# ---- design 1 ----
==> design_1/placement_by_type.png <==
Bar = 20 µm.
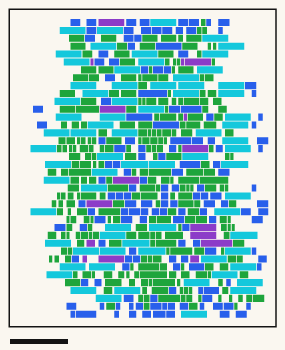
==> design_1/congestion.png <==
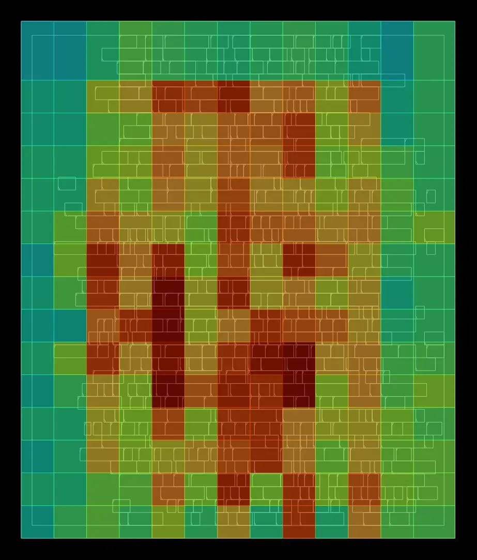
==> design_1/logic_types.png <==
Bar = 20 µm.
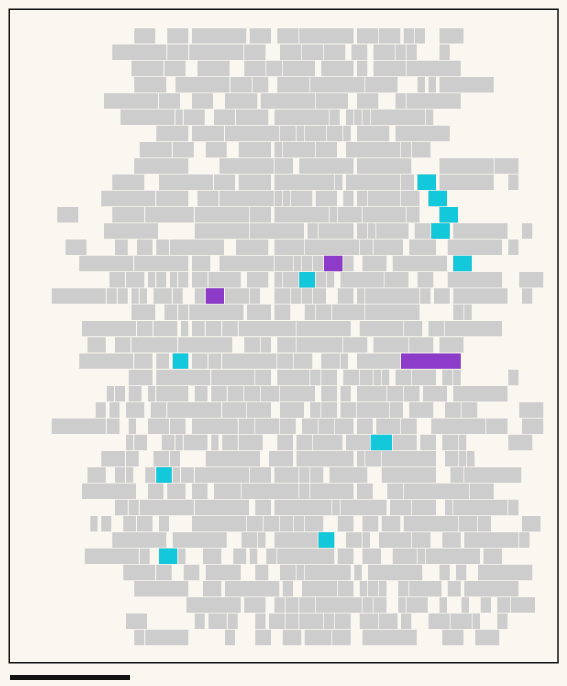
--- src/rtl/iicmb_wb_sequencer.sv ---
// Wishbone master that runs one complete single-byte I2C transaction on the IICMB core
// (Set Bus, Start, address, data write/read, Stop) for each client request.
module iicmb_wb_sequencer #(
   parameter int WB_ADDR_WIDTH = 2,
   parameter int WB_DATA_WIDTH = 8,
   parameter int IRQ_TIMEOUT   = 4096
) (
   input  logic                     clk_i,
   input  logic                     rst_i,
   input  logic                     req_valid_i,
   output logic                     req_ready_o,
   input  logic                     req_rw_i,
   input  logic [7:0]               req_bus_i,
   input  logic [6:0]               req_addr_i,
   input  logic [7:0]               req_wdata_i,
   output logic                     rsp_valid_o,
   output logic [2:0]               rsp_status_o,
   output logic [7:0]               rsp_rdata_o,
   output logic                     busy_o,
   output logic                     cyc_o,
   output logic                     stb_o,
   output logic                     we_o,
   output logic [WB_ADDR_WIDTH-1:0] adr_o,
   output logic [WB_DATA_WIDTH-1:0] dat_o,
   input  logic [WB_DATA_WIDTH-1:0] dat_i,
   input  logic                     ack_i,
   input  logic                     irq_i
);

   localparam int TW = $clog2(IRQ_TIMEOUT + 1);

   localparam logic [WB_ADDR_WIDTH-1:0] ADR_CSR  = WB_ADDR_WIDTH'(0);
   localparam logic [WB_ADDR_WIDTH-1:0] ADR_DPR  = WB_ADDR_WIDTH'(1);
   localparam logic [WB_ADDR_WIDTH-1:0] ADR_CMDR = WB_ADDR_WIDTH'(2);

   localparam logic [2:0] STS_OK      = 3'd0;
   localparam logic [2:0] STS_NAK     = 3'd1;
   localparam logic [2:0] STS_AL      = 3'd2;
   localparam logic [2:0] STS_ERR     = 3'd3;
   localparam logic [2:0] STS_TIMEOUT = 3'd4;

   typedef enum logic [2:0] {ST_INIT, ST_IDLE, ST_ISSUE, ST_ACCESS, ST_WAIT, ST_RESP} state_t;
   typedef enum logic [2:0] {PH_INIT, PH_BUS, PH_START, PH_ADDR, PH_DATA, PH_STOP} phase_t;
   typedef enum logic [2:0] {ACC_CSR_WR, ACC_DPR_WR, ACC_CMD_WR, ACC_CMD_RD, ACC_DPR_RD} acc_t;

   state_t                   state_q, state_d;
   phase_t                   phase_q, phase_d;
   acc_t                     acc_q, acc_d;
   logic [TW-1:0]            timer_q, timer_d;
   logic                     cyc_d, stb_d, we_d;
   logic [WB_ADDR_WIDTH-1:0] adr_d;
   logic [WB_DATA_WIDTH-1:0] dat_d;
   logic                     ready_d, busy_d, rsp_valid_d;
   logic [2:0]               status_d;
   logic [7:0]               rdata_d;
   logic                     rw_q;
   logic [7:0]               bus_q, wdata_q;
   logic [6:0]               addr_q;
   logic                     accept;
   logic                     acc_we;
   logic [WB_ADDR_WIDTH-1:0] acc_adr;
   logic [7:0]               acc_byte;

   assign accept = (state_q == ST_IDLE) && req_valid_i && req_ready_o;

   // Register address and payload of the access selected by the current phase and access kind.
   always_comb begin
      acc_we   = 1'b1;
      acc_adr  = ADR_CMDR;
      acc_byte = 8'h00;
      unique case (acc_q)
         ACC_CSR_WR: begin
            acc_adr  = ADR_CSR;
            acc_byte = 8'hC0;
         end
         ACC_DPR_WR: begin
            acc_adr = ADR_DPR;
            case (phase_q)
               PH_BUS:  acc_byte = bus_q;
               PH_ADDR: acc_byte = {addr_q, rw_q};
               default: acc_byte = wdata_q;
            endcase
         end
         ACC_CMD_WR: begin
            case (phase_q)
               PH_BUS:   acc_byte = 8'h06;
               PH_START: acc_byte = 8'h04;
               PH_ADDR:  acc_byte = 8'h01;
               PH_DATA:  acc_byte = rw_q ? 8'h03 : 8'h01;
               default:  acc_byte = 8'h05;
            endcase
         end
         ACC_CMD_RD: acc_we = 1'b0;
         ACC_DPR_RD: begin
            acc_we  = 1'b0;
            acc_adr = ADR_DPR;
         end
         default: acc_we = 1'b1;
      endcase
   end

   // Sequencer: every access is followed by an idle bus cycle (ST_ISSUE), CMDR writes by an irq wait.
   always_comb begin
      state_d  = state_q;
      phase_d  = phase_q;
      acc_d    = acc_q;
      timer_d  = timer_q;
      cyc_d    = 1'b0;
      stb_d    = 1'b0;
      we_d     = 1'b0;
      adr_d    = '0;
      dat_d    = '0;
      busy_d   = busy_o;
      status_d = rsp_status_o;
      rdata_d  = rsp_rdata_o;
      unique case (state_q)
         ST_INIT: begin
            phase_d = PH_INIT;
            acc_d   = ACC_CSR_WR;
            state_d = ST_ISSUE;
         end
         ST_IDLE: begin
            if (accept) begin
               busy_d   = 1'b1;
               status_d = STS_OK;
               rdata_d  = 8'h00;
               phase_d  = PH_BUS;
               acc_d    = ACC_DPR_WR;
               state_d  = ST_ISSUE;
            end
         end
         ST_ISSUE: begin
            cyc_d   = 1'b1;
            stb_d   = 1'b1;
            we_d    = acc_we;
            adr_d   = acc_adr;
            dat_d   = WB_DATA_WIDTH'(acc_byte);
            state_d = ST_ACCESS;
         end
         ST_ACCESS: begin
            if (ack_i && stb_o) begin
               state_d = ST_ISSUE;
               unique case (acc_q)
                  ACC_CSR_WR: state_d = ST_IDLE;
                  ACC_DPR_WR: acc_d = ACC_CMD_WR;
                  ACC_CMD_WR: begin
                     state_d = ST_WAIT;
                     timer_d = '0;
                  end
                  ACC_DPR_RD: begin
                     rdata_d = dat_i[7:0];
                     phase_d = PH_STOP;
                     acc_d   = ACC_CMD_WR;
                  end
                  ACC_CMD_RD: begin
                     // Status priority AL > ERR > NAK > DON; a NAK still gets a Stop unless it came from Stop.
                     if (dat_i[5]) begin
                        status_d = STS_AL;
                        state_d  = ST_RESP;
                     end else if (dat_i[4]) begin
                        status_d = STS_ERR;
                        state_d  = ST_RESP;
                     end else if (dat_i[6]) begin
                        status_d = STS_NAK;
                        if (phase_q == PH_STOP) begin
                           state_d = ST_RESP;
                        end else begin
                           phase_d = PH_STOP;
                           acc_d   = ACC_CMD_WR;
                        end
                     end else if (dat_i[7]) begin
                        case (phase_q)
                           PH_BUS: begin
                              phase_d = PH_START;
                              acc_d   = ACC_CMD_WR;
                           end
                           PH_START: begin
                              phase_d = PH_ADDR;
                              acc_d   = ACC_DPR_WR;
                           end
                           PH_ADDR: begin
                              phase_d = PH_DATA;
                              acc_d   = rw_q ? ACC_CMD_WR : ACC_DPR_WR;
                           end
                           PH_DATA: begin
                              if (rw_q) begin
                                 acc_d = ACC_DPR_RD;
                              end else begin
                                 phase_d = PH_STOP;
                                 acc_d   = ACC_CMD_WR;
                              end
                           end
                           default: state_d = ST_RESP;
                        endcase
                     end else begin
                        status_d = STS_ERR;
                        state_d  = ST_RESP;
                     end
                  end
                  default: state_d = ST_INIT;
               endcase
            end else begin
               cyc_d = cyc_o;
               stb_d = stb_o;
               we_d  = we_o;
               adr_d = adr_o;
               dat_d = dat_o;
            end
         end
         ST_WAIT: begin
            if (irq_i) begin
               acc_d   = ACC_CMD_RD;
               state_d = ST_ISSUE;
            end else if (timer_q == TW'(IRQ_TIMEOUT - 1)) begin
               status_d = STS_TIMEOUT;
               state_d  = ST_RESP;
            end else begin
               timer_d = timer_q + 1'b1;
            end
         end
         ST_RESP: begin
            busy_d  = 1'b0;
            state_d = ST_IDLE;
         end
         default: state_d = ST_INIT;
      endcase
      ready_d     = (state_d == ST_IDLE);
      rsp_valid_d = (state_d == ST_RESP);
   end

   always_ff @(posedge clk_i or negedge rst_i) begin
      if (!rst_i) begin
         state_q      <= ST_INIT;
         phase_q      <= PH_INIT;
         acc_q        <= ACC_CSR_WR;
         timer_q      <= '0;
         cyc_o        <= 1'b0;
         stb_o        <= 1'b0;
         we_o         <= 1'b0;
         adr_o        <= '0;
         dat_o        <= '0;
         req_ready_o  <= 1'b0;
         busy_o       <= 1'b0;
         rsp_valid_o  <= 1'b0;
         rsp_status_o <= 3'd0;
         rsp_rdata_o  <= 8'h00;
         rw_q         <= 1'b0;
         bus_q        <= 8'h00;
         addr_q       <= 7'h00;
         wdata_q      <= 8'h00;
      end else begin
         state_q      <= state_d;
         phase_q      <= phase_d;
         acc_q        <= acc_d;
         timer_q      <= timer_d;
         cyc_o        <= cyc_d;
         stb_o        <= stb_d;
         we_o         <= we_d;
         adr_o        <= adr_d;
         dat_o        <= dat_d;
         req_ready_o  <= ready_d;
         busy_o       <= busy_d;
         rsp_valid_o  <= rsp_valid_d;
         rsp_status_o <= status_d;
         rsp_rdata_o  <= rdata_d;
         if (accept) begin
            rw_q    <= req_rw_i;
            bus_q   <= req_bus_i;
            addr_q  <= req_addr_i;
            wdata_q <= req_wdata_i;
         end
      end
   end

endmodule

--- config.mk ---
export PLATFORM = sky130hd
export DESIGN_NAME = iicmb_wb_sequencer
export DESIGN_NICKNAME = d
export VERILOG_FILES = /design/src/rtl/iicmb_wb_sequencer.sv
export SDC_FILE = /design/constraint.sdc
export NUM_CORES = 1
export LEC_CHECK = 0
export ABC_CLOCK_PERIOD_IN_PS = 2000
export CORE_ASPECT_RATIO = 1.2
export CORE_MARGIN = 2
export CORE_UTILIZATION = 40
export CTS_BUF_LIST = sky130_fd_sc_hd__clkbuf_16
export CTS_CLUSTER_SIZE = 25
export DETAILED_ROUTE_END_ITERATION = 12
export PLACE_DENSITY = 0.71
export SETUP_SLACK_MARGIN = 0.5
export SYNTH_ARGS = -nofsm -noshare
export SYNTH_HDL_FRONTEND = slang
export SYNTH_SLANG_ARGS = --single-unit
--- constraint.sdc ---
create_clock -name clk_i -period 2 [get_ports clk_i]
set_input_delay 0.3 -clock clk_i [delete_from_list [all_inputs] [get_ports clk_i]]
set_output_delay 0.3 -clock clk_i [all_outputs]
set_load 0.05 [all_outputs]
==> Changelog: implementation <==
### Physical design

- Seq group: 2.23 mW
- Cells in synth_stat.txt: 367
- Htree depth: 3
- Pwr top: combinational logic
- Worst setup path endpoint: acc_q[2]
- Clock Sink Count: 72
- Worst setup SP type: flip-flop
- Syn Area/Cell: 10.0 µm²
- Peak supply drop: 0.610 mV
- Port-buffer cells: 63
- Comb power frac: 54.2%
- Met3 routed WL: 342 µm
- Synth async-reset ratio: 100%
- Ports: 64
- Status: complete, no violations
- Ys flop type: dfrtp_1
- DRC Markers: 0
- Vias in the first global route: 3233
- Max-area cell share: 49.0%
- Count leader, synth: dfrtp_1
Notes on design_1/placement_by_type.png above:
Purple marks clock drivers and dummy loads, cells 16. Cyan marks sequential cells, cells 72. Green marks combinational and other logic, cells 272. Blue marks remaining buffers and delay cells, cells 150.
Core Area: 0.00899 mm²
fin util: 66.1%
Final Cell Area: 0.00594 mm²
Core Rows: 38

Notes on design_1/congestion.png above:
grt peak-use layer: met2
Routed WL per cell: 18.0 µm
met2 GRT Util: 34.3%
met1 Use GR: 24.7%

Notes on design_1/logic_types.png above:
Cyan marks non-inverting ao/oa cells, cells 11. Purple marks xor and xnor cells, cells 3.
Final Non-Filler Cells: 630
Comb/total area: 38.4%
Top cell excl fill/tap: dfrtp_1


# ---- design 2 ----
==> design_2/placement_by_type.png <==
Bar = 20 µm.
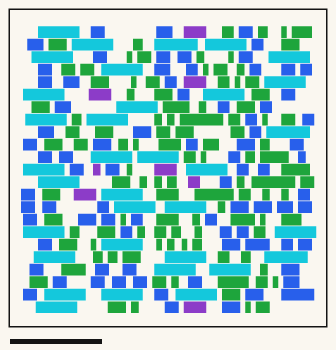
==> design_2/sizes.png <==
Bar = 20 µm.
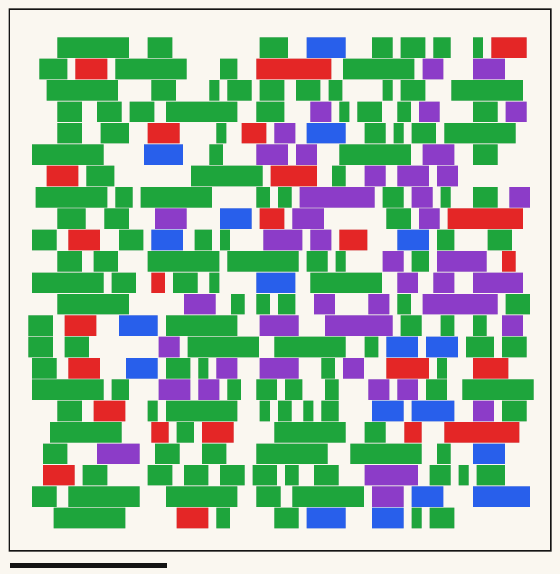
==> design_2/flops_by_reg.png <==
Bar = 20 µm.
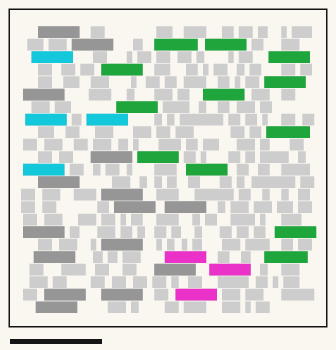
### src/rtl/alu_sequencer_if.sv
// rtl/alu_sequencer_if.sv - ROM fetch and ALU operand/result bundle for alu_sequencer
interface alu_sequencer_if #(
    parameter int ADDR_W = 12,
    parameter int DATA_W = 4
) ();
    logic [ADDR_W-1:0] rom_addr;
    logic [7:0]        rom_data;
    logic [DATA_W-1:0] alu_a;
    logic [DATA_W-1:0] alu_b;
    logic [2:0]        alu_op;
    logic [DATA_W-1:0] alu_y;

    // Sequencer side: drives the ROM address and ALU operands, samples ROM word and ALU result.
    modport master (
        output rom_addr,
        output alu_a,
        output alu_b,
        output alu_op,
        input  rom_data,
        input  alu_y
    );

    // ROM/ALU side.
    modport slave (
        input  rom_addr,
        input  alu_a,
        input  alu_b,
        input  alu_op,
        output rom_data,
        output alu_y
    );
endinterface

### src/rtl/alu_sequencer.sv
// rtl/alu_sequencer.sv - program-driven initiator fetching 8-bit instructions and driving a 4-bit ALU
module alu_sequencer #(
    parameter int ADDR_W = 12,
    parameter int DATA_W = 4
) (
    input  logic              clk,
    input  logic              reset,
    input  logic              start,
    alu_sequencer_if.master   bus,
    output logic [DATA_W-1:0] acc,
    output logic              zero,
    output logic              busy,
    output logic              done
);
    localparam logic [7:0] HALT_WORD = 8'hFF;

    typedef enum logic [2:0] {
        S_IDLE,
        S_FETCH,
        S_DECODE,
        S_EXEC,
        S_WRITE,
        S_DONE
    } state_t;

    state_t            r_state;
    logic [ADDR_W-1:0] r_pc;
    logic [DATA_W-1:0] r_acc;
    logic [DATA_W-1:0] r_alu_a;
    logic [DATA_W-1:0] r_alu_b;
    logic [2:0]        r_alu_op;
    logic              r_wb;
    logic              r_zero;
    logic              r_busy;
    logic              r_done;

    logic              w_halt;
    logic              w_pc_last;
    logic              w_y_zero;

    // The ROM is registered, so presenting pc directly keeps the address stable through FETCH.
    assign bus.rom_addr = r_pc;
    assign bus.alu_a    = r_alu_a;
    assign bus.alu_b    = r_alu_b;
    assign bus.alu_op   = r_alu_op;

    assign acc  = r_acc;
    assign zero = r_zero;
    assign busy = r_busy;
    assign done = r_done;

    // Decode helpers: HALT detection, last-address detection (no wrap), ALU zero flag.
    assign w_halt    = (bus.rom_data == HALT_WORD);
    assign w_pc_last = (r_pc == {ADDR_W{1'b1}});
    assign w_y_zero  = (bus.alu_y == {DATA_W{1'b0}});

    // Sequencer FSM: fetch, decode, execute, write back, with registered status outputs.
    always_ff @(posedge clk or negedge reset) begin
        if (!reset) begin
            r_state  <= S_IDLE;
            r_pc     <= '0;
            r_acc    <= '0;
            r_alu_a  <= '0;
            r_alu_b  <= '0;
            r_alu_op <= '0;
            r_wb     <= 1'b0;
            r_zero   <= 1'b0;
            r_busy   <= 1'b0;
            r_done   <= 1'b0;
        end else begin
            r_done <= 1'b0;
            case (r_state)
                S_IDLE: begin
                    if (start) begin
                        r_pc    <= '0;
                        r_acc   <= '0;
                        r_zero  <= 1'b0;
                        r_busy  <= 1'b1;
                        r_state <= S_FETCH;
                    end
                end
                S_FETCH: begin
                    r_state <= S_DECODE;
                end
                S_DECODE: begin
                    if (w_halt) begin
                        // HALT never reaches the ALU; operands keep their previous values.
                        r_busy  <= 1'b0;
                        r_done  <= 1'b1;
                        r_state <= S_DONE;
                    end else begin
                        r_wb     <= bus.rom_data[7];
                        r_alu_a  <= r_acc;
                        r_alu_b  <= bus.rom_data[DATA_W-1:0];
                        r_alu_op <= bus.rom_data[6:4];
                        r_state  <= S_EXEC;
                    end
                end
                S_EXEC: begin
                    if (r_wb) begin
                        r_acc <= bus.alu_y;
                    end
                    r_zero  <= w_y_zero;
                    r_state <= S_WRITE;
                end
                S_WRITE: begin
                    if (w_pc_last) begin
                        // Running off the end of the address space ends the program.
                        r_busy  <= 1'b0;
                        r_done  <= 1'b1;
                        r_state <= S_DONE;
                    end else begin
                        r_pc    <= r_pc + {{(ADDR_W-1){1'b0}}, 1'b1};
                        r_state <= S_FETCH;
                    end
                end
                S_DONE: begin
                    r_state <= S_IDLE;
                end
                default: begin
                    r_busy  <= 1'b0;
                    r_state <= S_IDLE;
                end
            endcase
        end
    end
endmodule
### src/flat_wrapper.sv
// flat-port wrapper written by rule: the top's interface ports become plain ports
module alu_sequencer_flat 
#(
    parameter int ADDR_W = 12,
    parameter int DATA_W = 4
)
  (clk, reset, start, acc, zero, busy, done, bus_rom_addr, bus_alu_a, bus_alu_b, bus_alu_op, bus_rom_data, bus_alu_y);
  alu_sequencer_if #(.ADDR_W(ADDR_W), .DATA_W(DATA_W)) bus_i ();
  input  logic clk;
  input  logic reset;
  input  logic start;
  output logic [DATA_W-1:0] acc;
  output logic zero;
  output logic busy;
  output logic done;
  output wire logic [$bits(bus_i.rom_addr)-1:0] bus_rom_addr;
  output wire logic [$bits(bus_i.alu_a)-1:0] bus_alu_a;
  output wire logic [$bits(bus_i.alu_b)-1:0] bus_alu_b;
  output wire logic [$bits(bus_i.alu_op)-1:0] bus_alu_op;
  input wire logic [$bits(bus_i.rom_data)-1:0] bus_rom_data;
  input wire logic [$bits(bus_i.alu_y)-1:0] bus_alu_y;
  assign bus_rom_addr = bus_i.rom_addr;
  assign bus_alu_a = bus_i.alu_a;
  assign bus_alu_b = bus_i.alu_b;
  assign bus_alu_op = bus_i.alu_op;
  assign bus_i.rom_data = bus_rom_data;
  assign bus_i.alu_y = bus_alu_y;
  alu_sequencer #(.ADDR_W(ADDR_W), .DATA_W(DATA_W)) u_core (.clk(clk), .reset(reset), .start(start), .bus(bus_i), .acc(acc), .zero(zero), .busy(busy), .done(done));
endmodule
### config.mk
export PLATFORM = sky130hd
export DESIGN_NAME = alu_sequencer_flat
export DESIGN_NICKNAME = d
export VERILOG_FILES = /design/src/rtl/alu_sequencer_if.sv /design/src/rtl/alu_sequencer.sv /design/src/flat_wrapper.sv
export SDC_FILE = /design/constraint.sdc
export NUM_CORES = 1
export LEC_CHECK = 0
export CELL_PAD_IN_SITES_DETAIL_PLACEMENT = 1
export CELL_PAD_IN_SITES_GLOBAL_PLACEMENT = 1
export CORE_MARGIN = 2
export CORE_UTILIZATION = 38
export CTS_BUF_LIST = sky130_fd_sc_hd__clkbuf_4 sky130_fd_sc_hd__clkbuf_8
export CTS_CLUSTER_DIAMETER = 200
export DETAILED_ROUTE_END_ITERATION = 10
export HOLD_SLACK_MARGIN = 0.15
export PLACE_DENSITY_LB_ADDON = 0.1
export SETUP_SLACK_MARGIN = 0.5
export SYNTH_ARGS = -nofsm -noshare
export SYNTH_HDL_FRONTEND = slang
export SYNTH_SLANG_ARGS = --single-unit
### constraint.sdc
create_clock -name clk -period 2.1 [get_ports clk]
set_input_delay 0.525 -clock clk [delete_from_list [all_inputs] [get_ports clk]]
set_output_delay 0.525 -clock clk [all_outputs]
set_load 0.01 [all_outputs]
==> Changelog: implementation <==
### Physical design

- Status: complete, no violations
- Initial DRT Pass Iterations: 4
- WP buf/inv: 0
- Final setup vio count: 0
- CTS tree: yes
- Hold Path End: u_core.bus.alu_op[1]
- Setup Fix Bufs, Post-CTS: 20
- Setup Skew: 0.00926 ns
- Power Total: 2.99 mW
- Routed WL per cell: 19.6 µm
- Top cell excl fill/tap: dlygate4sd2_1
- Clock Sink Count: 34
- Final Hold Viols: 0
- Post-DRT Antenna Nets: 0
- Init Core Util: 39.5%
- Clk network pwr share: 17.8%
- Cells on Worst Hold Path: 1
- Syn Area/Cell: 11.0 µm²
- Grt peak-use layer: met2
- Clock latency on the worst-skew pair: 0.30 ns
- Port-buffer cells: 44
- Ports: 45
- Layout clock area frac: 3.62%
- WHS: 0.508 ns
- Crit path time final: 1.91 ns
- Placed cells: 242
- Adder Area Share: 0.786%
- Largest logic family: simple AND/OR/NAND/NOR gates
- Worst setup path endpoint: u_core.bus.rom_addr[10]
- Clk pwr: 0.533 mW
## Picture notes: design_2/placement_by_type.png
Cyan marks sequential cells, cells 34. Purple marks clock drivers and dummy loads, cells 8. Blue marks remaining buffers and delay cells, cells 80. Green marks combinational and other logic, cells 106.
Core Area: 0.00403 mm²
Final Cell Area: 0.00263 mm²
Core Rows: 23

## Picture notes: design_2/sizes.png
Red marks _2 cells, cells 24, share 11%, most used mux2_2. Purple marks _3 and _4 cells, cells 44, share 19%, most used buf_4. Green marks _0 and _1 cells, cells 142, share 62%, most used dlygate4sd2_1. Blue marks _6 and larger, cells 18, share 7.9%, most used buf_6.
Synth-to-Final Area Change: 65.2%
Final WS setup: 0.188 ns
Non-clk bufs: 80

## Picture notes: design_2/flops_by_reg.png
Cyan marks u_core.bus.alu_a, flops 4. Green marks u_core.bus.rom_addr, flops 12. Magenta marks u_core.r_state, flops 3.
Another 15 sequential cells are not coloured.
Seq group: 0.977 mW
fin util: 65.2%
register area: 855 µm²
Seq area share: 32.5%


# ---- design 3 ----
==> design_3/logic_types.png <==
Bar = 20 µm.
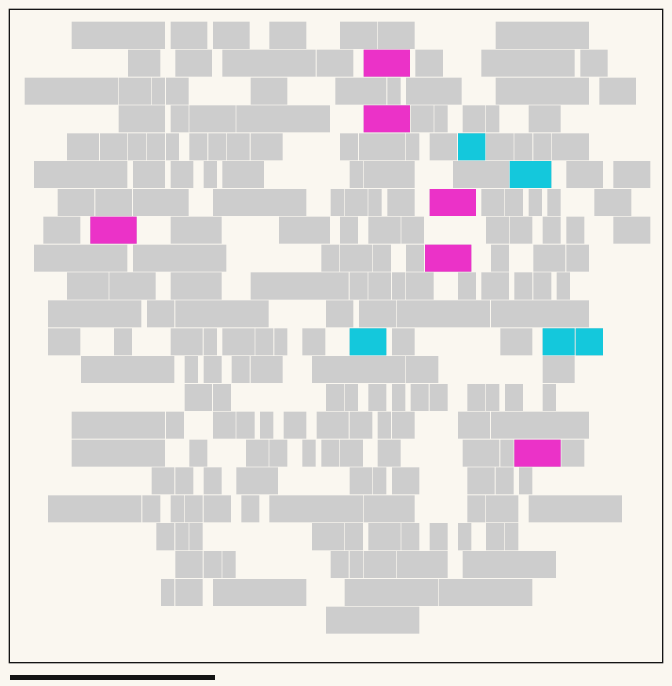
==> design_3/flops_by_reg.png <==
Bar = 20 µm.
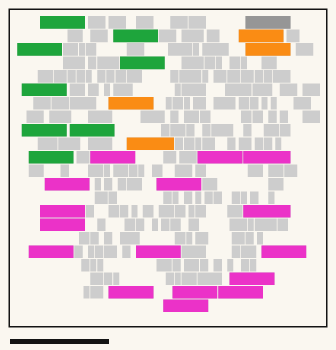
==> design_3/sizes.png <==
Bar = 20 µm.
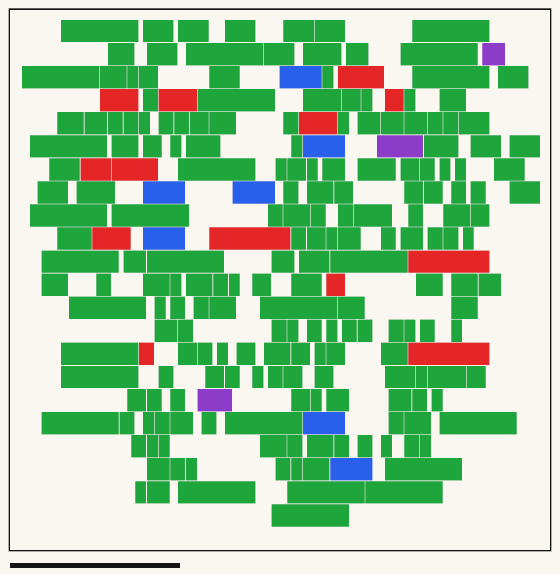
--- src/rtl/hvac_drive_guard.sv ---
`default_nettype none
// ============================================================================
// Module   : hvac_drive_guard
// Purpose  : Drives the heater and cooler enables from the controller's
//            heat/cool requests. It enforces a minimum on-time, a minimum
//            off-time (lockout) between any two activations, and mutual
//            exclusion of heating and cooling. It also flags conflicting
//            requests and keeps a saturating count of actuator starts.
// Ports    : clk      - system clock, rising edge
//            reset    - asynchronous active-low reset
//            h_req    - heat request
//            c_req    - cool request
//            heat_on  - heater enable (flop output)
//            cool_on  - cooler enable (flop output)
//            lockout  - high while the lockout dwell is running
//            fault    - one-cycle pulse after each sample with both requests high
//            starts   - saturating count of HEAT/COOL entries
// Revision : 1.0 - initial release
// ============================================================================
module hvac_drive_guard #(
    parameter int MIN_ON  = 8,
    parameter int MIN_OFF = 6,
    parameter int CW      = 16
) (
    input  logic       clk,
    input  logic       reset,
    input  logic       h_req,
    input  logic       c_req,
    output logic       heat_on,
    output logic       cool_on,
    output logic       lockout,
    output logic       fault,
    output logic [7:0] starts
);

    // One-hot encoding: each output enable is a state bit, so it comes
    // directly from a flop with no combinational path from the inputs.
    typedef enum logic [3:0] {
        ST_IDLE = 4'b0001,
        ST_HEAT = 4'b0010,
        ST_COOL = 4'b0100,
        ST_LOCK = 4'b1000
    } state_t;

    localparam logic [CW-1:0] c_ON_LOAD  = CW'(MIN_ON - 1);
    localparam logic [CW-1:0] c_OFF_LOAD = CW'(MIN_OFF - 1);
    localparam logic [CW-1:0] c_ONE      = CW'(1);

    state_t        r_state;
    state_t        w_state_nxt;
    logic [CW-1:0] r_cnt;
    logic [CW-1:0] w_cnt_nxt;
    logic          r_fault;
    logic [7:0]    r_starts;

    logic w_heat_ok;
    logic w_cool_ok;
    logic w_conflict;
    logic w_cnt_zero;
    logic w_enter;

    assign w_heat_ok  = h_req & ~c_req;
    assign w_cool_ok  = c_req & ~h_req;
    assign w_conflict = h_req & c_req;
    assign w_cnt_zero = (r_cnt == '0);

    // Only IDLE and LOCKOUT can lead into an active mode, so any edge that
    // lands in HEAT/COOL from another state is a fresh start.
    assign w_enter = ((w_state_nxt == ST_HEAT) && (r_state != ST_HEAT)) ||
                     ((w_state_nxt == ST_COOL) && (r_state != ST_COOL));

    // ------------------------------------------------------------------
    // Next-state and dwell-counter logic
    // ------------------------------------------------------------------
    always_comb begin
        w_state_nxt = r_state;
        w_cnt_nxt   = r_cnt;
        case (r_state)
            ST_IDLE: begin
                // A conflict matches neither heat_ok nor cool_ok, so it idles.
                if (w_heat_ok) begin
                    w_state_nxt = ST_HEAT;
                    w_cnt_nxt   = c_ON_LOAD;
                end else if (w_cool_ok) begin
                    w_state_nxt = ST_COOL;
                    w_cnt_nxt   = c_ON_LOAD;
                end
            end
            ST_HEAT: begin
                if (!w_cnt_zero) begin
                    w_cnt_nxt = r_cnt - c_ONE;
                end else if (!w_heat_ok) begin
                    w_state_nxt = ST_LOCK;
                    w_cnt_nxt   = c_OFF_LOAD;
                end
            end
            ST_COOL: begin
                if (!w_cnt_zero) begin
                    w_cnt_nxt = r_cnt - c_ONE;
                end else if (!w_cool_ok) begin
                    w_state_nxt = ST_LOCK;
                    w_cnt_nxt   = c_OFF_LOAD;
                end
            end
            ST_LOCK: begin
                if (!w_cnt_zero) begin
                    w_cnt_nxt = r_cnt - c_ONE;
                end else if (w_heat_ok) begin
                    w_state_nxt = ST_HEAT;
                    w_cnt_nxt   = c_ON_LOAD;
                end else if (w_cool_ok) begin
                    w_state_nxt = ST_COOL;
                    w_cnt_nxt   = c_ON_LOAD;
                end else begin
                    w_state_nxt = ST_IDLE;
                end
            end
            default: begin
                // Illegal encoding: fall back to the safe state with a full
                // off-time so neither actuator can short-cycle.
                w_state_nxt = ST_LOCK;
                w_cnt_nxt   = c_OFF_LOAD;
            end
        endcase
    end

    // ------------------------------------------------------------------
    // State, counter, fault and start-count registers
    // ------------------------------------------------------------------
    always_ff @(posedge clk or negedge reset) begin
        if (!reset) begin
            r_state  <= ST_LOCK;
            r_cnt    <= c_OFF_LOAD;
            r_fault  <= 1'b0;
            r_starts <= 8'd0;
        end else begin
            r_state <= w_state_nxt;
            r_cnt   <= w_cnt_nxt;
            r_fault <= w_conflict;
            if (w_enter && (r_starts != 8'hFF)) begin
                r_starts <= r_starts + 8'd1;
            end
        end
    end

    assign heat_on = r_state[1];
    assign cool_on = r_state[2];
    assign lockout = r_state[3];
    assign fault   = r_fault;
    assign starts  = r_starts;

endmodule
`default_nettype wire

--- config.mk ---
export PLATFORM = sky130hd
export DESIGN_NAME = hvac_drive_guard
export DESIGN_NICKNAME = d
export VERILOG_FILES = /design/src/rtl/hvac_drive_guard.sv
export SDC_FILE = /design/constraint.sdc
export NUM_CORES = 1
export LEC_CHECK = 0
export ABC_CLOCK_PERIOD_IN_PS = 4100
export CORE_UTILIZATION = 50
export CTS_BUF_LIST = sky130_fd_sc_hd__clkbuf_8 sky130_fd_sc_hd__clkbuf_16
export DETAILED_ROUTE_END_ITERATION = 16
export PLACE_DENSITY = 0.7
export SETUP_SLACK_MARGIN = 0.3
export SLEW_MARGIN = 20
export SYNTH_ARGS = -nofsm -noshare
export SYNTH_HDL_FRONTEND = slang
export SYNTH_SLANG_ARGS = --single-unit
--- constraint.sdc ---
create_clock -name clk -period 4.1 [get_ports clk]
set_input_delay 1.23 -clock clk [delete_from_list [all_inputs] [get_ports clk]]
set_output_delay 1.23 -clock clk [all_outputs]
set_load 0.01 [all_outputs]
==> Changelog: implementation <==
### Physical design

- Status: complete, no violations
- XOR/XNOR Area Share: 5.07%
- Initial DRC Count: 119
- Met3 global-route usage: 3.44%
- Simple share: 27.4%
- Routed wire length: 4200 µm
- Largest net degree at the start of global routing: 30
- WP buf/inv: 2
- Clock latency on the worst-skew pair: 0.28 ns
- YS warnings: 0
- Worst slew pin tran: 0.629 ns
- Yosys chip area: 0.00190 mm²
- CTS root buf: clkbuf_8
- Final Hold Viols: 0
- Core Rows: 22
- Dpl cell area: 0.00207 mm²
- M1 WL: 1920 µm
- Buffer share of cell area: 7.27%
- Clock Sink Count: 29
- Via Count: 1653
- Core Area: 0.00366 mm²
- Fill cells: 327
- Gp weighted congestion: 0.825
- Count leader, synth: dfrtp_1
- Die Y: 63.7 µm
- Global-route wire length before repair: 7450 µm
- Layout Nets: 232
- Area leader, netlist: dfrtp_1
- CP required: 4.26 ns
- Synth cell types: 52
Notes on design_3/logic_types.png above:
Magenta marks fa/ha/maj cells, cells 6. Cyan marks non-inverting ao/oa cells, cells 5, where east.
Comb/total area: 50.1%
Top cell excl fill/tap: dfrtp_1
Final Non-Filler Cells: 271

Notes on design_3/flops_by_reg.png above:
Magenta marks r_cnt, flops 16. Orange marks r_state, flops 4. Green marks starts, flops 8, where north-west.
Another 1 sequential cells are not coloured.
Seq group: 0.501 mW
register area: 729 µm²
fin util: 59.3%
Seq area share: 33.6%

Notes on design_3/sizes.png above:
Blue marks _6 and larger, cells 7, share 3.1%, most used clkbuf_8. Green marks _0 and _1 cells, cells 200, share 90%, most used dfrtp_1. Red marks _2 cells, cells 13, share 5.8%. Purple marks _3 and _4 cells, cells 3, share 1.3%.
Final Cell Area: 0.00217 mm²
Final WS setup: 0.650 ns
Non-clk bufs: 16


# ---- design 4 ----
==> design_4/placement_by_type.png <==
Bar = 50 µm.
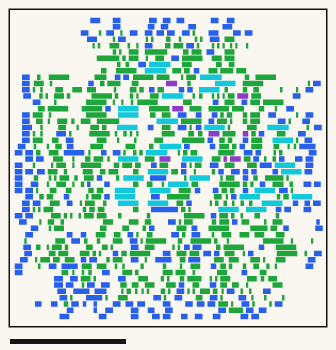
File: config.mk
export PLATFORM = sky130hd
export DESIGN_NAME = pwm_channel_serializer
export DESIGN_NICKNAME = d
export VERILOG_FILES = /design/src/rtl/pwm_channel_serializer.sv
export SDC_FILE = /design/constraint.sdc
export NUM_CORES = 1
export LEC_CHECK = 0
export CAP_MARGIN = 25
export CELL_PAD_IN_SITES_DETAIL_PLACEMENT = 1
export CELL_PAD_IN_SITES_GLOBAL_PLACEMENT = 2
export CORE_UTILIZATION = 24
export CTS_BUF_LIST = sky130_fd_sc_hd__clkbuf_8
export DETAILED_ROUTE_END_ITERATION = 6
export MAX_ROUTING_LAYER = met4
export PLACE_DENSITY_LB_ADDON = 0.3
export SYNTH_ARGS = -nofsm -noshare
export SYNTH_HDL_FRONTEND = slang
export SYNTH_SLANG_ARGS = --single-unit
File: constraint.sdc
create_clock -name clk -period 1.6 [get_ports clk]
set_input_delay 0.32 -clock clk [delete_from_list [all_inputs] [get_ports clk]]
set_output_delay 0.32 -clock clk [all_outputs]
set_load 0.01 [all_outputs]
File: src/rtl/pwm_channel_serializer.sv
// Purpose: per-channel PWM comparator whose result (or a brightness word) is snapshotted and shifted MSB-first to an LED driver chain.
// Latency: first bit appears the cycle after start; latch at T+2*CHANNELS, done at T+2*CHANNELS+1.
// Backpressure: none; start is honoured only when idle, and start while busy is dropped (not queued).
module pwm_channel_serializer #(
    parameter int CHANNELS    = 16,
    parameter int PWM_BITS    = 8,
    parameter int BRIGHT_BITS = 8
) (
    input  logic                         clk,
    input  logic                         reset_n,
    input  logic                         start,
    input  logic                         frame_sel,
    input  logic [PWM_BITS-1:0]          pwm_time,
    input  logic [CHANNELS*PWM_BITS-1:0] component_values,
    input  logic                         brightness_wr,
    input  logic [BRIGHT_BITS-1:0]       brightness_in,
    output logic                         serial_data_out,
    output logic                         serial_clk,
    output logic                         latch,
    output logic                         busy,
    output logic                         done
);

    // Counter must hold CHANNELS-1; keep it at least one bit wide for CHANNELS = 1.
    localparam int CNT_W = (CHANNELS > 1) ? $clog2(CHANNELS) : 1;
    localparam logic [CNT_W-1:0] LAST_BIT = CNT_W'(CHANNELS - 1);

    typedef enum logic [1:0] {
        ST_IDLE  = 2'd0,
        ST_SHIFT = 2'd1,
        ST_LATCH = 2'd2
    } state_t;

    state_t                 state;
    logic                   phase;
    logic [CNT_W-1:0]       bit_cnt;
    logic [CHANNELS-1:0]    shift_reg;
    logic [BRIGHT_BITS-1:0] brightness_reg;

    logic [CHANNELS-1:0]    cmp;
    logic [CHANNELS-1:0]    bright_word;
    logic [CHANNELS-1:0]    frame_word;
    logic [CHANNELS-1:0]    shifted;

    // Per-channel unsigned compare: output high while the timebase is below the channel value.
    genvar gi;
    generate
        for (gi = 0; gi < CHANNELS; gi++) begin : g_cmp
            assign cmp[gi] = (pwm_time < component_values[gi*PWM_BITS +: PWM_BITS]);
        end
    endgenerate

    // Build the candidate frame word: brightness zero-extended into the LSBs, or the compare vector.
    always_comb begin
        bright_word                    = '0;
        bright_word[BRIGHT_BITS-1:0]   = brightness_reg;
        frame_word                     = frame_sel ? bright_word : cmp;
        shifted                        = shift_reg << 1;
    end

    // Brightness register: writable in any state; the frame in flight already holds its own copy.
    always_ff @(posedge clk or negedge reset_n) begin
        if (!reset_n) begin
            brightness_reg <= '1;
        end else if (brightness_wr) begin
            brightness_reg <= brightness_in;
        end
    end

    // Frame sequencer: snapshot on start, two cycles per bit (clock low then high), then latch and done pulses.
    always_ff @(posedge clk or negedge reset_n) begin
        if (!reset_n) begin
            state           <= ST_IDLE;
            phase           <= 1'b0;
            bit_cnt         <= '0;
            shift_reg       <= '0;
            serial_data_out <= 1'b0;
            serial_clk      <= 1'b0;
            latch           <= 1'b0;
            busy            <= 1'b0;
            done            <= 1'b0;
        end else begin
            case (state)
                ST_IDLE: begin
                    done  <= 1'b0;
                    latch <= 1'b0;
                    if (start) begin
                        shift_reg       <= frame_word;
                        serial_data_out <= frame_word[CHANNELS-1];
                        serial_clk      <= 1'b0;
                        phase           <= 1'b0;
                        bit_cnt         <= '0;
                        busy            <= 1'b1;
                        state           <= ST_SHIFT;
                    end
                end
                ST_SHIFT: begin
                    if (!phase) begin
                        // Data has been stable for a cycle; raise the bit clock.
                        phase      <= 1'b1;
                        serial_clk <= 1'b1;
                    end else begin
                        phase      <= 1'b0;
                        serial_clk <= 1'b0;
                        if (bit_cnt == LAST_BIT) begin
                            serial_data_out <= 1'b0;
                            latch           <= 1'b1;
                            state           <= ST_LATCH;
                        end else begin
                            shift_reg       <= shifted;
                            serial_data_out <= shifted[CHANNELS-1];
                            bit_cnt         <= bit_cnt + CNT_W'(1);
                        end
                    end
                end
                ST_LATCH: begin
                    latch <= 1'b0;
                    busy  <= 1'b0;
                    done  <= 1'b1;
                    state <= ST_IDLE;
                end
                default: begin
                    state           <= ST_IDLE;
                    phase           <= 1'b0;
                    serial_clk      <= 1'b0;
                    serial_data_out <= 1'b0;
                    latch           <= 1'b0;
                    busy            <= 1'b0;
                    done            <= 1'b0;
                end
            endcase
        end
    end

endmodule
==> Changelog: implementation <==
### Physical design

- Synth async-reset ratio: 100%
- Pwr dens: 775 mW/mm²
- Status: finished with violations
- Crit. path cell count: 7
- Comb_multi_in: 356
- Layout cell share with drive strength beyond 1: 28.1%
- Failing checks: negative setup slack
- Hold-fix buffers at CTS: 1
- Final setup vio count: 2
- FF-to-FF path depth: 7
- CTS tree: yes
- Fin. max-slew vios: 0
- Critical-path cell list: clkdlybuf4s50_1 > inv_1 > ha_1 > a21o_1 > a21oi_1 > a21oi_2 > o41ai_4
- Worst setup path endpoint: shift_reg[7]
- Vias in the first global route: 5269
- Static leakage: 3.77 nW
- Final WS setup: -0.0251 ns
- Cells after synthesis: 516
- Combinational cell power: 3.94 mW
- Pwr top: combinational logic
## Picture notes: design_4/placement_by_type.png
Green marks combinational and other logic, cells 472. Blue marks remaining buffers and delay cells, cells 244. Purple marks clock drivers and dummy loads, cells 8. Cyan marks sequential cells, cells 34.
Seq area share: 11.1%
Final Cell Area: 0.00777 mm²
Core Rows: 48
Core Area: 0.0175 mm²


# ---- design 5 ----
**src/rtl/data_mem_pkg.sv**
```systemverilog
// Shared definitions for the data-memory responder.
// Contents: FSM state encoding, word/lane geometry, wait-state limit and the
// derived wait-counter width.
package data_mem_pkg;

    typedef enum logic [1:0] {
        IDLE = 2'd0,
        WAIT = 2'd1,
        RESP = 2'd2
    } dm_state_t;

    localparam int WORD_W     = 32;
    localparam int BYTE_LANES = 4;
    localparam int MAX_WAIT   = 15;
    localparam int CNT_W      = $clog2(MAX_WAIT + 1);

endpackage : data_mem_pkg

```
**src/rtl/dm_word_array.sv**
```systemverilog
// Word storage behind the data-memory responder.
// Ports:
//   clk_i    - clock, all updates on the rising edge
//   rst_i    - async active-high reset; clears only the read-data register
//   we_i     - write enable (one-cycle pulse from the responder FSM)
//   re_i     - read enable, captures the addressed word into rdata_o
//   clr_i    - clears rdata_o (store or error response)
//   addr_i   - word index
//   wdata_i  - write data
//   wmask_i  - byte-lane write mask, lane i = bits 8i+7:8i
//   rdata_o  - registered read data
// Array contents are never reset.
module dm_word_array
    import data_mem_pkg::*;
#(
    parameter int DEPTH_WORDS = 64,
    parameter int ADDR_W      = $clog2(DEPTH_WORDS)
) (
    input  logic                  clk_i,
    input  logic                  rst_i,
    input  logic                  we_i,
    input  logic                  re_i,
    input  logic                  clr_i,
    input  logic [ADDR_W-1:0]     addr_i,
    input  logic [WORD_W-1:0]     wdata_i,
    input  logic [BYTE_LANES-1:0] wmask_i,
    output logic [WORD_W-1:0]     rdata_o
);

    logic [WORD_W-1:0] mem_q [DEPTH_WORDS];
    logic [WORD_W-1:0] rdata_q;

    always_ff @(posedge clk_i) begin
        if (we_i) begin
            for (int i = 0; i < BYTE_LANES; i++) begin
                if (wmask_i[i]) begin
                    mem_q[addr_i][8*i +: 8] <= wdata_i[8*i +: 8];
                end
            end
        end
    end

    // The read register doubles as the response data register, so it is
    // the one piece of this block that reset clears.
    always_ff @(posedge clk_i or posedge rst_i) begin
        if (rst_i) begin
            rdata_q <= '0;
        end else if (re_i) begin
            rdata_q <= mem_q[addr_i];
        end else if (clr_i) begin
            rdata_q <= '0;
        end
    end

    assign rdata_o = rdata_q;

endmodule : dm_word_array

```
**src/rtl/data_mem_responder.sv**
```systemverilog
// Memory-side responder for the RV32 core's load/store port.
// Accepts one word request over req_valid/req_ready, waits WAIT_CYCLES
// cycles, performs the access on the word array and presents the result
// over rsp_valid/rsp_ready until consumed.
// Ports:
//   clk, reset (async, active-high)
//   req_valid/req_ready, req_we, req_addr (byte address), req_wdata,
//   req_wstrb (only when DATA_MEM_BYTE_STROBE_EN is defined)
//   rsp_valid/rsp_ready, rsp_rdata (0 for stores and errors), rsp_err
// Build option: DATA_MEM_BYTE_STROBE_EN adds req_wstrb and per-lane stores;
// without it every successful store writes the full word.
module data_mem_responder
    import data_mem_pkg::*;
#(
    parameter int DEPTH_WORDS = 64,
    parameter int WAIT_CYCLES = 1
) (
    input  logic                  clk,
    input  logic                  reset,
    input  logic                  req_valid,
    output logic                  req_ready,
    input  logic                  req_we,
    input  logic [WORD_W-1:0]     req_addr,
    input  logic [WORD_W-1:0]     req_wdata,
`ifdef DATA_MEM_BYTE_STROBE_EN
    input  logic [BYTE_LANES-1:0] req_wstrb,
`endif
    output logic                  rsp_valid,
    input  logic                  rsp_ready,
    output logic [WORD_W-1:0]     rsp_rdata,
    output logic                  rsp_err
);

    localparam int ADDR_W = $clog2(DEPTH_WORDS);
    localparam logic [CNT_W-1:0] WAIT_LOAD =
        (WAIT_CYCLES == 0) ? '0 : CNT_W'(WAIT_CYCLES - 1);
    localparam logic [WORD_W-3:0] DEPTH_LIMIT = (WORD_W-2)'(DEPTH_WORDS);

    dm_state_t             state_q, state_d;
    logic [CNT_W-1:0]      cnt_q, cnt_d;
    logic                  rsp_err_q;

    // Latched request; data-only, so no reset.
    logic                  we_q;
    logic [WORD_W-1:0]     addr_q;
    logic [WORD_W-1:0]     wdata_q;
    logic [BYTE_LANES-1:0] wstrb_q;

    logic                  accept;
    logic                  acc_fire;
    logic                  acc_we;
    logic [WORD_W-1:0]     acc_addr;
    logic [WORD_W-1:0]     acc_wdata;
    logic [BYTE_LANES-1:0] acc_wstrb;
    logic [BYTE_LANES-1:0] req_strb;
    logic                  acc_err;

`ifdef DATA_MEM_BYTE_STROBE_EN
    assign req_strb = req_wstrb;
`else
    assign req_strb = '1;
`endif

    assign req_ready = (state_q == IDLE);
    assign rsp_valid = (state_q == RESP);
    assign accept    = req_ready && req_valid;

    // ---------------------------------------------------------------------
    // Control FSM
    // ---------------------------------------------------------------------
    always_comb begin
        state_d  = state_q;
        cnt_d    = cnt_q;
        acc_fire = 1'b0;
        case (state_q)
            IDLE: begin
                if (req_valid) begin
                    if (WAIT_CYCLES == 0) begin
                        state_d  = RESP;
                        acc_fire = 1'b1;
                    end else begin
                        state_d = WAIT;
                        cnt_d   = WAIT_LOAD;
                    end
                end
            end
            WAIT: begin
                if (cnt_q == '0) begin
                    state_d  = RESP;
                    acc_fire = 1'b1;
                end else begin
                    cnt_d = cnt_q - 1'b1;
                end
            end
            RESP: begin
                if (rsp_ready) begin
                    state_d = IDLE;
                end
            end
            default: state_d = IDLE;
        endcase
    end

    always_ff @(posedge clk or posedge reset) begin
        if (reset) begin
            state_q <= IDLE;
            cnt_q   <= '0;
        end else begin
            state_q <= state_d;
            cnt_q   <= cnt_d;
        end
    end

    always_ff @(posedge clk) begin
        if (accept) begin
            we_q    <= req_we;
            addr_q  <= req_addr;
            wdata_q <= req_wdata;
            wstrb_q <= req_strb;
        end
    end

    // ---------------------------------------------------------------------
    // Access on the RESP-entry edge. With zero wait states that edge is the
    // accept edge itself, so the live request is used instead of the latch.
    // ---------------------------------------------------------------------
    always_comb begin
        if (state_q == IDLE) begin
            acc_we    = req_we;
            acc_addr  = req_addr;
            acc_wdata = req_wdata;
            acc_wstrb = req_strb;
        end else begin
            acc_we    = we_q;
            acc_addr  = addr_q;
            acc_wdata = wdata_q;
            acc_wstrb = wstrb_q;
        end
    end

    // The full upper address is range-checked so high addresses never alias
    // onto low words.
    assign acc_err = (acc_addr[1:0] != 2'b00) ||
                     (acc_addr[WORD_W-1:2] >= DEPTH_LIMIT);

    always_ff @(posedge clk or posedge reset) begin
        if (reset) begin
            rsp_err_q <= 1'b0;
        end else if (acc_fire) begin
            rsp_err_q <= acc_err;
        end
    end

    assign rsp_err = rsp_err_q;

    dm_word_array #(
        .DEPTH_WORDS (DEPTH_WORDS),
        .ADDR_W      (ADDR_W)
    ) u_array (
        .clk_i   (clk),
        .rst_i   (reset),
        .we_i    (acc_fire && acc_we && !acc_err),
        .re_i    (acc_fire && !acc_we && !acc_err),
        .clr_i   (acc_fire && (acc_we || acc_err)),
        .addr_i  (acc_addr[2 +: ADDR_W]),
        .wdata_i (acc_wdata),
        .wmask_i (acc_wstrb),
        .rdata_o (rsp_rdata)
    );

endmodule : data_mem_responder

```
**config.mk**
```make
export PLATFORM = sky130hd
export DESIGN_NAME = data_mem_responder
export DESIGN_NICKNAME = d
export VERILOG_FILES = /design/src/rtl/data_mem_pkg.sv /design/src/rtl/dm_word_array.sv /design/src/rtl/data_mem_responder.sv
export SDC_FILE = /design/constraint.sdc
export NUM_CORES = 2
export LEC_CHECK = 0
export ABC_AREA = 1
export CORE_MARGIN = 5
export CORE_UTILIZATION = 25
export CTS_BUF_LIST = sky130_fd_sc_hd__clkbuf_2
export DETAILED_ROUTE_END_ITERATION = 8
export PLACE_DENSITY_LB_ADDON = 0.1
export SETUP_SLACK_MARGIN = 0.2
export SYNTH_ARGS = -nofsm -noshare
export SYNTH_HDL_FRONTEND = slang
export SYNTH_HIERARCHICAL = 1
export SYNTH_SLANG_ARGS = --single-unit
```
**constraint.sdc**
```tcl
create_clock -name clk -period 8.9 [get_ports clk]
set_clock_uncertainty 0.1 [all_clocks]
set_input_delay 2.67 -clock clk [delete_from_list [all_inputs] [get_ports clk]]
set_output_delay 2.67 -clock clk [all_outputs]
set_load 0.02 [all_outputs]
```
==> Changelog: implementation <==
### Physical design

- Ys flop type: edfxtp_1
- Core Area: 0.363 mm²
- Worst Setup SP: state_q[1]
- M1 WL: 157000 µm
- CTS root buf: clkbuf_2
- Init Core Util: 25.1%
- Reg2Reg Setup Slack: 3.40 ns
- Clock buffer depth: 4
- Max-area cell share: 69.6%
- Antenna Cells: 11
- Status: complete, no violations
- Die Y: 614 µm
- Adder Area Share: 0.0275%
- Final Hold Viols: 0
- Register share after synthesis: 70.7%
- Final WS setup: 2.22 ns
- Setup TNS Final: 0 ns
- CTS tree: yes
- Pwr top: combinational logic
- Place WS: 1.41 ns
- Crit. path cell count: 2
- Grt peak-use layer: met2
- Drt via density: 4.36
- Mux frac, synth: 0%
- Comb/total area: 23.8%
- Most frequent cells in the layout: nand2_1, edfxtp_1, clkbuf_2
- Met2 wire length: 157000 µm
- Chip Width: 614 µm
- Non-clk bufs: 332
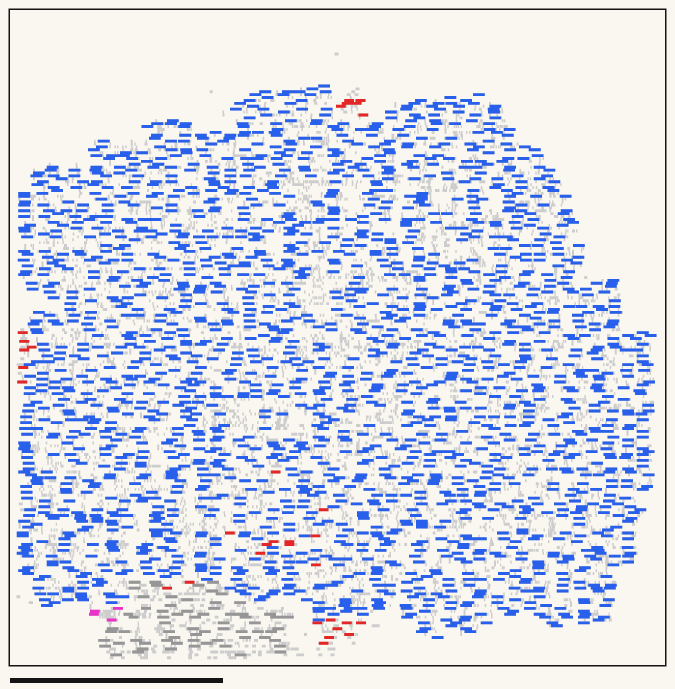
(design_5/flops_by_reg.png)
Bar = 200 µm.
Magenta marks cnt_q, flops 4, where south-west. Blue marks u_array/mem_q, flops 2048, where widely spread. Red marks u_array/rdata_o, flops 32.
fin util: 28.7%
Seq area share: 62.0%
Seq group: 13.0 mW
register area: 0.0644 mm²


# ---- design 6 ----
===== src/rtl/modmul_2957_pipe.sv =====
// Three-stage pipelined modular multiplier over GF(2957): product, Barrett estimate, two corrections.
// Optional range-error flag enabled by defining MODMUL_2957_RANGE_CHK_EN.
module modmul_2957_pipe #(
  parameter int Q  = 2957,
  parameter int W  = 12,
  parameter int K  = 24,
  parameter int MU = 5673
) (
  input  logic         clk,
  input  logic         rst_n,
  input  logic         din_valid,
  output logic         din_ready,
  input  logic [W-1:0] din_a,
  input  logic [W-1:0] din_b,
  output logic         dout_valid,
  input  logic         dout_ready,
  output logic [W-1:0] dout_r,
  output logic         dout_err
);
  localparam int PW = 2 * W;
  localparam int MW = PW + 13;
  localparam logic [W+1:0] QR = (W+2)'(Q);

  logic          adv;
  logic [2:0]    vld_q;
  logic [PW-1:0] p1_q, p1_d, p2_q;
  logic [W:0]    t2_q, t2_d;
  logic [PW-1:0] tq;
  logic [W+1:0]  r0, r1, r2;
  logic [W-1:0]  r_q;

  // One global enable: every stage moves together, so only the output slot can hold a stall.
  assign adv       = ~vld_q[2] | dout_ready;
  assign din_ready = adv;

  assign p1_d = PW'(din_a) * PW'(din_b);
  assign t2_d = (W+1)'((MW'(p1_q) * MW'(MU)) >> K);

  // The estimate t never exceeds p/Q, so the difference is below 3Q and non-negative.
  assign tq = PW'(t2_q) * PW'(Q);
  assign r0 = (W+2)'(p2_q - tq);
  assign r1 = (r0 >= QR) ? r0 - QR : r0;
  assign r2 = (r1 >= QR) ? r1 - QR : r1;

  always_ff @(posedge clk or negedge rst_n) begin
    if (!rst_n) begin
      vld_q <= '0;
      p1_q  <= '0;
      p2_q  <= '0;
      t2_q  <= '0;
      r_q   <= '0;
    end else if (adv) begin
      vld_q <= {vld_q[1:0], din_valid};
      p1_q  <= p1_d;
      p2_q  <= p1_q;
      t2_q  <= t2_d;
      r_q   <= r2[W-1:0];
    end
  end

  assign dout_valid = vld_q[2];
  assign dout_r     = r_q;

`ifdef MODMUL_2957_RANGE_CHK_EN
  localparam logic [W-1:0] QW = W'(Q);
  logic e1_q, e2_q, e3_q;

  // The last stage gates with the valid bit so the flag is never seen on an empty slot.
  always_ff @(posedge clk or negedge rst_n) begin
    if (!rst_n) begin
      e1_q <= 1'b0;
      e2_q <= 1'b0;
      e3_q <= 1'b0;
    end else if (adv) begin
      e1_q <= (din_a >= QW) | (din_b >= QW);
      e2_q <= e1_q;
      e3_q <= e2_q & vld_q[1];
    end
  end

  assign dout_err = e3_q;
`else
  assign dout_err = 1'b0;
`endif

endmodule


===== config.mk =====
export PLATFORM = sky130hd
export DESIGN_NAME = modmul_2957_pipe
export DESIGN_NICKNAME = d
export VERILOG_FILES = /design/src/rtl/modmul_2957_pipe.sv
export SDC_FILE = /design/constraint.sdc
export NUM_CORES = 1
export LEC_CHECK = 0
export CELL_PAD_IN_SITES_DETAIL_PLACEMENT = 1
export CELL_PAD_IN_SITES_GLOBAL_PLACEMENT = 2
export CORE_MARGIN = 2
export CORE_UTILIZATION = 38
export DETAILED_ROUTE_END_ITERATION = 8
export PLACE_DENSITY_LB_ADDON = 0.1
export SLEW_MARGIN = 10
export SYNTH_ARGS = -nofsm -noshare
export SYNTH_HDL_FRONTEND = slang
export SYNTH_SLANG_ARGS = --single-unit

===== constraint.sdc =====
create_clock -name clk -period 6.2 [get_ports clk]
set_input_delay 0.62 -clock clk [delete_from_list [all_inputs] [get_ports clk]]
set_output_delay 0.62 -clock clk [all_outputs]
set_load 0.005 [all_outputs]

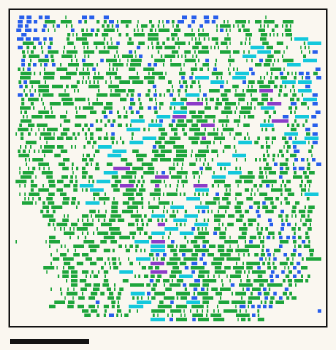
(design_6/placement_by_type.png)
Bar = 50 µm.
Cyan marks sequential cells, cells 66. Blue marks remaining buffers and delay cells, cells 201. Green marks combinational and other logic, cells 1459. Purple marks clock drivers and dummy loads, cells 16.
Seq area share: 9.55%
Core Rows: 71
Final Cell Area: 0.0174 mm²
fin util: 46.3%
Core Area: 0.0376 mm²

==> Changelog: implementation <==
### Physical design

- Status: complete, no violations
- RSZ-0062 raised after global routing: yes
- Antenna Cells: 0
- Max FFs per register: 24
- Worst slew pin tran: 0.999 ns
- Yosys chip area: 0.0145 mm²
- Final period util: 97.7%
- Comb_multi_in: 1126
- Slowest stage delay, CP: 0.49 ns
- Htree depth: 3
- Cells after synthesis: 1570
- Most frequent cells after synthesis: inv_1, ha_1, fa_1
- Gr usage total: 19.7%
- Cells in synth_stat.txt: 1570
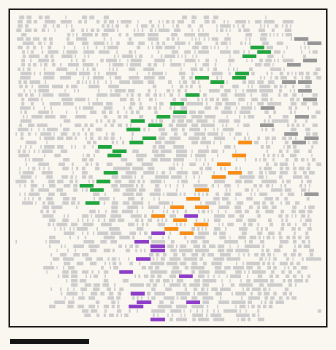
(design_6/flops_by_reg.png)
Bar = 50 µm.
Green marks p1_q, flops 24. Purple marks t2_q, flops 13, where south. Orange marks p2_q, flops 14, where centre.
Another 15 sequential cells are not coloured.
register area: 0.00166 mm²


# ---- design 7 ----
--- config.mk ---
export PLATFORM = sky130hd
export DESIGN_NAME = fetch_redirect_ctrl
export DESIGN_NICKNAME = d
export VERILOG_FILES = /design/src/rtl/fetch_ctrl_pkg.sv /design/src/rtl/redirect_arbiter.sv /design/src/rtl/fetch_redirect_ctrl.sv
export SDC_FILE = /design/constraint.sdc
export NUM_CORES = 1
export LEC_CHECK = 0
export ABC_CLOCK_PERIOD_IN_PS = 6300
export CORE_MARGIN = 2
export CORE_UTILIZATION = 44
export DETAILED_ROUTE_END_ITERATION = 12
export PLACE_DENSITY = 0.82
export SLEW_MARGIN = 10
export SYNTH_ARGS = -nofsm -noshare
export SYNTH_HDL_FRONTEND = slang
export SYNTH_HIERARCHICAL = 1
export SYNTH_SLANG_ARGS = --single-unit
--- constraint.sdc ---
create_clock -name clk -period 6.3 [get_ports clk]
set_input_delay 1.89 -clock clk [delete_from_list [all_inputs] [get_ports clk]]
set_output_delay 1.89 -clock clk [all_outputs]
set_load 0.02 [all_outputs]
--- src/rtl/fetch_ctrl_pkg.sv ---
// Shared types for the fetch redirect controller: FSM states, redirect
// sources ordered by priority, and the source/target pair they travel in.
package fetch_ctrl_pkg;

  typedef enum logic [1:0] {
    RUN,
    PEND,
    HALT
  } fc_state_e;

  // Numeric order is priority order, so a plain compare arbitrates.
  typedef enum logic [1:0] {
    SRC_NONE = 2'd0,
    SRC_JAL  = 2'd1,
    SRC_BR   = 2'd2,
    SRC_TRAP = 2'd3
  } redir_src_e;

  typedef struct packed {
    redir_src_e  src;
    logic [31:0] target;
  } redir_t;

  localparam redir_t REDIR_NONE = '{src: SRC_NONE, target: 32'h0};

  // A live request takes over a parked one of equal or lower priority.
  function automatic logic outranks(input redir_src_e req, input redir_src_e parked);
    return (req != SRC_NONE) && (req >= parked);
  endfunction

endpackage

--- src/rtl/redirect_arbiter.sv ---
// Fixed-priority select of trap > branch > jal, plus the squash pair the
// winning source implies (jal only squashes IF/ID).
module redirect_arbiter
  import fetch_ctrl_pkg::*;
(
  input  logic        trap_req,
  input  logic [31:0] trap_target,
  input  logic        br_req,
  input  logic [31:0] br_target,
  input  logic        jal_req,
  input  logic [31:0] jal_target,
  output redir_t      winner,
  output logic        flush_if_id,
  output logic        flush_id_ex
);

  // NOTE: every always_comb output gets a default first so no path leaves it unassigned (no latch).
  always_comb begin
    winner = REDIR_NONE;
    if (trap_req)     winner = '{src: SRC_TRAP, target: trap_target};
    else if (br_req)  winner = '{src: SRC_BR,   target: br_target};
    else if (jal_req) winner = '{src: SRC_JAL,  target: jal_target};
    flush_if_id = (winner.src != SRC_NONE);
    flush_id_ex = (winner.src == SRC_TRAP) || (winner.src == SRC_BR);
  end

endmodule

--- src/rtl/fetch_redirect_ctrl.sv ---
// Fetch-PC sequencer: applies the winning redirect, parks it while imem is
// busy, holds the PC on stalls, and provides halt and a redirect counter.
module fetch_redirect_ctrl
  import fetch_ctrl_pkg::*;
#(
  parameter logic [31:0] RESET_VECTOR = 32'h0000_0000,
  parameter int          CNT_W        = 16
) (
  input  logic             clk,
  input  logic             reset,
  input  logic             trap_req,
  input  logic [31:0]      trap_target,
  input  logic             br_req,
  input  logic [31:0]      br_target,
  input  logic             jal_req,
  input  logic [31:0]      jal_target,
  input  logic             hazard_stall,
  input  logic             imem_ready,
  input  logic             halt_req,
  output logic             pc_enable,
  output logic             pc_redirect,
  output logic [31:0]      pc_target,
  output logic             flush_if_id,
  output logic             flush_id_ex,
  output logic             halted,
  output logic [CNT_W-1:0] redirect_cnt
);

  fc_state_e  state_q, state_d;
  redir_t     pend_q, pend_d, pend_sel;
  redir_t     arb;
  logic       arb_flush_if_id, arb_flush_id_ex;
  logic       live_q;
  logic [CNT_W-1:0] cnt_q;

  redirect_arbiter u_arb (
    .trap_req    (trap_req),
    .trap_target (trap_target),
    .br_req      (br_req),
    .br_target   (br_target),
    .jal_req     (jal_req),
    .jal_target  (jal_target),
    .winner      (arb),
    .flush_if_id (arb_flush_if_id),
    .flush_id_ex (arb_flush_id_ex)
  );

  // live_q is low during reset and the first cycle after release, which
  // pins every output at its reset value for that window.
  always_comb begin
    state_d     = state_q;
    pend_d      = pend_q;
    pend_sel    = pend_q;
    pc_enable   = 1'b0;
    pc_redirect = 1'b0;
    pc_target   = RESET_VECTOR;
    flush_if_id = 1'b0;
    flush_id_ex = 1'b0;
    halted      = 1'b0;
    if (live_q) begin
      unique case (state_q)
        RUN: begin
          if (arb.src != SRC_NONE) begin
            flush_if_id = arb_flush_if_id;
            flush_id_ex = arb_flush_id_ex;
            if (imem_ready) begin
              pc_redirect = 1'b1;
              pc_enable   = 1'b1;
              pc_target   = arb.target;
            end else begin
              pend_d  = arb;
              state_d = PEND;
            end
          end else if (halt_req) begin
            state_d = HALT;
          end else begin
            pc_enable = imem_ready & ~hazard_stall;
          end
        end
        PEND: begin
          if (outranks(arb.src, pend_q.src)) begin
            pend_sel    = arb;
            flush_if_id = arb_flush_if_id;
            flush_id_ex = arb_flush_id_ex;
          end
          pend_d = pend_sel;
          if (imem_ready) begin
            pc_redirect = 1'b1;
            pc_enable   = 1'b1;
            pc_target   = pend_sel.target;
            pend_d      = REDIR_NONE;
            state_d     = RUN;
          end
        end
        HALT: halted = 1'b1;
        default: state_d = RUN;
      endcase
    end
  end

  // NOTE: sequential state uses non-blocking assignments so every register samples pre-edge values.
  always_ff @(posedge clk or negedge reset) begin
    if (!reset) begin
      state_q <= RUN;
      // NOTE: the parked target is reset too, so a redirect from before reset can never be replayed.
      pend_q  <= REDIR_NONE;
      cnt_q   <= '0;
      live_q  <= 1'b0;
    end else begin
      state_q <= state_d;
      pend_q  <= pend_d;
      live_q  <= 1'b1;
      if (pc_redirect && pc_enable && !(&cnt_q)) cnt_q <= cnt_q + CNT_W'(1);
    end
  end

  assign redirect_cnt = cnt_q;

endmodule
==> Changelog: implementation <==
### Physical design

- Top cell excl fill/tap: clkdlybuf4s50_1
- Vias in the first global route: 3643
- Layout clock area frac: 1.58%
- Rel. slew slack: 48.7%
- Initial DRT Pass Iterations: 4
- Peak supply drop: 0.0960 mV
- Sequential share of power: 43.2%
- Highest routed metal layer: met4
- Worst hold path class: reg2reg
- Status: complete, no violations
- Simple share: 20.6%
- Clk network pwr share: 18.3%
- Core Area: 0.00830 mm²
- Largest net degree at the start of global routing: 58
- Register share after synthesis: 34.9%
- Global-route wire length before repair: 18000 µm
- Slowest-stage cell, CP: clkdlybuf4s50_1
- Switching Share: 33.4%
- FF-to-FF Start: pend_q[32]
- Biggest area cells: dfrtp_1, a22o_1, a21oi_2
- CP required: 4.41 ns
- Max FFs per register: 34
- Post-CTS sizing: 24
- Synth-to-Final Area Change: 44.3%
- Via Count: 3532
- Cells in synth_stat.txt: 372
- Seq group: 0.459 mW
- Synth async-reset ratio: 100%
- Fin. max-slew vios: 0
- Maxcap violations: 0
- Combinational cell power: 0.409 mW
- Cells on Worst Hold Path: 1
- Mux frac, synth: 0.890%
- Port-buffer cells: 156
- Adder Area Share: 0.988%
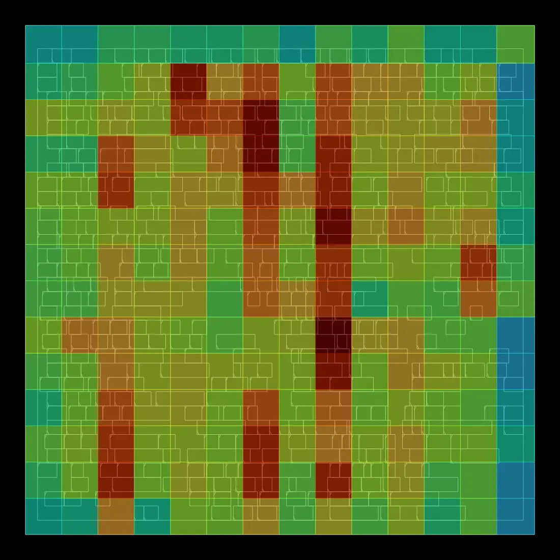
(design_7/congestion.png)
gr usage total: 23.0%
grt peak-use layer: met2
fin util: 66.0%

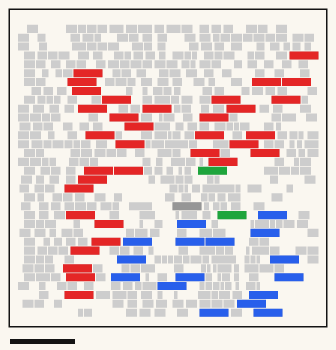
(design_7/flops_by_reg.png)
Bar = 20 µm.
Red marks pend_q, flops 34. Blue marks redirect_cnt, flops 16. Green marks state_q, flops 2.
Another 1 sequential cells are not coloured.
Seq area share: 24.2%
register area: 0.00133 mm²


# ---- design 8 ----
==> design_8/placement_by_type.png <==
Bar = 50 µm.
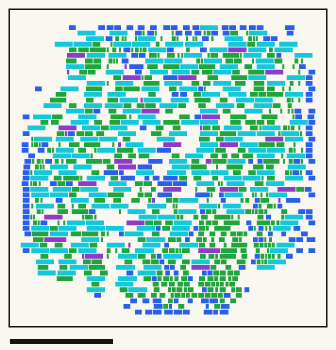
==> design_8/logic_types.png <==
Bar = 50 µm.
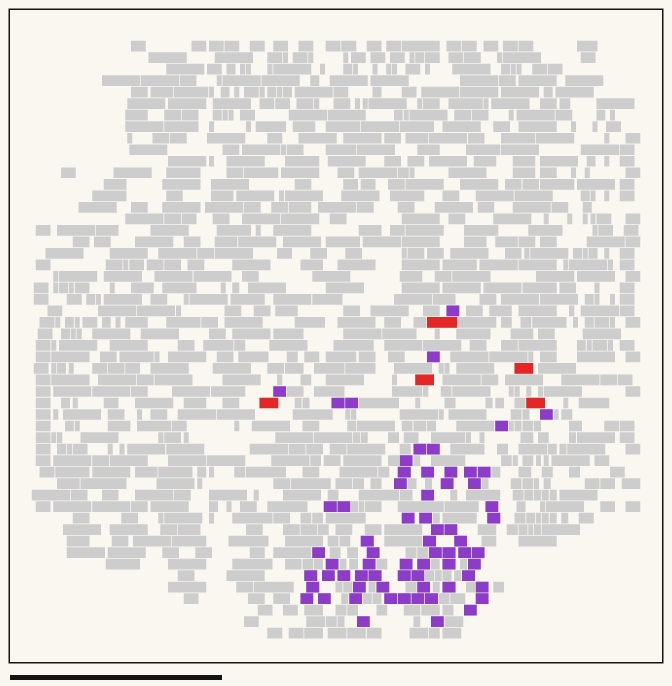
**src/rtl/writeback_arbiter.sv**
```systemverilog
// rtl/writeback_arbiter.sv - register-file write-port arbiter: pipeline priority, buffered long-latency results
//
// Ports:
//   clk, rst_n                        clock, asynchronous active-low reset
//   pipe_valid/pipe_reg/pipe_data     in-order pipeline result; pipe_ready = accepted this cycle
//   lu_valid/lu_reg/lu_data           long-latency result; lu_ready = FIFO not full
//   q1_reg/q2_reg -> q1/q2_pending    live buffered entry targets the queried register
//   reg_write/write_reg/write_data    registered register-file write port
// Optional (macro WB_STATS_EN): stall_cycles (32), kill_count (16) saturating counters.
module writeback_arbiter #(
    parameter int DEPTH        = 4,
    parameter int STARVE_LIMIT = 8
) (
    input  logic        clk,
    input  logic        rst_n,
    input  logic        pipe_valid,
    input  logic [4:0]  pipe_reg,
    input  logic [31:0] pipe_data,
    output logic        pipe_ready,
    input  logic        lu_valid,
    input  logic [4:0]  lu_reg,
    input  logic [31:0] lu_data,
    output logic        lu_ready,
    input  logic [4:0]  q1_reg,
    input  logic [4:0]  q2_reg,
    output logic        q1_pending,
    output logic        q2_pending,
    output logic        reg_write,
    output logic [4:0]  write_reg,
    output logic [31:0] write_data
`ifdef WB_STATS_EN
    ,
    output logic [31:0] stall_cycles,
    output logic [15:0] kill_count
`endif
);

    localparam int PW = $clog2(DEPTH);
    localparam int CW = PW + 1;
    localparam int SW = $clog2(STARVE_LIMIT + 1);

    logic [4:0]       ent_reg_q  [DEPTH];
    logic [4:0]       ent_reg_d  [DEPTH];
    logic [31:0]      ent_data_q [DEPTH];
    logic [31:0]      ent_data_d [DEPTH];
    logic [DEPTH-1:0] ent_live_q, ent_live_d;
    logic [DEPTH-1:0] kill_vec;
    logic [PW-1:0]    rd_ptr_q, rd_ptr_d, wr_ptr_q, wr_ptr_d;
    logic [CW-1:0]    count_q, count_d;
    logic [SW-1:0]    starve_q, starve_d;
    logic             reg_write_q, reg_write_d;
    logic [4:0]       write_reg_q, write_reg_d;
    logic [31:0]      write_data_q, write_data_d;

    logic fifo_empty, force_pop, grant_pipe, pop, push;

    assign fifo_empty = (count_q == '0);
    assign force_pop  = !fifo_empty && (starve_q == SW'(STARVE_LIMIT));
    assign grant_pipe = pipe_valid && !force_pop;
    assign pop        = !grant_pipe && !fifo_empty;
    // Full is judged before any pop this cycle: no same-cycle pass-through.
    assign lu_ready   = (count_q != CW'(DEPTH));
    assign push       = lu_valid && lu_ready;
    assign pipe_ready = !force_pop;

    assign reg_write  = reg_write_q;
    assign write_reg  = write_reg_q;
    assign write_data = write_data_q;

    // Live bits are cleared on pop, so a live bit always means an occupied slot.
    always_comb begin
        q1_pending = 1'b0;
        q2_pending = 1'b0;
        for (int i = 0; i < DEPTH; i++) begin
            if (ent_live_q[i] && ent_reg_q[i] == q1_reg) q1_pending = 1'b1;
            if (ent_live_q[i] && ent_reg_q[i] == q2_reg) q2_pending = 1'b1;
        end
        if (q1_reg == 5'd0) q1_pending = 1'b0;
        if (q2_reg == 5'd0) q2_pending = 1'b0;
    end

    always_comb begin
        ent_reg_d  = ent_reg_q;
        ent_data_d = ent_data_q;
        kill_vec   = '0;
        // A granted pipeline write is younger than every buffered result to the same register.
        if (grant_pipe && pipe_reg != 5'd0) begin
            for (int i = 0; i < DEPTH; i++) begin
                if (ent_live_q[i] && ent_reg_q[i] == pipe_reg) kill_vec[i] = 1'b1;
            end
        end
        ent_live_d = ent_live_q & ~kill_vec;
        if (pop) ent_live_d[rd_ptr_q] = 1'b0;
        // Applied after the kill so a same-cycle push survives.
        if (push) begin
            ent_reg_d[wr_ptr_q]  = lu_reg;
            ent_data_d[wr_ptr_q] = lu_data;
            ent_live_d[wr_ptr_q] = (lu_reg != 5'd0);
        end
        rd_ptr_d = rd_ptr_q + PW'(pop);
        wr_ptr_d = wr_ptr_q + PW'(push);
        count_d  = count_q + CW'(push) - CW'(pop);

        if (fifo_empty || pop)
            starve_d = '0;
        else if (grant_pipe && starve_q != SW'(STARVE_LIMIT))
            starve_d = starve_q + SW'(1);
        else
            starve_d = starve_q;

        reg_write_d  = 1'b0;
        write_reg_d  = write_reg_q;
        write_data_d = write_data_q;
        if (grant_pipe) begin
            reg_write_d  = (pipe_reg != 5'd0);
            write_reg_d  = pipe_reg;
            write_data_d = pipe_data;
        end else if (pop) begin
            reg_write_d  = ent_live_q[rd_ptr_q];
            write_reg_d  = ent_reg_q[rd_ptr_q];
            write_data_d = ent_data_q[rd_ptr_q];
        end
    end

    always_ff @(posedge clk or negedge rst_n) begin
        if (!rst_n) begin
            for (int i = 0; i < DEPTH; i++) begin
                ent_reg_q[i]  <= '0;
                ent_data_q[i] <= '0;
            end
            ent_live_q   <= '0;
            rd_ptr_q     <= '0;
            wr_ptr_q     <= '0;
            count_q      <= '0;
            starve_q     <= '0;
            reg_write_q  <= 1'b0;
            write_reg_q  <= '0;
            write_data_q <= '0;
        end else begin
            ent_reg_q    <= ent_reg_d;
            ent_data_q   <= ent_data_d;
            ent_live_q   <= ent_live_d;
            rd_ptr_q     <= rd_ptr_d;
            wr_ptr_q     <= wr_ptr_d;
            count_q      <= count_d;
            starve_q     <= starve_d;
            reg_write_q  <= reg_write_d;
            write_reg_q  <= write_reg_d;
            write_data_q <= write_data_d;
        end
    end

`ifdef WB_STATS_EN
    logic [31:0] stall_cycles_q, stall_cycles_d;
    logic [15:0] kill_count_q, kill_count_d;
    logic [16:0] kill_sum;

    always_comb begin
        kill_sum = {1'b0, kill_count_q};
        for (int i = 0; i < DEPTH; i++) kill_sum = kill_sum + 17'(kill_vec[i]);
        kill_count_d   = kill_sum[16] ? 16'hffff : kill_sum[15:0];
        stall_cycles_d = stall_cycles_q;
        if (pipe_valid && !pipe_ready && stall_cycles_q != 32'hffff_ffff)
            stall_cycles_d = stall_cycles_q + 32'd1;
    end

    always_ff @(posedge clk or negedge rst_n) begin
        if (!rst_n) begin
            stall_cycles_q <= '0;
            kill_count_q   <= '0;
        end else begin
            stall_cycles_q <= stall_cycles_d;
            kill_count_q   <= kill_count_d;
        end
    end

    assign stall_cycles = stall_cycles_q;
    assign kill_count   = kill_count_q;
`endif

endmodule

```
**config.mk**
```make
export PLATFORM = sky130hd
export DESIGN_NAME = writeback_arbiter
export DESIGN_NICKNAME = d
export VERILOG_FILES = /design/src/rtl/writeback_arbiter.sv
export SDC_FILE = /design/constraint.sdc
export NUM_CORES = 1
export LEC_CHECK = 0
export CAP_MARGIN = 20
export CORE_MARGIN = 5
export CORE_UTILIZATION = 47
export CTS_BUF_LIST = sky130_fd_sc_hd__clkbuf_16
export CTS_CLUSTER_SIZE = 24
export DETAILED_ROUTE_END_ITERATION = 6
export PLACE_DENSITY = 0.7
export SKIP_CTS_REPAIR_TIMING = 1
export SYNTH_ARGS = -nofsm -noshare
export SYNTH_HDL_FRONTEND = slang
export SYNTH_SLANG_ARGS = --single-unit
export TNS_END_PERCENT = 5
```
**constraint.sdc**
```tcl
create_clock -name clk -period 2.6 [get_ports clk]
set_clock_uncertainty 0.15 [all_clocks]
set_input_delay 0.52 -clock clk [delete_from_list [all_inputs] [get_ports clk]]
set_output_delay 0.52 -clock clk [all_outputs]
set_load 0.01 [all_outputs]
```
==> Changelog: implementation <==
### Physical design

- Post-synth EDFFs: 0
- Final WS setup: -0.0748 ns
- Final Non-Filler Cells: 1179
- Cells on Worst Hold Path: 1
- Rel. slew slack: 68.3%
- CTS root buf: clkbuf_16
- Die Y: 154 µm
- Static leakage: 5.31 nW
- Status: finished with violations
- Syn Area/Cell: 13.1 µm²
- Post-DP HPWL: 15800 µm
- Place WS: -0.510 ns
- Hold_sp: starve_q[0]
- Clock Sink Count: 201
- Final setup vio count: 2
- RSZ-0062 raised after global routing: yes
- Met3 routed WL: 1340 µm
- Failing checks: negative setup slack
- FF-to-FF Start: starve_q[0]
- Adder Area Share: 0.718%
- Pwr top: combinational logic
- Port-buffer cells: 129
- Cells in synth_stat.txt: 743
- Setup TNS Final: -0.103 ns
- Cells after synthesis: 743
About design_8/placement_by_type.png:
Cyan marks sequential cells, cells 201. Green marks combinational and other logic, cells 486. Blue marks remaining buffers and delay cells, cells 187. Purple marks clock drivers and dummy loads, cells 34.
Core Rows: 52
Seq area share: 40.7%
Final Cell Area: 0.0124 mm²

About design_8/logic_types.png:
Red marks fa/ha/maj cells, cells 5. Purple marks xor and xnor cells, cells 67.
Top cell excl fill/tap: dfrtp_1
Comb/total area: 35.7%


# ---- design 9 ----
==> src/rtl/uart_tx.sv <==
// UART transmitter: start bit, DATA_WIDTH payload bits LSB first, optional
// even/odd parity bit, one stop bit. One serial bit per clk; all outputs registered.
module uart_tx #(
   parameter int DATA_WIDTH = 8
) (
   input  logic                  clk,
   input  logic                  rst,
   input  logic [DATA_WIDTH-1:0] p_data,
   input  logic                  data_valid,
   input  logic                  par_en,
   input  logic                  par_typ,
   output logic                  tx_out,
   output logic                  busy
);
   localparam int CW = (DATA_WIDTH > 1) ? $clog2(DATA_WIDTH) : 1;
   localparam logic [CW-1:0] LAST = CW'(DATA_WIDTH - 1);

   typedef enum logic [2:0] {
      IDLE   = 3'd0,
      START  = 3'd1,
      DATA   = 3'd2,
      PARITY = 3'd3,
      STOP   = 3'd4
   } state_e;

   state_e                state_q, state_d;
   logic [CW-1:0]         cnt_q, cnt_d;
   logic [DATA_WIDTH-1:0] data_q, data_d;
   logic [DATA_WIDTH-1:0] sh_q, sh_d;
   logic                  pen_q, pen_d;
   logic                  ptyp_q, ptyp_d;
   logic                  tx_q, tx_d;
   logic                  busy_q, busy_d;
   logic                  load;
   logic                  par_bit;

   // Parity comes from the latched payload; odd parity is the inverted XOR.
   assign par_bit = (^data_q) ^ ptyp_q;
   assign load    = data_valid && ((state_q == IDLE) || (state_q == STOP));

   always_comb begin
      state_d = state_q;
      cnt_d   = cnt_q;
      data_d  = data_q;
      sh_d    = sh_q;
      pen_d   = pen_q;
      ptyp_d  = ptyp_q;
      tx_d    = tx_q;
      busy_d  = busy_q;
      case (state_q)
         IDLE, STOP: begin
            if (data_valid) begin
               state_d = START;
               tx_d    = 1'b0;
               busy_d  = 1'b1;
            end else begin
               state_d = IDLE;
               tx_d    = 1'b1;
               busy_d  = 1'b0;
            end
         end
         START: begin
            state_d = DATA;
            cnt_d   = '0;
            tx_d    = data_q[0];
            sh_d    = data_q >> 1;
            busy_d  = 1'b1;
         end
         DATA: begin
            busy_d = 1'b1;
            if (cnt_q == LAST) begin
               if (pen_q) begin
                  state_d = PARITY;
                  tx_d    = par_bit;
               end else begin
                  state_d = STOP;
                  tx_d    = 1'b1;
               end
            end else begin
               cnt_d = cnt_q + 1'b1;
               tx_d  = sh_q[0];
               sh_d  = sh_q >> 1;
            end
         end
         PARITY: begin
            state_d = STOP;
            tx_d    = 1'b1;
            busy_d  = 1'b1;
         end
         default: begin
            state_d = IDLE;
            tx_d    = 1'b1;
            busy_d  = 1'b0;
         end
      endcase
      if (load) begin
         data_d = p_data;
         pen_d  = par_en;
         ptyp_d = par_typ;
      end
   end

   always_ff @(posedge clk) begin
      if (!rst) begin
         state_q <= IDLE;
         cnt_q   <= '0;
         data_q  <= '0;
         sh_q    <= '0;
         pen_q   <= 1'b0;
         ptyp_q  <= 1'b0;
         tx_q    <= 1'b1;
         busy_q  <= 1'b0;
      end else begin
         state_q <= state_d;
         cnt_q   <= cnt_d;
         data_q  <= data_d;
         sh_q    <= sh_d;
         pen_q   <= pen_d;
         ptyp_q  <= ptyp_d;
         tx_q    <= tx_d;
         busy_q  <= busy_d;
      end
   end

   assign tx_out = tx_q;
   assign busy   = busy_q;

endmodule

==> config.mk <==
export PLATFORM = sky130hd
export DESIGN_NAME = uart_tx
export DESIGN_NICKNAME = d
export VERILOG_FILES = /design/src/rtl/uart_tx.sv
export SDC_FILE = /design/constraint.sdc
export NUM_CORES = 1
export LEC_CHECK = 0
export CAP_MARGIN = 20
export CORE_MARGIN = 5
export CORE_UTILIZATION = 50
export DETAILED_ROUTE_END_ITERATION = 16
export PLACE_DENSITY = 0.72
export SETUP_SLACK_MARGIN = 0.05
export SYNTH_ARGS = -nofsm -noshare
export SYNTH_HDL_FRONTEND = slang
export SYNTH_SLANG_ARGS = --single-unit
==> constraint.sdc <==
create_clock -name clk -period 5.5 [get_ports clk]
set_input_delay 1.65 -clock clk [delete_from_list [all_inputs] [get_ports clk]]
set_output_delay 1.65 -clock clk [all_outputs]
set_load 0.01 [all_outputs]
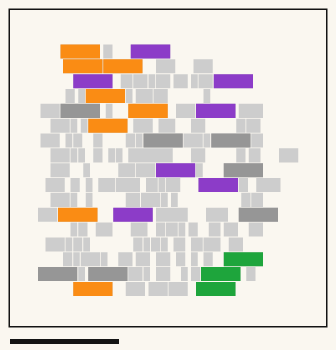
(design_9/flops_by_reg.png)
Bar = 20 µm.
Green marks state_q, flops 3. Purple marks sh_q, flops 7. Orange marks data_q, flops 8.
Another 7 sequential cells are not coloured.
register area: 500 µm²
Seq group: 0.208 mW

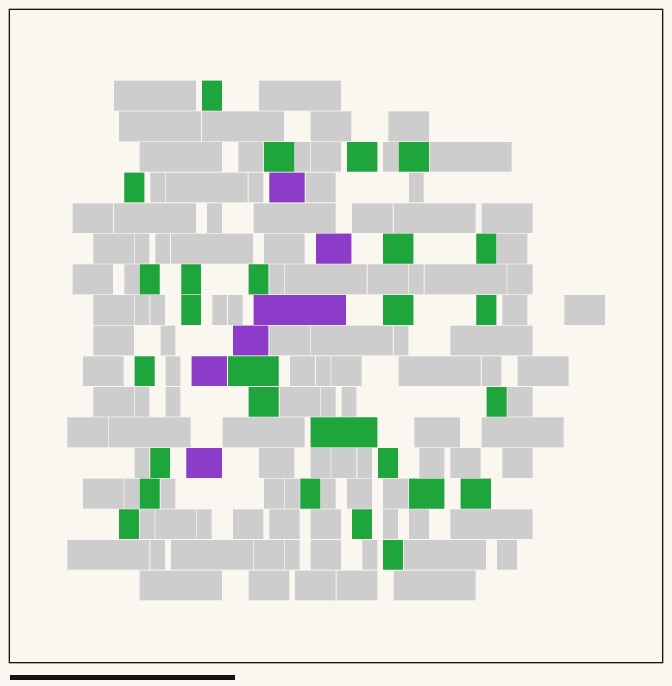
(design_9/logic_types.png)
Bar = 20 µm.
Purple marks xor and xnor cells, cells 6, where centre. Green marks aoi and oai cells, cells 27.
Final Non-Filler Cells: 171
Top cell excl fill/tap: dfxtp_1
Comb/total area: 45.3%

==> Changelog: implementation <==
### Physical design

- Worst hold path class: reg2reg
- RSZ-0062 raised after global routing: no
- Largest delay share family, worst path: buffers and inverters
- Simple share: 22.7%
- Gr usage total: 15.0%
- Hold Path End: cnt_q[2]
- WP buf/inv: 1
- Met2 GRT Util: 26.0%
- Setup TNS Final: 0 ns
- FF-to-FF path depth: 6
- Logic cell area: 602 µm²
- Slowest stage delay, CP: 0.53 ns
- YS warnings: 0
- Synth async-reset ratio: 0%
- Hold-fix buffers at CTS: 0
- WHS: 0.485 ns
- Peak supply drop: 0.219 mV
- Worst Path Max Fanout: 1
- Post-synth EDFFs: 0
- Highest routed metal layer: met4
- Status: complete, no violations
- Layout clock buffer count: 3
- Final period util: 52.2%
- Dominant class by area: multi-input combinational cells
- Met2 wire length: 1090 µm
- Register share after synthesis: 43.6%
- Power Total: 0.372 mW
- Area leader, netlist: dfxtp_1
- Htree depth: 1
- FF-to-FF Start: cnt_q[0]
- CTS root buf: clkbuf_4
- Worst Path Class, Setup: reg2out

# ---- design 10 ----
==> design_10/sizes.png <==
Bar = 20 µm.
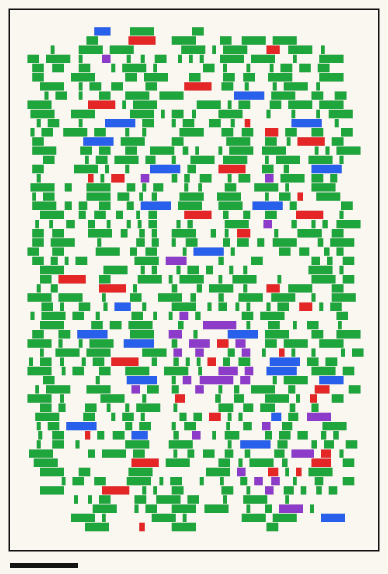
==> design_10/placement_by_type.png <==
Bar = 20 µm.
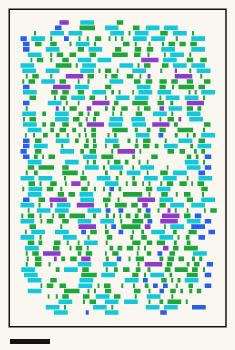
[src/rtl/lut_loader_pkg.sv]
// Shared types and sizing helpers for the runtime-loadable LUT neuron.
package lut_loader_pkg;

  localparam int DEF_IN_BITS  = 6;
  localparam int DEF_OUT_BITS = 1;
  localparam int DEF_LOAD_W   = 8;

  typedef enum logic [1:0] {
    IDLE,
    LOAD,
    DRAIN,
    COMMIT
  } ld_state_t;

  // Number of load beats needed to fill one full table.
  function automatic int calc_beats(input int in_bits, input int out_bits, input int load_w);
    return ((2 ** in_bits) * out_bits) / load_w;
  endfunction

  // Beat counter width; one spare bit so the counter can reach BEATS without wrapping.
  function automatic int calc_cnt_w(input int beats);
    return $clog2(beats) + 1;
  endfunction

endpackage

[src/rtl/lut_table_bank.sv]
// Shadow/active truth-table storage: slice writes into the shadow copy,
// single-cycle commit into the active copy, and a registered lookup port.
module lut_table_bank
  import lut_loader_pkg::*;
#(
  parameter int IN_BITS  = DEF_IN_BITS,
  parameter int OUT_BITS = DEF_OUT_BITS,
  parameter int LOAD_W   = DEF_LOAD_W,
  parameter int CNT_W    = 4
) (
  input  logic                clk,
  input  logic                rst,
  input  logic                wr_en,
  input  logic [CNT_W-1:0]    wr_idx,
  input  logic [LOAD_W-1:0]   wr_data,
  input  logic                clear,
  input  logic                commit,
  input  logic                rd_en,
  input  logic [IN_BITS-1:0]  rd_addr,
  output logic                rd_valid,
  output logic [OUT_BITS-1:0] rd_data
);

  localparam int TBL_W = (2 ** IN_BITS) * OUT_BITS;

  logic [TBL_W-1:0] shadow;
  logic [TBL_W-1:0] active;

  // Shadow fill; an abort wipes whatever partial table was collected.
  always_ff @(posedge clk) begin
    if (rst || clear) begin
      shadow <= '0;
    end else if (wr_en) begin
      shadow[int'(wr_idx) * LOAD_W +: LOAD_W] <= wr_data;
    end
  end

  // Atomic copy of the whole shadow table into the active table.
  always_ff @(posedge clk) begin
    if (rst) begin
      active <= '0;
    end else if (commit) begin
      active <= shadow;
    end
  end

  // Registered lookup; reads the pre-commit table in the commit cycle itself.
  always_ff @(posedge clk) begin
    if (rst) begin
      rd_valid <= 1'b0;
      rd_data  <= '0;
    end else begin
      rd_valid <= rd_en;
      if (rd_en) begin
        rd_data <= active[int'(rd_addr) * OUT_BITS +: OUT_BITS];
      end
    end
  end

endmodule

[src/rtl/lut_neuron_loader.sv]
// Runtime-programmable truth-table neuron: beat-stream loader with abort
// handling plus a latency-1 lookup port.
// Optional beat parity check enabled by defining LUT_LOAD_PARITY_EN.
//
// state  | meaning
// IDLE   | waiting for the first beat of a table
// LOAD   | collecting beats 1..BEATS-1 into the shadow table
// DRAIN  | swallowing the rest of a rejected table up to cfg_last
// COMMIT | copying shadow into active; loader not ready
module lut_neuron_loader
  import lut_loader_pkg::*;
#(
  parameter int IN_BITS  = DEF_IN_BITS,
  parameter int OUT_BITS = DEF_OUT_BITS,
  parameter int LOAD_W   = DEF_LOAD_W
) (
  input  logic                clk,
  input  logic                rst,
  input  logic                cfg_valid,
  output logic                cfg_ready,
  input  logic [LOAD_W-1:0]   cfg_data,
  input  logic                cfg_last,
`ifdef LUT_LOAD_PARITY_EN
  input  logic                cfg_par,
`endif
  output logic                cfg_err,
  output logic                table_loaded,
  input  logic                in_valid,
  input  logic [IN_BITS-1:0]  M0,
  output logic                out_valid,
  output logic [OUT_BITS-1:0] M1
);

  localparam int BEATS = calc_beats(IN_BITS, OUT_BITS, LOAD_W);
  localparam int CNT_W = calc_cnt_w(BEATS);
  localparam logic [CNT_W-1:0] LAST_IDX = CNT_W'(BEATS - 1);

  ld_state_t        state, state_nxt;
  logic [CNT_W-1:0] cnt, cnt_nxt;
  logic [CNT_W-1:0] idx;
  logic             xfer;
  logic             par_bad;
  logic             wr_en;
  logic             clear;
  logic             commit;
  logic             err_nxt;

  // State, beat counter and registered handshake/status outputs.
  always_ff @(posedge clk) begin
    if (rst) begin
      state        <= IDLE;
      cnt          <= '0;
      cfg_err      <= 1'b0;
      cfg_ready    <= 1'b0;
      table_loaded <= 1'b0;
    end else begin
      state     <= state_nxt;
      cnt       <= cnt_nxt;
      cfg_err   <= err_nxt;
      cfg_ready <= (state_nxt != COMMIT);
      if (commit) begin
        table_loaded <= 1'b1;
      end
    end
  end

  // Next-state logic; IDLE and LOAD share one path with IDLE writing slice 0,
  // which also covers a single-beat table.
  always_comb begin
    state_nxt = state;
    cnt_nxt   = cnt;
    wr_en     = 1'b0;
    clear     = 1'b0;
    commit    = 1'b0;
    err_nxt   = 1'b0;
    xfer      = cfg_valid && cfg_ready;
    idx       = (state == LOAD) ? cnt : '0;
`ifdef LUT_LOAD_PARITY_EN
    par_bad   = (cfg_par != ^cfg_data);
`else
    par_bad   = 1'b0;
`endif
    case (state)
      IDLE, LOAD: begin
        if (xfer) begin
          if (par_bad) begin
            err_nxt   = 1'b1;
            clear     = 1'b1;
            cnt_nxt   = '0;
            state_nxt = cfg_last ? IDLE : DRAIN;
          end else if (idx == LAST_IDX) begin
            if (cfg_last) begin
              wr_en     = 1'b1;
              cnt_nxt   = idx + 1'b1;
              state_nxt = COMMIT;
            end else begin
              err_nxt   = 1'b1;
              clear     = 1'b1;
              cnt_nxt   = '0;
              state_nxt = DRAIN;
            end
          end else if (cfg_last) begin
            err_nxt   = 1'b1;
            clear     = 1'b1;
            cnt_nxt   = '0;
            state_nxt = IDLE;
          end else begin
            wr_en     = 1'b1;
            cnt_nxt   = idx + 1'b1;
            state_nxt = LOAD;
          end
        end
      end
      DRAIN: begin
        if (xfer && cfg_last) begin
          state_nxt = IDLE;
        end
      end
      COMMIT: begin
        commit    = 1'b1;
        cnt_nxt   = '0;
        state_nxt = IDLE;
      end
      default: begin
        state_nxt = IDLE;
      end
    endcase
  end

  lut_table_bank #(
    .IN_BITS  (IN_BITS),
    .OUT_BITS (OUT_BITS),
    .LOAD_W   (LOAD_W),
    .CNT_W    (CNT_W)
  ) u_bank (
    .clk      (clk),
    .rst      (rst),
    .wr_en    (wr_en),
    .wr_idx   (idx),
    .wr_data  (cfg_data),
    .clear    (clear),
    .commit   (commit),
    .rd_en    (in_valid),
    .rd_addr  (M0),
    .rd_valid (out_valid),
    .rd_data  (M1)
  );

endmodule

[config.mk]
export PLATFORM = sky130hd
export DESIGN_NAME = lut_neuron_loader
export DESIGN_NICKNAME = d
export VERILOG_FILES = /design/src/rtl/lut_loader_pkg.sv /design/src/rtl/lut_table_bank.sv /design/src/rtl/lut_neuron_loader.sv
export SDC_FILE = /design/constraint.sdc
export NUM_CORES = 1
export LEC_CHECK = 0
export CAP_MARGIN = 20
export CELL_PAD_IN_SITES_DETAIL_PLACEMENT = 2
export CELL_PAD_IN_SITES_GLOBAL_PLACEMENT = 2
export CORE_AREA = 4 4 105 156
export DETAILED_ROUTE_END_ITERATION = 16
export DIE_AREA = 0 0 109 160
export PLACE_DENSITY_LB_ADDON = 0.1
export SLEW_MARGIN = 40
export SYNTH_ARGS = -nofsm -noshare
export SYNTH_HDL_FRONTEND = slang
export SYNTH_HIERARCHICAL = 1
export SYNTH_SLANG_ARGS = --single-unit
[constraint.sdc]
create_clock -name clk -period 3.4 [get_ports clk]
set_clock_uncertainty 0.15 [all_clocks]
set_input_delay 0.51 -clock clk [delete_from_list [all_inputs] [get_ports clk]]
set_output_delay 0.51 -clock clk [all_outputs]
set_load 0.02 [all_outputs]
==> Changelog: implementation <==
### Physical design

- Comb/total area: 42.6%
- Clock buffer depth: 2
- Grt ovf: 0
- Clk network pwr share: 48.6%
- Cells after synthesis: 580
- Post-synth EDFFs: 0
- Core Rows: 55
- WP buf/inv: 3
- Gr usage total: 21.6%
- Power Total: 3.49 mW
- Initial DRT Pass Iterations: 5
- Biggest area cells: dfxtp_1, mux2i_1, nor2_1
- P_sw: 0.814 mW
- Status: complete, no violations
- Adder Area Share: 0.637%
- Clock latency on the worst-skew pair: 0.42 ns
- Reg clk slew, reported paths: 0.06 ns
- Most used cell, CP: buf_4
- WHS: 0.315 ns
- Tool warnings: 26
- Yosys aoi share: 4.63%
- Slowest stage delay, CP: 0.45 ns
- Max Freq: 0.314 GHz
- Final period util: 93.6%
- Fin. max-slew vios: 0
- Yosys chip area: 0.00589 mm²
- Pwr top: clock
- Vias in the first global route: 4932
Notes on design_10/sizes.png above:
Blue marks _6 and larger, cells 23, share 3.7%, most used clkbuf_16. Red marks _2 cells, cells 34, share 5.5%, most used mux4_2. Green marks _0 and _1 cells, cells 535, share 86%, most used dfxtp_1. Purple marks _3 and _4 cells, cells 29, share 4.7%, most used buf_4.
Synth-to-Final Area Change: 18.1%
Final Cell Area: 0.00695 mm²

Notes on design_10/placement_by_type.png above:
Green marks combinational and other logic, cells 409. Purple marks clock drivers and dummy loads, cells 32. Blue marks remaining buffers and delay cells, cells 41. Cyan marks sequential cells, cells 139.
Core Area: 0.0151 mm²
Seq area share: 40.0%
fin util: 46.1%


# ---- design 11 ----
==> src/rtl/parity_check_stream.sv <==
// Receive-side parity checker behind a single valid/ready register slice.
// Flags per-word and per-frame parity errors, with a saturating error count.
module parity_check_stream #(
  parameter int unsigned width    = 8,
  parameter int unsigned odd      = 0,
  parameter int unsigned cntWidth = 16
) (
  input  logic                CLK,
  input  logic                RST,
  input  logic                Clr,
  input  logic                InValid,
  output logic                InReady,
  input  logic [width-1:0]    InData,
  input  logic                InPar,
  input  logic                InLast,
  output logic                OutValid,
  input  logic                OutReady,
  output logic [width-1:0]    OutData,
  output logic                OutErr,
  output logic                OutLast,
  output logic                OutFrmErr,
  output logic [cntWidth-1:0] ErrCnt,
  output logic                Sticky
);

  typedef enum logic {
    FIRST = 1'b0,
    MID   = 1'b1
  } frm_state_e;

  localparam logic [cntWidth-1:0] CntMax = {cntWidth{1'b1}};
  localparam logic OddSense = (odd != 0);

  frm_state_e state_q, state_d;

  logic                valid_q, valid_d;
  logic [width-1:0]    data_q, data_d;
  logic                err_q, err_d;
  logic                last_q, last_d;
  logic                frm_q, frm_d;
  logic                acc_q, acc_d;
  logic [cntWidth-1:0] cnt_q, cnt_d;
  logic                sticky_q, sticky_d;

  logic accept;
  logic beat_err;
  logic acc_cur;

  assign InReady  = !valid_q | OutReady;
  assign accept   = InValid & InReady;
  assign beat_err = (^InData) ^ InPar ^ OddSense;

  always_comb begin
    state_d  = state_q;
    valid_d  = valid_q;
    data_d   = data_q;
    err_d    = err_q;
    last_d   = last_q;
    frm_d    = frm_q;
    acc_d    = acc_q;
    cnt_d    = cnt_q;
    sticky_d = sticky_q;
    acc_cur  = beat_err;

    unique case (state_q)
      FIRST:   acc_cur = beat_err;
      MID:     acc_cur = acc_q | beat_err;
      default: acc_cur = beat_err;
    endcase

    if (accept) begin
      valid_d = 1'b1;
      data_d  = InData;
      err_d   = beat_err;
      last_d  = InLast;
      frm_d   = InLast & acc_cur;
      acc_d   = acc_cur;
      state_d = InLast ? FIRST : MID;
    end else if (OutReady) begin
      valid_d = 1'b0;
    end

    // Clear takes priority over an error counted in the same cycle
    if (Clr) begin
      cnt_d    = '0;
      sticky_d = 1'b0;
    end else if (accept && beat_err) begin
      sticky_d = 1'b1;
      if (cnt_q != CntMax) begin
        cnt_d = cnt_q + 1'b1;
      end
    end
  end

  always_ff @(posedge CLK) begin
    if (RST) begin
      state_q  <= FIRST;
      valid_q  <= 1'b0;
      data_q   <= '0;
      err_q    <= 1'b0;
      last_q   <= 1'b0;
      frm_q    <= 1'b0;
      acc_q    <= 1'b0;
      cnt_q    <= '0;
      sticky_q <= 1'b0;
    end else begin
      state_q  <= state_d;
      valid_q  <= valid_d;
      data_q   <= data_d;
      err_q    <= err_d;
      last_q   <= last_d;
      frm_q    <= frm_d;
      acc_q    <= acc_d;
      cnt_q    <= cnt_d;
      sticky_q <= sticky_d;
    end
  end

  assign OutValid  = valid_q;
  assign OutData   = data_q;
  assign OutErr    = err_q;
  assign OutLast   = last_q;
  assign OutFrmErr = frm_q;
  assign ErrCnt    = cnt_q;
  assign Sticky    = sticky_q;

endmodule

==> config.mk <==
export PLATFORM = sky130hd
export DESIGN_NAME = parity_check_stream
export DESIGN_NICKNAME = d
export VERILOG_FILES = /design/src/rtl/parity_check_stream.sv
export SDC_FILE = /design/constraint.sdc
export NUM_CORES = 1
export LEC_CHECK = 0
export ABC_AREA = 1
export CAP_MARGIN = 30
export CORE_MARGIN = 4
export CORE_UTILIZATION = 35
export CTS_CLUSTER_DIAMETER = 50
export DETAILED_ROUTE_END_ITERATION = 8
export SYNTH_ARGS = -nofsm -noshare
export SYNTH_HDL_FRONTEND = slang
export SYNTH_SLANG_ARGS = --single-unit
==> constraint.sdc <==
create_clock -name CLK -period 3.23 [get_ports CLK]
set_input_delay 0.8075 -clock CLK [delete_from_list [all_inputs] [get_ports CLK]]
set_output_delay 0.8075 -clock CLK [all_outputs]
set_load 0.05 [all_outputs]
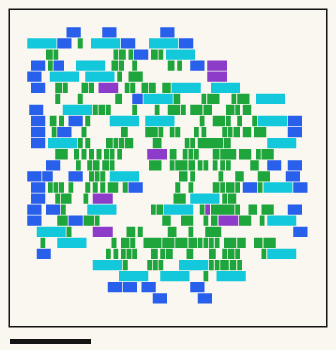
(design_11/placement_by_type.png)
Bar = 20 µm.
Purple marks clock drivers and dummy loads, cells 8. Blue marks remaining buffers and delay cells, cells 46. Cyan marks sequential cells, cells 31. Green marks combinational and other logic, cells 203.
fin util: 48.4%
Seq area share: 27.3%
Final Cell Area: 0.00227 mm²
Core Area: 0.00469 mm²
Core Rows: 25

==> Changelog: implementation <==
### Physical design

- DIE AREA: 0.00602 mm²
- Status: complete, no violations
- Crit path arrival time: 2.68 ns
- Clk network pwr share: 37.0%
- Max Freq: 0.394 GHz
- Setup TNS Final: 0 ns
- Logic cell area: 928 µm²
- Buffer share of cell area: 19.9%
- Simple share: 36.7%
- Flops: 31
- Synth Net Count: 258
- Cells in synth_stat.txt: 242
- Global-route wire length before repair: 7050 µm
- Hold_sp: Sticky
- Antenna Cells: 0
- Synth async-reset ratio: 0%
- Mux frac, synth: 0%
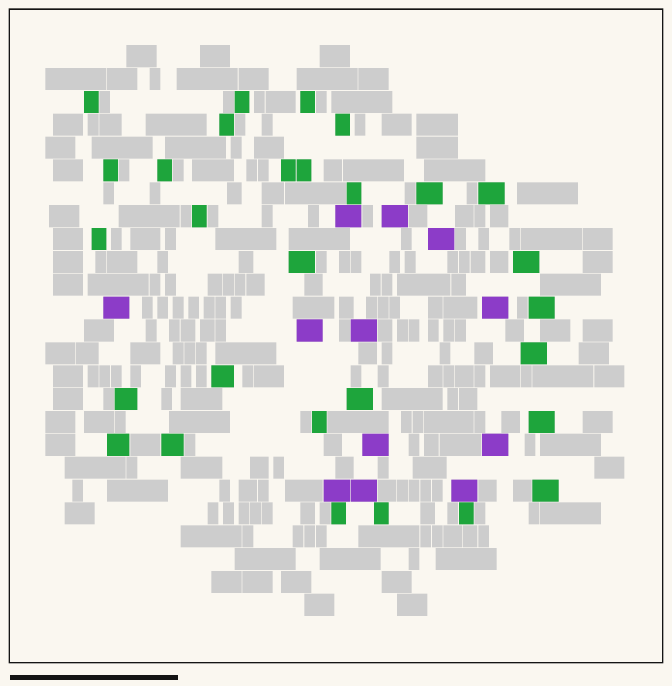
(design_11/logic_types.png)
Bar = 20 µm.
Purple marks xor and xnor cells, cells 12, where centre. Green marks aoi and oai cells, cells 29.
Final Non-Filler Cells: 342
Top cell excl fill/tap: nand2_1
Comb/total area: 40.9%


# ---- design 12 ----
==> design_12/logic_types.png <==
Bar = 100 µm.
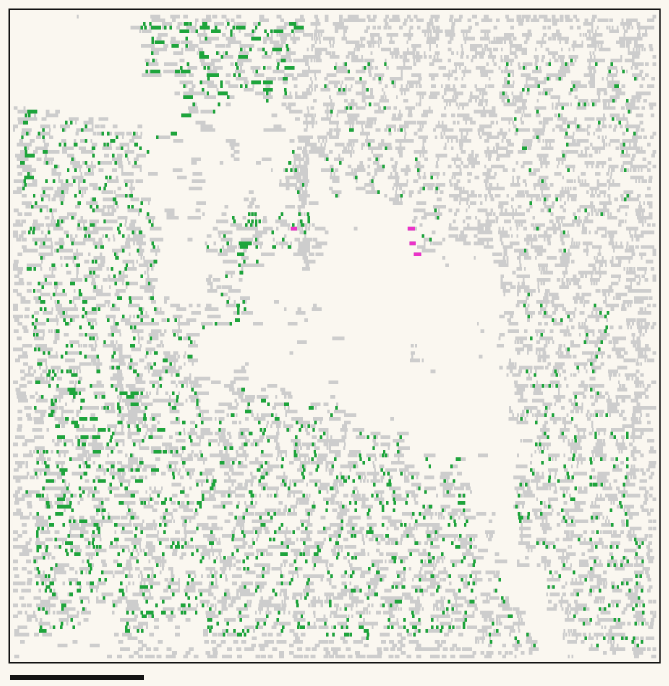
==> design_12/congestion.png <==
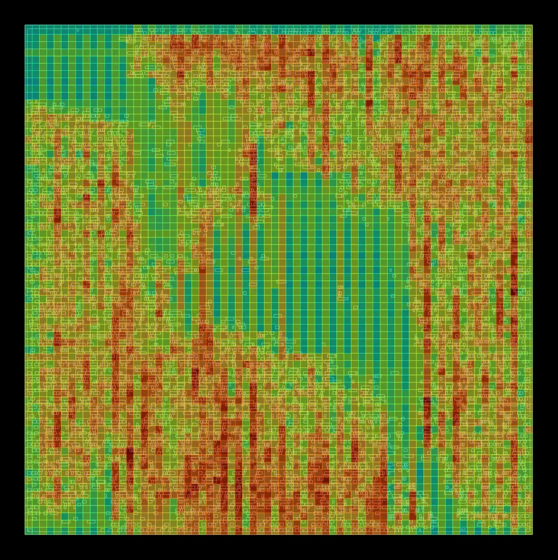
**src/rtl/cache_pkg.sv**
```systemverilog
// Shared types and defaults for the cache and its miss/refill controller.
package cache_pkg;

    function automatic int offset_width(input int data_w, input int line_words);
        return $clog2(line_words * data_w / 8);
    endfunction

    localparam int CACHE_ADDR_W     = 32;
    localparam int CACHE_DATA_W     = 32;
    localparam int CACHE_LINE_WORDS = 16;
    localparam int CACHE_OFFSET_W   = offset_width(CACHE_DATA_W, CACHE_LINE_WORDS);

    typedef enum logic [2:0] {
        ST_IDLE    = 3'd0,
        ST_WB_REQ  = 3'd1,
        ST_RD_REQ  = 3'd2,
        ST_RD_WAIT = 3'd3,
        ST_FILL    = 3'd4
    } refill_state_t;

    typedef logic [CACHE_LINE_WORDS*CACHE_DATA_W-1:0] cache_line_t;

endpackage

```
**src/rtl/cache_refill_ctrl.sv**
```systemverilog
// Miss/refill controller: optional word-by-word victim write-back, then a
// word-by-word line read, returned to the cache as a single-cycle fill.
module cache_refill_ctrl
    import cache_pkg::*;
#(
    parameter int ADDR_W     = CACHE_ADDR_W,
    parameter int DATA_W     = CACHE_DATA_W,
    parameter int LINE_WORDS = CACHE_LINE_WORDS
) (
    input  logic                         clk,
    input  logic                         rst,
    input  logic                         miss_valid,
    output logic                         miss_ready,
    input  logic [ADDR_W-1:0]            miss_addr,
    input  logic                         miss_dirty,
    input  logic [ADDR_W-1:0]            miss_victim_addr,
    input  logic [LINE_WORDS*DATA_W-1:0] miss_victim_data,
    output logic                         mem_req_valid,
    input  logic                         mem_req_ready,
    output logic                         mem_we,
    output logic [ADDR_W-1:0]            mem_addr,
    output logic [DATA_W-1:0]            mem_wdata,
    input  logic                         mem_rsp_valid,
    input  logic [DATA_W-1:0]            mem_rdata,
    output logic                         fill_valid,
    output logic [ADDR_W-1:0]            fill_addr,
    output logic [LINE_WORDS*DATA_W-1:0] fill_data,
    output logic                         busy
);

    localparam int LINE_W     = LINE_WORDS * DATA_W;
    localparam int CNT_W      = $clog2(LINE_WORDS);
    localparam int OFF_W      = offset_width(DATA_W, LINE_WORDS);
    localparam int BIT_IDX_W  = $clog2(LINE_W);
    localparam logic [CNT_W-1:0]  LAST_WORD = CNT_W'(LINE_WORDS - 1);
    localparam logic [ADDR_W-1:0] OFF_MASK  = ADDR_W'((32'd1 << OFF_W) - 32'd1);
    localparam logic [ADDR_W-1:0] WORD_BYTES = ADDR_W'(DATA_W / 8);

    refill_state_t          r_state;
    refill_state_t          w_next_state;
    logic [CNT_W-1:0]       r_cnt;
    logic [CNT_W-1:0]       w_cnt_next;
    logic [ADDR_W-1:0]      r_miss_base;
    logic [ADDR_W-1:0]      r_victim_base;
    logic [LINE_W-1:0]      r_victim_line;
    logic [LINE_W-1:0]      r_fill_line;
    logic                   w_accept;
    logic                   w_store;
    logic [ADDR_W-1:0]      w_word_off;
    logic [BIT_IDX_W-1:0]   w_bit_base;

    assign w_word_off = ADDR_W'(r_cnt) * WORD_BYTES;
    assign w_bit_base = BIT_IDX_W'(r_cnt) * BIT_IDX_W'(DATA_W);

    // State, word counter and the two line registers.
    always_ff @(posedge clk) begin
        if (rst) begin
            r_state       <= ST_IDLE;
            r_cnt         <= '0;
            r_miss_base   <= '0;
            r_victim_base <= '0;
            r_victim_line <= '0;
            r_fill_line   <= '0;
        end else begin
            r_state <= w_next_state;
            r_cnt   <= w_cnt_next;
            if (w_accept) begin
                r_miss_base   <= miss_addr & ~OFF_MASK;
                r_victim_base <= miss_victim_addr & ~OFF_MASK;
                r_victim_line <= miss_victim_data;
            end
            if (w_store) begin
                r_fill_line[w_bit_base +: DATA_W] <= mem_rdata;
            end
        end
    end

    // Next-state and counter logic; responses outside RD_WAIT are ignored.
    always_comb begin
        w_next_state = r_state;
        w_cnt_next   = r_cnt;
        w_accept     = 1'b0;
        w_store      = 1'b0;
        case (r_state)
            ST_IDLE: begin
                if (miss_valid) begin
                    w_accept     = 1'b1;
                    w_cnt_next   = '0;
                    w_next_state = miss_dirty ? ST_WB_REQ : ST_RD_REQ;
                end else begin
                    w_next_state = ST_IDLE;
                end
            end
            ST_WB_REQ: begin
                if (mem_req_ready) begin
                    if (r_cnt == LAST_WORD) begin
                        w_cnt_next   = '0;
                        w_next_state = ST_RD_REQ;
                    end else begin
                        w_cnt_next = r_cnt + CNT_W'(1'b1);
                    end
                end else begin
                    w_next_state = ST_WB_REQ;
                end
            end
            ST_RD_REQ: begin
                if (mem_req_ready) begin
                    w_next_state = ST_RD_WAIT;
                end else begin
                    w_next_state = ST_RD_REQ;
                end
            end
            ST_RD_WAIT: begin
                if (mem_rsp_valid) begin
                    w_store = 1'b1;
                    if (r_cnt == LAST_WORD) begin
                        w_next_state = ST_FILL;
                    end else begin
                        w_cnt_next   = r_cnt + CNT_W'(1'b1);
                        w_next_state = ST_RD_REQ;
                    end
                end else begin
                    w_next_state = ST_RD_WAIT;
                end
            end
            ST_FILL: w_next_state = ST_IDLE;
            default: w_next_state = ST_IDLE;
        endcase
    end

    // Memory request decode; fields depend only on registers, so they hold while stalled.
    always_comb begin
        mem_req_valid = 1'b0;
        mem_we        = 1'b0;
        mem_addr      = '0;
        mem_wdata     = '0;
        case (r_state)
            ST_WB_REQ: begin
                mem_req_valid = 1'b1;
                mem_we        = 1'b1;
                mem_addr      = r_victim_base + w_word_off;
                mem_wdata     = r_victim_line[w_bit_base +: DATA_W];
            end
            ST_RD_REQ: begin
                mem_req_valid = 1'b1;
                mem_addr      = r_miss_base + w_word_off;
            end
            default: begin
                mem_req_valid = 1'b0;
            end
        endcase
    end

    assign miss_ready = (r_state == ST_IDLE);
    assign busy       = (r_state != ST_IDLE);
    assign fill_valid = (r_state == ST_FILL);
    assign fill_addr  = r_miss_base;
    assign fill_data  = r_fill_line;

endmodule

```
**config.mk**
```make
export PLATFORM = sky130hd
export DESIGN_NAME = cache_refill_ctrl
export DESIGN_NICKNAME = d
export VERILOG_FILES = /design/src/rtl/cache_pkg.sv /design/src/rtl/cache_refill_ctrl.sv
export SDC_FILE = /design/constraint.sdc
export NUM_CORES = 2
export LEC_CHECK = 0
export ABC_AREA = 1
export CAP_MARGIN = 15
export CORE_AREA = 2 2 481 483
export DETAILED_ROUTE_END_ITERATION = 8
export DIE_AREA = 0 0 483 485
export PLACE_DENSITY_LB_ADDON = 0.1
export SLEW_MARGIN = 15
export SYNTH_ARGS = -nofsm -noshare
export SYNTH_HDL_FRONTEND = slang
export SYNTH_SLANG_ARGS = --single-unit
```
**constraint.sdc**
```tcl
create_clock -name clk -period 2.92 [get_ports clk]
set_input_delay 0.584 -clock clk [delete_from_list [all_inputs] [get_ports clk]]
set_output_delay 0.584 -clock clk [all_outputs]
set_load 0.1 [all_outputs]
```
==> Changelog: implementation <==
### Physical design

- Status: finished with violations
- Failing checks: negative setup slack
- Placed cells: 10.5k
- Htree depth: 4
- FF-to-FF Start: r_cnt[0]
- Simple share: 24.5%
- Initial DRC Count: 3438
- P_sw: 16.1 mW
- Chip Width: 483 µm
- Layout Nets: 8308
- Layout cell share with drive strength beyond 1: 18.9%
- Most used cell, CP: buf_12
- Setup TNS Final: -10.20 ns
- Final WS setup: -0.386 ns
- Final setup vio count: 36
- Largest logic family: simple AND/OR/NAND/NOR gates
- Grt peak-use layer: met2
- Post-CTS sizing: 243
- Port-buffer cells: 1206
- Routed wire length: 282000 µm
About design_12/logic_types.png:
Magenta marks fa/ha/maj cells, cells 4. Green marks aoi and oai cells, cells 1544, where widely spread.
Final Non-Filler Cells: 10.8k
Top cell excl fill/tap: dfxtp_1
Comb/total area: 30.4%

About design_12/congestion.png:
gr usage total: 23.1%
met1 Use GR: 27.1%
fin util: 30.6%


# ---- design 13 ----
==> design_13/placement_by_type.png <==
Bar = 50 µm.
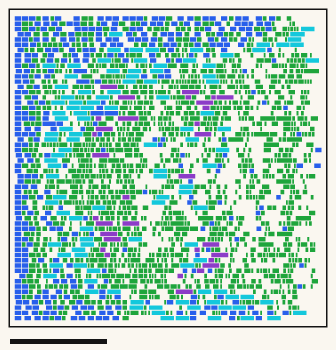
==> design_13/logic_types.png <==
Bar = 50 µm.
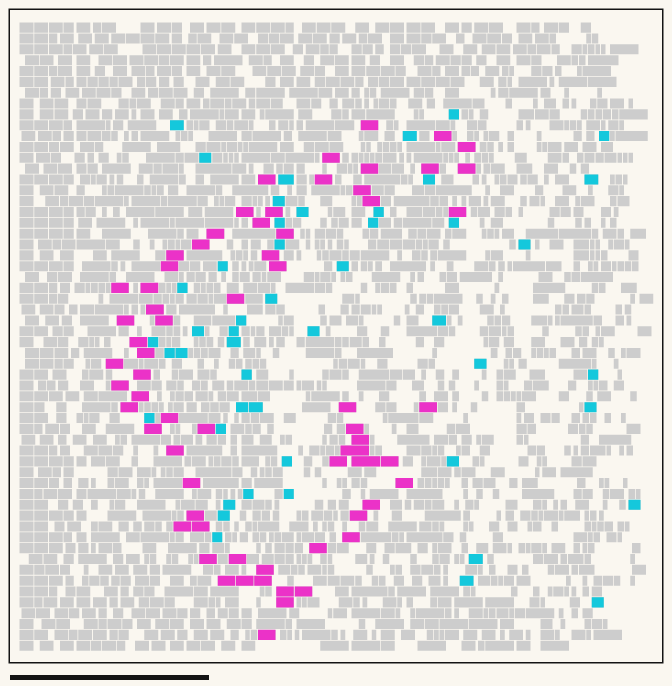
==> design_13/flops_by_reg.png <==
Bar = 50 µm.
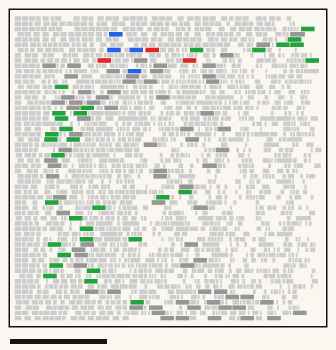
## config.mk

```make
export PLATFORM = sky130hd
export DESIGN_NAME = hlsm_alu_sched
export DESIGN_NICKNAME = d
export VERILOG_FILES = /design/src/rtl/hlsm_alu_sched.sv
export SDC_FILE = /design/constraint.sdc
export NUM_CORES = 1
export LEC_CHECK = 0
export CORE_MARGIN = 2
export CORE_UTILIZATION = 52
export CTS_CLUSTER_DIAMETER = 40
export DETAILED_ROUTE_END_ITERATION = 10
export PLACE_DENSITY = 0.87
export SETUP_SLACK_MARGIN = 0.4
export SYNTH_ARGS = -nofsm -noshare
export SYNTH_HDL_FRONTEND = slang
export SYNTH_SLANG_ARGS = --single-unit
```

## constraint.sdc

```tcl
create_clock -name Clk -period 4.4 [get_ports Clk]
set_clock_uncertainty 0.05 [all_clocks]
set_input_delay 0.88 -clock Clk [delete_from_list [all_inputs] [get_ports Clk]]
set_output_delay 0.88 -clock Clk [all_outputs]
set_load 0.005 [all_outputs]
```

## src/rtl/hlsm_alu_sched.sv

```systemverilog
// hlsm_alu_sched: round-robin shared signed ALU for N requesters (define HLSM_ALU_FIXED_PRIO_EN for fixed lowest-index priority)
module hlsm_alu_sched #(
  parameter int N = 4,
  parameter int WIDTH = 32
) (
  input  logic               Clk,
  input  logic               Rst,
  input  logic [N-1:0]       req,
  input  logic [3*N-1:0]     op,
  input  logic [WIDTH*N-1:0] a,
  input  logic [WIDTH*N-1:0] b,
  input  logic [N-1:0]       sel,
  output logic [N-1:0]       gnt,
  output logic [N-1:0]       ack,
  output logic [WIDTH-1:0]   res,
  output logic               err,
  output logic               busy
);
  localparam int IW = $clog2(N);
  localparam int SW = $clog2(WIDTH);
  typedef enum logic [1:0] {IDLE, EXEC, DONE} state_t;
  state_t state, nxt;
  logic [IW-1:0] win;
  logic [2:0] lop;
  logic [WIDTH-1:0] la, lb, alu;
  logic lsel;
`ifdef HLSM_ALU_FIXED_PRIO_EN
  // lowest asserted request index wins
  always_comb begin
    win = '0;
    for (int i = N - 1; i >= 0; i--)
      if (req[IW'(i)]) win = IW'(i);
  end
`else
  logic [IW-1:0] ptr;
  // first asserted request after the last winner wins; the last winner itself ranks lowest
  always_comb begin
    win = ptr;
    for (int k = N; k >= 1; k--)
      if (req[IW'((int'(ptr) + k) % N)]) win = IW'((int'(ptr) + k) % N);
  end
  // remember the last winner to rotate priority
  always_ff @(posedge Clk)
    if (Rst) ptr <= IW'(N - 1);
    else if (state == IDLE && |req) ptr <= win;
`endif
  // state register
  always_ff @(posedge Clk)
    if (Rst) state <= IDLE;
    else state <= nxt;
  // IDLE waits for a request, then one cycle each of EXEC and DONE
  always_comb begin
    nxt = (state == IDLE) ? (|req ? EXEC : IDLE) : (state == EXEC) ? DONE : IDLE;
  end
  // the ALU works only from the latched copy so early request drops are harmless
  always_comb begin
    alu = (lop == 3'd0) ? la + lb :
          (lop == 3'd1) ? la - lb :
          (lop == 3'd2) ? WIDTH'($signed(la) < $signed(lb)) :
          (lop == 3'd3) ? WIDTH'(la == lb) :
          (lop == 3'd4) ? la << lb[SW-1:0] :
          (lop == 3'd5) ? la >> lb[SW-1:0] :
          (lop == 3'd6) ? (lsel ? la : lb) : '0;
  end
  // grant and operand latch in IDLE, result and ack in EXEC, clear in DONE
  always_ff @(posedge Clk)
    if (Rst) begin
      gnt  <= '0;
      ack  <= '0;
      res  <= '0;
      err  <= 1'b0;
      lop  <= '0;
      la   <= '0;
      lb   <= '0;
      lsel <= 1'b0;
    end else if (state == IDLE) begin
      if (|req) begin
        gnt  <= N'(1) << win;
        lop  <= op[3*win +: 3];
        la   <= a[WIDTH*win +: WIDTH];
        lb   <= b[WIDTH*win +: WIDTH];
        lsel <= sel[win];
      end
    end else if (state == EXEC) begin
      res <= alu;
      ack <= gnt;
      err <= lop == 3'd7;
    end else begin
      gnt <= '0;
      ack <= '0;
      err <= 1'b0;
    end
  assign busy = state != IDLE;
endmodule

```

==> Changelog: implementation <==
### Physical design

- Synth-to-Final Area Change: 30.9%
- Status: complete, no violations
- Worst Path Max Fanout: 47
- Cells on Worst Hold Path: 2
- Grt ovf: 0
- Worst slew pin tran: 1.11 ns
- Highest routed metal layer: met4
- Chip Width: 164 µm
- Syn Area/Cell: 7.17 µm²
- Post-DRT Antenna Nets: 0
- Slowest-stage cell, CP: a2111oi_0
- Crit path arrival time: 4.25 ns
- Static leakage: 6.78 nW
- CP required: 4.72 ns
- # Taps: 330
- Synth async-reset ratio: 0%
- Layout Nets: 2425
- Clk pwr: 1.42 mW
- Tool warnings: 58
- Synth flops: 113
- Routed wire length: 58900 µm
- WHS: 0.440 ns
- Largest registers: la x32, lb x32, res x32
- Pwr dens: 424 mW/mm²
- Worst setup path endpoint: res[22]
- Largest net degree at the start of global routing: 100
- FF-to-FF path depth: 10
- Reg clk slew, reported paths: 0.06 ns
- Ys flop type: dfxtp_1
- Hold-fix buffers at CTS: 0
- Met2 GRT Util: 65.6%
- Layout cell share with drive strength beyond 1: 7.40%
- Initial DRC Count: 2285
- Drt via density: 6.60
- Dpl cell area: 0.0167 mm²
- YS warnings: 0
- DRC Markers: 0
Notes on design_13/placement_by_type.png above:
Cyan marks sequential cells, cells 113. Blue marks remaining buffers and delay cells, cells 378. Green marks combinational and other logic, cells 1571. Purple marks clock drivers and dummy loads, cells 32.
Core Area: 0.0251 mm²
fin util: 69.0%
Seq area share: 13.1%

Notes on design_13/logic_types.png above:
Cyan marks non-inverting ao/oa cells, cells 48. Magenta marks fa/ha/maj cells, cells 66.
Comb/total area: 58.3%
Final Non-Filler Cells: 2426
Top cell excl fill/tap: clkdlybuf4s50_1

Notes on design_13/flops_by_reg.png above:
Red marks lop, flops 3. Green marks la, flops 32, where widely spread. Blue marks ack, flops 4.
register area: 0.00227 mm²
Seq group: 1.48 mW


# ---- design 14 ----
==> design_14/placement_by_type.png <==
Bar = 50 µm.
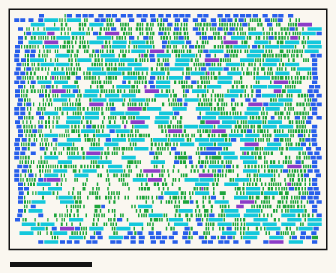
==> design_14/congestion.png <==
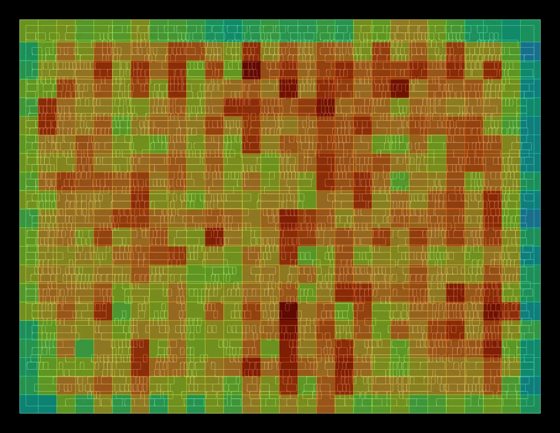
==> design_14/sizes.png <==
Bar = 50 µm.
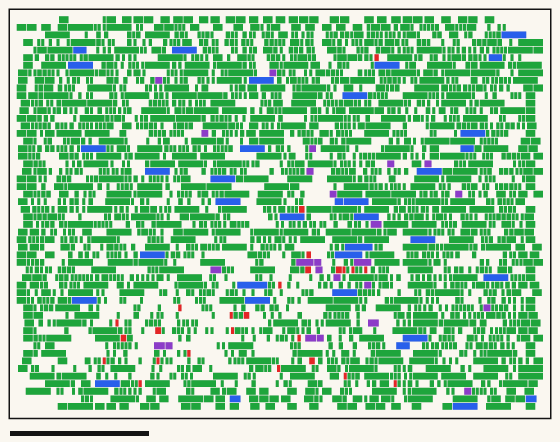
### config.mk
export PLATFORM = sky130hd
export DESIGN_NAME = ysyx_040750_csr_fwd_tracker
export DESIGN_NICKNAME = d
export VERILOG_FILES = /design/src/rtl/ysyx_040750_csr_pkg.sv /design/src/rtl/ysyx_040750_csr_fwd_match.sv /design/src/rtl/ysyx_040750_csr_fwd_tracker.sv
export SDC_FILE = /design/constraint.sdc
export NUM_CORES = 1
export LEC_CHECK = 0
export ABC_AREA = 1
export CAP_MARGIN = 20
export CORE_ASPECT_RATIO = 0.75
export CORE_MARGIN = 2
export CORE_UTILIZATION = 57
export CTS_CLUSTER_SIZE = 28
export DETAILED_ROUTE_END_ITERATION = 12
export PLACE_DENSITY_LB_ADDON = 0.3
export SYNTH_ARGS = -nofsm -noshare
export SYNTH_HDL_FRONTEND = slang
export SYNTH_SLANG_ARGS = --single-unit
### constraint.sdc
create_clock -name I_clk -period 15.6 [get_ports I_clk]
set_input_delay 3.9 -clock I_clk [delete_from_list [all_inputs] [get_ports I_clk]]
set_output_delay 3.9 -clock I_clk [all_outputs]
set_load 0.005 [all_outputs]
### src/rtl/ysyx_040750_csr_pkg.sv
// ysyx_040750_csr_pkg
// Shared types for the CSR forwarding tracker.
//   csr_slot_t : one in-flight CSR write (valid, addr, data, rdy).
// Slot storage is sized for the widest supported configuration
// (12-bit CSR address, 64-bit data). Narrower XLEN/AW instances
// zero-extend into the slot and truncate on the way out.
package ysyx_040750_csr_pkg;

    localparam int CSR_AW       = 12;
    localparam int CSR_XLEN_MAX = 64;

    typedef struct packed {
        logic                    valid;
        logic [CSR_AW-1:0]       addr;
        logic [CSR_XLEN_MAX-1:0] data;
        logic                    rdy;
    } csr_slot_t;

    localparam int SLOT_W = $bits(csr_slot_t);

    // True when a slot holds a live write to the given CSR.
    function automatic logic slot_match(input csr_slot_t s, input logic [CSR_AW-1:0] a);
        return s.valid && (s.addr == a);
    endfunction

endpackage

### src/rtl/ysyx_040750_csr_fwd_match.sv
// ysyx_040750_csr_fwd_match
// Combinational lookup for one ID read port. Scans the slot table and
// picks the youngest (lowest-index) live write to the requested CSR.
//   slots_flat     : DEPTH packed csr_slot_t, slot 0 in the low bits
//   rd_en/addr/arch: read request and architectural fallback value
//   ex_wdata_*     : EX result for slot 0, usable the same cycle
//   hit/data/stall : forwarding result for this port
// Valid/ready note: the port either gets a usable value (stall = 0) or
// must hold ID (stall = 1); data is only meaningful when stall = 0.
module ysyx_040750_csr_fwd_match
    import ysyx_040750_csr_pkg::*;
#(
    parameter int XLEN  = 64,
    parameter int AW    = 12,
    parameter int DEPTH = 3
) (
    input  logic [DEPTH*SLOT_W-1:0] slots_flat,
    input  logic                    rd_en,
    input  logic [AW-1:0]           rd_addr,
    input  logic [XLEN-1:0]         rd_arch,
    input  logic                    ex_wdata_valid,
    input  logic [XLEN-1:0]         ex_wdata,
    output logic                    hit,
    output logic [XLEN-1:0]         data,
    output logic                    stall
);

    csr_slot_t win_slot;
    logic      found;
    logic      win_is0;

    // Priority encoder: scanning from the oldest slot down means the last
    // match written is the youngest one, so an older ready copy never
    // hides a younger pending write.
    always_comb begin
        found    = 1'b0;
        win_is0  = 1'b0;
        win_slot = '0;
        for (int k = DEPTH - 1; k >= 0; k--) begin
            if (slot_match(csr_slot_t'(slots_flat[k*SLOT_W +: SLOT_W]), CSR_AW'(rd_addr))) begin
                found    = 1'b1;
                win_is0  = (k == 0);
                win_slot = csr_slot_t'(slots_flat[k*SLOT_W +: SLOT_W]);
            end
        end
    end

    always_comb begin
        hit   = 1'b0;
        data  = rd_arch;
        stall = 1'b0;
        if (rd_en && found) begin
            hit = 1'b1;
            if (win_slot.rdy) begin
                data = XLEN'(win_slot.data);
            end else if (win_is0 && ex_wdata_valid) begin
                data = ex_wdata;
            end else begin
                stall = 1'b1;
            end
        end
    end

endmodule

### src/rtl/ysyx_040750_csr_fwd_tracker.sv
// ysyx_040750_csr_fwd_tracker
// Tracks in-flight CSR writes from EX (slot 0) to WB (slot DEPTH-1) and
// forwards the youngest pending value to NRD decode-stage read ports.
//   I_advance/I_flush        : pipeline control
//   I_id_*                   : ID-stage CSR write to insert into slot 0
//   I_rd_*                   : per-port read requests (flattened, port 0 low)
//   I_ex_wdata_valid/data    : EX result captured into slot 0
//   O_fwd_data/O_fwd_hit     : per-port forwarding result
//   O_stall                  : some enabled port needs a value not yet computed
//   O_commit_*               : tail entry retiring on this advance
//   O_err                    : sticky protocol error (stray EX data, or an
//                              entry retiring before its data was captured)
module ysyx_040750_csr_fwd_tracker
    import ysyx_040750_csr_pkg::*;
#(
    parameter int XLEN  = 64,
    parameter int AW    = CSR_AW,
    parameter int DEPTH = 3,
    parameter int NRD   = 1
) (
    input  logic              I_clk,
    input  logic              I_rst,
    input  logic              I_advance,
    input  logic              I_flush,
    input  logic              I_id_valid,
    input  logic              I_id_wen,
    input  logic [AW-1:0]     I_id_waddr,
    input  logic [NRD-1:0]    I_rd_en,
    input  logic [NRD*AW-1:0] I_rd_addr,
    input  logic [NRD*XLEN-1:0] I_rd_arch,
    input  logic              I_ex_wdata_valid,
    input  logic [XLEN-1:0]   I_ex_wdata,
    output logic [NRD*XLEN-1:0] O_fwd_data,
    output logic [NRD-1:0]    O_fwd_hit,
    output logic              O_stall,
    output logic              O_commit_valid,
    output logic [AW-1:0]     O_commit_addr,
    output logic [XLEN-1:0]   O_commit_data,
    output logic              O_err
);

    csr_slot_t [DEPTH-1:0] slot_q;
    csr_slot_t [DEPTH-1:0] slot_eff;
    csr_slot_t [DEPTH-1:0] slot_d;
    logic      [NRD-1:0]   port_stall;
    logic                  capture;
    logic                  insert;
    logic                  err_q;
    logic                  err_d;

    // ------------------------------------------------------------------
    // Read ports
    // ------------------------------------------------------------------
    for (genvar r = 0; r < NRD; r++) begin : g_port
        ysyx_040750_csr_fwd_match #(
            .XLEN  (XLEN),
            .AW    (AW),
            .DEPTH (DEPTH)
        ) u_match (
            .slots_flat     (slot_q),
            .rd_en          (I_rd_en[r]),
            .rd_addr        (I_rd_addr[r*AW +: AW]),
            .rd_arch        (I_rd_arch[r*XLEN +: XLEN]),
            .ex_wdata_valid (I_ex_wdata_valid),
            .ex_wdata       (I_ex_wdata),
            .hit            (O_fwd_hit[r]),
            .data           (O_fwd_data[r*XLEN +: XLEN]),
            .stall          (port_stall[r])
        );
    end

    assign O_stall = |port_stall;

    // ------------------------------------------------------------------
    // Table update
    // ------------------------------------------------------------------
    assign capture = I_ex_wdata_valid && slot_q[0].valid && !slot_q[0].rdy;
    assign insert  = I_id_valid && I_id_wen && !O_stall && !I_flush;

    // slot_eff is the table after this cycle's capture and flush but
    // before the shift; the shift and the commit port both read it, so a
    // value captured this cycle moves (or retires, when DEPTH = 1) with
    // its entry, and a flushed slot 0 never retires.
    always_comb begin
        slot_eff = slot_q;
        if (capture) begin
            slot_eff[0].data = CSR_XLEN_MAX'(I_ex_wdata);
            slot_eff[0].rdy  = 1'b1;
        end
        if (I_flush) begin
            slot_eff[0].valid = 1'b0;
        end

        slot_d = slot_eff;
        if (I_advance) begin
            for (int k = 1; k < DEPTH; k++) begin
                slot_d[k] = slot_eff[k-1];
            end
            slot_d[0] = '0;
            if (insert) begin
                slot_d[0].valid = 1'b1;
                slot_d[0].addr  = CSR_AW'(I_id_waddr);
            end
        end
    end

    // ------------------------------------------------------------------
    // Commit and error
    // ------------------------------------------------------------------
    assign O_commit_valid = I_advance && slot_eff[DEPTH-1].valid;
    assign O_commit_addr  = AW'(slot_eff[DEPTH-1].addr);
    assign O_commit_data  = XLEN'(slot_eff[DEPTH-1].data);

    assign err_d = err_q
                 | (I_ex_wdata_valid && !capture)
                 | (O_commit_valid && !slot_eff[DEPTH-1].rdy);

    assign O_err = err_q;

    always_ff @(posedge I_clk or posedge I_rst) begin
        if (I_rst) begin
            slot_q <= '0;
            err_q  <= 1'b0;
        end else begin
            slot_q <= slot_d;
            err_q  <= err_d;
        end
    end

endmodule

==> Changelog: implementation <==
### Physical design

- Top cell excl fill/tap: nand2_1
- Ports: 304
- Rel. slew slack: 27.0%
- Reg2Reg Setup Slack: 13.03 ns
- Cells on Worst Hold Path: 2
- Switching Share: 26.4%
- Port-buffer cells: 303
- Global-route wire length before repair: 76900 µm
- Slowest-stage cell, CP: nand2_2
- Post-DP HPWL: 30800 µm
- Post-DRT Antenna Nets: 0
- Combinational cell power: 0.223 mW
- Clk pwr: 0.574 mW
- Most frequent cells after synthesis: nand2_1, dfrtp_1, nand3_1
- CTS root buf: clkbuf_16
- WP buf/inv: 5
- Status: complete, no violations
- Final setup vio count: 0
- DIE AREA: 0.0283 mm²
- Cell Area, Synth: 0.0154 mm²
- Register area: 0.00588 mm²
- Initial antenna violation count: 2
- Hold-fix buffers at CTS: 0
- P_int: 1.08 mW
About design_14/placement_by_type.png:
Cyan marks sequential cells, cells 235. Green marks combinational and other logic, cells 1911. Blue marks remaining buffers and delay cells, cells 321. Purple marks clock drivers and dummy loads, cells 41.
Final Cell Area: 0.0184 mm²
Core Area: 0.0267 mm²
Core Rows: 52

About design_14/congestion.png:
fin util: 68.8%
met3 global-route usage: 4.92%
met2 GRT Util: 51.9%

About design_14/sizes.png:
Red marks _2 cells, cells 25, share 1.0%, most used inv_2. Green marks _0 and _1 cells, cells 2424, share 97%, most used nand2_1. Purple marks _3 and _4 cells, cells 24, share 0.96%, most used buf_4. Blue marks _6 and larger, cells 35, share 1.4%, most used clkbuf_16.
Synth-to-Final Area Change: 19.6%
Final WS setup: 3.02 ns


# ---- design 15 ----
$ cat config.mk
export PLATFORM = sky130hd
export DESIGN_NAME = voice_alloc
export DESIGN_NICKNAME = d
export VERILOG_FILES = /design/src/rtl/harbinger_pkg.sv /design/src/rtl/voice_alloc_pick.sv /design/src/rtl/voice_alloc.sv
export SDC_FILE = /design/constraint.sdc
export NUM_CORES = 1
export LEC_CHECK = 0
export CAP_MARGIN = 20
export CORE_UTILIZATION = 35
export CTS_CLUSTER_SIZE = 24
export DETAILED_ROUTE_END_ITERATION = 6
export MAX_ROUTING_LAYER = met4
export PLACE_DENSITY_LB_ADDON = 0.08
export RECOVER_POWER = 100
export SYNTH_ARGS = -nofsm -noshare
export SYNTH_HDL_FRONTEND = slang
export SYNTH_SLANG_ARGS = --single-unit
$ cat constraint.sdc
create_clock -name clk147 -period 12.28 [get_ports clk147]
set_input_delay 3.684 -clock clk147 [delete_from_list [all_inputs] [get_ports clk147]]
set_output_delay 3.684 -clock clk147 [all_outputs]
set_load 0.005 [all_outputs]
$ cat src/rtl/harbinger_pkg.sv
// Shared command-word definitions and voice bookkeeping types for the voice allocator.
// The slot age field is sized for the widest supported AGE_W; narrower ages saturate lower.
package harbinger_pkg;

    localparam logic [3:0] NOP       = 4'd0;
    localparam logic [3:0] SET_CMD   = 4'd1;
    localparam logic [3:0] TOGGLE_VC = 4'd2;

    localparam int OPC_MSB  = 31;
    localparam int OPC_LSB  = 28;
    localparam int MASK_MSB = 27;
    localparam int MASK_LSB = 20;

    localparam int AGE_W_MAX = 16;

    typedef struct packed {
        logic [6:0]           note;
        logic [AGE_W_MAX-1:0] age;
    } voice_slot_t;

    typedef enum logic [1:0] {
        IDLE   = 2'd0,
        SCAN   = 2'd1,
        UPDATE = 2'd2,
        EMIT   = 2'd3
    } va_state_t;

endpackage

$ cat src/rtl/voice_alloc_pick.sv
// Registered best-candidate tracker, fed one voice per scan cycle.
// Note-on: first free voice, else oldest (ties to lowest index). Note-off: lowest-index gated match.
module voice_alloc_pick
    import harbinger_pkg::*;
#(
    parameter int IW = 3
) (
    input  logic          clk147,
    input  logic          rst_n,
    input  logic          clear,
    input  logic          en,
    input  logic          mode_on,
    input  logic          gate_bit,
    input  logic [IW-1:0] idx,
    input  voice_slot_t   slot,
    input  logic [6:0]    note_num,
    output logic [IW-1:0] best_idx,
    output logic          found
);

    logic [AGE_W_MAX-1:0] best_age;

    always_ff @(posedge clk147 or negedge rst_n) begin
        if (!rst_n) begin
            best_idx <= '0;
            best_age <= '0;
            found    <= 1'b0;
        end else if (clear) begin
            best_idx <= '0;
            best_age <= '0;
            found    <= 1'b0;
        end else if (en) begin
            if (mode_on) begin
                // Once a free voice is found, no later voice can displace it.
                if (!found) begin
                    if (!gate_bit) begin
                        best_idx <= idx;
                        found    <= 1'b1;
                    end else if (slot.age > best_age) begin
                        best_idx <= idx;
                        best_age <= slot.age;
                    end
                end
            end else if (!found && gate_bit && (slot.note == note_num)) begin
                best_idx <= idx;
                found    <= 1'b1;
            end
        end
    end

endmodule

$ cat src/rtl/voice_alloc.sv
// Polyphonic voice allocator: scans voices per note event and emits one TOGGLE_VC word per gate change.
// Optional VOICE_ALLOC_STATS_EN adds a saturating steal_count output.
//
// state  | meaning
// IDLE   | note_ready high, waiting for an event
// SCAN   | one voice examined per cycle, index 0..NUM_VOICES-1
// UPDATE | apply winner to gate/age/note, build command word
// EMIT   | hold cmd_valid/cmd_data until consumer accepts
module voice_alloc
    import harbinger_pkg::*;
#(
    parameter int NUM_VOICES = 6,
    parameter int AGE_W      = 8
) (
    input  logic                  clk147,
    input  logic                  rst_n,
    input  logic                  note_valid,
    output logic                  note_ready,
    input  logic                  note_on,
    input  logic [6:0]            note_num,
    output logic                  cmd_valid,
    input  logic                  cmd_ready,
    output logic [31:0]           cmd_data,
    output logic [NUM_VOICES-1:0] gate
`ifdef VOICE_ALLOC_STATS_EN
    ,
    output logic [15:0]           steal_count
`endif
);

    localparam int IW = 3;
    localparam logic [IW-1:0] LAST_IDX = IW'(NUM_VOICES - 1);
    localparam logic [AGE_W_MAX-1:0] AGE_SAT = AGE_W_MAX'((64'd1 << AGE_W) - 64'd1);

    va_state_t             state, next_state;
    logic [IW-1:0]         scan_idx;
    logic                  ev_on;
    logic [6:0]            ev_note;
    voice_slot_t           slots [NUM_VOICES];
    logic [NUM_VOICES-1:0] gate_q, gate_upd;
    logic [IW-1:0]         win_idx;
    logic                  win_found;
    logic                  take;
    logic [31:0]           cmd_word;

    assign take = note_valid && note_ready;
    assign gate = gate_q;

    voice_alloc_pick #(.IW(IW)) u_pick (
        .clk147   (clk147),
        .rst_n    (rst_n),
        .clear    (take),
        .en       (state == SCAN),
        .mode_on  (ev_on),
        .gate_bit (gate_q[scan_idx]),
        .idx      (scan_idx),
        .slot     (slots[scan_idx]),
        .note_num (ev_note),
        .best_idx (win_idx),
        .found    (win_found)
    );

    always_ff @(posedge clk147 or negedge rst_n) begin
        if (!rst_n) state <= IDLE;
        else        state <= next_state;
    end

    always_comb begin
        next_state = IDLE;
        case (state)
            IDLE:    next_state = take ? SCAN : IDLE;
            SCAN:    next_state = (scan_idx == LAST_IDX) ? UPDATE : SCAN;
            UPDATE:  next_state = (ev_on || win_found) ? EMIT : IDLE;
            EMIT:    next_state = cmd_ready ? IDLE : EMIT;
            default: next_state = IDLE;
        endcase
    end

    always_comb begin
        gate_upd = gate_q;
        if (ev_on)          gate_upd[win_idx] = 1'b1;
        else if (win_found) gate_upd[win_idx] = 1'b0;
    end

    always_comb begin
        cmd_word                   = '0;
        cmd_word[OPC_MSB:OPC_LSB]   = TOGGLE_VC;
        cmd_word[MASK_MSB:MASK_LSB] = 8'(gate_upd);
        cmd_word[10:8]             = win_idx;
        cmd_word[7]                = ev_on;
        cmd_word[6:0]              = ev_note;
    end

    always_ff @(posedge clk147 or negedge rst_n) begin
        if (!rst_n) begin
            note_ready <= 1'b0;
            cmd_valid  <= 1'b0;
            cmd_data   <= '0;
            gate_q     <= '0;
            scan_idx   <= '0;
            ev_on      <= 1'b0;
            ev_note    <= '0;
            for (int v = 0; v < NUM_VOICES; v++) slots[v] <= '0;
        end else begin
            // Registered so it stays low while reset is asserted and drops right after a transfer.
            note_ready <= (next_state == IDLE);
            case (state)
                IDLE: begin
                    if (take) begin
                        ev_on    <= note_on;
                        ev_note  <= note_num;
                        scan_idx <= '0;
                    end
                end
                SCAN: scan_idx <= scan_idx + 1'b1;
                UPDATE: begin
                    if (ev_on) begin
                        for (int v = 0; v < NUM_VOICES; v++) begin
                            if (IW'(v) == win_idx) begin
                                slots[v].note <= ev_note;
                                slots[v].age  <= '0;
                            end else if (gate_q[v] && (slots[v].age != AGE_SAT)) begin
                                slots[v].age <= slots[v].age + 1'b1;
                            end
                        end
                    end else if (win_found) begin
                        slots[win_idx].age <= '0;
                    end
                    if (ev_on || win_found) begin
                        gate_q    <= gate_upd;
                        cmd_valid <= 1'b1;
                        cmd_data  <= cmd_word;
                    end
                end
                EMIT: if (cmd_ready) cmd_valid <= 1'b0;
                default: ;
            endcase
        end
    end

`ifdef VOICE_ALLOC_STATS_EN
    always_ff @(posedge clk147 or negedge rst_n) begin
        if (!rst_n)
            steal_count <= '0;
        else if ((state == UPDATE) && ev_on && !win_found && (steal_count != 16'hFFFF))
            steal_count <= steal_count + 16'd1;
    end
`endif

endmodule

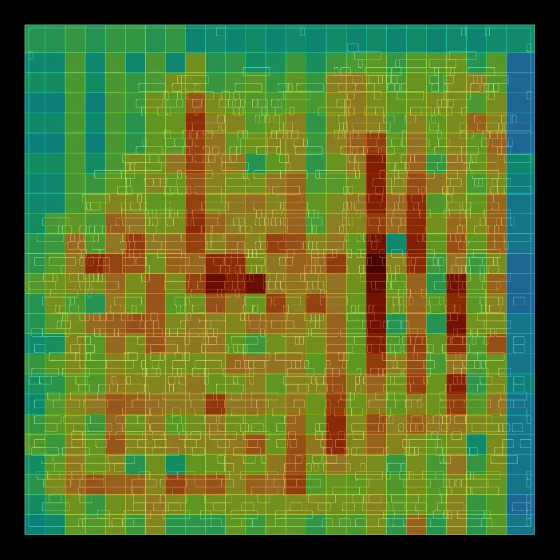
(design_15/congestion.png)
met2 GRT Util: 29.5%
met3 global-route usage: 2.92%

==> Changelog: implementation <==
### Physical design

- Max FFs per register: 138
- Maxcap violations: 6
- Grt peak-use layer: met1
- Most frequent cells in the layout: dfrtp_1, nor2_1, nand2_1
- Failing checks: max-capacitance violations, max-slew violations
- Dpl cell area: 0.0112 mm²
- Worst hold path class: reg2reg
- Via Count: 7832
- Comb power frac: 28.2%
- Status: finished with violations
- Invs w/o clock: 26
- Comb_multi_in: 765
- Slowest-stage cell, CP: clkbuf_1
- Syn Area/Cell: 10.1 µm²
- Post-DP HPWL: 20400 µm
- Ys flop type: dfrtp_1
- Power Total: 2.02 mW
- Register area: 0.00478 mm²
- P_int: 1.28 mW
- XOR/XNOR Area Share: 5.84%
- Worst setup SP type: input pin
- Mux frac, synth: 13.3%
- Reg2Reg Setup Slack: 5.74 ns
- Fin. max-slew vios: 235

# ---- design 16 ----
==> design_16/sizes.png <==
Bar = 20 µm.
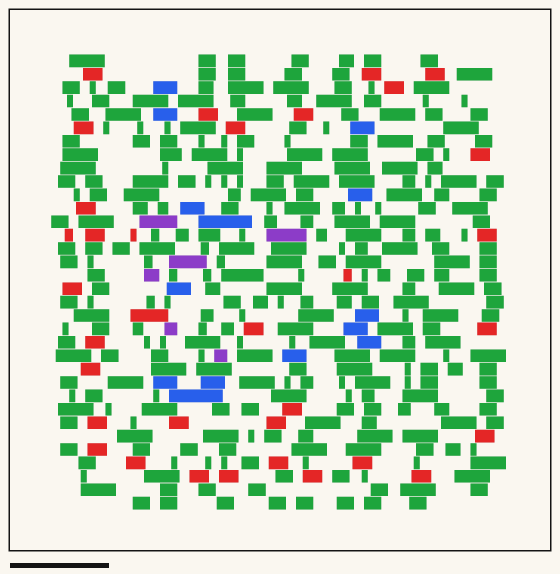
==> design_16/placement_by_type.png <==
Bar = 20 µm.
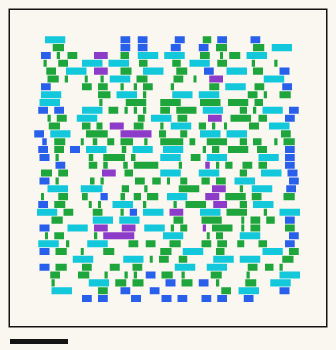
==> design_16/flops_by_reg.png <==
Bar = 20 µm.
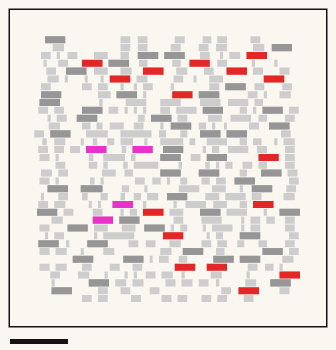
### src/rtl/mul_16.sv
// Sequential 16x16 unsigned shift-and-add multiplier keeping the low product word.
// One add_16 is shared across 16 data-independent iterations.

module add_16 (
  input  logic [15:0] i_a,
  input  logic [15:0] i_b,
  output logic [15:0] o_sum
);
  // Ripple chain stops at bit 14's carry; the bit-15 carry is never formed.
  logic [15:0] w_c;

  assign w_c[0] = 1'b0;

  for (genvar i = 0; i < 16; i++) begin : g_bit
    assign o_sum[i] = i_a[i] ^ i_b[i] ^ w_c[i];
    if (i < 15) begin : g_cy
      assign w_c[i+1] = (i_a[i] & i_b[i]) | (w_c[i] & (i_a[i] ^ i_b[i]));
    end
  end
endmodule

module mul_16 (
  input  logic        clk,
  input  logic        rst_n,
  input  logic        start,
  input  logic [15:0] a,
  input  logic [15:0] b,
  output logic [15:0] out,
  output logic        busy,
  output logic        done
);
  typedef enum logic {S_IDLE, S_RUN} state_t;

  state_t      r_state, w_state_nxt;
  logic [15:0] r_mcand, r_mplier, r_acc, r_out;
  logic [3:0]  r_cnt;
  logic        r_done;
  logic [15:0] w_sum, w_acc_nxt;
  logic        w_last;

  add_16 u_add (
    .i_a   (r_acc),
    .i_b   (r_mcand),
    .o_sum (w_sum)
  );

  assign w_acc_nxt = r_mplier[0] ? w_sum : r_acc;
  assign w_last    = (r_cnt == 4'd15);

  always_comb begin
    w_state_nxt = r_state;
    case (r_state)
      S_IDLE: if (start)  w_state_nxt = S_RUN;
      S_RUN:  if (w_last) w_state_nxt = S_IDLE;
      default:            w_state_nxt = S_IDLE;
    endcase
  end

  always_ff @(posedge clk) begin
    if (!rst_n) begin
      r_state  <= S_IDLE;
      r_mcand  <= '0;
      r_mplier <= '0;
      r_acc    <= '0;
      r_cnt    <= '0;
      r_out    <= '0;
      r_done   <= 1'b0;
    end else begin
      r_state <= w_state_nxt;
      r_done  <= 1'b0;
      case (r_state)
        S_IDLE: begin
          if (start) begin
            r_mcand  <= a;
            r_mplier <= b;
            r_acc    <= '0;
            r_cnt    <= '0;
          end
        end
        S_RUN: begin
          r_acc    <= w_acc_nxt;
          r_mcand  <= {r_mcand[14:0], 1'b0};
          r_mplier <= {1'b0, r_mplier[15:1]};
          r_cnt    <= r_cnt + 4'd1;
          if (w_last) begin
            r_out  <= w_acc_nxt;
            r_done <= 1'b1;
          end
        end
        default: ;
      endcase
    end
  end

  assign out  = r_out;
  assign busy = (r_state == S_RUN);
  assign done = r_done;
endmodule

### config.mk
export PLATFORM = sky130hd
export DESIGN_NAME = mul_16
export DESIGN_NICKNAME = d
export VERILOG_FILES = /design/src/rtl/mul_16.sv
export SDC_FILE = /design/constraint.sdc
export NUM_CORES = 1
export LEC_CHECK = 0
export ABC_AREA = 0
export CAP_MARGIN = 20
export CELL_PAD_IN_SITES_DETAIL_PLACEMENT = 2
export CELL_PAD_IN_SITES_GLOBAL_PLACEMENT = 2
export CORE_MARGIN = 8
export CORE_UTILIZATION = 38
export CTS_CLUSTER_DIAMETER = 30
export DETAILED_ROUTE_END_ITERATION = 8
export PLACE_DENSITY_LB_ADDON = 0.1
export SLEW_MARGIN = 10
export SYNTH_ARGS = -nofsm -noshare
export SYNTH_HDL_FRONTEND = slang
export SYNTH_HIERARCHICAL = 1
export SYNTH_SLANG_ARGS = --single-unit
### constraint.sdc
create_clock -name clk -period 14.1 [get_ports clk]
set_clock_uncertainty 0.1 [all_clocks]
set_input_delay 2.115 -clock clk [delete_from_list [all_inputs] [get_ports clk]]
set_output_delay 2.115 -clock clk [all_outputs]
set_load 0.005 [all_outputs]
==> Changelog: implementation <==
### Physical design

- Status: complete, no violations
- Area leader, netlist: dfxtp_1
- Drt via density: 5.22
- Crit. path cell count: 20
- Synth Net Count: 346
- Routed wire length: 8200 µm
- Yosys aoi share: 9.62%
- Slowest-stage cell, CP: fa_1
- Hold_sp: out[1]
- Mux frac, synth: 25.6%
- Final Non-Filler Cells: 452
- Cells on Worst Hold Path: 1
- Logic cell area: 0.00176 mm²
- Initial DRC Count: 53
- Comb power frac: 11.3%
- Most frequent cells in the layout: dfxtp_1, nor2_1, clkdlybuf4s50_1
- Cell Area, Synth: 0.00333 mm²
- Cells in synth_stat.txt: 295
- Num CTS Buffers: 9
- Met2 wire length: 4250 µm
- Hold-fix buffers at CTS: 0
About design_16/sizes.png:
Purple marks _3 and _4 cells, cells 6, share 1.7%, most used buf_4. Blue marks _6 and larger, cells 14, share 4.1%, most used clkbuf_8. Green marks _0 and _1 cells, cells 290, share 84%, most used dfxtp_1. Red marks _2 cells, cells 34, share 9.9%, most used mux2_2.
Synth-to-Final Area Change: 22.8%
Non-clk bufs: 54
Final WS setup: 7.22 ns

About design_16/placement_by_type.png:
Purple marks clock drivers and dummy loads, cells 16. Green marks combinational and other logic, cells 204. Blue marks remaining buffers and delay cells, cells 54. Cyan marks sequential cells, cells 70.
Core Rows: 34
Final Cell Area: 0.00409 mm²
Core Area: 0.00859 mm²
fin util: 47.6%

About design_16/flops_by_reg.png:
Magenta marks r_cnt, flops 4. Red marks r_mcand, flops 16.
register area: 0.00140 mm²
Seq area share: 34.3%
Seq group: 0.210 mW


# ---- design 17 ----
[config.mk]
export PLATFORM = sky130hd
export DESIGN_NAME = prog_loader
export DESIGN_NICKNAME = d
export VERILOG_FILES = /design/src/rtl/prog_loader.sv
export SDC_FILE = /design/constraint.sdc
export NUM_CORES = 1
export LEC_CHECK = 0
export ABC_AREA = 1
export ABC_CLOCK_PERIOD_IN_PS = 4100
export CAP_MARGIN = 20
export CORE_UTILIZATION = 40
export DETAILED_ROUTE_END_ITERATION = 10
export SYNTH_ARGS = -nofsm -noshare
export SYNTH_HDL_FRONTEND = slang
export SYNTH_SLANG_ARGS = --single-unit
[constraint.sdc]
create_clock -name clk_i -period 4.1 [get_ports clk_i]
set_input_delay 1.23 -clock clk_i [delete_from_list [all_inputs] [get_ports clk_i]]
set_output_delay 1.23 -clock clk_i [all_outputs]
set_load 0.01 [all_outputs]
[src/rtl/prog_loader.sv]
// rtl/prog_loader.sv - boot-time loader: byte stream to instruction memory with length and XOR checksum
module prog_loader #(
  parameter int ADDR_W = 5
) (
  input  logic        clk_i,
  input  logic        rst_i,
  input  logic        byte_valid_i,
  input  logic [7:0]  byte_data_i,
  output logic        byte_ready_o,
  output logic        im_we_o,
  output logic [31:0] im_addr_o,
  output logic [31:0] im_data_o,
  output logic        cpu_rst_o,
  output logic        done_o,
  output logic        err_o
);

  // Loader states; DONE and ERR are terminal until reset.
  localparam logic [2:0] S_HDR_HI = 3'd0;
  localparam logic [2:0] S_HDR_LO = 3'd1;
  localparam logic [2:0] S_DATA   = 3'd2;
  localparam logic [2:0] S_CSUM   = 3'd3;
  localparam logic [2:0] S_DONE   = 3'd4;
  localparam logic [2:0] S_ERR    = 3'd5;

  // Largest acceptable word count; 17 bits so 2**16 cannot alias.
  localparam logic [16:0] CAPACITY = 17'd1 << ADDR_W;

  logic [2:0]        state;
  logic [15:0]       count;
  logic [ADDR_W-1:0] word_idx;
  logic [1:0]        byte_idx;
  logic [23:0]       asm_q;
  logic [7:0]        csum;
  logic              we_q;
  logic [31:0]       addr_q;
  logic [31:0]       data_q;

  logic              accepting;
  logic              fire;
  logic [16:0]       hdr_count;
  logic [15:0]       words_done;
  logic [31:0]       word_next;
  logic [31:0]       word_addr;
  logic [7:0]        csum_next;

  // Ready is gated by reset so nothing is accepted in the reset cycle.
  assign accepting = (state == S_HDR_HI) || (state == S_HDR_LO) ||
                     (state == S_DATA)   || (state == S_CSUM);
  assign byte_ready_o = accepting & ~rst_i;
  assign fire = byte_valid_i & byte_ready_o;

  // Full count as it will be once the low header byte lands.
  assign hdr_count  = {1'b0, count[15:8], byte_data_i};
  // Words completed including the one finishing this cycle; wider than the
  // index so a full-capacity image does not wrap before the compare.
  assign words_done = 16'(word_idx) + 16'd1;
  assign word_next  = {asm_q, byte_data_i};
  assign word_addr  = {{(30 - ADDR_W){1'b0}}, word_idx, 2'b00};
  assign csum_next  = csum ^ byte_data_i;

  // State sequencing: header parse, data phase, checksum verdict.
  always_ff @(posedge clk_i) begin
    if (rst_i) begin
      state <= S_HDR_HI;
    end else if (fire) begin
      case (state)
        S_HDR_HI: state <= S_HDR_LO;
        S_HDR_LO: begin
          if (hdr_count > CAPACITY) begin
            state <= S_ERR;
          end else if (hdr_count == 17'd0) begin
            state <= S_CSUM;
          end else begin
            state <= S_DATA;
          end
        end
        S_DATA: begin
          if (byte_idx == 2'd3 && words_done == count) begin
            state <= S_CSUM;
          end
        end
        S_CSUM: state <= (byte_data_i == csum) ? S_DONE : S_ERR;
        default: state <= state;
      endcase
    end
  end

  // Header count, word/byte indices, assembly register and running XOR.
  always_ff @(posedge clk_i) begin
    if (rst_i) begin
      count    <= 16'd0;
      word_idx <= '0;
      byte_idx <= 2'd0;
      asm_q    <= 24'd0;
      csum     <= 8'd0;
    end else if (fire) begin
      case (state)
        S_HDR_HI: count[15:8] <= byte_data_i;
        S_HDR_LO: begin
          count[7:0] <= byte_data_i;
          word_idx   <= '0;
          byte_idx   <= 2'd0;
          csum       <= 8'd0;
        end
        S_DATA: begin
          asm_q    <= word_next[23:0];
          csum     <= csum_next;
          byte_idx <= byte_idx + 2'd1;
          if (byte_idx == 2'd3) begin
            word_idx <= word_idx + 1'b1;
          end
        end
        default: begin
          count <= count;
        end
      endcase
    end
  end

  // Registered write port: one-cycle strobe, address/data held until next word.
  always_ff @(posedge clk_i) begin
    if (rst_i) begin
      we_q   <= 1'b0;
      addr_q <= 32'd0;
      data_q <= 32'd0;
    end else begin
      we_q <= 1'b0;
      if (fire && state == S_DATA && byte_idx == 2'd3) begin
        we_q   <= 1'b1;
        addr_q <= word_addr;
        data_q <= word_next;
      end
    end
  end

  // Outputs forced to reset values during the reset cycle itself, which also
  // kills a strobe for a word whose last byte landed just before reset.
  assign im_we_o   = we_q & ~rst_i;
  assign im_addr_o = rst_i ? 32'd0 : addr_q;
  assign im_data_o = rst_i ? 32'd0 : data_q;
  assign done_o    = ~rst_i & (state == S_DONE);
  assign err_o     = ~rst_i & (state == S_ERR);
  assign cpu_rst_o = rst_i | (state != S_DONE);

endmodule
==> Changelog: implementation <==
### Physical design

- Yosys chip area: 0.00441 mm²
- Setup Skew: 0.0167 ns
- M1 WL: 4640 µm
- Seq area share: 37.9%
- Crit. path cell count: 5
- Max FFs per register: 32
- Final Non-Filler Cells: 798
- Antenna Cells: 0
- CTS tree: yes
- Setup Fix Bufs, Post-CTS: 0
- Fin util: 48.3%
- Pwr top: sequential cells
- Hold Path End: count[11]
- Place WS: 0.479 ns
- Num CTS Buffers: 9
- Grt peak-use layer: met2
- YS warnings: 0
- Adder Area Share: 0.568%
- Crit path time final: 3.65 ns
- Rel. slew slack: 47.0%
- WP buf/inv: 3
- Layout Nets: 670
- Hold-fix buffers at CTS: 0
- Yosys aoi share: 17.9%
- Status: complete, no violations
- Peak supply drop: 0.204 mV
- Comb power frac: 9.8%
- Synth-to-Final Area Change: 15.2%
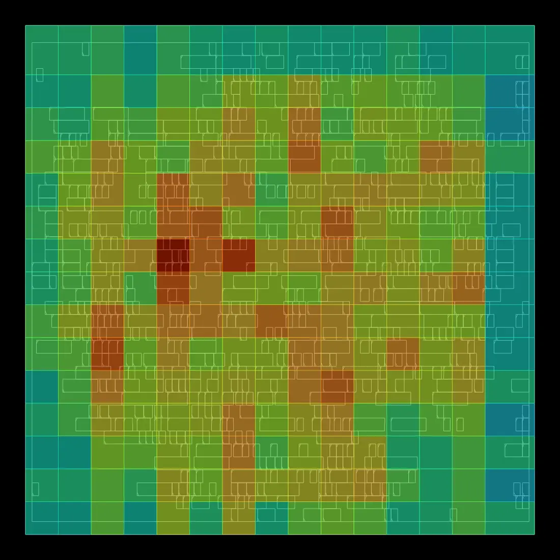
(design_17/congestion.png)
met2 GRT Util: 29.4%
met3 global-route usage: 2.74%

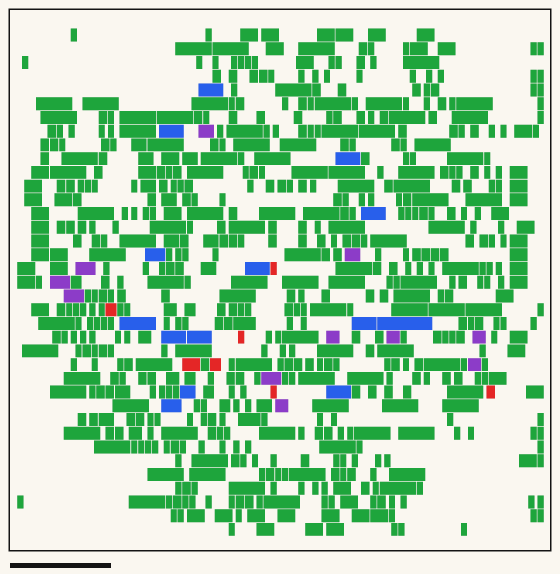
(design_17/sizes.png)
Bar = 20 µm.
Green marks _0 and _1 cells, cells 630, share 95%, most used inv_1. Red marks _2 cells, cells 7, share 1.1%, most used inv_2. Purple marks _3 and _4 cells, cells 11, share 1.7%, most used buf_4. Blue marks _6 and larger, cells 14, share 2.1%, most used clkbuf_8.
Final WS setup: 0.446 ns
Final Cell Area: 0.00508 mm²


# ---- design 18 ----
==> design_18/sizes.png <==
Bar = 20 µm.
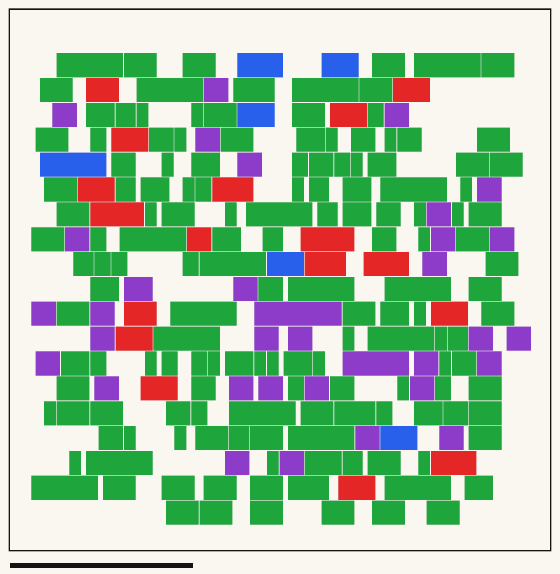
==> design_18/layer_met1.png <==
Bar = 20 µm. Supply wires on this layer in grey. Cells faint in the background.
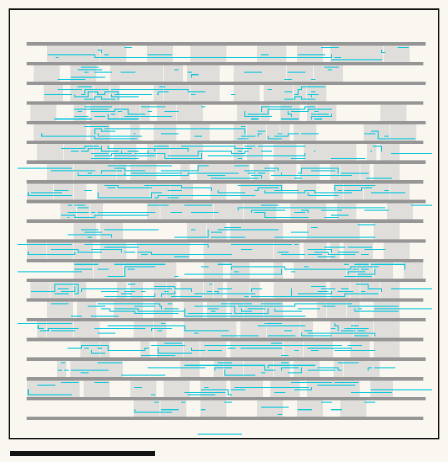
==> design_18/logic_types.png <==
Bar = 20 µm.
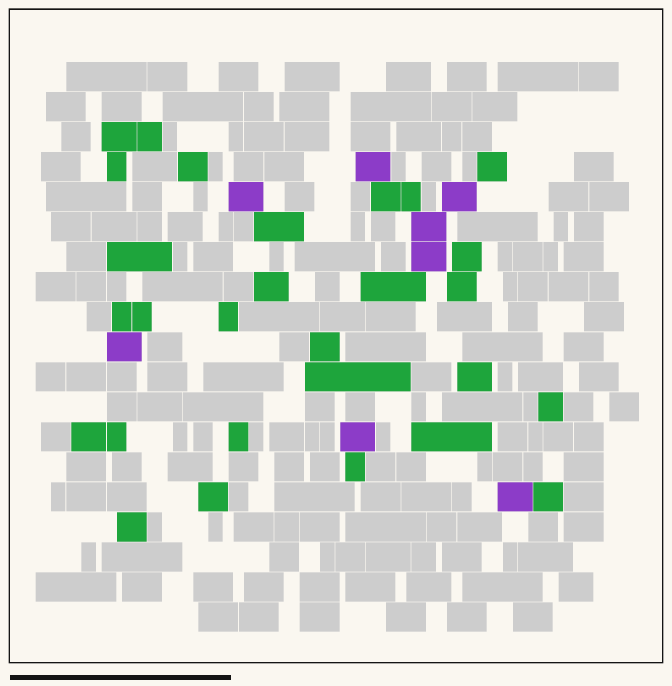
==> src/rtl/pc_pkg.sv <==
// pc_pkg: shared widths, vector addresses and PC type for the program-counter unit
package pc_pkg;
    localparam int BYTE_W_DEF    = 8;
    localparam int NUM_BYTES_DEF = 2;
    localparam int PC_W          = BYTE_W_DEF * NUM_BYTES_DEF;
    localparam logic [15:0] RESET_VECTOR = 16'hFFFC;
    localparam logic [15:0] NMI_VECTOR   = 16'hFFFA;
    localparam logic [15:0] IRQ_VECTOR   = 16'hFFFE;
    typedef logic [PC_W-1:0] pc_t;
endpackage

==> src/rtl/pc_unit_if.sv <==
// pc_unit_if: control, address-bus and PC/flag signals between the core and the PC unit
interface pc_unit_if
    import pc_pkg::*;
#(
    parameter int BYTE_W    = BYTE_W_DEF,
    parameter int NUM_BYTES = NUM_BYTES_DEF
);
    logic                        stall_IN;
    logic [NUM_BYTES-1:0]        load_EN;
    logic [BYTE_W*NUM_BYTES-1:0] addrBus_IN;
    logic                        inc_EN;
    logic [BYTE_W*NUM_BYTES-1:0] pc_OUT;
    logic [BYTE_W*NUM_BYTES-1:0] pcSel_OUT;
    logic                        pageCross_OUT;
    logic                        wrap_OUT;
    modport master (
        output stall_IN, load_EN, addrBus_IN, inc_EN,
        input  pc_OUT, pcSel_OUT, pageCross_OUT, wrap_OUT
    );
    modport slave (
        input  stall_IN, load_EN, addrBus_IN, inc_EN,
        output pc_OUT, pcSel_OUT, pageCross_OUT, wrap_OUT
    );
endinterface

==> src/rtl/pc_byte_sel.sv <==
// pc_byte_sel: one byte lane of the PC source select (address bus or held PC)
module pc_byte_sel
    import pc_pkg::*;
#(
    parameter int W = BYTE_W_DEF
) (
    input  logic         load_en,
    input  logic [W-1:0] bus_byte,
    input  logic [W-1:0] pc_byte,
    output logic [W-1:0] sel
);
    // Lane takes the bus byte when loading, otherwise keeps the current PC byte
    always_comb begin
        sel = load_en ? bus_byte : pc_byte;
    end
endmodule

==> src/rtl/pc_unit.sv <==
// pc_unit: registered program counter with per-byte load, full-width increment and page/wrap flags
module pc_unit
    import pc_pkg::*;
#(
    parameter int BYTE_W    = BYTE_W_DEF,
    parameter int NUM_BYTES = NUM_BYTES_DEF,
    parameter logic [BYTE_W*NUM_BYTES-1:0] RESET_VALUE = (BYTE_W*NUM_BYTES)'(RESET_VECTOR)
) (
    input logic        clk,
    input logic        rst_n,
    pc_unit_if.slave   bus
);
    localparam int PW = BYTE_W * NUM_BYTES;

    logic [PW-1:0] pc_q, pc_d, sel;
    logic [PW:0]   sum;
    logic          page_cross_q, page_cross_d;
    logic          wrap_q, wrap_d;

    for (genvar g = 0; g < NUM_BYTES; g++) begin : g_lane
        pc_byte_sel #(.W(BYTE_W)) u_sel (
            .load_en  (bus.load_EN[g]),
            .bus_byte (bus.addrBus_IN[g*BYTE_W +: BYTE_W]),
            .pc_byte  (pc_q[g*BYTE_W +: BYTE_W]),
            .sel      (sel[g*BYTE_W +: BYTE_W])
        );
    end

    // Single adder one bit wider than the PC so the carry ripples through every byte this cycle
    always_comb begin
        sum          = {1'b0, sel} + (PW+1)'(bus.inc_EN);
        pc_d         = !rst_n ? RESET_VALUE : bus.stall_IN ? pc_q : sum[PW-1:0];
        page_cross_d = !rst_n ? 1'b0 : bus.stall_IN ? page_cross_q : bus.inc_EN & (&sel[BYTE_W-1:0]);
        wrap_d       = !rst_n ? 1'b0 : bus.stall_IN ? wrap_q : sum[PW];
    end

    // PC and flag registers; reset and stall are already folded into the next values
    always_ff @(posedge clk) begin
        pc_q         <= pc_d;
        page_cross_q <= page_cross_d;
        wrap_q       <= wrap_d;
    end

    assign bus.pc_OUT        = pc_q;
    assign bus.pcSel_OUT     = sel;
    assign bus.pageCross_OUT = page_cross_q;
    assign bus.wrap_OUT      = wrap_q;
endmodule

==> src/flat_wrapper.sv <==
// flat-port wrapper written by rule: the top's interface ports become plain ports
module pc_unit_flat import pc_pkg::*;
#(
    parameter int BYTE_W    = BYTE_W_DEF,
    parameter int NUM_BYTES = NUM_BYTES_DEF,
    parameter logic [BYTE_W*NUM_BYTES-1:0] RESET_VALUE = (BYTE_W*NUM_BYTES)'(RESET_VECTOR)
)
  (clk, rst_n, bus_stall_IN, bus_load_EN, bus_addrBus_IN, bus_inc_EN, bus_pc_OUT, bus_pcSel_OUT, bus_pageCross_OUT, bus_wrap_OUT);
  pc_unit_if #(.BYTE_W(BYTE_W), .NUM_BYTES(NUM_BYTES)) bus_i ();
  input logic clk;
  input logic rst_n;
  input wire logic [$bits(bus_i.stall_IN)-1:0] bus_stall_IN;
  input wire logic [$bits(bus_i.load_EN)-1:0] bus_load_EN;
  input wire logic [$bits(bus_i.addrBus_IN)-1:0] bus_addrBus_IN;
  input wire logic [$bits(bus_i.inc_EN)-1:0] bus_inc_EN;
  output wire logic [$bits(bus_i.pc_OUT)-1:0] bus_pc_OUT;
  output wire logic [$bits(bus_i.pcSel_OUT)-1:0] bus_pcSel_OUT;
  output wire logic [$bits(bus_i.pageCross_OUT)-1:0] bus_pageCross_OUT;
  output wire logic [$bits(bus_i.wrap_OUT)-1:0] bus_wrap_OUT;
  assign bus_i.stall_IN = bus_stall_IN;
  assign bus_i.load_EN = bus_load_EN;
  assign bus_i.addrBus_IN = bus_addrBus_IN;
  assign bus_i.inc_EN = bus_inc_EN;
  assign bus_pc_OUT = bus_i.pc_OUT;
  assign bus_pcSel_OUT = bus_i.pcSel_OUT;
  assign bus_pageCross_OUT = bus_i.pageCross_OUT;
  assign bus_wrap_OUT = bus_i.wrap_OUT;
  pc_unit #(.BYTE_W(BYTE_W), .NUM_BYTES(NUM_BYTES), .RESET_VALUE(RESET_VALUE)) u_core (.clk(clk), .rst_n(rst_n), .bus(bus_i));
endmodule
==> config.mk <==
export PLATFORM = sky130hd
export DESIGN_NAME = pc_unit_flat
export DESIGN_NICKNAME = d
export VERILOG_FILES = /design/src/rtl/pc_pkg.sv /design/src/rtl/pc_unit_if.sv /design/src/rtl/pc_byte_sel.sv /design/src/rtl/pc_unit.sv /design/src/flat_wrapper.sv
export SDC_FILE = /design/constraint.sdc
export NUM_CORES = 1
export LEC_CHECK = 0
export CAP_MARGIN = 20
export CORE_MARGIN = 2
export CORE_UTILIZATION = 41
export DETAILED_ROUTE_END_ITERATION = 12
export GPL_ROUTABILITY_DRIVEN = 1
export MAX_ROUTING_LAYER = met4
export PLACE_DENSITY_LB_ADDON = 0.12
export RECOVER_POWER = 50
export SETUP_SLACK_MARGIN = 0.15
export SLEW_MARGIN = 25
export SYNTH_ARGS = -nofsm -noshare
export SYNTH_HDL_FRONTEND = slang
export SYNTH_SLANG_ARGS = --single-unit
export TNS_END_PERCENT = 50
==> constraint.sdc <==
create_clock -name clk -period 3.21 [get_ports clk]
set_input_delay 0.963 -clock clk [delete_from_list [all_inputs] [get_ports clk]]
set_output_delay 0.963 -clock clk [all_outputs]
set_load 0.05 [all_outputs]
==> Changelog: implementation <==
### Physical design

- Grt ovf: 0
- Initial antenna violation count: 0
- Antenna Cells: 0
- Register area: 360 µm²
- Crit. End Element: output port
- Syn Area/Cell: 8.95 µm²
- Post-DRT Antenna Nets: 0
- DRC Markers: 0
- Core Rows: 19
- Hold-fix buffers at CTS: 0
- Largest logic family: simple AND/OR/NAND/NOR gates
- Comb_multi_in: 105
- Synth async-reset ratio: 0%
- Ys flop type: dfxtp_1
- Slowest stage delay, CP: 0.40 ns
- Mux frac, synth: 15.7%
- Met2 GRT Util: 38.1%
- Post-CTS sizing: 3
- Max Freq: 0.338 GHz
- Final period util: 92.3%
- FF-to-FF End: u_core.bus.wrap_OUT
- Status: complete, no violations
About design_18/sizes.png:
Purple marks _3 and _4 cells, cells 34, share 16%, most used buf_4. Blue marks _6 and larger, cells 6, share 2.9%, most used buf_6. Red marks _2 cells, cells 17, share 8.2%, most used mux2_2. Green marks _0 and _1 cells, cells 151, share 73%, most used nand2_1.
Final Cell Area: 0.00195 mm²
Final WS setup: 0.248 ns
Synth-to-Final Area Change: 56.5%

About design_18/layer_met1.png:
204 nets have wire on it. The layer carries 1590 µm of wire. The longest straight run is 32.7 µm. The layer holds 45% of the routed length.
met1 Use GR: 29.6%
routed wire length: 3530 µm
Via Count: 1325

About design_18/logic_types.png:
Green marks aoi and oai cells, cells 28. Purple marks xor and xnor cells, cells 8.
Comb/total area: 41.6%
Top cell excl fill/tap: buf_4
Final Non-Filler Cells: 239


# ---- design 19 ----
==> design_19/congestion.png <==
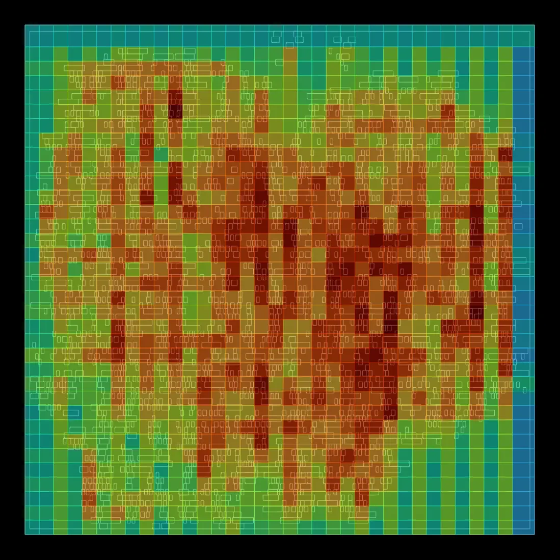
**config.mk**
```make
export PLATFORM = sky130hd
export DESIGN_NAME = free_list
export DESIGN_NICKNAME = d
export VERILOG_FILES = /design/src/rtl/free_list.sv
export SDC_FILE = /design/constraint.sdc
export NUM_CORES = 1
export LEC_CHECK = 0
export ABC_AREA = 1
export CAP_MARGIN = 15
export CELL_PAD_IN_SITES_DETAIL_PLACEMENT = 1
export CELL_PAD_IN_SITES_GLOBAL_PLACEMENT = 2
export CORE_MARGIN = 2
export CORE_UTILIZATION = 26
export CTS_BUF_LIST = sky130_fd_sc_hd__clkbuf_8
export CTS_CLUSTER_DIAMETER = 150
export DETAILED_ROUTE_END_ITERATION = 8
export GPL_TIMING_DRIVEN = 0
export PLACE_DENSITY = 0.68
export SLEW_MARGIN = 20
export SYNTH_ARGS = -nofsm -noshare
export SYNTH_HDL_FRONTEND = slang
export SYNTH_SLANG_ARGS = --single-unit
```
**constraint.sdc**
```tcl
create_clock -name i_clk -period 12.7 [get_ports i_clk]
set_input_delay 1.905 -clock i_clk [delete_from_list [all_inputs] [get_ports i_clk]]
set_output_delay 1.905 -clock i_clk [all_outputs]
set_load 0.1 [all_outputs]
```
**src/rtl/free_list.sv**
```systemverilog
// ============================================================================
// free_list : circular FIFO of free physical-register numbers, 2 alloc / 2 free
// Rev 1.0
// ============================================================================
`default_nettype none

module free_list #(
    parameter int NUM_PREGS = 64,
    parameter int NUM_AREGS = 32,
    parameter int PREG_W    = $clog2(NUM_PREGS),
    parameter int DEPTH     = NUM_PREGS - NUM_AREGS,
    localparam int PTR_W    = $clog2(DEPTH),
    localparam int CNT_W    = $clog2(DEPTH + 1)
) (
    input  logic                   i_clk,
    input  logic                   i_rst,
    input  logic [1:0]             i_alloc_req,
    output logic [1:0][PREG_W-1:0] o_alloc_preg,
    output logic [1:0]             o_alloc_valid,
    output logic                   o_stall,
    input  logic [1:0]             i_free_valid,
    input  logic [1:0][PREG_W-1:0] i_free_preg,
    output logic [CNT_W-1:0]       o_free_count,
    output logic                   o_error
);

    localparam logic [PTR_W:0]   c_DEPTH_P = (PTR_W + 1)'(DEPTH);
    localparam logic [CNT_W-1:0] c_DEPTH_C = CNT_W'(DEPTH);

    logic [PREG_W-1:0] fifo_q [DEPTH];
    logic [PTR_W-1:0]  head_q, head_d;
    logic [PTR_W-1:0]  tail_q, tail_d;
    logic [CNT_W-1:0]  count_q, count_d;
    logic              error_q, error_d;

    logic [1:0]        w_n_req;
    logic [1:0]        w_grant;
    logic [1:0]        w_n_grant;
    logic [CNT_W-1:0]  w_after_pop;
    logic [CNT_W-1:0]  w_space;
    logic [1:0]        w_ok;
    logic              w_acc0, w_acc1;
    logic [1:0]        w_n_acc;
    logic [PREG_W-1:0] w_wdat0;

    function automatic logic [PTR_W-1:0] ptr_add(input logic [PTR_W-1:0] p,
                                                 input logic [1:0] n);
        logic [PTR_W:0] s;
        s = {1'b0, p} + (PTR_W + 1)'(n);
        if (s >= c_DEPTH_P) begin
            s = s - c_DEPTH_P;
        end
        return s[PTR_W-1:0];
    endfunction

    always_comb begin
        w_n_req   = {1'b0, i_alloc_req[0]} + {1'b0, i_alloc_req[1]};
        o_stall   = !i_rst && (CNT_W'(w_n_req) > count_q);
        w_grant   = (i_rst || o_stall) ? 2'b00 : i_alloc_req;
        w_n_grant = {1'b0, w_grant[0]} + {1'b0, w_grant[1]};
        o_alloc_valid   = w_grant;
        o_alloc_preg[0] = fifo_q[head_q];
        o_alloc_preg[1] = fifo_q[ptr_add(head_q, {1'b0, i_alloc_req[0]})];

        // Frees fill whatever room is left after this cycle's pops, in slot order.
        w_after_pop = count_q - CNT_W'(w_n_grant);
        w_space     = c_DEPTH_C - w_after_pop;
        w_ok[0]     = i_free_valid[0] && (i_free_preg[0] != '0);
        w_ok[1]     = i_free_valid[1] && (i_free_preg[1] != '0);
        w_acc0      = w_ok[0] && (w_space != '0);
        w_acc1      = w_ok[1] && ((w_space - CNT_W'(w_acc0)) != '0);
        w_n_acc     = {1'b0, w_acc0} + {1'b0, w_acc1};
        w_wdat0     = w_acc0 ? i_free_preg[0] : i_free_preg[1];

        head_d  = ptr_add(head_q, w_n_grant);
        tail_d  = ptr_add(tail_q, w_n_acc);
        count_d = w_after_pop + CNT_W'(w_n_acc);
        error_d = error_q
                | (i_free_valid[0] && (i_free_preg[0] == '0))
                | (i_free_valid[1] && (i_free_preg[1] == '0))
                | (w_ok[0] && !w_acc0)
                | (w_ok[1] && !w_acc1);
    end

    always_ff @(posedge i_clk or posedge i_rst) begin
        if (i_rst) begin
            for (int i = 0; i < DEPTH; i++) begin
                fifo_q[i] <= PREG_W'(NUM_AREGS + i);
            end
            head_q  <= '0;
            tail_q  <= '0;
            count_q <= c_DEPTH_C;
            error_q <= 1'b0;
        end else begin
            if (w_acc0 || w_acc1) begin
                fifo_q[tail_q] <= w_wdat0;
            end
            if (w_acc0 && w_acc1) begin
                fifo_q[ptr_add(tail_q, 2'd1)] <= i_free_preg[1];
            end
            head_q  <= head_d;
            tail_q  <= tail_d;
            count_q <= count_d;
            error_q <= error_d;
        end
    end

    assign o_free_count = count_q;
    assign o_error      = error_q;

endmodule

`default_nettype wire

```
==> Changelog: implementation <==
### Physical design

- Setup Skew: 0.0353 ns
- Invs w/o clock: 267
- Final setup vio count: 0
- Crit. End Element: flip-flop
- Fill cells: 7267
- FF-to-FF Start: o_free_count[1]
- Synth flops: 209
- Comb/total area: 46.5%
- Status: complete, no violations
- Die Y: 245 µm
- Static leakage: 6.99 nW
- Initial antenna violation count: 1
- Post-DRT Antenna Nets: 0
- Sequential share of power: 25.3%
- Place WS: 3.44 ns
- Placed cells: 3041
- Cells after synthesis: 2241
- Setup TNS Final: 0 ns
- Post-DP HPWL: 63900 µm
- Final Hold Viols: 0
- Tool warnings: 28
- FF-to-FF path depth: 35
- Met3 routed WL: 5580 µm
- Worst setup path endpoint: fifo_q[75]
- Seq group: 1.50 mW
- Worst Path Class, Setup: in2reg
About design_19/congestion.png:
Routed WL per cell: 27.7 µm
fin util: 30.1%
met2 GRT Util: 44.0%
met1 Use GR: 38.1%


# ---- design 20 ----
==> design_20/logic_types.png <==
Bar = 50 µm.
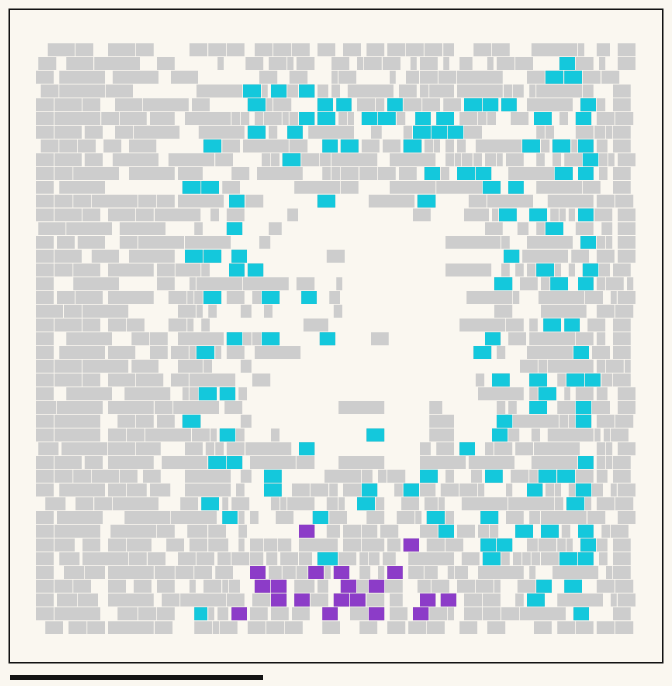
==> design_20/sizes.png <==
Bar = 50 µm.
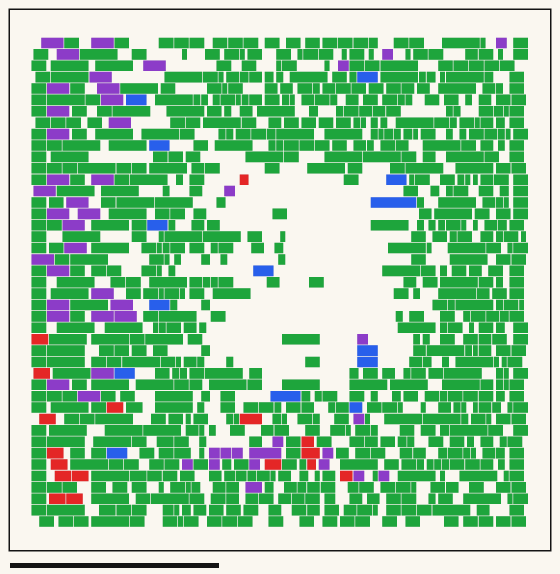
==> design_20/placement_by_type.png <==
Bar = 50 µm.
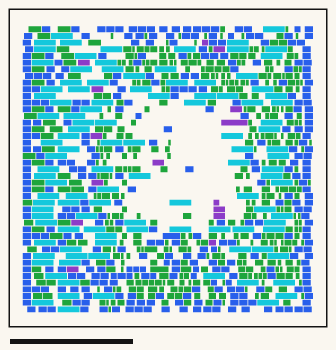
### src/rtl/operand_fetch_stage.sv
// rtl/operand_fetch_stage.sv - register-read stage with bypass, forwarding, load-use stall and output register
module operand_fetch_stage #(
    parameter int DATA_W         = 32,
    parameter int REG_AW         = 5,
    parameter int CTRL_W         = 8,
    parameter int ZERO_HARDWIRED = 1
) (
    input  logic              clk,
    input  logic              rst,
    input  logic              in_valid,
    output logic              in_ready,
    input  logic [REG_AW-1:0] in_rs,
    input  logic [REG_AW-1:0] in_rt,
    input  logic              in_use_rs,
    input  logic              in_use_rt,
    input  logic [REG_AW-1:0] in_rd,
    input  logic [DATA_W-1:0] in_imm,
    input  logic [CTRL_W-1:0] in_ctrl,
    output logic [REG_AW-1:0] rf_rs,
    output logic [REG_AW-1:0] rf_rt,
    input  logic [DATA_W-1:0] rf_data1,
    input  logic [DATA_W-1:0] rf_data2,
    input  logic              ex_regWrite,
    input  logic              ex_isLoad,
    input  logic [REG_AW-1:0] ex_reg,
    input  logic [DATA_W-1:0] ex_data,
    input  logic              wb_regWrite,
    input  logic [REG_AW-1:0] wb_reg,
    input  logic [DATA_W-1:0] wb_data,
    output logic              out_valid,
    input  logic              out_ready,
    output logic [DATA_W-1:0] out_op1,
    output logic [DATA_W-1:0] out_op2,
    output logic [REG_AW-1:0] out_rd,
    output logic [DATA_W-1:0] out_imm,
    output logic [CTRL_W-1:0] out_ctrl,
    output logic              stall
);

    logic              valid_q, valid_d;
    logic [DATA_W-1:0] op1_q, op1_d;
    logic [DATA_W-1:0] op2_q, op2_d;
    logic [REG_AW-1:0] rd_q, rd_d;
    logic [DATA_W-1:0] imm_q, imm_d;
    logic [CTRL_W-1:0] ctrl_q, ctrl_d;

    logic              rs_zero, rt_zero;
    logic              ex_hit_rs, ex_hit_rt;
    logic              wb_hit_rs, wb_hit_rt;
    logic              accept;
    logic [DATA_W-1:0] op1_sel, op2_sel;

    // Register 0 reads as constant zero and never matches a bypass source
    assign rs_zero = (ZERO_HARDWIRED != 0) && (in_rs == '0);
    assign rt_zero = (ZERO_HARDWIRED != 0) && (in_rt == '0);

    assign ex_hit_rs = ex_regWrite && (ex_reg == in_rs) && !rs_zero;
    assign ex_hit_rt = ex_regWrite && (ex_reg == in_rt) && !rt_zero;
    assign wb_hit_rs = wb_regWrite && (wb_reg == in_rs) && !rs_zero;
    assign wb_hit_rt = wb_regWrite && (wb_reg == in_rt) && !rt_zero;

    // Addresses go straight to the register file so its read data arrives this cycle
    assign rf_rs = in_rs;
    assign rf_rt = in_rt;

    // A load in EX has no result yet; only operands actually read can stall
    assign stall = in_valid && ex_isLoad &&
                   ((in_use_rs && ex_hit_rs) || (in_use_rt && ex_hit_rt));

    assign in_ready = (!valid_q || out_ready) && !stall;
    assign accept   = in_valid && in_ready;

    // Operand priority: zero reg, EX forward (younger), WB bypass, register file
    always_comb begin
        op1_sel = rf_data1;
        if (rs_zero)                       op1_sel = '0;
        else if (ex_hit_rs && !ex_isLoad)  op1_sel = ex_data;
        else if (wb_hit_rs)                op1_sel = wb_data;

        op2_sel = rf_data2;
        if (rt_zero)                       op2_sel = '0;
        else if (ex_hit_rt && !ex_isLoad)  op2_sel = ex_data;
        else if (wb_hit_rt)                op2_sel = wb_data;
    end

    // Output register: load on accept, drop valid when drained without a replacement
    always_comb begin
        valid_d = valid_q;
        op1_d   = op1_q;
        op2_d   = op2_q;
        rd_d    = rd_q;
        imm_d   = imm_q;
        ctrl_d  = ctrl_q;
        if (accept) begin
            valid_d = 1'b1;
            op1_d   = op1_sel;
            op2_d   = op2_sel;
            rd_d    = in_rd;
            imm_d   = in_imm;
            ctrl_d  = in_ctrl;
        end else if (out_ready) begin
            valid_d = 1'b0;
        end
    end

    // State update with asynchronous active-low reset discarding any pending bundle
    always_ff @(posedge clk or negedge rst) begin
        if (!rst) begin
            valid_q <= 1'b0;
            op1_q   <= '0;
            op2_q   <= '0;
            rd_q    <= '0;
            imm_q   <= '0;
            ctrl_q  <= '0;
        end else begin
            valid_q <= valid_d;
            op1_q   <= op1_d;
            op2_q   <= op2_d;
            rd_q    <= rd_d;
            imm_q   <= imm_d;
            ctrl_q  <= ctrl_d;
        end
    end

    assign out_valid = valid_q;
    assign out_op1   = op1_q;
    assign out_op2   = op2_q;
    assign out_rd    = rd_q;
    assign out_imm   = imm_q;
    assign out_ctrl  = ctrl_q;

endmodule

### config.mk
export PLATFORM = sky130hd
export DESIGN_NAME = operand_fetch_stage
export DESIGN_NICKNAME = d
export VERILOG_FILES = /design/src/rtl/operand_fetch_stage.sv
export SDC_FILE = /design/constraint.sdc
export NUM_CORES = 1
export LEC_CHECK = 0
export CORE_MARGIN = 5
export CORE_UTILIZATION = 44
export CTS_BUF_LIST = sky130_fd_sc_hd__clkbuf_8
export CTS_CLUSTER_SIZE = 14
export DETAILED_ROUTE_END_ITERATION = 16
export PLACE_DENSITY = 0.95
export SYNTH_ARGS = -nofsm -noshare
export SYNTH_HDL_FRONTEND = slang
export SYNTH_SLANG_ARGS = --single-unit
### constraint.sdc
create_clock -name clk -period 7.2 [get_ports clk]
set_clock_uncertainty 0.1 [all_clocks]
set_input_delay 1.44 -clock clk [delete_from_list [all_inputs] [get_ports clk]]
set_output_delay 1.44 -clock clk [all_outputs]
set_load 0.05 [all_outputs]
==> Changelog: implementation <==
### Physical design

- Fin. max-slew vios: 0
- Pwr dens: 223 mW/mm²
- Largest net degree at the start of global routing: 111
- DIE AREA: 0.0166 mm²
- Clk pwr: 0.392 mW
- FF-to-FF path depth: 5
- Met3 routed WL: 2890 µm
- Logic cell area: 0.00303 mm²
- Status: complete, no violations
- Synth flops: 110
- Synth cell types: 34
- Vias in the first global route: 6601
- CTS root buf: clkbuf_8
- Final period util: 78.1%
- Routed wire length: 25300 µm
- Place WS: 1.63 ns
- Via Count: 6519
## Picture notes: design_20/logic_types.png
Cyan marks non-inverting ao/oa cells, cells 130. Purple marks xor and xnor cells, cells 20, where south.
Comb/total area: 31.2%
Top cell excl fill/tap: clkdlybuf4s50_1
Final Non-Filler Cells: 1063

## Picture notes: design_20/sizes.png
Blue marks _6 and larger, cells 14, share 1.6%, most used clkbuf_8. Red marks _2 cells, cells 17, share 1.9%, most used mux2_2. Purple marks _3 and _4 cells, cells 49, share 5.6%, most used mux2_4. Green marks _0 and _1 cells, cells 801, share 91%, most used clkdlybuf4s50_1.
Final Cell Area: 0.00969 mm²
Non-clk bufs: 338
Final WS setup: 1.57 ns
Synth-to-Final Area Change: 55.8%

## Picture notes: design_20/placement_by_type.png
Cyan marks sequential cells, cells 110. Green marks combinational and other logic, cells 418. Blue marks remaining buffers and delay cells, cells 338. Purple marks clock drivers and dummy loads, cells 15.
Seq area share: 28.4%
fin util: 69.8%
Core Rows: 43
Core Area: 0.0139 mm²


# ---- design 21 ----
===== config.mk =====
export PLATFORM = sky130hd
export DESIGN_NAME = pulse_encoder
export DESIGN_NICKNAME = d
export VERILOG_FILES = /design/src/rtl/pulse_encoder_pkg.sv /design/src/rtl/pulse_encoder.sv
export SDC_FILE = /design/constraint.sdc
export NUM_CORES = 1
export LEC_CHECK = 0
export CAP_MARGIN = 20
export CORE_ASPECT_RATIO = 1.1
export CORE_MARGIN = 5
export CORE_UTILIZATION = 35
export CTS_CLUSTER_DIAMETER = 200
export DETAILED_ROUTE_END_ITERATION = 8
export PLACE_DENSITY_LB_ADDON = 0.05
export SETUP_SLACK_MARGIN = 0.3
export SYNTH_ARGS = -nofsm -noshare
export SYNTH_HDL_FRONTEND = slang
export SYNTH_SLANG_ARGS = --single-unit

===== constraint.sdc =====
create_clock -name clock -period 1.8 [get_ports clock]
set_clock_uncertainty 0.1 [all_clocks]
set_input_delay 0.27 -clock clock [delete_from_list [all_inputs] [get_ports clock]]
set_output_delay 0.27 -clock clock [all_outputs]
set_load 0.05 [all_outputs]

===== src/rtl/pulse_encoder_pkg.sv =====
// Shared LightIO link definitions: frame and interval defaults, plus the encoder state encodings.
// The receive-side decoder uses the same frame and interval constants.
package pulse_encoder_pkg;

  localparam int DEF_FRAME_SIZE    = 8;
  localparam int DEF_COUNTER_SIZE  = 4;
  localparam int DEF_INTERVAL_LOW  = 2;
  localparam int DEF_INTERVAL_HIGH = 5;

  // The guard must outlast the receiver timeout so that frames stay separable.
  localparam int ENC_GAP_IDLE = DEF_INTERVAL_HIGH + 2;

  typedef enum logic [2:0] {
    ENC_IDLE  = 3'd0,
    ENC_START = 3'd1,
    ENC_GAP   = 3'd2,
    ENC_PULSE = 3'd3,
    ENC_GUARD = 3'd4
  } enc_state_e;

  // Returns the last counter value of an interval of len cycles.
  function automatic int last_count(input int len);
    return len - 1;
  endfunction

endpackage


===== src/rtl/pulse_encoder.sv =====
// Transmit side of the LightIO pulse-interval link. A word is sent LSB first as a start
// pulse followed by one single-cycle pulse per bit; the low gap before each pulse encodes the bit.
//
// state | meaning
// IDLE  | ready for a word, emitter dark
// START | start pulse on the emitter
// GAP   | low cycles encoding the current bit
// PULSE | bit pulse on the emitter
// GUARD | low guard interval so the receiver times out
module pulse_encoder
  import pulse_encoder_pkg::*;
#(
  parameter int FRAME_SIZE = DEF_FRAME_SIZE,
  parameter int CNT_W      = DEF_COUNTER_SIZE,
  parameter int GAP_ZERO   = DEF_INTERVAL_LOW,
  parameter int GAP_ONE    = DEF_INTERVAL_HIGH,
  parameter int GAP_IDLE   = ENC_GAP_IDLE
) (
  input  logic                  clock,
  input  logic                  reset,
  input  logic [FRAME_SIZE-1:0] tx_data,
  input  logic                  tx_valid,
  output logic                  tx_ready,
  output logic                  signal,
  output logic                  busy,
  output logic                  done
);

  localparam int BIDX_W = $clog2(FRAME_SIZE) + 1;

  localparam logic [CNT_W-1:0]  ZERO_LAST  = CNT_W'(last_count(GAP_ZERO));
  localparam logic [CNT_W-1:0]  ONE_LAST   = CNT_W'(last_count(GAP_ONE));
  localparam logic [CNT_W-1:0]  GUARD_LAST = CNT_W'(last_count(GAP_IDLE));
  localparam logic [BIDX_W-1:0] BIDX_LAST  = BIDX_W'(FRAME_SIZE - 1);

  generate
    if (FRAME_SIZE < 1) begin : g_chk_frame
      $error("pulse_encoder: FRAME_SIZE must be at least 1");
    end
    if (GAP_ZERO < 1) begin : g_chk_zero
      $error("pulse_encoder: GAP_ZERO must be at least 1");
    end
    if (GAP_ZERO >= GAP_ONE - 1) begin : g_chk_sep
      $error("pulse_encoder: GAP_ZERO must be below GAP_ONE - 1");
    end
    if (GAP_ONE > DEF_INTERVAL_HIGH + 1) begin : g_chk_one
      $error("pulse_encoder: GAP_ONE exceeds the receiver timeout");
    end
    if (GAP_IDLE < DEF_INTERVAL_HIGH + 2) begin : g_chk_idle
      $error("pulse_encoder: GAP_IDLE shorter than the receiver timeout");
    end
    if ((GAP_ONE - 1) >= (1 << CNT_W) || (GAP_IDLE - 1) >= (1 << CNT_W)) begin : g_chk_cnt
      $error("pulse_encoder: gaps do not fit in CNT_W");
    end
  endgenerate

  enc_state_e              state, state_next;
  logic [CNT_W-1:0]        cnt, cnt_next;
  logic [FRAME_SIZE-1:0]   shreg, shreg_next;
  logic [BIDX_W-1:0]       bidx, bidx_next;
  logic                    signal_next;
  logic                    done_next;
  logic [CNT_W-1:0]        gap_last;

  assign gap_last = shreg[0] ? ONE_LAST : ZERO_LAST;

  always_ff @(posedge clock or negedge reset) begin
    if (!reset) begin
      state  <= ENC_IDLE;
      cnt    <= '0;
      shreg  <= '0;
      bidx   <= '0;
      signal <= 1'b0;
      done   <= 1'b0;
    end else begin
      state  <= state_next;
      cnt    <= cnt_next;
      shreg  <= shreg_next;
      bidx   <= bidx_next;
      signal <= signal_next;
      done   <= done_next;
    end
  end

  always_comb begin
    state_next = state;
    cnt_next   = cnt;
    shreg_next = shreg;
    bidx_next  = bidx;
    done_next  = 1'b0;
    unique case (state)
      ENC_IDLE: begin
        if (tx_valid) begin
          shreg_next = tx_data;
          bidx_next  = '0;
          state_next = ENC_START;
        end
      end
      ENC_START: begin
        cnt_next   = '0;
        state_next = ENC_GAP;
      end
      ENC_GAP: begin
        if (cnt == gap_last) begin
          cnt_next   = '0;
          state_next = ENC_PULSE;
        end else begin
          cnt_next = cnt + 1'b1;
        end
      end
      ENC_PULSE: begin
        shreg_next = shreg >> 1;
        bidx_next  = bidx + 1'b1;
        cnt_next   = '0;
        state_next = (bidx == BIDX_LAST) ? ENC_GUARD : ENC_GAP;
      end
      ENC_GUARD: begin
        if (cnt == GUARD_LAST) begin
          cnt_next   = '0;
          done_next  = 1'b1;
          state_next = ENC_IDLE;
        end else begin
          cnt_next = cnt + 1'b1;
        end
      end
      default: begin
        cnt_next   = '0;
        state_next = ENC_IDLE;
      end
    endcase
  end

  // Emitter is registered from the next state, so each pulse is exactly one cycle wide.
  assign signal_next = (state_next == ENC_START) || (state_next == ENC_PULSE);

  assign tx_ready = (state == ENC_IDLE);
  assign busy     = (state != ENC_IDLE);

endmodule


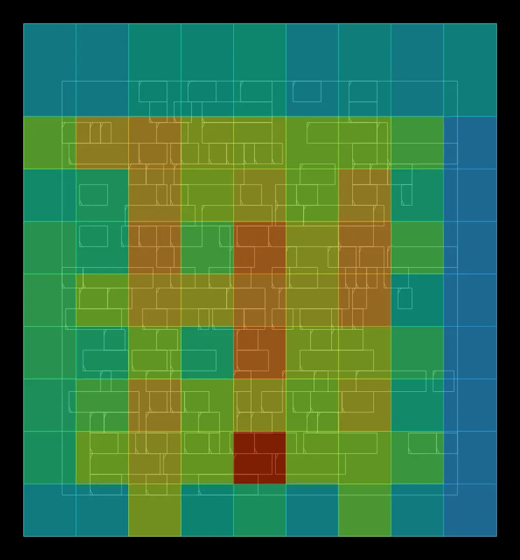
(design_21/congestion.png)
Routed WL per cell: 13.3 µm
met3 global-route usage: 2.33%
met1 Use GR: 15.7%
gr usage total: 11.0%

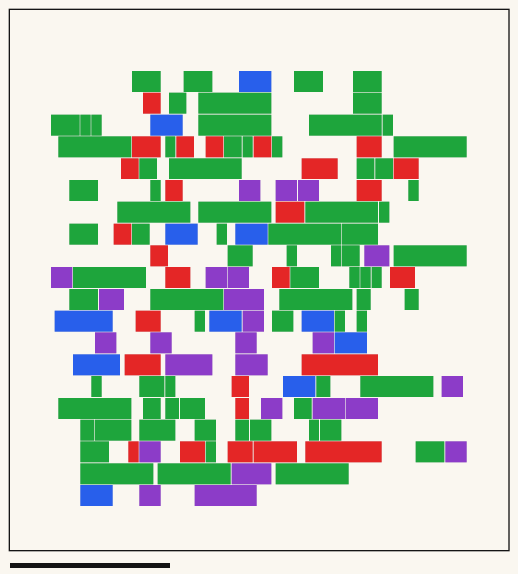
(design_21/sizes.png)
Bar = 20 µm.
Red marks _2 cells, cells 27, share 19%, most used nand2_2. Purple marks _3 and _4 cells, cells 25, share 18%, most used buf_4. Green marks _0 and _1 cells, cells 78, share 55%, most used dfrtp_1. Blue marks _6 and larger, cells 11, share 7.8%, most used buf_6.
Non-clk bufs: 33
Final WS setup: 0.0174 ns
Final Cell Area: 0.00153 mm²

==> Changelog: implementation <==
### Physical design

- Sequential share of power: 54.8%
- Setup Fix Bufs, Post-CTS: 7
- Adder Area Share: 3.58%
- Worst slew pin tran: 0.287 ns
- Layout Nets: 156
- Seq area share: 34.6%
- Drt via density: 5.09
- # Taps: 33
- DIE AREA: 0.00419 mm²
- P_sw: 0.257 mW
- Post-DRT Antenna Nets: 0
- Clock buffer depth: 2
- Status: complete, no violations
- FF-to-FF Start: state[2]
- Dpl cell area: 0.00124 mm²
- Biggest area cells: dfrtp_1, nand2_1, ha_1
- XOR/XNOR Area Share: 0.835%
- FF-to-FF End: bidx[2]
- YS warnings: 0
- M1 WL: 1190 µm
- Peak supply drop: 0.268 mV
- Combinational cell power: 0.180 mW
- Critical-path cell list: buf_6 > or3_4 > clkinv_8 > buf_12
- Htree depth: 1
- Initial DRC Count: 19
- Vias in the first global route: 766
- Reg clk slew, reported paths: 0.12 ns
- Place WS: -0.0342 ns
- CP required: 1.43 ns
- Worst setup path endpoint: tx_ready
- Fill cells: 248
- Reg2Reg Setup Slack: 0.08 ns
- Largest delay share family, worst path: flip-flops
- Setup TNS Final: 0 ns
- Post-CTS sizing: 13
- Comb power frac: 19.5%
- P_int: 0.667 mW

# ---- design 22 ----
==> design_22/flops_by_reg.png <==
Bar = 20 µm.
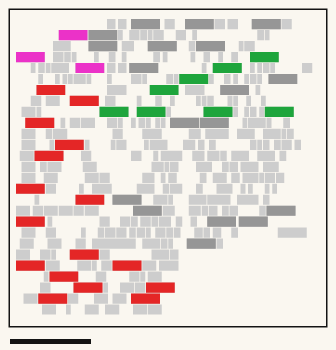
==> design_22/congestion.png <==
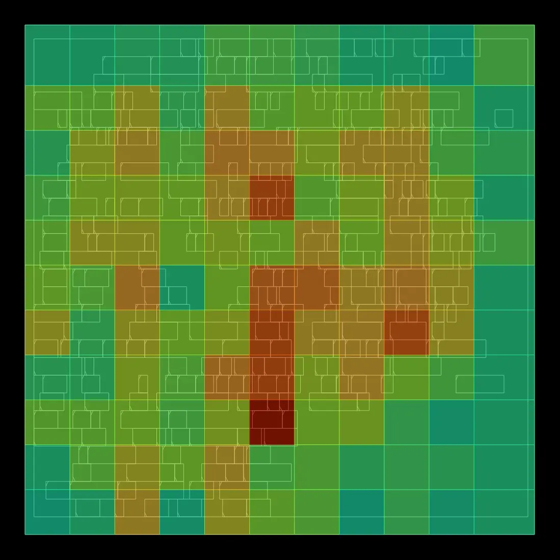
$ cat src/rtl/isqrt_param.sv
// isqrt_param: sequential restoring integer square root, one root bit per clock.
// sol = floor(sqrt(a)) for a W-bit radicand, start/valid handshake, busy flag.
// Optional remainder output port `rem` is built only when ISQRT_REM_EN is defined.
module isqrt_param #(
    parameter int W = 16
) (
    input  logic           clk,
    input  logic           clr,
    input  logic [W-1:0]   a,
    input  logic           start,
    output logic [W/2-1:0] sol,
`ifdef ISQRT_REM_EN
    output logic [W/2:0]   rem,
`endif
    output logic           valid,
    output logic           busy
);
    localparam int R  = W / 2;
    localparam int CW = (R > 1) ? $clog2(R) : 1;

    typedef enum logic [1:0] {
        IDLE = 2'd0,
        CALC = 2'd1,
        DONE = 2'd2
    } state_t;

    state_t        state_q, state_d;
    logic [W-1:0]  x_q, x_d;
    logic [R-1:0]  q_q, q_d;
    logic [R+1:0]  p_q, p_d;
    logic [CW-1:0] cnt_q, cnt_d;
    logic [R-1:0]  sol_q, sol_d;
`ifdef ISQRT_REM_EN
    logic [R:0]    rem_q, rem_d;
`endif

    logic [R+1:0]  p_sh;
    logic [R+1:0]  t_val;
    logic [R+1:0]  p_nx;
    logic [R-1:0]  q_nx;
    logic          ge;
    logic          accept;

    // One restoring step: bring down two radicand bits, trial-subtract 4Q+1.
    always_comb begin
        p_sh  = (p_q << 2) | (R+2)'(x_q[W-1:W-2]);
        t_val = {q_q, 2'b01};
        ge    = (p_sh >= t_val);
        p_nx  = ge ? (p_sh - t_val) : p_sh;
        q_nx  = {q_q[R-2:0], ge};
    end

    // Next-state and datapath update; a new request is accepted in IDLE or DONE.
    always_comb begin
        state_d = state_q;
        x_d     = x_q;
        q_d     = q_q;
        p_d     = p_q;
        cnt_d   = cnt_q;
        sol_d   = sol_q;
`ifdef ISQRT_REM_EN
        rem_d   = rem_q;
`endif
        accept  = start && (state_q != CALC);

        case (state_q)
            IDLE: begin
                if (start) state_d = CALC;
            end
            CALC: begin
                x_d   = x_q << 2;
                p_d   = p_nx;
                q_d   = q_nx;
                cnt_d = cnt_q - CW'(1);
                if (cnt_q == '0) begin
                    state_d = DONE;
                    sol_d   = q_nx;
`ifdef ISQRT_REM_EN
                    rem_d   = p_nx[R:0];
`endif
                end
            end
            DONE: begin
                state_d = start ? CALC : IDLE;
            end
            default: state_d = IDLE;
        endcase

        if (accept) begin
            x_d   = a;
            q_d   = '0;
            p_d   = '0;
            cnt_d = CW'(R - 1);
        end
    end

    // State and datapath registers; clr discards everything including results.
    always_ff @(posedge clk) begin
        if (clr) begin
            state_q <= IDLE;
            x_q     <= '0;
            q_q     <= '0;
            p_q     <= '0;
            cnt_q   <= '0;
            sol_q   <= '0;
`ifdef ISQRT_REM_EN
            rem_q   <= '0;
`endif
        end else begin
            state_q <= state_d;
            x_q     <= x_d;
            q_q     <= q_d;
            p_q     <= p_d;
            cnt_q   <= cnt_d;
            sol_q   <= sol_d;
`ifdef ISQRT_REM_EN
            rem_q   <= rem_d;
`endif
        end
    end

    assign sol   = sol_q;
`ifdef ISQRT_REM_EN
    assign rem   = rem_q;
`endif
    assign valid = (state_q == DONE);
    assign busy  = (state_q == CALC);

endmodule

$ cat config.mk
export PLATFORM = sky130hd
export DESIGN_NAME = isqrt_param
export DESIGN_NICKNAME = d
export VERILOG_FILES = /design/src/rtl/isqrt_param.sv
export SDC_FILE = /design/constraint.sdc
export NUM_CORES = 1
export LEC_CHECK = 0
export CAP_MARGIN = 20
export CORE_UTILIZATION = 40
export DETAILED_ROUTE_END_ITERATION = 7
export PLACE_DENSITY_LB_ADDON = 0.2
export SKIP_LAST_GASP = 1
export SLEW_MARGIN = 20
export SYNTH_ARGS = -nofsm -noshare
export SYNTH_HDL_FRONTEND = slang
export SYNTH_SLANG_ARGS = --single-unit
$ cat constraint.sdc
create_clock -name clk -period 2.52 [get_ports clk]
set_clock_uncertainty 0.1 [all_clocks]
set_input_delay 0.252 -clock clk [delete_from_list [all_inputs] [get_ports clk]]
set_output_delay 0.252 -clock clk [all_outputs]
set_load 0.1 [all_outputs]
==> Changelog: implementation <==
### Physical design

- DRC Markers: 0
- P_sw: 0.612 mW
- Core Area: 0.00557 mm²
- Slowest stage delay, CP: 0.45 ns
- Initial antenna violation count: 0
- Place WS: 0.488 ns
- Synth cell types: 45
- Vias in the first global route: 1844
- Fill cells: 561
- Largest net degree at the start of global routing: 23
- Final setup vio count: 0
- # Taps: 72
- Initial DRC Count: 93
- RSZ-0062 raised after global routing: no
- Worst Path Class, Setup: reg2reg
- Critical-path cell list: inv_1 > ha_1 > o21ai_2 > a21oi_2 > o311a_2 > nor2_4 > o211ai_1
- Die Y: 78.3 µm
- Crit. End Element: flip-flop
- Comb_multi_in: 200
- Grt ovf: 0
- CTS root buf: clkbuf_8
- FF-to-FF End: p_q[0]
- Biggest area cells: dfxtp_1, mux2i_1, ha_1
- Status: complete, no violations
- Dominant class by area: multi-input combinational cells
- Final Hold Viols: 0
- YS warnings: 0
- Cells after synthesis: 277
- Met3 routed WL: 163 µm
- Reg clk slew, reported paths: 0.09 ns
- Synth async-reset ratio: 0%
- Worst setup SP type: flip-flop
- Largest delay share family, worst path: AND-OR/OR-AND gates
- Num CTS Buffers: 5
- Synth-to-Final Area Change: 19.6%
- DIE AREA: 0.00613 mm²
- Dpl cell area: 0.00267 mm²
- Clock Sink Count: 45
- Adder Area Share: 6.45%
- Clock latency on the worst-skew pair: 0.30 ns
- Reg2Reg Setup Slack: 0.46 ns
- Cells in synth_stat.txt: 277
- Layout clock area frac: 4.00%
## Picture notes: design_22/flops_by_reg.png
Green marks q_q, flops 8. Red marks x_q, flops 16. Magenta marks cnt_q, flops 3.
Seq group: 0.793 mW
register area: 901 µm²
fin util: 50.0%

## Picture notes: design_22/congestion.png
met1 Use GR: 22.6%
met3 global-route usage: 3.72%
met2 GRT Util: 27.4%
gr usage total: 17.0%


# ---- design 23 ----
==> design_23/flops_by_reg.png <==
Bar = 100 µm.
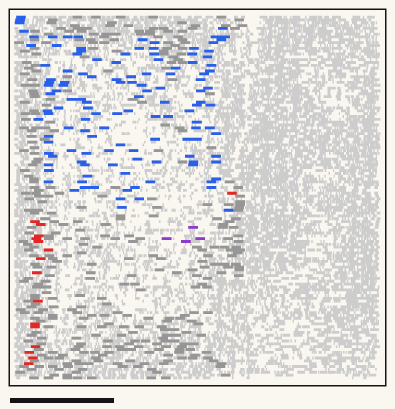
==> design_23/sizes.png <==
Bar = 100 µm.
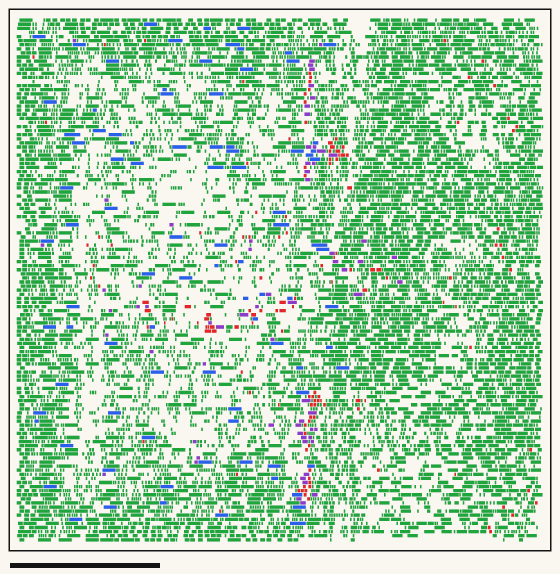
===== src/rtl/ifft8_core.sv =====
// ifft8_core: 8-point radix-2 DIT inverse FFT built around one time-shared butterfly.
// Define IFFT8_SCALE_EN to halve every butterfly output (overall 1/8, the true IFFT).
module ifft8_core (
    input  logic               clk,
    input  logic               rst,
    input  logic               start_i,
    input  logic signed [15:0] X_0_R_i,
    input  logic signed [15:0] X_0_I_i,
    input  logic signed [15:0] X_1_R_i,
    input  logic signed [15:0] X_1_I_i,
    input  logic signed [15:0] X_2_R_i,
    input  logic signed [15:0] X_2_I_i,
    input  logic signed [15:0] X_3_R_i,
    input  logic signed [15:0] X_3_I_i,
    input  logic signed [15:0] X_4_R_i,
    input  logic signed [15:0] X_4_I_i,
    input  logic signed [15:0] X_5_R_i,
    input  logic signed [15:0] X_5_I_i,
    input  logic signed [15:0] X_6_R_i,
    input  logic signed [15:0] X_6_I_i,
    input  logic signed [15:0] X_7_R_i,
    input  logic signed [15:0] X_7_I_i,
    output logic signed [15:0] x_0_R_o,
    output logic signed [15:0] x_0_I_o,
    output logic signed [15:0] x_1_R_o,
    output logic signed [15:0] x_1_I_o,
    output logic signed [15:0] x_2_R_o,
    output logic signed [15:0] x_2_I_o,
    output logic signed [15:0] x_3_R_o,
    output logic signed [15:0] x_3_I_o,
    output logic signed [15:0] x_4_R_o,
    output logic signed [15:0] x_4_I_o,
    output logic signed [15:0] x_5_R_o,
    output logic signed [15:0] x_5_I_o,
    output logic signed [15:0] x_6_R_o,
    output logic signed [15:0] x_6_I_o,
    output logic signed [15:0] x_7_R_o,
    output logic signed [15:0] x_7_I_o,
    output logic               valid_o,
    output logic               busy_o
);
    localparam int unsigned DW = 16;  // sample width
    localparam int unsigned AW = 18;  // butterfly sum width
    localparam int unsigned PW = 32;  // product width
    localparam int unsigned NB = 12;  // butterflies per transform

    typedef enum logic [1:0] {IDLE, CALC, DONE} state_t;

    state_t               state;
    logic [3:0]           cnt;
    logic signed [DW-1:0] in_r  [8];
    logic signed [DW-1:0] in_i  [8];
    logic signed [DW-1:0] rf_r  [8];
    logic signed [DW-1:0] rf_i  [8];
    logic signed [DW-1:0] out_r [8];
    logic signed [DW-1:0] out_i [8];

    assign in_r[0] = X_0_R_i;  assign in_i[0] = X_0_I_i;
    assign in_r[1] = X_1_R_i;  assign in_i[1] = X_1_I_i;
    assign in_r[2] = X_2_R_i;  assign in_i[2] = X_2_I_i;
    assign in_r[3] = X_3_R_i;  assign in_i[3] = X_3_I_i;
    assign in_r[4] = X_4_R_i;  assign in_i[4] = X_4_I_i;
    assign in_r[5] = X_5_R_i;  assign in_i[5] = X_5_I_i;
    assign in_r[6] = X_6_R_i;  assign in_i[6] = X_6_I_i;
    assign in_r[7] = X_7_R_i;  assign in_i[7] = X_7_I_i;

    assign x_0_R_o = out_r[0];  assign x_0_I_o = out_i[0];
    assign x_1_R_o = out_r[1];  assign x_1_I_o = out_i[1];
    assign x_2_R_o = out_r[2];  assign x_2_I_o = out_i[2];
    assign x_3_R_o = out_r[3];  assign x_3_I_o = out_i[3];
    assign x_4_R_o = out_r[4];  assign x_4_I_o = out_i[4];
    assign x_5_R_o = out_r[5];  assign x_5_I_o = out_i[5];
    assign x_6_R_o = out_r[6];  assign x_6_I_o = out_i[6];
    assign x_7_R_o = out_r[7];  assign x_7_I_o = out_i[7];

    function automatic logic [2:0] bitrev3(input logic [2:0] v);
        return {v[0], v[1], v[2]};
    endfunction

    // Optional halving, then clamp to the 16-bit signed range
    function automatic logic signed [DW-1:0] scale_sat(input logic signed [AW-1:0] v);
        logic signed [AW-1:0] s;
`ifdef IFFT8_SCALE_EN
        s = v >>> 1;
`else
        s = v;
`endif
        if (s > AW'(32767))
            return 16'sh7FFF;
        else if (s < AW'(-32768))
            return 16'sh8000;
        else
            return DW'(s);
    endfunction

    logic [1:0] stage;
    logic [1:0] pos;
    logic [1:0] tw;
    logic [2:0] idx_a;
    logic [2:0] idx_b;

    assign stage = cnt[3:2];
    assign pos   = cnt[1:0];

    // Butterfly pair addresses and twiddle index for the current counter value
    always_comb begin
        idx_a = {pos, 1'b0};
        idx_b = {pos, 1'b1};
        tw    = 2'd0;
        case (stage)
            2'd1: begin
                idx_a = {pos[1], 1'b0, pos[0]};
                idx_b = {pos[1], 1'b1, pos[0]};
                tw    = {pos[0], 1'b0};
            end
            2'd2: begin
                idx_a = {1'b0, pos};
                idx_b = {1'b1, pos};
                tw    = pos;
            end
            default: ;
        endcase
    end

    logic signed [DW-1:0] w_r;
    logic signed [DW-1:0] w_i;

    always_comb begin
        case (tw)
            2'd1:    begin w_r = 16'sd11585;  w_i = 16'sd11585; end
            2'd2:    begin w_r = 16'sd0;      w_i = 16'sd16384; end
            2'd3:    begin w_r = -16'sd11585; w_i = 16'sd11585; end
            default: begin w_r = 16'sd16384;  w_i = 16'sd0;     end
        endcase
    end

    logic signed [DW-1:0] a_r, a_i, b_r, b_i;
    logic signed [PW-1:0] p_rr, p_ii, p_ri, p_ir;
    logic signed [PW:0]   s_r, s_i;
    logic signed [AW-1:0] t_r, t_i, sum_r, sum_i, dif_r, dif_i;

    assign a_r = rf_r[idx_a];
    assign a_i = rf_i[idx_a];
    assign b_r = rf_r[idx_b];
    assign b_i = rf_i[idx_b];

    // t = b * W; unity twiddle bypasses the multipliers
    always_comb begin
        p_rr = PW'(b_r) * PW'(w_r);
        p_ii = PW'(b_i) * PW'(w_i);
        p_ri = PW'(b_r) * PW'(w_i);
        p_ir = PW'(b_i) * PW'(w_r);
        s_r  = (PW+1)'(p_rr) - (PW+1)'(p_ii);
        s_i  = (PW+1)'(p_ri) + (PW+1)'(p_ir);
        if (tw == 2'd0) begin
            t_r = AW'(b_r);
            t_i = AW'(b_i);
        end else begin
            t_r = AW'(s_r >>> 14);
            t_i = AW'(s_i >>> 14);
        end
        sum_r = AW'(a_r) + t_r;
        sum_i = AW'(a_i) + t_i;
        dif_r = AW'(a_r) - t_r;
        dif_i = AW'(a_i) - t_i;
    end

    always_ff @(posedge clk or negedge rst) begin
        if (!rst) begin
            state   <= IDLE;
            cnt     <= '0;
            valid_o <= 1'b0;
            busy_o  <= 1'b0;
            for (int i = 0; i < 8; i++) begin
                rf_r[i]  <= '0;
                rf_i[i]  <= '0;
                out_r[i] <= '0;
                out_i[i] <= '0;
            end
        end else begin
            valid_o <= 1'b0;
            case (state)
                IDLE: begin
                    if (start_i) begin
                        for (int i = 0; i < 8; i++) begin
                            rf_r[i] <= in_r[bitrev3(3'(i))];
                            rf_i[i] <= in_i[bitrev3(3'(i))];
                        end
                        cnt    <= '0;
                        busy_o <= 1'b1;
                        state  <= CALC;
                    end
                end
                CALC: begin
                    rf_r[idx_a] <= scale_sat(sum_r);
                    rf_i[idx_a] <= scale_sat(sum_i);
                    rf_r[idx_b] <= scale_sat(dif_r);
                    rf_i[idx_b] <= scale_sat(dif_i);
                    if (cnt == 4'(NB - 1)) begin
                        cnt   <= '0;
                        state <= DONE;
                    end else begin
                        cnt <= cnt + 4'd1;
                    end
                end
                DONE: begin
                    for (int i = 0; i < 8; i++) begin
                        out_r[i] <= rf_r[i];
                        out_i[i] <= rf_i[i];
                    end
                    valid_o <= 1'b1;
                    busy_o  <= 1'b0;
                    state   <= IDLE;
                end
                default: begin
                    busy_o <= 1'b0;
                    state  <= IDLE;
                end
            endcase
        end
    end

endmodule


===== config.mk =====
export PLATFORM = sky130hd
export DESIGN_NAME = ifft8_core
export DESIGN_NICKNAME = d
export VERILOG_FILES = /design/src/rtl/ifft8_core.sv
export SDC_FILE = /design/constraint.sdc
export NUM_CORES = 2
export LEC_CHECK = 0
export ABC_AREA = 1
export CAP_MARGIN = 5
export CORE_MARGIN = 4
export CORE_UTILIZATION = 50
export DETAILED_ROUTE_END_ITERATION = 10
export GPL_TIMING_DRIVEN = 0
export PLACE_DENSITY = 0.66
export SYNTH_ARGS = -nofsm -noshare
export SYNTH_HDL_FRONTEND = slang
export SYNTH_SLANG_ARGS = --single-unit

===== constraint.sdc =====
create_clock -name clk -period 25.9 [get_ports clk]
set_input_delay 6.475 -clock clk [delete_from_list [all_inputs] [get_ports clk]]
set_output_delay 6.475 -clock clk [all_outputs]
set_load 0.05 [all_outputs]

==> Changelog: implementation <==
### Physical design

- WP buf/inv: 19
- Cells after synthesis: 8244
- Hold-fix buffers at CTS: 0
- Fin. max-slew vios: 11
- Layout cell share with drive strength beyond 1: 3.36%
- Mux frac, synth: 0%
- Grt peak-use layer: met2
- Status: finished with violations
- Failing checks: max-capacitance violations, max-slew violations
- Worst Setup SP: cnt[2]
- Met2 GRT Util: 69.9%
- Maxcap violations: 1
- Largest registers: rf_i x128, rf_r x128
- Cells in synth_stat.txt: 8244
- Clock buffer depth: 3
- Gp weighted congestion: 1.07
- Simple share: 24.3%
- Buffer share of cell area: 9.61%
- Post-DP HPWL: 247000 µm
- Met3 global-route usage: 10.9%
- Register share after synthesis: 21.1%
- Worst hold path class: reg2reg
- Clock Sink Count: 520
Notes on design_23/flops_by_reg.png above:
Purple marks cnt, flops 4, where centre. Blue marks rf_r, flops 128. Red marks x_1_I_o, flops 16.
Another 372 sequential cells are not coloured.
register area: 0.0130 mm²
Seq area share: 18.4%

Notes on design_23/sizes.png above:
Blue marks _6 and larger, cells 91, share 1.0%, most used clkbuf_16. Red marks _2 cells, cells 140, share 1.6%, most used nand2_2. Purple marks _3 and _4 cells, cells 67, share 0.76%, most used nand2_4. Green marks _0 and _1 cells, cells 8572, share 97%, most used nand2_1.
Synth-to-Final Area Change: 15.1%
Final Cell Area: 0.0709 mm²
Final WS setup: 8.68 ns
Non-clk bufs: 869


# ---- design 24 ----
==> design_24/congestion.png <==
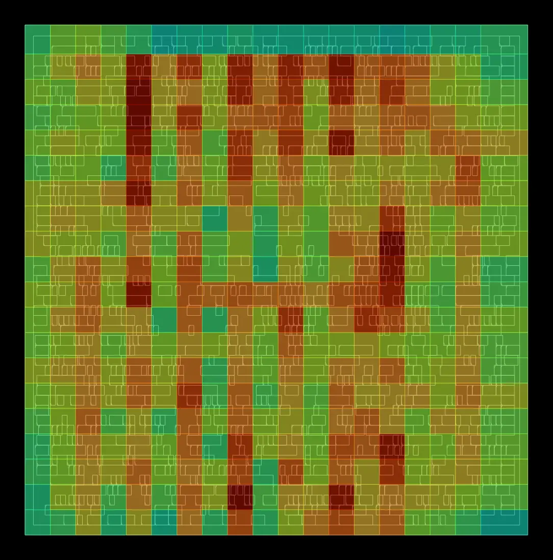
==> design_24/logic_types.png <==
Bar = 50 µm.
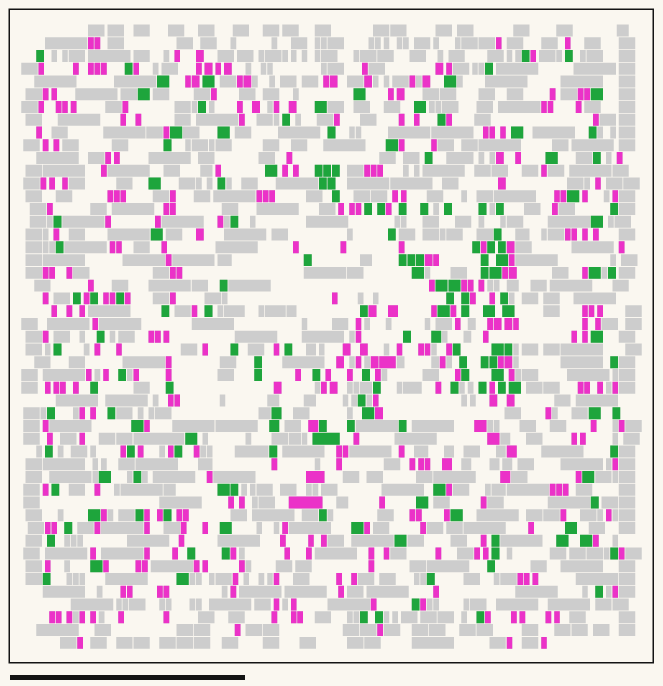
**config.mk**
```make
export PLATFORM = sky130hd
export DESIGN_NAME = rv_memory
export DESIGN_NICKNAME = d
export VERILOG_FILES = /design/src/rtl/rv_pkg.sv /design/src/rtl/rv_load_align.sv /design/src/rtl/rv_memory.sv
export SDC_FILE = /design/constraint.sdc
export NUM_CORES = 1
export LEC_CHECK = 0
export ABC_AREA = 1
export CAP_MARGIN = 10
export CORE_AREA = 2 2 135 137
export DETAILED_ROUTE_END_ITERATION = 10
export DIE_AREA = 0 0 137 139
export PLACE_DENSITY_LB_ADDON = 0.05
export SLEW_MARGIN = 5
export SYNTH_ARGS = -nofsm -noshare
export SYNTH_HDL_FRONTEND = slang
export SYNTH_SLANG_ARGS = --single-unit
export TNS_END_PERCENT = 10
```
**constraint.sdc**
```tcl
create_clock -name i_clk -period 5.87 [get_ports i_clk]
set_clock_uncertainty 0.1 [all_clocks]
set_input_delay 1.174 -clock i_clk [delete_from_list [all_inputs] [get_ports i_clk]]
set_output_delay 1.174 -clock i_clk [all_outputs]
set_load 0.03 [all_outputs]
```
**src/rtl/rv_pkg.sv**
```systemverilog
// Shared definitions for the memory stage: result-source selects, load/store
// funct3 encodings, access size decode and the bus handshake state enum.
package rv_pkg;

    localparam logic [1:0] RES_ALU = 2'd0;
    localparam logic [1:0] RES_MEM = 2'd1;
    localparam logic [1:0] RES_PC4 = 2'd2;

    localparam logic [2:0] F3_LB  = 3'b000;
    localparam logic [2:0] F3_LH  = 3'b001;
    localparam logic [2:0] F3_LW  = 3'b010;
    localparam logic [2:0] F3_LBU = 3'b100;
    localparam logic [2:0] F3_LHU = 3'b101;
    localparam logic [2:0] F3_SB  = 3'b000;
    localparam logic [2:0] F3_SH  = 3'b001;
    localparam logic [2:0] F3_SW  = 3'b010;

    typedef enum logic {
        ST_IDLE = 1'b0,
        ST_WAIT = 1'b1
    } mem_state_t;

    typedef enum logic [1:0] {
        SZ_BYTE = 2'd0,
        SZ_HALF = 2'd1,
        SZ_WORD = 2'd2
    } mem_size_t;

    // Any encoding not recognised for the access direction is a word access.
    function automatic mem_size_t mem_size(input logic [2:0] funct3, input logic is_store);
        mem_size_t sz;
        sz = SZ_WORD;
        if (is_store) begin
            case (funct3)
                F3_SB:   sz = SZ_BYTE;
                F3_SH:   sz = SZ_HALF;
                default: sz = SZ_WORD;
            endcase
        end else begin
            case (funct3)
                F3_LB, F3_LBU: sz = SZ_BYTE;
                F3_LH, F3_LHU: sz = SZ_HALF;
                default:       sz = SZ_WORD;
            endcase
        end
        return sz;
    endfunction

endpackage

```
**src/rtl/rv_load_align.sv**
```systemverilog
// Combinational load formatter: picks the byte/halfword lane from the read
// word by address offset and sign- or zero-extends according to funct3.
// Ports: i_rdata (bus word), i_addr (byte offset), i_funct3, o_data (result).
module rv_load_align
    import rv_pkg::*;
(
    input  logic [31:0] i_rdata,
    input  logic [1:0]  i_addr,
    input  logic [2:0]  i_funct3,
    output logic [31:0] o_data
);

    logic [7:0]  w_byte;
    logic [15:0] w_half;

    always_comb begin
        w_byte = i_rdata[7:0];
        case (i_addr)
            2'd0: w_byte = i_rdata[7:0];
            2'd1: w_byte = i_rdata[15:8];
            2'd2: w_byte = i_rdata[23:16];
            2'd3: w_byte = i_rdata[31:24];
            default: w_byte = i_rdata[7:0];
        endcase
        w_half = i_addr[1] ? i_rdata[31:16] : i_rdata[15:0];

        o_data = i_rdata;
        case (i_funct3)
            F3_LB:   o_data = {{24{w_byte[7]}}, w_byte};
            F3_LBU:  o_data = {24'd0, w_byte};
            F3_LH:   o_data = {{16{w_half[15]}}, w_half};
            F3_LHU:  o_data = {16'd0, w_half};
            default: o_data = i_rdata;
        endcase
    end

endmodule

```
**src/rtl/rv_memory.sv**
```systemverilog
// Memory stage: M-pipeline register, data bus request/handshake, store lane
// steering, load formatting, misalignment detection and forwarding value.
// Ports: i_clk/i_reset_n; execute-stage fields i_*; data bus o_dmem_*/i_dmem_*;
// o_stall holds upstream while a request waits for ack; o_misalign flags a
// suppressed access; o_rd_val forwards to execute; writeback fields o_*.
module rv_memory
    import rv_pkg::*;
(
    input  logic        i_clk,
    input  logic        i_reset_n,
    input  logic [31:0] i_alu_result,
    input  logic [31:0] i_rs2_val,
    input  logic [4:0]  i_rd,
    input  logic [31:2] i_pc_p4,
    input  logic [1:0]  i_res_src,
    input  logic [2:0]  i_funct3,
    input  logic        i_reg_write,
    input  logic        i_mem_read,
    input  logic        i_mem_write,
    output logic        o_dmem_req,
    output logic        o_dmem_we,
    output logic [31:2] o_dmem_addr,
    output logic [3:0]  o_dmem_be,
    output logic [31:0] o_dmem_wdata,
    input  logic        i_dmem_ack,
    input  logic [31:0] i_dmem_rdata,
    output logic        o_stall,
    output logic        o_misalign,
    output logic [31:0] o_rd_val,
    output logic [31:0] o_load_data,
    output logic [31:0] o_alu_result,
    output logic        o_reg_write,
    output logic [4:0]  o_rd,
    output logic [31:2] o_pc_p4,
    output logic [1:0]  o_res_src
);

    logic [31:0] r_alu_result;
    logic [31:0] r_rs2_val;
    logic [4:0]  r_rd;
    logic [31:2] r_pc_p4;
    logic [1:0]  r_res_src;
    logic [2:0]  r_funct3;
    logic        r_reg_write;
    logic        r_mem_read;
    logic        r_mem_write;

    mem_state_t  r_state;
    mem_state_t  w_state_nxt;

    logic        w_mem_op;
    mem_size_t   w_size;
    logic        w_misalign;
    logic        w_req;
    logic [31:0] w_load_fmt;
    logic [3:0]  w_st_be;
    logic [31:0] w_st_wdata;

    always_ff @(posedge i_clk or negedge i_reset_n) begin
        if (!i_reset_n) begin
            r_alu_result <= '0;
            r_rs2_val    <= '0;
            r_rd         <= '0;
            r_pc_p4      <= '0;
            r_res_src    <= RES_ALU;
            r_funct3     <= '0;
            r_reg_write  <= 1'b0;
            r_mem_read   <= 1'b0;
            r_mem_write  <= 1'b0;
        end else if (!o_stall) begin
            r_alu_result <= i_alu_result;
            r_rs2_val    <= i_rs2_val;
            r_rd         <= i_rd;
            r_pc_p4      <= i_pc_p4;
            r_res_src    <= i_res_src;
            r_funct3     <= i_funct3;
            r_reg_write  <= i_reg_write;
            r_mem_read   <= i_mem_read;
            r_mem_write  <= i_mem_write;
        end
    end

    always_ff @(posedge i_clk or negedge i_reset_n) begin
        if (!i_reset_n) r_state <= ST_IDLE;
        else            r_state <= w_state_nxt;
    end

    always_comb begin
        w_state_nxt = r_state;
        case (r_state)
            ST_IDLE: if (w_req && !i_dmem_ack) w_state_nxt = ST_WAIT;
            ST_WAIT: if (i_dmem_ack)           w_state_nxt = ST_IDLE;
            default: w_state_nxt = ST_IDLE;
        endcase
    end

    // Request is derived purely from the held M-reg, so the bus fields stay
    // stable while stalled and drop asynchronously when reset clears M-reg.
    always_comb begin
        w_mem_op   = r_mem_read | r_mem_write;
        w_size     = mem_size(r_funct3, r_mem_write);
        w_misalign = w_mem_op &
                     (((w_size == SZ_HALF) && r_alu_result[0]) ||
                      ((w_size == SZ_WORD) && (r_alu_result[1:0] != 2'd0)));
        w_req      = w_mem_op & ~w_misalign;

        case (w_size)
            SZ_BYTE: begin
                w_st_be    = 4'b0001 << r_alu_result[1:0];
                w_st_wdata = {4{r_rs2_val[7:0]}};
            end
            SZ_HALF: begin
                w_st_be    = r_alu_result[1] ? 4'b1100 : 4'b0011;
                w_st_wdata = {2{r_rs2_val[15:0]}};
            end
            default: begin
                w_st_be    = 4'b1111;
                w_st_wdata = r_rs2_val;
            end
        endcase
    end

    rv_load_align u_load_align (
        .i_rdata  (i_dmem_rdata),
        .i_addr   (r_alu_result[1:0]),
        .i_funct3 (r_funct3),
        .o_data   (w_load_fmt)
    );

    always_comb begin
        o_dmem_req   = w_req;
        o_dmem_we    = w_req & r_mem_write;
        o_dmem_addr  = w_req ? r_alu_result[31:2] : '0;
        o_dmem_be    = !w_req ? 4'b0000 : (r_mem_write ? w_st_be : 4'b1111);
        o_dmem_wdata = (w_req && r_mem_write) ? w_st_wdata : '0;
        o_stall      = w_req & ~i_dmem_ack;
        o_misalign   = w_misalign;
        // Gated so a floating bus word never leaks out when no load is held.
        o_load_data  = r_mem_read ? w_load_fmt : '0;

        case (r_res_src)
            RES_MEM: o_rd_val = o_load_data;
            RES_PC4: o_rd_val = {r_pc_p4, 2'b00};
            default: o_rd_val = r_alu_result;
        endcase

        o_alu_result = r_alu_result;
        o_reg_write  = r_reg_write & ~w_misalign;
        o_rd         = r_rd;
        o_pc_p4      = r_pc_p4;
        o_res_src    = r_res_src;
    end

endmodule

```
==> Changelog: implementation <==
### Physical design

- Status: complete, no violations
- Hold-fix buffers at CTS: 0
- Post-DRT Antenna Nets: 0
- Clk pwr: 0.656 mW
- Seq group: 1.04 mW
- Clock latency on the worst-skew pair: 0.36 ns
- Switching Share: 48.7%
- DRC Markers: 0
- Flops: 107
- Mux frac, synth: 0%
- CTS root buf: clkbuf_16
- Synth flops: 107
- Cells on Worst Hold Path: 2
- Worst setup path endpoint: o_load_data[26]
- Slowest stage delay, CP: 0.69 ns
- Gp weighted congestion: 0.867
- DIE AREA: 0.0190 mm²
- Post-CTS sizing: 0
- Core Area: 0.0177 mm²
- Synth async-reset ratio: 100%
- XOR/XNOR Area Share: 0%
- CTS tree: yes
- Final Cell Area: 0.0101 mm²
- YS warnings: 0
- Largest delay share family, worst path: buffers and inverters
- Worst slew pin tran: 1.07 ns
About design_24/congestion.png:
met2 GRT Util: 44.5%
gr usage total: 26.2%
grt peak-use layer: met2
met3 global-route usage: 8.22%

About design_24/logic_types.png:
Green marks aoi and oai cells, cells 165, where widely spread. Magenta marks nand cells, cells 355, where widely spread.
Comb/total area: 28.8%
Final Non-Filler Cells: 1453


# ---- design 25 ----
==> design_25/sizes.png <==
Bar = 20 µm.
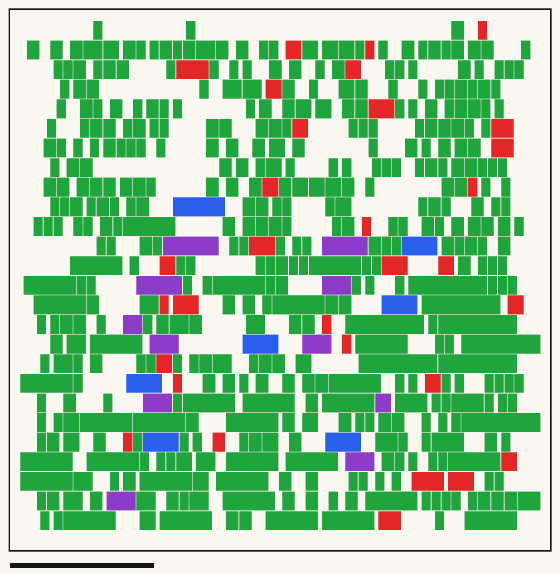
File: src/rtl/wb_interlock_pkg.sv
// Shared constants and types for the write-back interlock block.
package wb_interlock_pkg;

  localparam int REG_ADDR_W = 4;
  localparam int NUM_REGS   = 16;
  localparam int OP3_ADDR_W = 3;

  // Which event the WB stage latches on the next edge.
  typedef enum logic [1:0] {
    WB_NONE = 2'd0,
    WB_LOAD = 2'd1,
    WB_SKID = 2'd2,
    WB_ALU  = 2'd3
  } wb_src_e;

  // One-hot register bit for a register address.
  function automatic logic [NUM_REGS-1:0] reg_onehot(input logic [REG_ADDR_W-1:0] a);
    return NUM_REGS'(1) << a;
  endfunction

endpackage

File: src/rtl/wb_interlock_if.sv
// Bypass-bus bundle: EX/MEM/ID inputs and WB/interlock outputs.
interface wb_interlock_if
  import wb_interlock_pkg::*;
#(
  parameter int NUM_DOMAINS = 1
);
  localparam int DW = NUM_DOMAINS * 8;

  logic                  ex_valid;
  logic                  ex_wr_en;
  logic                  ex_is_load;
  logic [REG_ADDR_W-1:0] ex_dest_addr;
  logic [DW-1:0]         ex_alu_result;
  logic                  mem_rsp_valid;
  logic [DW-1:0]         mem_rsp_data;
  logic [REG_ADDR_W-1:0] id_op1_addr;
  logic [REG_ADDR_W-1:0] id_op2_addr;
  logic [OP3_ADDR_W-1:0] id_op3_addr;
  logic [2:0]            id_op_used;

  logic                  stall_ex;
  logic                  stall_ifid;
  logic                  bubble_idex;
  logic                  wb_reg_wr_en;
  logic [REG_ADDR_W-1:0] wb_dest_addr;
  logic [DW-1:0]         wb_wr_data;
  logic                  wb_load_true;
  logic [NUM_REGS-1:0]   pending_mask;
  logic                  load_err;

  // Pipeline side driving the block.
  modport master (
    output ex_valid, ex_wr_en, ex_is_load, ex_dest_addr, ex_alu_result,
           mem_rsp_valid, mem_rsp_data, id_op1_addr, id_op2_addr,
           id_op3_addr, id_op_used,
    input  stall_ex, stall_ifid, bubble_idex, wb_reg_wr_en, wb_dest_addr,
           wb_wr_data, wb_load_true, pending_mask, load_err
  );

  // The interlock block itself.
  modport slave (
    input  ex_valid, ex_wr_en, ex_is_load, ex_dest_addr, ex_alu_result,
           mem_rsp_valid, mem_rsp_data, id_op1_addr, id_op2_addr,
           id_op3_addr, id_op_used,
    output stall_ex, stall_ifid, bubble_idex, wb_reg_wr_en, wb_dest_addr,
           wb_wr_data, wb_load_true, pending_mask, load_err
  );

endinterface

File: src/rtl/wb_load_queue.sv
// In-order queue of outstanding load destinations. Pointers carry one
// extra wrap bit so full/empty is decided by comparing MSBs.
module wb_load_queue
  import wb_interlock_pkg::*;
#(
  parameter int DEPTH = 2
) (
  input  logic                             clk,
  input  logic                             rst_n,
  input  logic                             push,
  input  logic [REG_ADDR_W-1:0]            push_addr,
  input  logic                             pop,
  output logic                             full,
  output logic                             empty,
  output logic [REG_ADDR_W-1:0]            head,
  output logic [DEPTH-1:0]                 ent_vld,
  output logic [DEPTH-1:0][REG_ADDR_W-1:0] ent_addr
);
  localparam int AW = $clog2(DEPTH);
  localparam int PW = AW + 1;

  logic [DEPTH-1:0][REG_ADDR_W-1:0] mem;
  logic [PW-1:0] wr_ptr, rd_ptr, cnt;
  logic do_push, do_pop;

  assign empty   = (wr_ptr == rd_ptr);
  assign full    = (wr_ptr[AW] != rd_ptr[AW]) && (wr_ptr[AW-1:0] == rd_ptr[AW-1:0]);
  assign do_pop  = pop && !empty;
  // A pop in the same cycle frees the slot, so push is legal even when full.
  assign do_push = push && (!full || do_pop);
  assign cnt     = wr_ptr - rd_ptr;
  assign head    = mem[rd_ptr[AW-1:0]];
  assign ent_addr = mem;

  // Entry g is live when its distance from the head is below the fill count.
  for (genvar g = 0; g < DEPTH; g++) begin : g_vld
    localparam logic [AW-1:0] IDX = AW'(g);
    logic [AW-1:0] off;
    assign off        = IDX - rd_ptr[AW-1:0];
    assign ent_vld[g] = ({1'b0, off} < cnt);
  end

  // Pointer update; reset discards everything queued.
  always_ff @(posedge clk) begin
    if (!rst_n) begin
      wr_ptr <= '0;
      rd_ptr <= '0;
    end else begin
      if (do_push) wr_ptr <= wr_ptr + PW'(1);
      if (do_pop)  rd_ptr <= rd_ptr + PW'(1);
    end
  end

  // Destination storage; contents are qualified by ent_vld so no reset.
  always_ff @(posedge clk) begin
    if (do_push) mem[wr_ptr[AW-1:0]] <= push_addr;
  end

endmodule

File: src/rtl/wb_interlock.sv
// WB-stage owner: arbitrates load responses against ALU results through a
// one-entry skid, tracks outstanding loads and raises load-use/WAW stalls.
module wb_interlock
  import wb_interlock_pkg::*;
#(
  parameter int NUM_DOMAINS = 1,
  parameter int LQ_DEPTH    = 2
) (
  input logic          clk,
  input logic          rst_n,
  wb_interlock_if.slave bus
);
  localparam int DW = NUM_DOMAINS * 8;

  logic                                q_full, q_empty, q_push, rsp_pop;
  logic [REG_ADDR_W-1:0]               q_head;
  logic [LQ_DEPTH-1:0]                 ent_vld;
  logic [LQ_DEPTH-1:0][REG_ADDR_W-1:0] ent_addr;

  logic                  skid_vld;
  logic [REG_ADDR_W-1:0] skid_dest;
  logic [DW-1:0]         skid_data;

  logic                  wb_en_q, wb_load_q, load_err_q;
  logic [REG_ADDR_W-1:0] wb_dest_q;
  logic [DW-1:0]         wb_data_q;

  logic [NUM_REGS-1:0] pend_mask, busy_mask;
  logic                stall_ex, consume, alu_cand, waw, id_hit;
  wb_src_e             wb_sel;

  wb_load_queue #(.DEPTH(LQ_DEPTH)) u_lq (
    .clk       (clk),
    .rst_n     (rst_n),
    .push      (q_push),
    .push_addr (bus.ex_dest_addr),
    .pop       (rsp_pop),
    .full      (q_full),
    .empty     (q_empty),
    .head      (q_head),
    .ent_vld   (ent_vld),
    .ent_addr  (ent_addr)
  );

  // Registers with a load in flight.
  always_comb begin
    pend_mask = '0;
    for (int i = 0; i < LQ_DEPTH; i++)
      if (ent_vld[i]) pend_mask = pend_mask | reg_onehot(ent_addr[i]);
  end

  assign rsp_pop  = bus.mem_rsp_valid && !q_empty;
  assign waw      = (bus.ex_is_load || bus.ex_wr_en) && pend_mask[bus.ex_dest_addr];
  assign stall_ex = bus.ex_valid && (
                      (bus.ex_is_load && q_full && !rsp_pop) ||
                      waw ||
                      (!bus.ex_is_load && bus.ex_wr_en && skid_vld));
  assign consume  = bus.ex_valid && !stall_ex;
  assign q_push   = consume && bus.ex_is_load;
  assign alu_cand = consume && !bus.ex_is_load && bus.ex_wr_en;

  // Registers whose value is not yet visible on the WB port.
  always_comb begin
    busy_mask = pend_mask;
    if (skid_vld) busy_mask = busy_mask | reg_onehot(skid_dest);
    if (q_push)   busy_mask = busy_mask | reg_onehot(bus.ex_dest_addr);
  end

  assign id_hit = (bus.id_op_used[0] && busy_mask[bus.id_op1_addr]) ||
                  (bus.id_op_used[1] && busy_mask[bus.id_op2_addr]) ||
                  (bus.id_op_used[2] && busy_mask[{1'b0, bus.id_op3_addr}]);

  // WB source priority: load response, then skid, then fresh ALU result.
  always_comb begin
    wb_sel = WB_NONE;
    if (rsp_pop)       wb_sel = WB_LOAD;
    else if (skid_vld) wb_sel = WB_SKID;
    else if (alu_cand) wb_sel = WB_ALU;
  end

  // WB register, skid and sticky error update.
  always_ff @(posedge clk) begin
    if (!rst_n) begin
      wb_en_q    <= 1'b0;
      wb_load_q  <= 1'b0;
      wb_dest_q  <= '0;
      wb_data_q  <= '0;
      skid_vld   <= 1'b0;
      skid_dest  <= '0;
      skid_data  <= '0;
      load_err_q <= 1'b0;
    end else begin
      if (bus.mem_rsp_valid && q_empty) load_err_q <= 1'b1;
      wb_en_q   <= (wb_sel != WB_NONE);
      wb_load_q <= (wb_sel == WB_LOAD);
      case (wb_sel)
        WB_LOAD: begin
          wb_dest_q <= q_head;
          wb_data_q <= bus.mem_rsp_data;
        end
        WB_SKID: begin
          wb_dest_q <= skid_dest;
          wb_data_q <= skid_data;
        end
        WB_ALU: begin
          wb_dest_q <= bus.ex_dest_addr;
          wb_data_q <= bus.ex_alu_result;
        end
        default: ;
      endcase
      // A skid-occupied cycle blocks new ALU writes, so it cannot overflow.
      if (wb_sel == WB_SKID) begin
        skid_vld <= 1'b0;
      end else if (wb_sel == WB_LOAD && alu_cand) begin
        skid_vld  <= 1'b1;
        skid_dest <= bus.ex_dest_addr;
        skid_data <= bus.ex_alu_result;
      end
    end
  end

  assign bus.stall_ex     = stall_ex;
  assign bus.stall_ifid   = stall_ex || id_hit;
  assign bus.bubble_idex  = id_hit && !stall_ex;
  assign bus.wb_reg_wr_en = wb_en_q;
  assign bus.wb_dest_addr = wb_dest_q;
  assign bus.wb_wr_data   = wb_data_q;
  assign bus.wb_load_true = wb_load_q;
  assign bus.pending_mask = pend_mask;
  assign bus.load_err     = load_err_q;

endmodule

File: src/flat_wrapper.sv
// flat-port wrapper written by rule: the top's interface ports become plain ports
module wb_interlock_flat import wb_interlock_pkg::*;
#(
  parameter int NUM_DOMAINS = 1,
  parameter int LQ_DEPTH    = 2
)
  (clk, rst_n, bus_ex_valid, bus_ex_wr_en, bus_ex_is_load, bus_ex_dest_addr, bus_ex_alu_result, bus_mem_rsp_valid, bus_mem_rsp_data, bus_id_op1_addr, bus_id_op2_addr, bus_id_op3_addr, bus_id_op_used, bus_stall_ex, bus_stall_ifid, bus_bubble_idex, bus_wb_reg_wr_en, bus_wb_dest_addr, bus_wb_wr_data, bus_wb_load_true, bus_pending_mask, bus_load_err);
  wb_interlock_if #(.NUM_DOMAINS(NUM_DOMAINS)) bus_i ();
  input logic clk;
  input logic rst_n;
  input wire logic [$bits(bus_i.ex_valid)-1:0] bus_ex_valid;
  input wire logic [$bits(bus_i.ex_wr_en)-1:0] bus_ex_wr_en;
  input wire logic [$bits(bus_i.ex_is_load)-1:0] bus_ex_is_load;
  input wire logic [$bits(bus_i.ex_dest_addr)-1:0] bus_ex_dest_addr;
  input wire logic [$bits(bus_i.ex_alu_result)-1:0] bus_ex_alu_result;
  input wire logic [$bits(bus_i.mem_rsp_valid)-1:0] bus_mem_rsp_valid;
  input wire logic [$bits(bus_i.mem_rsp_data)-1:0] bus_mem_rsp_data;
  input wire logic [$bits(bus_i.id_op1_addr)-1:0] bus_id_op1_addr;
  input wire logic [$bits(bus_i.id_op2_addr)-1:0] bus_id_op2_addr;
  input wire logic [$bits(bus_i.id_op3_addr)-1:0] bus_id_op3_addr;
  input wire logic [$bits(bus_i.id_op_used)-1:0] bus_id_op_used;
  output wire logic [$bits(bus_i.stall_ex)-1:0] bus_stall_ex;
  output wire logic [$bits(bus_i.stall_ifid)-1:0] bus_stall_ifid;
  output wire logic [$bits(bus_i.bubble_idex)-1:0] bus_bubble_idex;
  output wire logic [$bits(bus_i.wb_reg_wr_en)-1:0] bus_wb_reg_wr_en;
  output wire logic [$bits(bus_i.wb_dest_addr)-1:0] bus_wb_dest_addr;
  output wire logic [$bits(bus_i.wb_wr_data)-1:0] bus_wb_wr_data;
  output wire logic [$bits(bus_i.wb_load_true)-1:0] bus_wb_load_true;
  output wire logic [$bits(bus_i.pending_mask)-1:0] bus_pending_mask;
  output wire logic [$bits(bus_i.load_err)-1:0] bus_load_err;
  assign bus_i.ex_valid = bus_ex_valid;
  assign bus_i.ex_wr_en = bus_ex_wr_en;
  assign bus_i.ex_is_load = bus_ex_is_load;
  assign bus_i.ex_dest_addr = bus_ex_dest_addr;
  assign bus_i.ex_alu_result = bus_ex_alu_result;
  assign bus_i.mem_rsp_valid = bus_mem_rsp_valid;
  assign bus_i.mem_rsp_data = bus_mem_rsp_data;
  assign bus_i.id_op1_addr = bus_id_op1_addr;
  assign bus_i.id_op2_addr = bus_id_op2_addr;
  assign bus_i.id_op3_addr = bus_id_op3_addr;
  assign bus_i.id_op_used = bus_id_op_used;
  assign bus_stall_ex = bus_i.stall_ex;
  assign bus_stall_ifid = bus_i.stall_ifid;
  assign bus_bubble_idex = bus_i.bubble_idex;
  assign bus_wb_reg_wr_en = bus_i.wb_reg_wr_en;
  assign bus_wb_dest_addr = bus_i.wb_dest_addr;
  assign bus_wb_wr_data = bus_i.wb_wr_data;
  assign bus_wb_load_true = bus_i.wb_load_true;
  assign bus_pending_mask = bus_i.pending_mask;
  assign bus_load_err = bus_i.load_err;
  wb_interlock #(.NUM_DOMAINS(NUM_DOMAINS), .LQ_DEPTH(LQ_DEPTH)) u_core (.clk(clk), .rst_n(rst_n), .bus(bus_i));
endmodule
File: config.mk
export PLATFORM = sky130hd
export DESIGN_NAME = wb_interlock_flat
export DESIGN_NICKNAME = d
export VERILOG_FILES = /design/src/rtl/wb_interlock_pkg.sv /design/src/rtl/wb_interlock_if.sv /design/src/rtl/wb_load_queue.sv /design/src/rtl/wb_interlock.sv /design/src/flat_wrapper.sv
export SDC_FILE = /design/constraint.sdc
export NUM_CORES = 1
export LEC_CHECK = 0
export ABC_AREA = 1
export CAP_MARGIN = 20
export CORE_UTILIZATION = 60
export DETAILED_ROUTE_END_ITERATION = 16
export DONT_BUFFER_PORTS = 1
export PLACE_DENSITY = 0.79
export SLEW_MARGIN = 30
export SYNTH_ARGS = -nofsm -noshare
export SYNTH_HDL_FRONTEND = slang
export SYNTH_HIERARCHICAL = 1
export SYNTH_SLANG_ARGS = --single-unit
export TNS_END_PERCENT = 30
File: constraint.sdc
create_clock -name clk -period 5.05 [get_ports clk]
set_input_delay 0.505 -clock clk [delete_from_list [all_inputs] [get_ports clk]]
set_output_delay 0.505 -clock clk [all_outputs]
set_load 0.02 [all_outputs]
==> Changelog: implementation <==
### Physical design

- Status: complete, no violations
- CTS tree: yes
- Invs w/o clock: 69
- Switching Share: 31.8%
- Clock latency on the worst-skew pair: 0.30 ns
- Hold_sp: bus_ex_dest_addr[0]
- Maxcap violations: 0
- Met3 global-route usage: 6.69%
- Seq group: 0.365 mW
- Placed cells: 562
- Dpl cell area: 0.00320 mm²
- Worst slew pin tran: 0.531 ns
- Crit path time final: 4.41 ns
- Met2 GRT Util: 54.1%
- Post-DP HPWL: 7180 µm
- Routed WL per cell: 16.2 µm
- Routed wire length: 9260 µm
- Initial DRC Count: 276
- Final Hold Viols: 0
- Pwr top: sequential cells
- Peak supply drop: 0.195 mV
- Global-route wire length before repair: 14400 µm
## Picture notes: design_25/sizes.png
Red marks _2 cells, cells 31, share 6.2%, most used inv_2. Green marks _0 and _1 cells, cells 451, share 90%, most used nand2_1. Blue marks _6 and larger, cells 7, share 1.4%, most used clkbuf_8. Purple marks _3 and _4 cells, cells 11, share 2.2%, most used nor2_4.
Non-clk bufs: 0
Final WS setup: 0.644 ns
Final Cell Area: 0.00330 mm²
Synth-to-Final Area Change: 3.37%


# ---- design 26 ----
--- config.mk ---
export PLATFORM = sky130hd
export DESIGN_NAME = per_hs_rx_fifo
export DESIGN_NICKNAME = d
export VERILOG_FILES = /design/src/rtl/hs_pkg.sv /design/src/rtl/hs_sync_fifo.sv /design/src/rtl/per_hs_rx_fifo.sv
export SDC_FILE = /design/constraint.sdc
export NUM_CORES = 1
export LEC_CHECK = 0
export CAP_MARGIN = 20
export CORE_ASPECT_RATIO = 1.1
export CORE_MARGIN = 1.5
export CORE_UTILIZATION = 47
export CTS_CLUSTER_DIAMETER = 50
export DETAILED_ROUTE_END_ITERATION = 6
export PLACE_DENSITY = 0.73
export SYNTH_ARGS = -nofsm -noshare
export SYNTH_HDL_FRONTEND = slang
export SYNTH_SLANG_ARGS = --single-unit
--- constraint.sdc ---
create_clock -name per_clk -period 2.1 [get_ports per_clk]
set_clock_uncertainty 0.1 [all_clocks]
set_input_delay 0.42 -clock per_clk [delete_from_list [all_inputs] [get_ports per_clk]]
set_output_delay 0.42 -clock per_clk [all_outputs]
set_load 0.02 [all_outputs]
--- src/rtl/hs_pkg.sv ---
// Shared types and helpers for the peripheral-side 4-phase receiver.
// The parity helper is only used when the design is built with PER_PARITY_EN.
package hs_pkg;

  typedef enum logic [1:0] {
    HS_SYNC = 2'd0,
    HS_IDLE = 2'd1,
    HS_ACK  = 2'd2
  } hs_state_t;

  localparam int PAR_MAX_W = 64;

  // The result is 1 when v holds an odd number of ones.
  // Even parity over a word is good when this returns 0.
  function automatic logic parity_odd(input logic [PAR_MAX_W-1:0] v);
    return ^v;
  endfunction

endpackage

--- src/rtl/hs_sync_fifo.sv ---
// Single-clock FIFO for DEPTH entries, where DEPTH is a power of two.
// The head word is read combinationally, and the fill level is held in a register.
module hs_sync_fifo
  import hs_pkg::*;
#(
  parameter int DATA_W = 4,
  parameter int DEPTH  = 4,
  parameter int CNT_W  = $clog2(DEPTH) + 1
) (
  input  logic              clk,
  input  logic              rst,
  input  logic              push,
  input  logic [DATA_W-1:0] push_data,
  input  logic              pop,
  output logic [DATA_W-1:0] head_data,
  output logic              valid,
  output logic [CNT_W-1:0]  level
);

  localparam int AW = $clog2(DEPTH);

  logic [DATA_W-1:0] mem_r [DEPTH];
  logic [AW-1:0]     wr_ptr_r;
  logic [AW-1:0]     rd_ptr_r;
  logic [CNT_W-1:0]  level_r;
  logic              full_s;
  logic              empty_s;
  logic              push_ok_s;
  logic              pop_ok_s;

  assign full_s    = (level_r == CNT_W'(DEPTH));
  assign empty_s   = (level_r == {CNT_W{1'b0}});
  assign push_ok_s = push & ~full_s;
  assign pop_ok_s  = pop & ~empty_s;

  // Storage array. It has no reset because entries past the level are don't-care.
  always_ff @(posedge clk) begin
    if (push_ok_s) begin
      mem_r[wr_ptr_r] <= push_data;
    end
  end

  // Pointers wrap naturally at DEPTH. The level stays unchanged on a simultaneous push and pop.
  always_ff @(posedge clk) begin
    if (rst) begin
      wr_ptr_r <= {AW{1'b0}};
      rd_ptr_r <= {AW{1'b0}};
      level_r  <= {CNT_W{1'b0}};
    end else begin
      if (push_ok_s) begin
        wr_ptr_r <= wr_ptr_r + AW'(1);
      end
      if (pop_ok_s) begin
        rd_ptr_r <= rd_ptr_r + AW'(1);
      end
      case ({push_ok_s, pop_ok_s})
        2'b10:   level_r <= level_r + CNT_W'(1);
        2'b01:   level_r <= level_r - CNT_W'(1);
        default: level_r <= level_r;
      endcase
    end
  end

  assign head_data = mem_r[rd_ptr_r];
  assign valid     = ~empty_s;
  assign level     = level_r;

endmodule

--- src/rtl/per_hs_rx_fifo.sv ---
// Peripheral receiver for the 4-phase send/ack link. Accepted words are queued in an hs_sync_fifo.
// A full FIFO holds back ack. Optional macro PER_PARITY_EN adds in_per_par and per_erro.
module per_hs_rx_fifo
  import hs_pkg::*;
#(
  parameter int DATA_W = 4,
  parameter int DEPTH  = 4,
  parameter int CNT_W  = $clog2(DEPTH) + 1
) (
  input  logic              per_clk,
  input  logic              per_rst,
  input  logic              per_send,
  input  logic [DATA_W-1:0] in_per_dados,
`ifdef PER_PARITY_EN
  input  logic              in_per_par,
  output logic              per_erro,
`endif
  output logic              per_ack,
  output logic              out_per_valid,
  output logic [DATA_W-1:0] out_per_dados,
  input  logic              out_per_ready,
  output logic [CNT_W-1:0]  per_nivel
);

  hs_state_t        state_r;
  hs_state_t        state_nxt_s;
  logic             ack_r;
  logic             ack_nxt_s;
  logic             take_s;
  logic             push_s;
  logic             par_ok_s;
  logic             full_s;
  logic [CNT_W-1:0] level_s;

  assign full_s = (level_s == CNT_W'(DEPTH));

  // State and ack registers.
  always_ff @(posedge per_clk) begin
    if (per_rst) begin
      state_r <= HS_SYNC;
      ack_r   <= 1'b0;
    end else begin
      state_r <= state_nxt_s;
      ack_r   <= ack_nxt_s;
    end
  end

  // Next state. SYNC absorbs a send that was already high when reset was applied.
  always_comb begin
    state_nxt_s = state_r;
    case (state_r)
      HS_SYNC: begin
        if (!per_send) state_nxt_s = HS_IDLE;
        else           state_nxt_s = HS_SYNC;
      end
      HS_IDLE: begin
        if (per_send && !full_s) state_nxt_s = HS_ACK;
        else                     state_nxt_s = HS_IDLE;
      end
      HS_ACK: begin
        if (!per_send) state_nxt_s = HS_IDLE;
        else           state_nxt_s = HS_ACK;
      end
      default: state_nxt_s = HS_SYNC;
    endcase
  end

  // Output decode. A word is taken only on the IDLE to ACK transition.
  always_comb begin
    take_s    = 1'b0;
    ack_nxt_s = 1'b0;
    if (state_r == HS_IDLE && state_nxt_s == HS_ACK) begin
      take_s = 1'b1;
    end else begin
      take_s = 1'b0;
    end
    if (state_nxt_s == HS_ACK) begin
      ack_nxt_s = 1'b1;
    end else begin
      ack_nxt_s = 1'b0;
    end
  end

`ifdef PER_PARITY_EN
  logic erro_r;

  assign par_ok_s = ~parity_odd(PAR_MAX_W'({in_per_par, in_per_dados}));

  // Sticky error flag. It is set by an acked word that has bad parity.
  always_ff @(posedge per_clk) begin
    if (per_rst) begin
      erro_r <= 1'b0;
    end else if (take_s && !par_ok_s) begin
      erro_r <= 1'b1;
    end else begin
      erro_r <= erro_r;
    end
  end

  assign per_erro = erro_r;
`else
  assign par_ok_s = 1'b1;
`endif

  assign push_s = take_s & par_ok_s;

  hs_sync_fifo #(
    .DATA_W (DATA_W),
    .DEPTH  (DEPTH),
    .CNT_W  (CNT_W)
  ) u_fifo (
    .clk       (per_clk),
    .rst       (per_rst),
    .push      (push_s),
    .push_data (in_per_dados),
    .pop       (out_per_ready),
    .head_data (out_per_dados),
    .valid     (out_per_valid),
    .level     (level_s)
  );

  assign per_ack   = ack_r;
  assign per_nivel = level_s;

endmodule

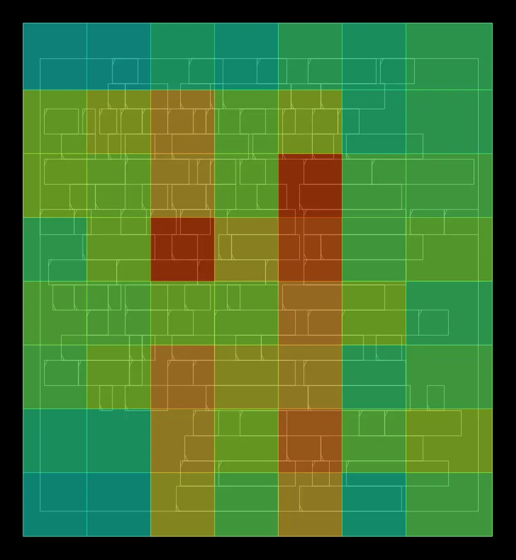
(design_26/congestion.png)
gr usage total: 14.0%
grt peak-use layer: met2

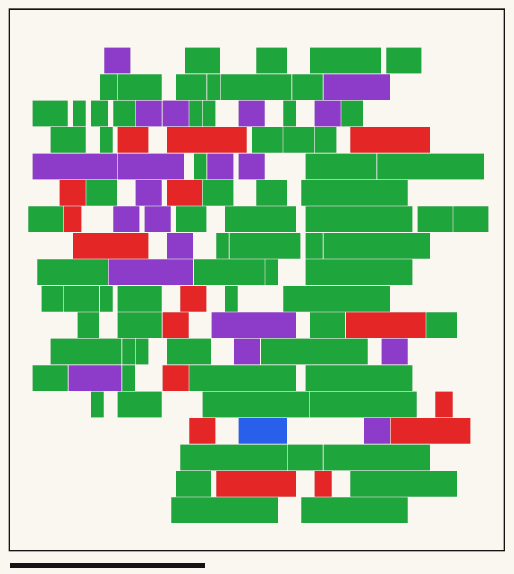
(design_26/sizes.png)
Bar = 20 µm.
Purple marks _3 and _4 cells, cells 20, share 18%, most used buf_4. Blue marks _6 and larger, cells 1, share 0.90%, most used clkbuf_8. Red marks _2 cells, cells 16, share 14%. Green marks _0 and _1 cells, cells 74, share 67%, most used edfxtp_1.
Final WS setup: 0.0201 ns
Final Cell Area: 0.00150 mm²
Synth-to-Final Area Change: 27.2%
Non-clk bufs: 27

==> Changelog: implementation <==
### Physical design

- Status: complete, no violations
- FF-to-FF End: u_fifo.level[2]
- Rel. slew slack: 71.3%
- Post-CTS sizing: 13
- Seq area share: 48.9%
- Clk pwr: 0.250 mW
- Invs w/o clock: 6
- Comb power frac: 32.8%
- Crit. path cell count: 9
- RSZ-0062 raised after global routing: yes
- Global-route wire length before repair: 2970 µm
- M1 WL: 873 µm
- Cells on Worst Hold Path: 2
- Worst hold path class: in2reg
- Combinational cell power: 0.447 mW
- Pwr dens: 910 mW/mm²
- Most frequent cells after synthesis: edfxtp_1, dfxtp_1, nor2_1
- Layout clock area frac: 2.42%
- FF-to-FF Start: u_fifo.level[1]
- Routed WL per cell: 13.2 µm
- P_sw: 0.390 mW
- Synth Net Count: 95
- Worst setup path endpoint: u_fifo.level[2]

# ---- design 27 ----
==> design_27/placement_by_type.png <==
Bar = 20 µm.
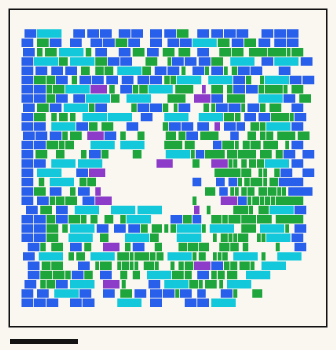
==> design_27/congestion.png <==
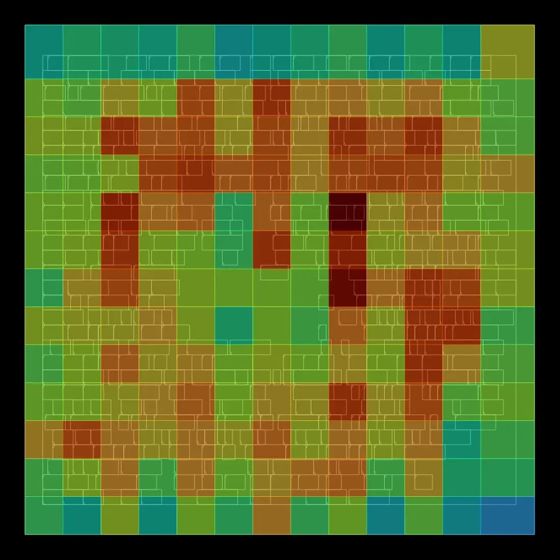
File: src/rtl/rf_wb_arbiter.sv
// rf_wb_arbiter
// Round-robin arbiter sharing one register-file write port between N_REQ
// write-back requesters. Grants are combinational (valid/ready), and the
// winning write is registered onto the port one cycle after acceptance.
// Optional build macro: RF_WB_ZERO_FILTER_EN -- when defined, granted writes
// to register 0 are consumed but never raise rf_we or bump wr_count.

module rf_wb_arbiter #(
   parameter int unsigned N_REQ  = 3,
   parameter int unsigned ADDR_W = 5,
   parameter int unsigned DATA_W = 32,
   parameter int unsigned CNT_W  = 16,
   localparam int unsigned SRC_W = $clog2(N_REQ)
) (
   input  logic                    clk,
   input  logic                    rst,
   input  logic [N_REQ-1:0]        req_valid,
   input  logic [N_REQ*ADDR_W-1:0] req_addr,
   input  logic [N_REQ*DATA_W-1:0] req_data,
   output logic [N_REQ-1:0]        req_ready,
   input  logic                    stall,
   output logic                    rf_we,
   output logic [ADDR_W-1:0]       rf_waddr,
   output logic [DATA_W-1:0]       rf_wdata,
   output logic [SRC_W-1:0]        rf_wsrc,
   output logic [CNT_W-1:0]        wr_count
);

   localparam logic [CNT_W-1:0] CNT_MAX = {CNT_W{1'b1}};

   // Index reached by stepping 'offset' places past 'base', wrapping at N_REQ.
   function automatic logic [SRC_W-1:0] rr_index(input logic [SRC_W-1:0] base,
                                                 input int unsigned   offset);
      int unsigned sum;
      sum = {{(32-SRC_W){1'b0}}, base} + offset;
      if (sum >= N_REQ) begin
         sum = sum - N_REQ;
      end else begin
         sum = sum;
      end
      return sum[SRC_W-1:0];
   endfunction

   logic [SRC_W-1:0]  ptr;
   logic [SRC_W-1:0]  cand;
   logic [SRC_W-1:0]  win_idx;
   logic [SRC_W-1:0]  next_ptr;
   logic              found;
   logic              hit;
   logic              grant_taken;
   logic              commit;
   logic [ADDR_W-1:0] win_addr;
   logic [DATA_W-1:0] win_data;
   logic [ADDR_W-1:0] addr_arr [N_REQ];
   logic [DATA_W-1:0] data_arr [N_REQ];

   // Unpack the flat request buses into per-requester fields.
   for (genvar gi = 0; gi < N_REQ; gi++) begin : g_unpack
      assign addr_arr[gi] = req_addr[gi*ADDR_W +: ADDR_W];
      assign data_arr[gi] = req_data[gi*DATA_W +: DATA_W];
   end

   // Round-robin search: first valid requester at or after ptr wins.
   always_comb begin
      found   = 1'b0;
      win_idx = {SRC_W{1'b0}};
      cand    = {SRC_W{1'b0}};
      hit     = 1'b0;
      for (int unsigned k = 0; k < N_REQ; k++) begin
         cand    = rr_index(ptr, k);
         hit     = ~found & req_valid[cand];
         win_idx = hit ? cand : win_idx;
         found   = found | hit;
      end
   end

   // Grant qualification, ready vector and the winner's payload.
   always_comb begin
      grant_taken = found & ~stall & ~rst;
      req_ready   = grant_taken ? ({{(N_REQ-1){1'b0}}, 1'b1} << win_idx)
                                : {N_REQ{1'b0}};
      win_addr    = addr_arr[win_idx];
      win_data    = data_arr[win_idx];
      next_ptr    = rr_index(win_idx, 32'd1);
`ifdef RF_WB_ZERO_FILTER_EN
      // Register 0 is hard-wired: consume the request but suppress the write.
      commit      = grant_taken & (win_addr != {ADDR_W{1'b0}});
`else
      commit      = grant_taken;
`endif
   end

   // Output register, round-robin pointer and saturating write counter.
   always_ff @(posedge clk) begin
      if (rst) begin
         ptr      <= {SRC_W{1'b0}};
         rf_we    <= 1'b0;
         rf_waddr <= {ADDR_W{1'b0}};
         rf_wdata <= {DATA_W{1'b0}};
         rf_wsrc  <= {SRC_W{1'b0}};
         wr_count <= {CNT_W{1'b0}};
      end else begin
         rf_we <= commit;
         if (grant_taken) begin
            rf_waddr <= win_addr;
            rf_wdata <= win_data;
            rf_wsrc  <= win_idx;
            ptr      <= next_ptr;
         end
         if (commit && (wr_count != CNT_MAX)) begin
            wr_count <= wr_count + {{(CNT_W-1){1'b0}}, 1'b1};
         end
      end
   end

endmodule
File: config.mk
export PLATFORM = sky130hd
export DESIGN_NAME = rf_wb_arbiter
export DESIGN_NICKNAME = d
export VERILOG_FILES = /design/src/rtl/rf_wb_arbiter.sv
export SDC_FILE = /design/constraint.sdc
export NUM_CORES = 1
export LEC_CHECK = 0
export CAP_MARGIN = 20
export CORE_MARGIN = 3
export CORE_UTILIZATION = 41
export DETAILED_ROUTE_END_ITERATION = 8
export PLACE_DENSITY = 0.93
export SYNTH_ARGS = -nofsm -noshare
export SYNTH_HDL_FRONTEND = slang
export SYNTH_SLANG_ARGS = --single-unit
export TNS_END_PERCENT = 30
File: constraint.sdc
create_clock -name clk -period 5.9 [get_ports clk]
set_clock_uncertainty 0.1 [all_clocks]
set_input_delay 1.77 -clock clk [delete_from_list [all_inputs] [get_ports clk]]
set_output_delay 1.77 -clock clk [all_outputs]
set_load 0.05 [all_outputs]
==> Changelog: implementation <==
### Physical design

- Status: complete, no violations
- Crit path time final: 5.67 ns
- Area leader, netlist: dfxtp_1
- Hold_sp: rf_wsrc[1]
- Clock Sink Count: 58
- Flops: 58
- Worst slew pin tran: 0.666 ns
- Num CTS Buffers: 9
- Max-area cell share: 37.8%
- Mux frac, synth: 15.8%
- Comb/total area: 35.0%
- Drt via density: 5.53
- Synth flops: 58
- Register with the most flip-flops: rf_wdata
- Met2 wire length: 5760 µm
- Crit. path cell count: 8
- Ys flop type: dfxtp_1
- Setup TNS Final: 0 ns
- Layout cell share with drive strength beyond 1: 9.02%
- Seq group: 0.553 mW
- Worst Path Class, Setup: in2out
- Fin util: 73.0%
- Reg2Reg Setup Slack: 2.81 ns
- Routed wire length: 10800 µm
- YS warnings: 0
- CTS tree: yes
- Peak supply drop: 0.240 mV
- Layout clock area frac: 3.32%
- DRC Markers: 0
- Hold Path End: rf_wsrc[1]
- Crit path arrival time: 3.80 ns
- Comb power frac: 59.8%
- Logic cell area: 0.00179 mm²
- Invs w/o clock: 9
- Max FFs per register: 32
- Vias in the first global route: 3547
About design_27/placement_by_type.png:
Purple marks clock drivers and dummy loads, cells 15. Blue marks remaining buffers and delay cells, cells 185. Cyan marks sequential cells, cells 58. Green marks combinational and other logic, cells 252.
Seq area share: 22.7%
Final Cell Area: 0.00512 mm²
Core Area: 0.00702 mm²

About design_27/congestion.png:
met1 Use GR: 27.5%
gr usage total: 25.7%
Routed WL per cell: 17.8 µm
grt peak-use layer: met2
met3 global-route usage: 7.80%



==> gallery <==
Routing congestion.
panel A
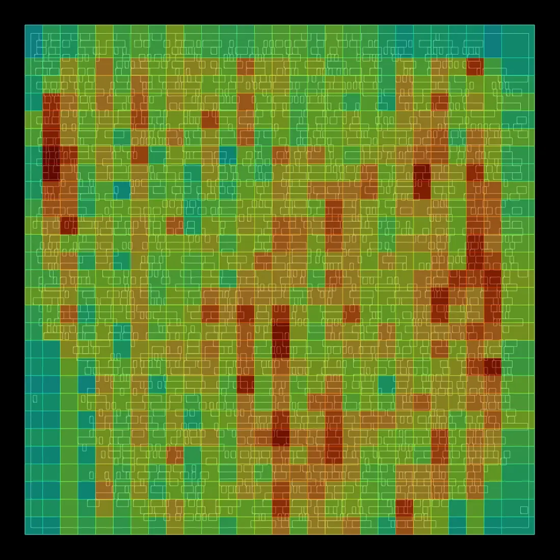
panel B
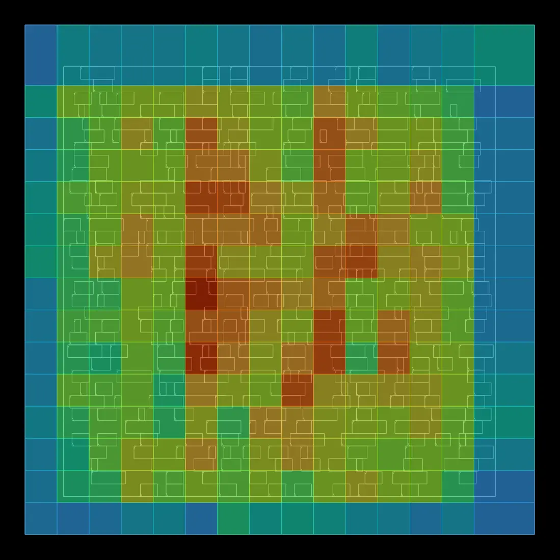
panel C
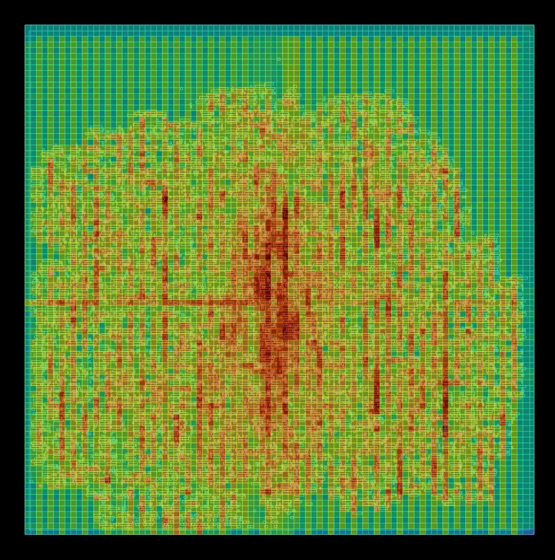
panel D
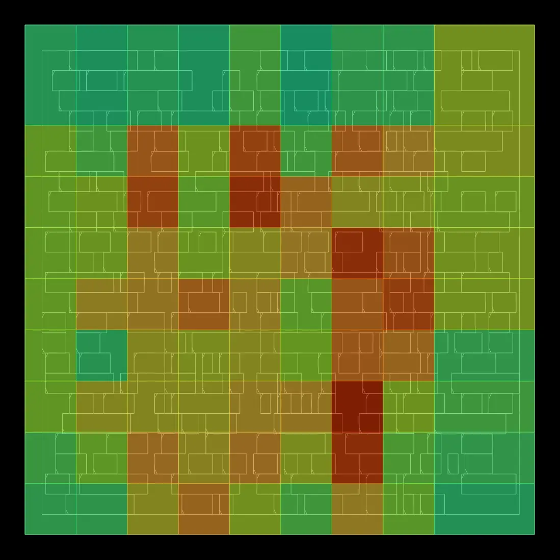
panel E
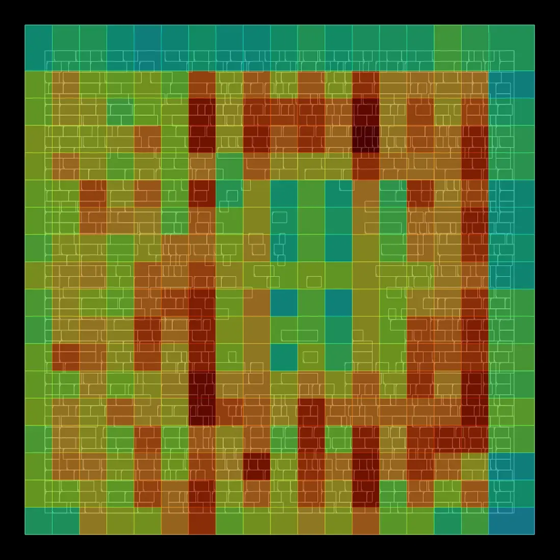
panel F
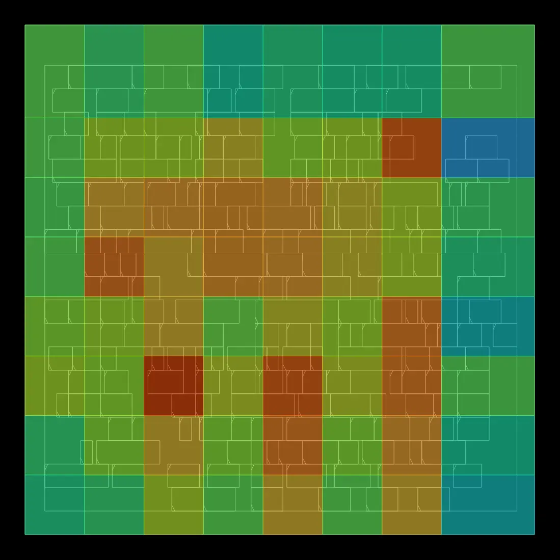
panel F -> design 18
panel B -> design 16
panel E -> design 20
panel C -> design 5
panel D -> design 2
panel A -> design 6


## Gallery

Register map, names as in the netlist.
picture 1
Bar = 50 µm.
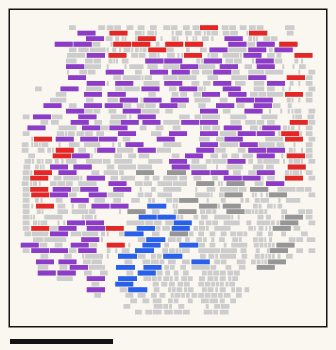
picture 2
Bar = 20 µm.
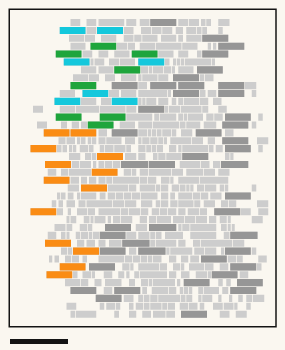
picture 3
Bar = 50 µm.
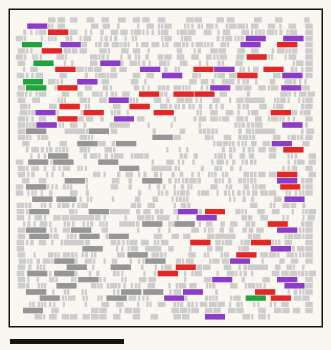
picture 4
Bar = 20 µm.
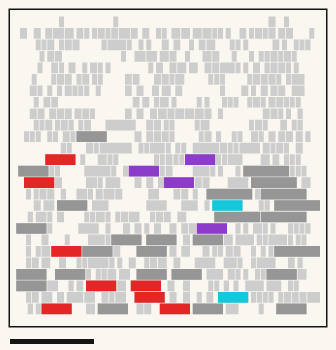
picture 5
Bar = 100 µm.
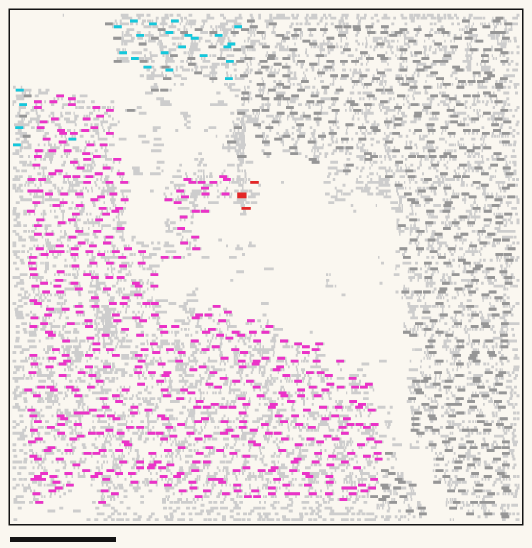
picture 6
Bar = 20 µm.
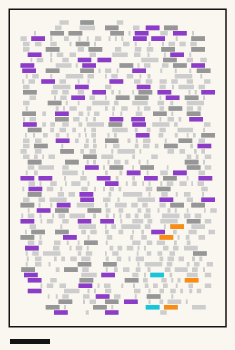
picture 1: design 8
picture 6: design 10
picture 2: design 1
picture 4: design 25
picture 5: design 12
picture 3: design 24

Power and IR drop assume default switching activity.
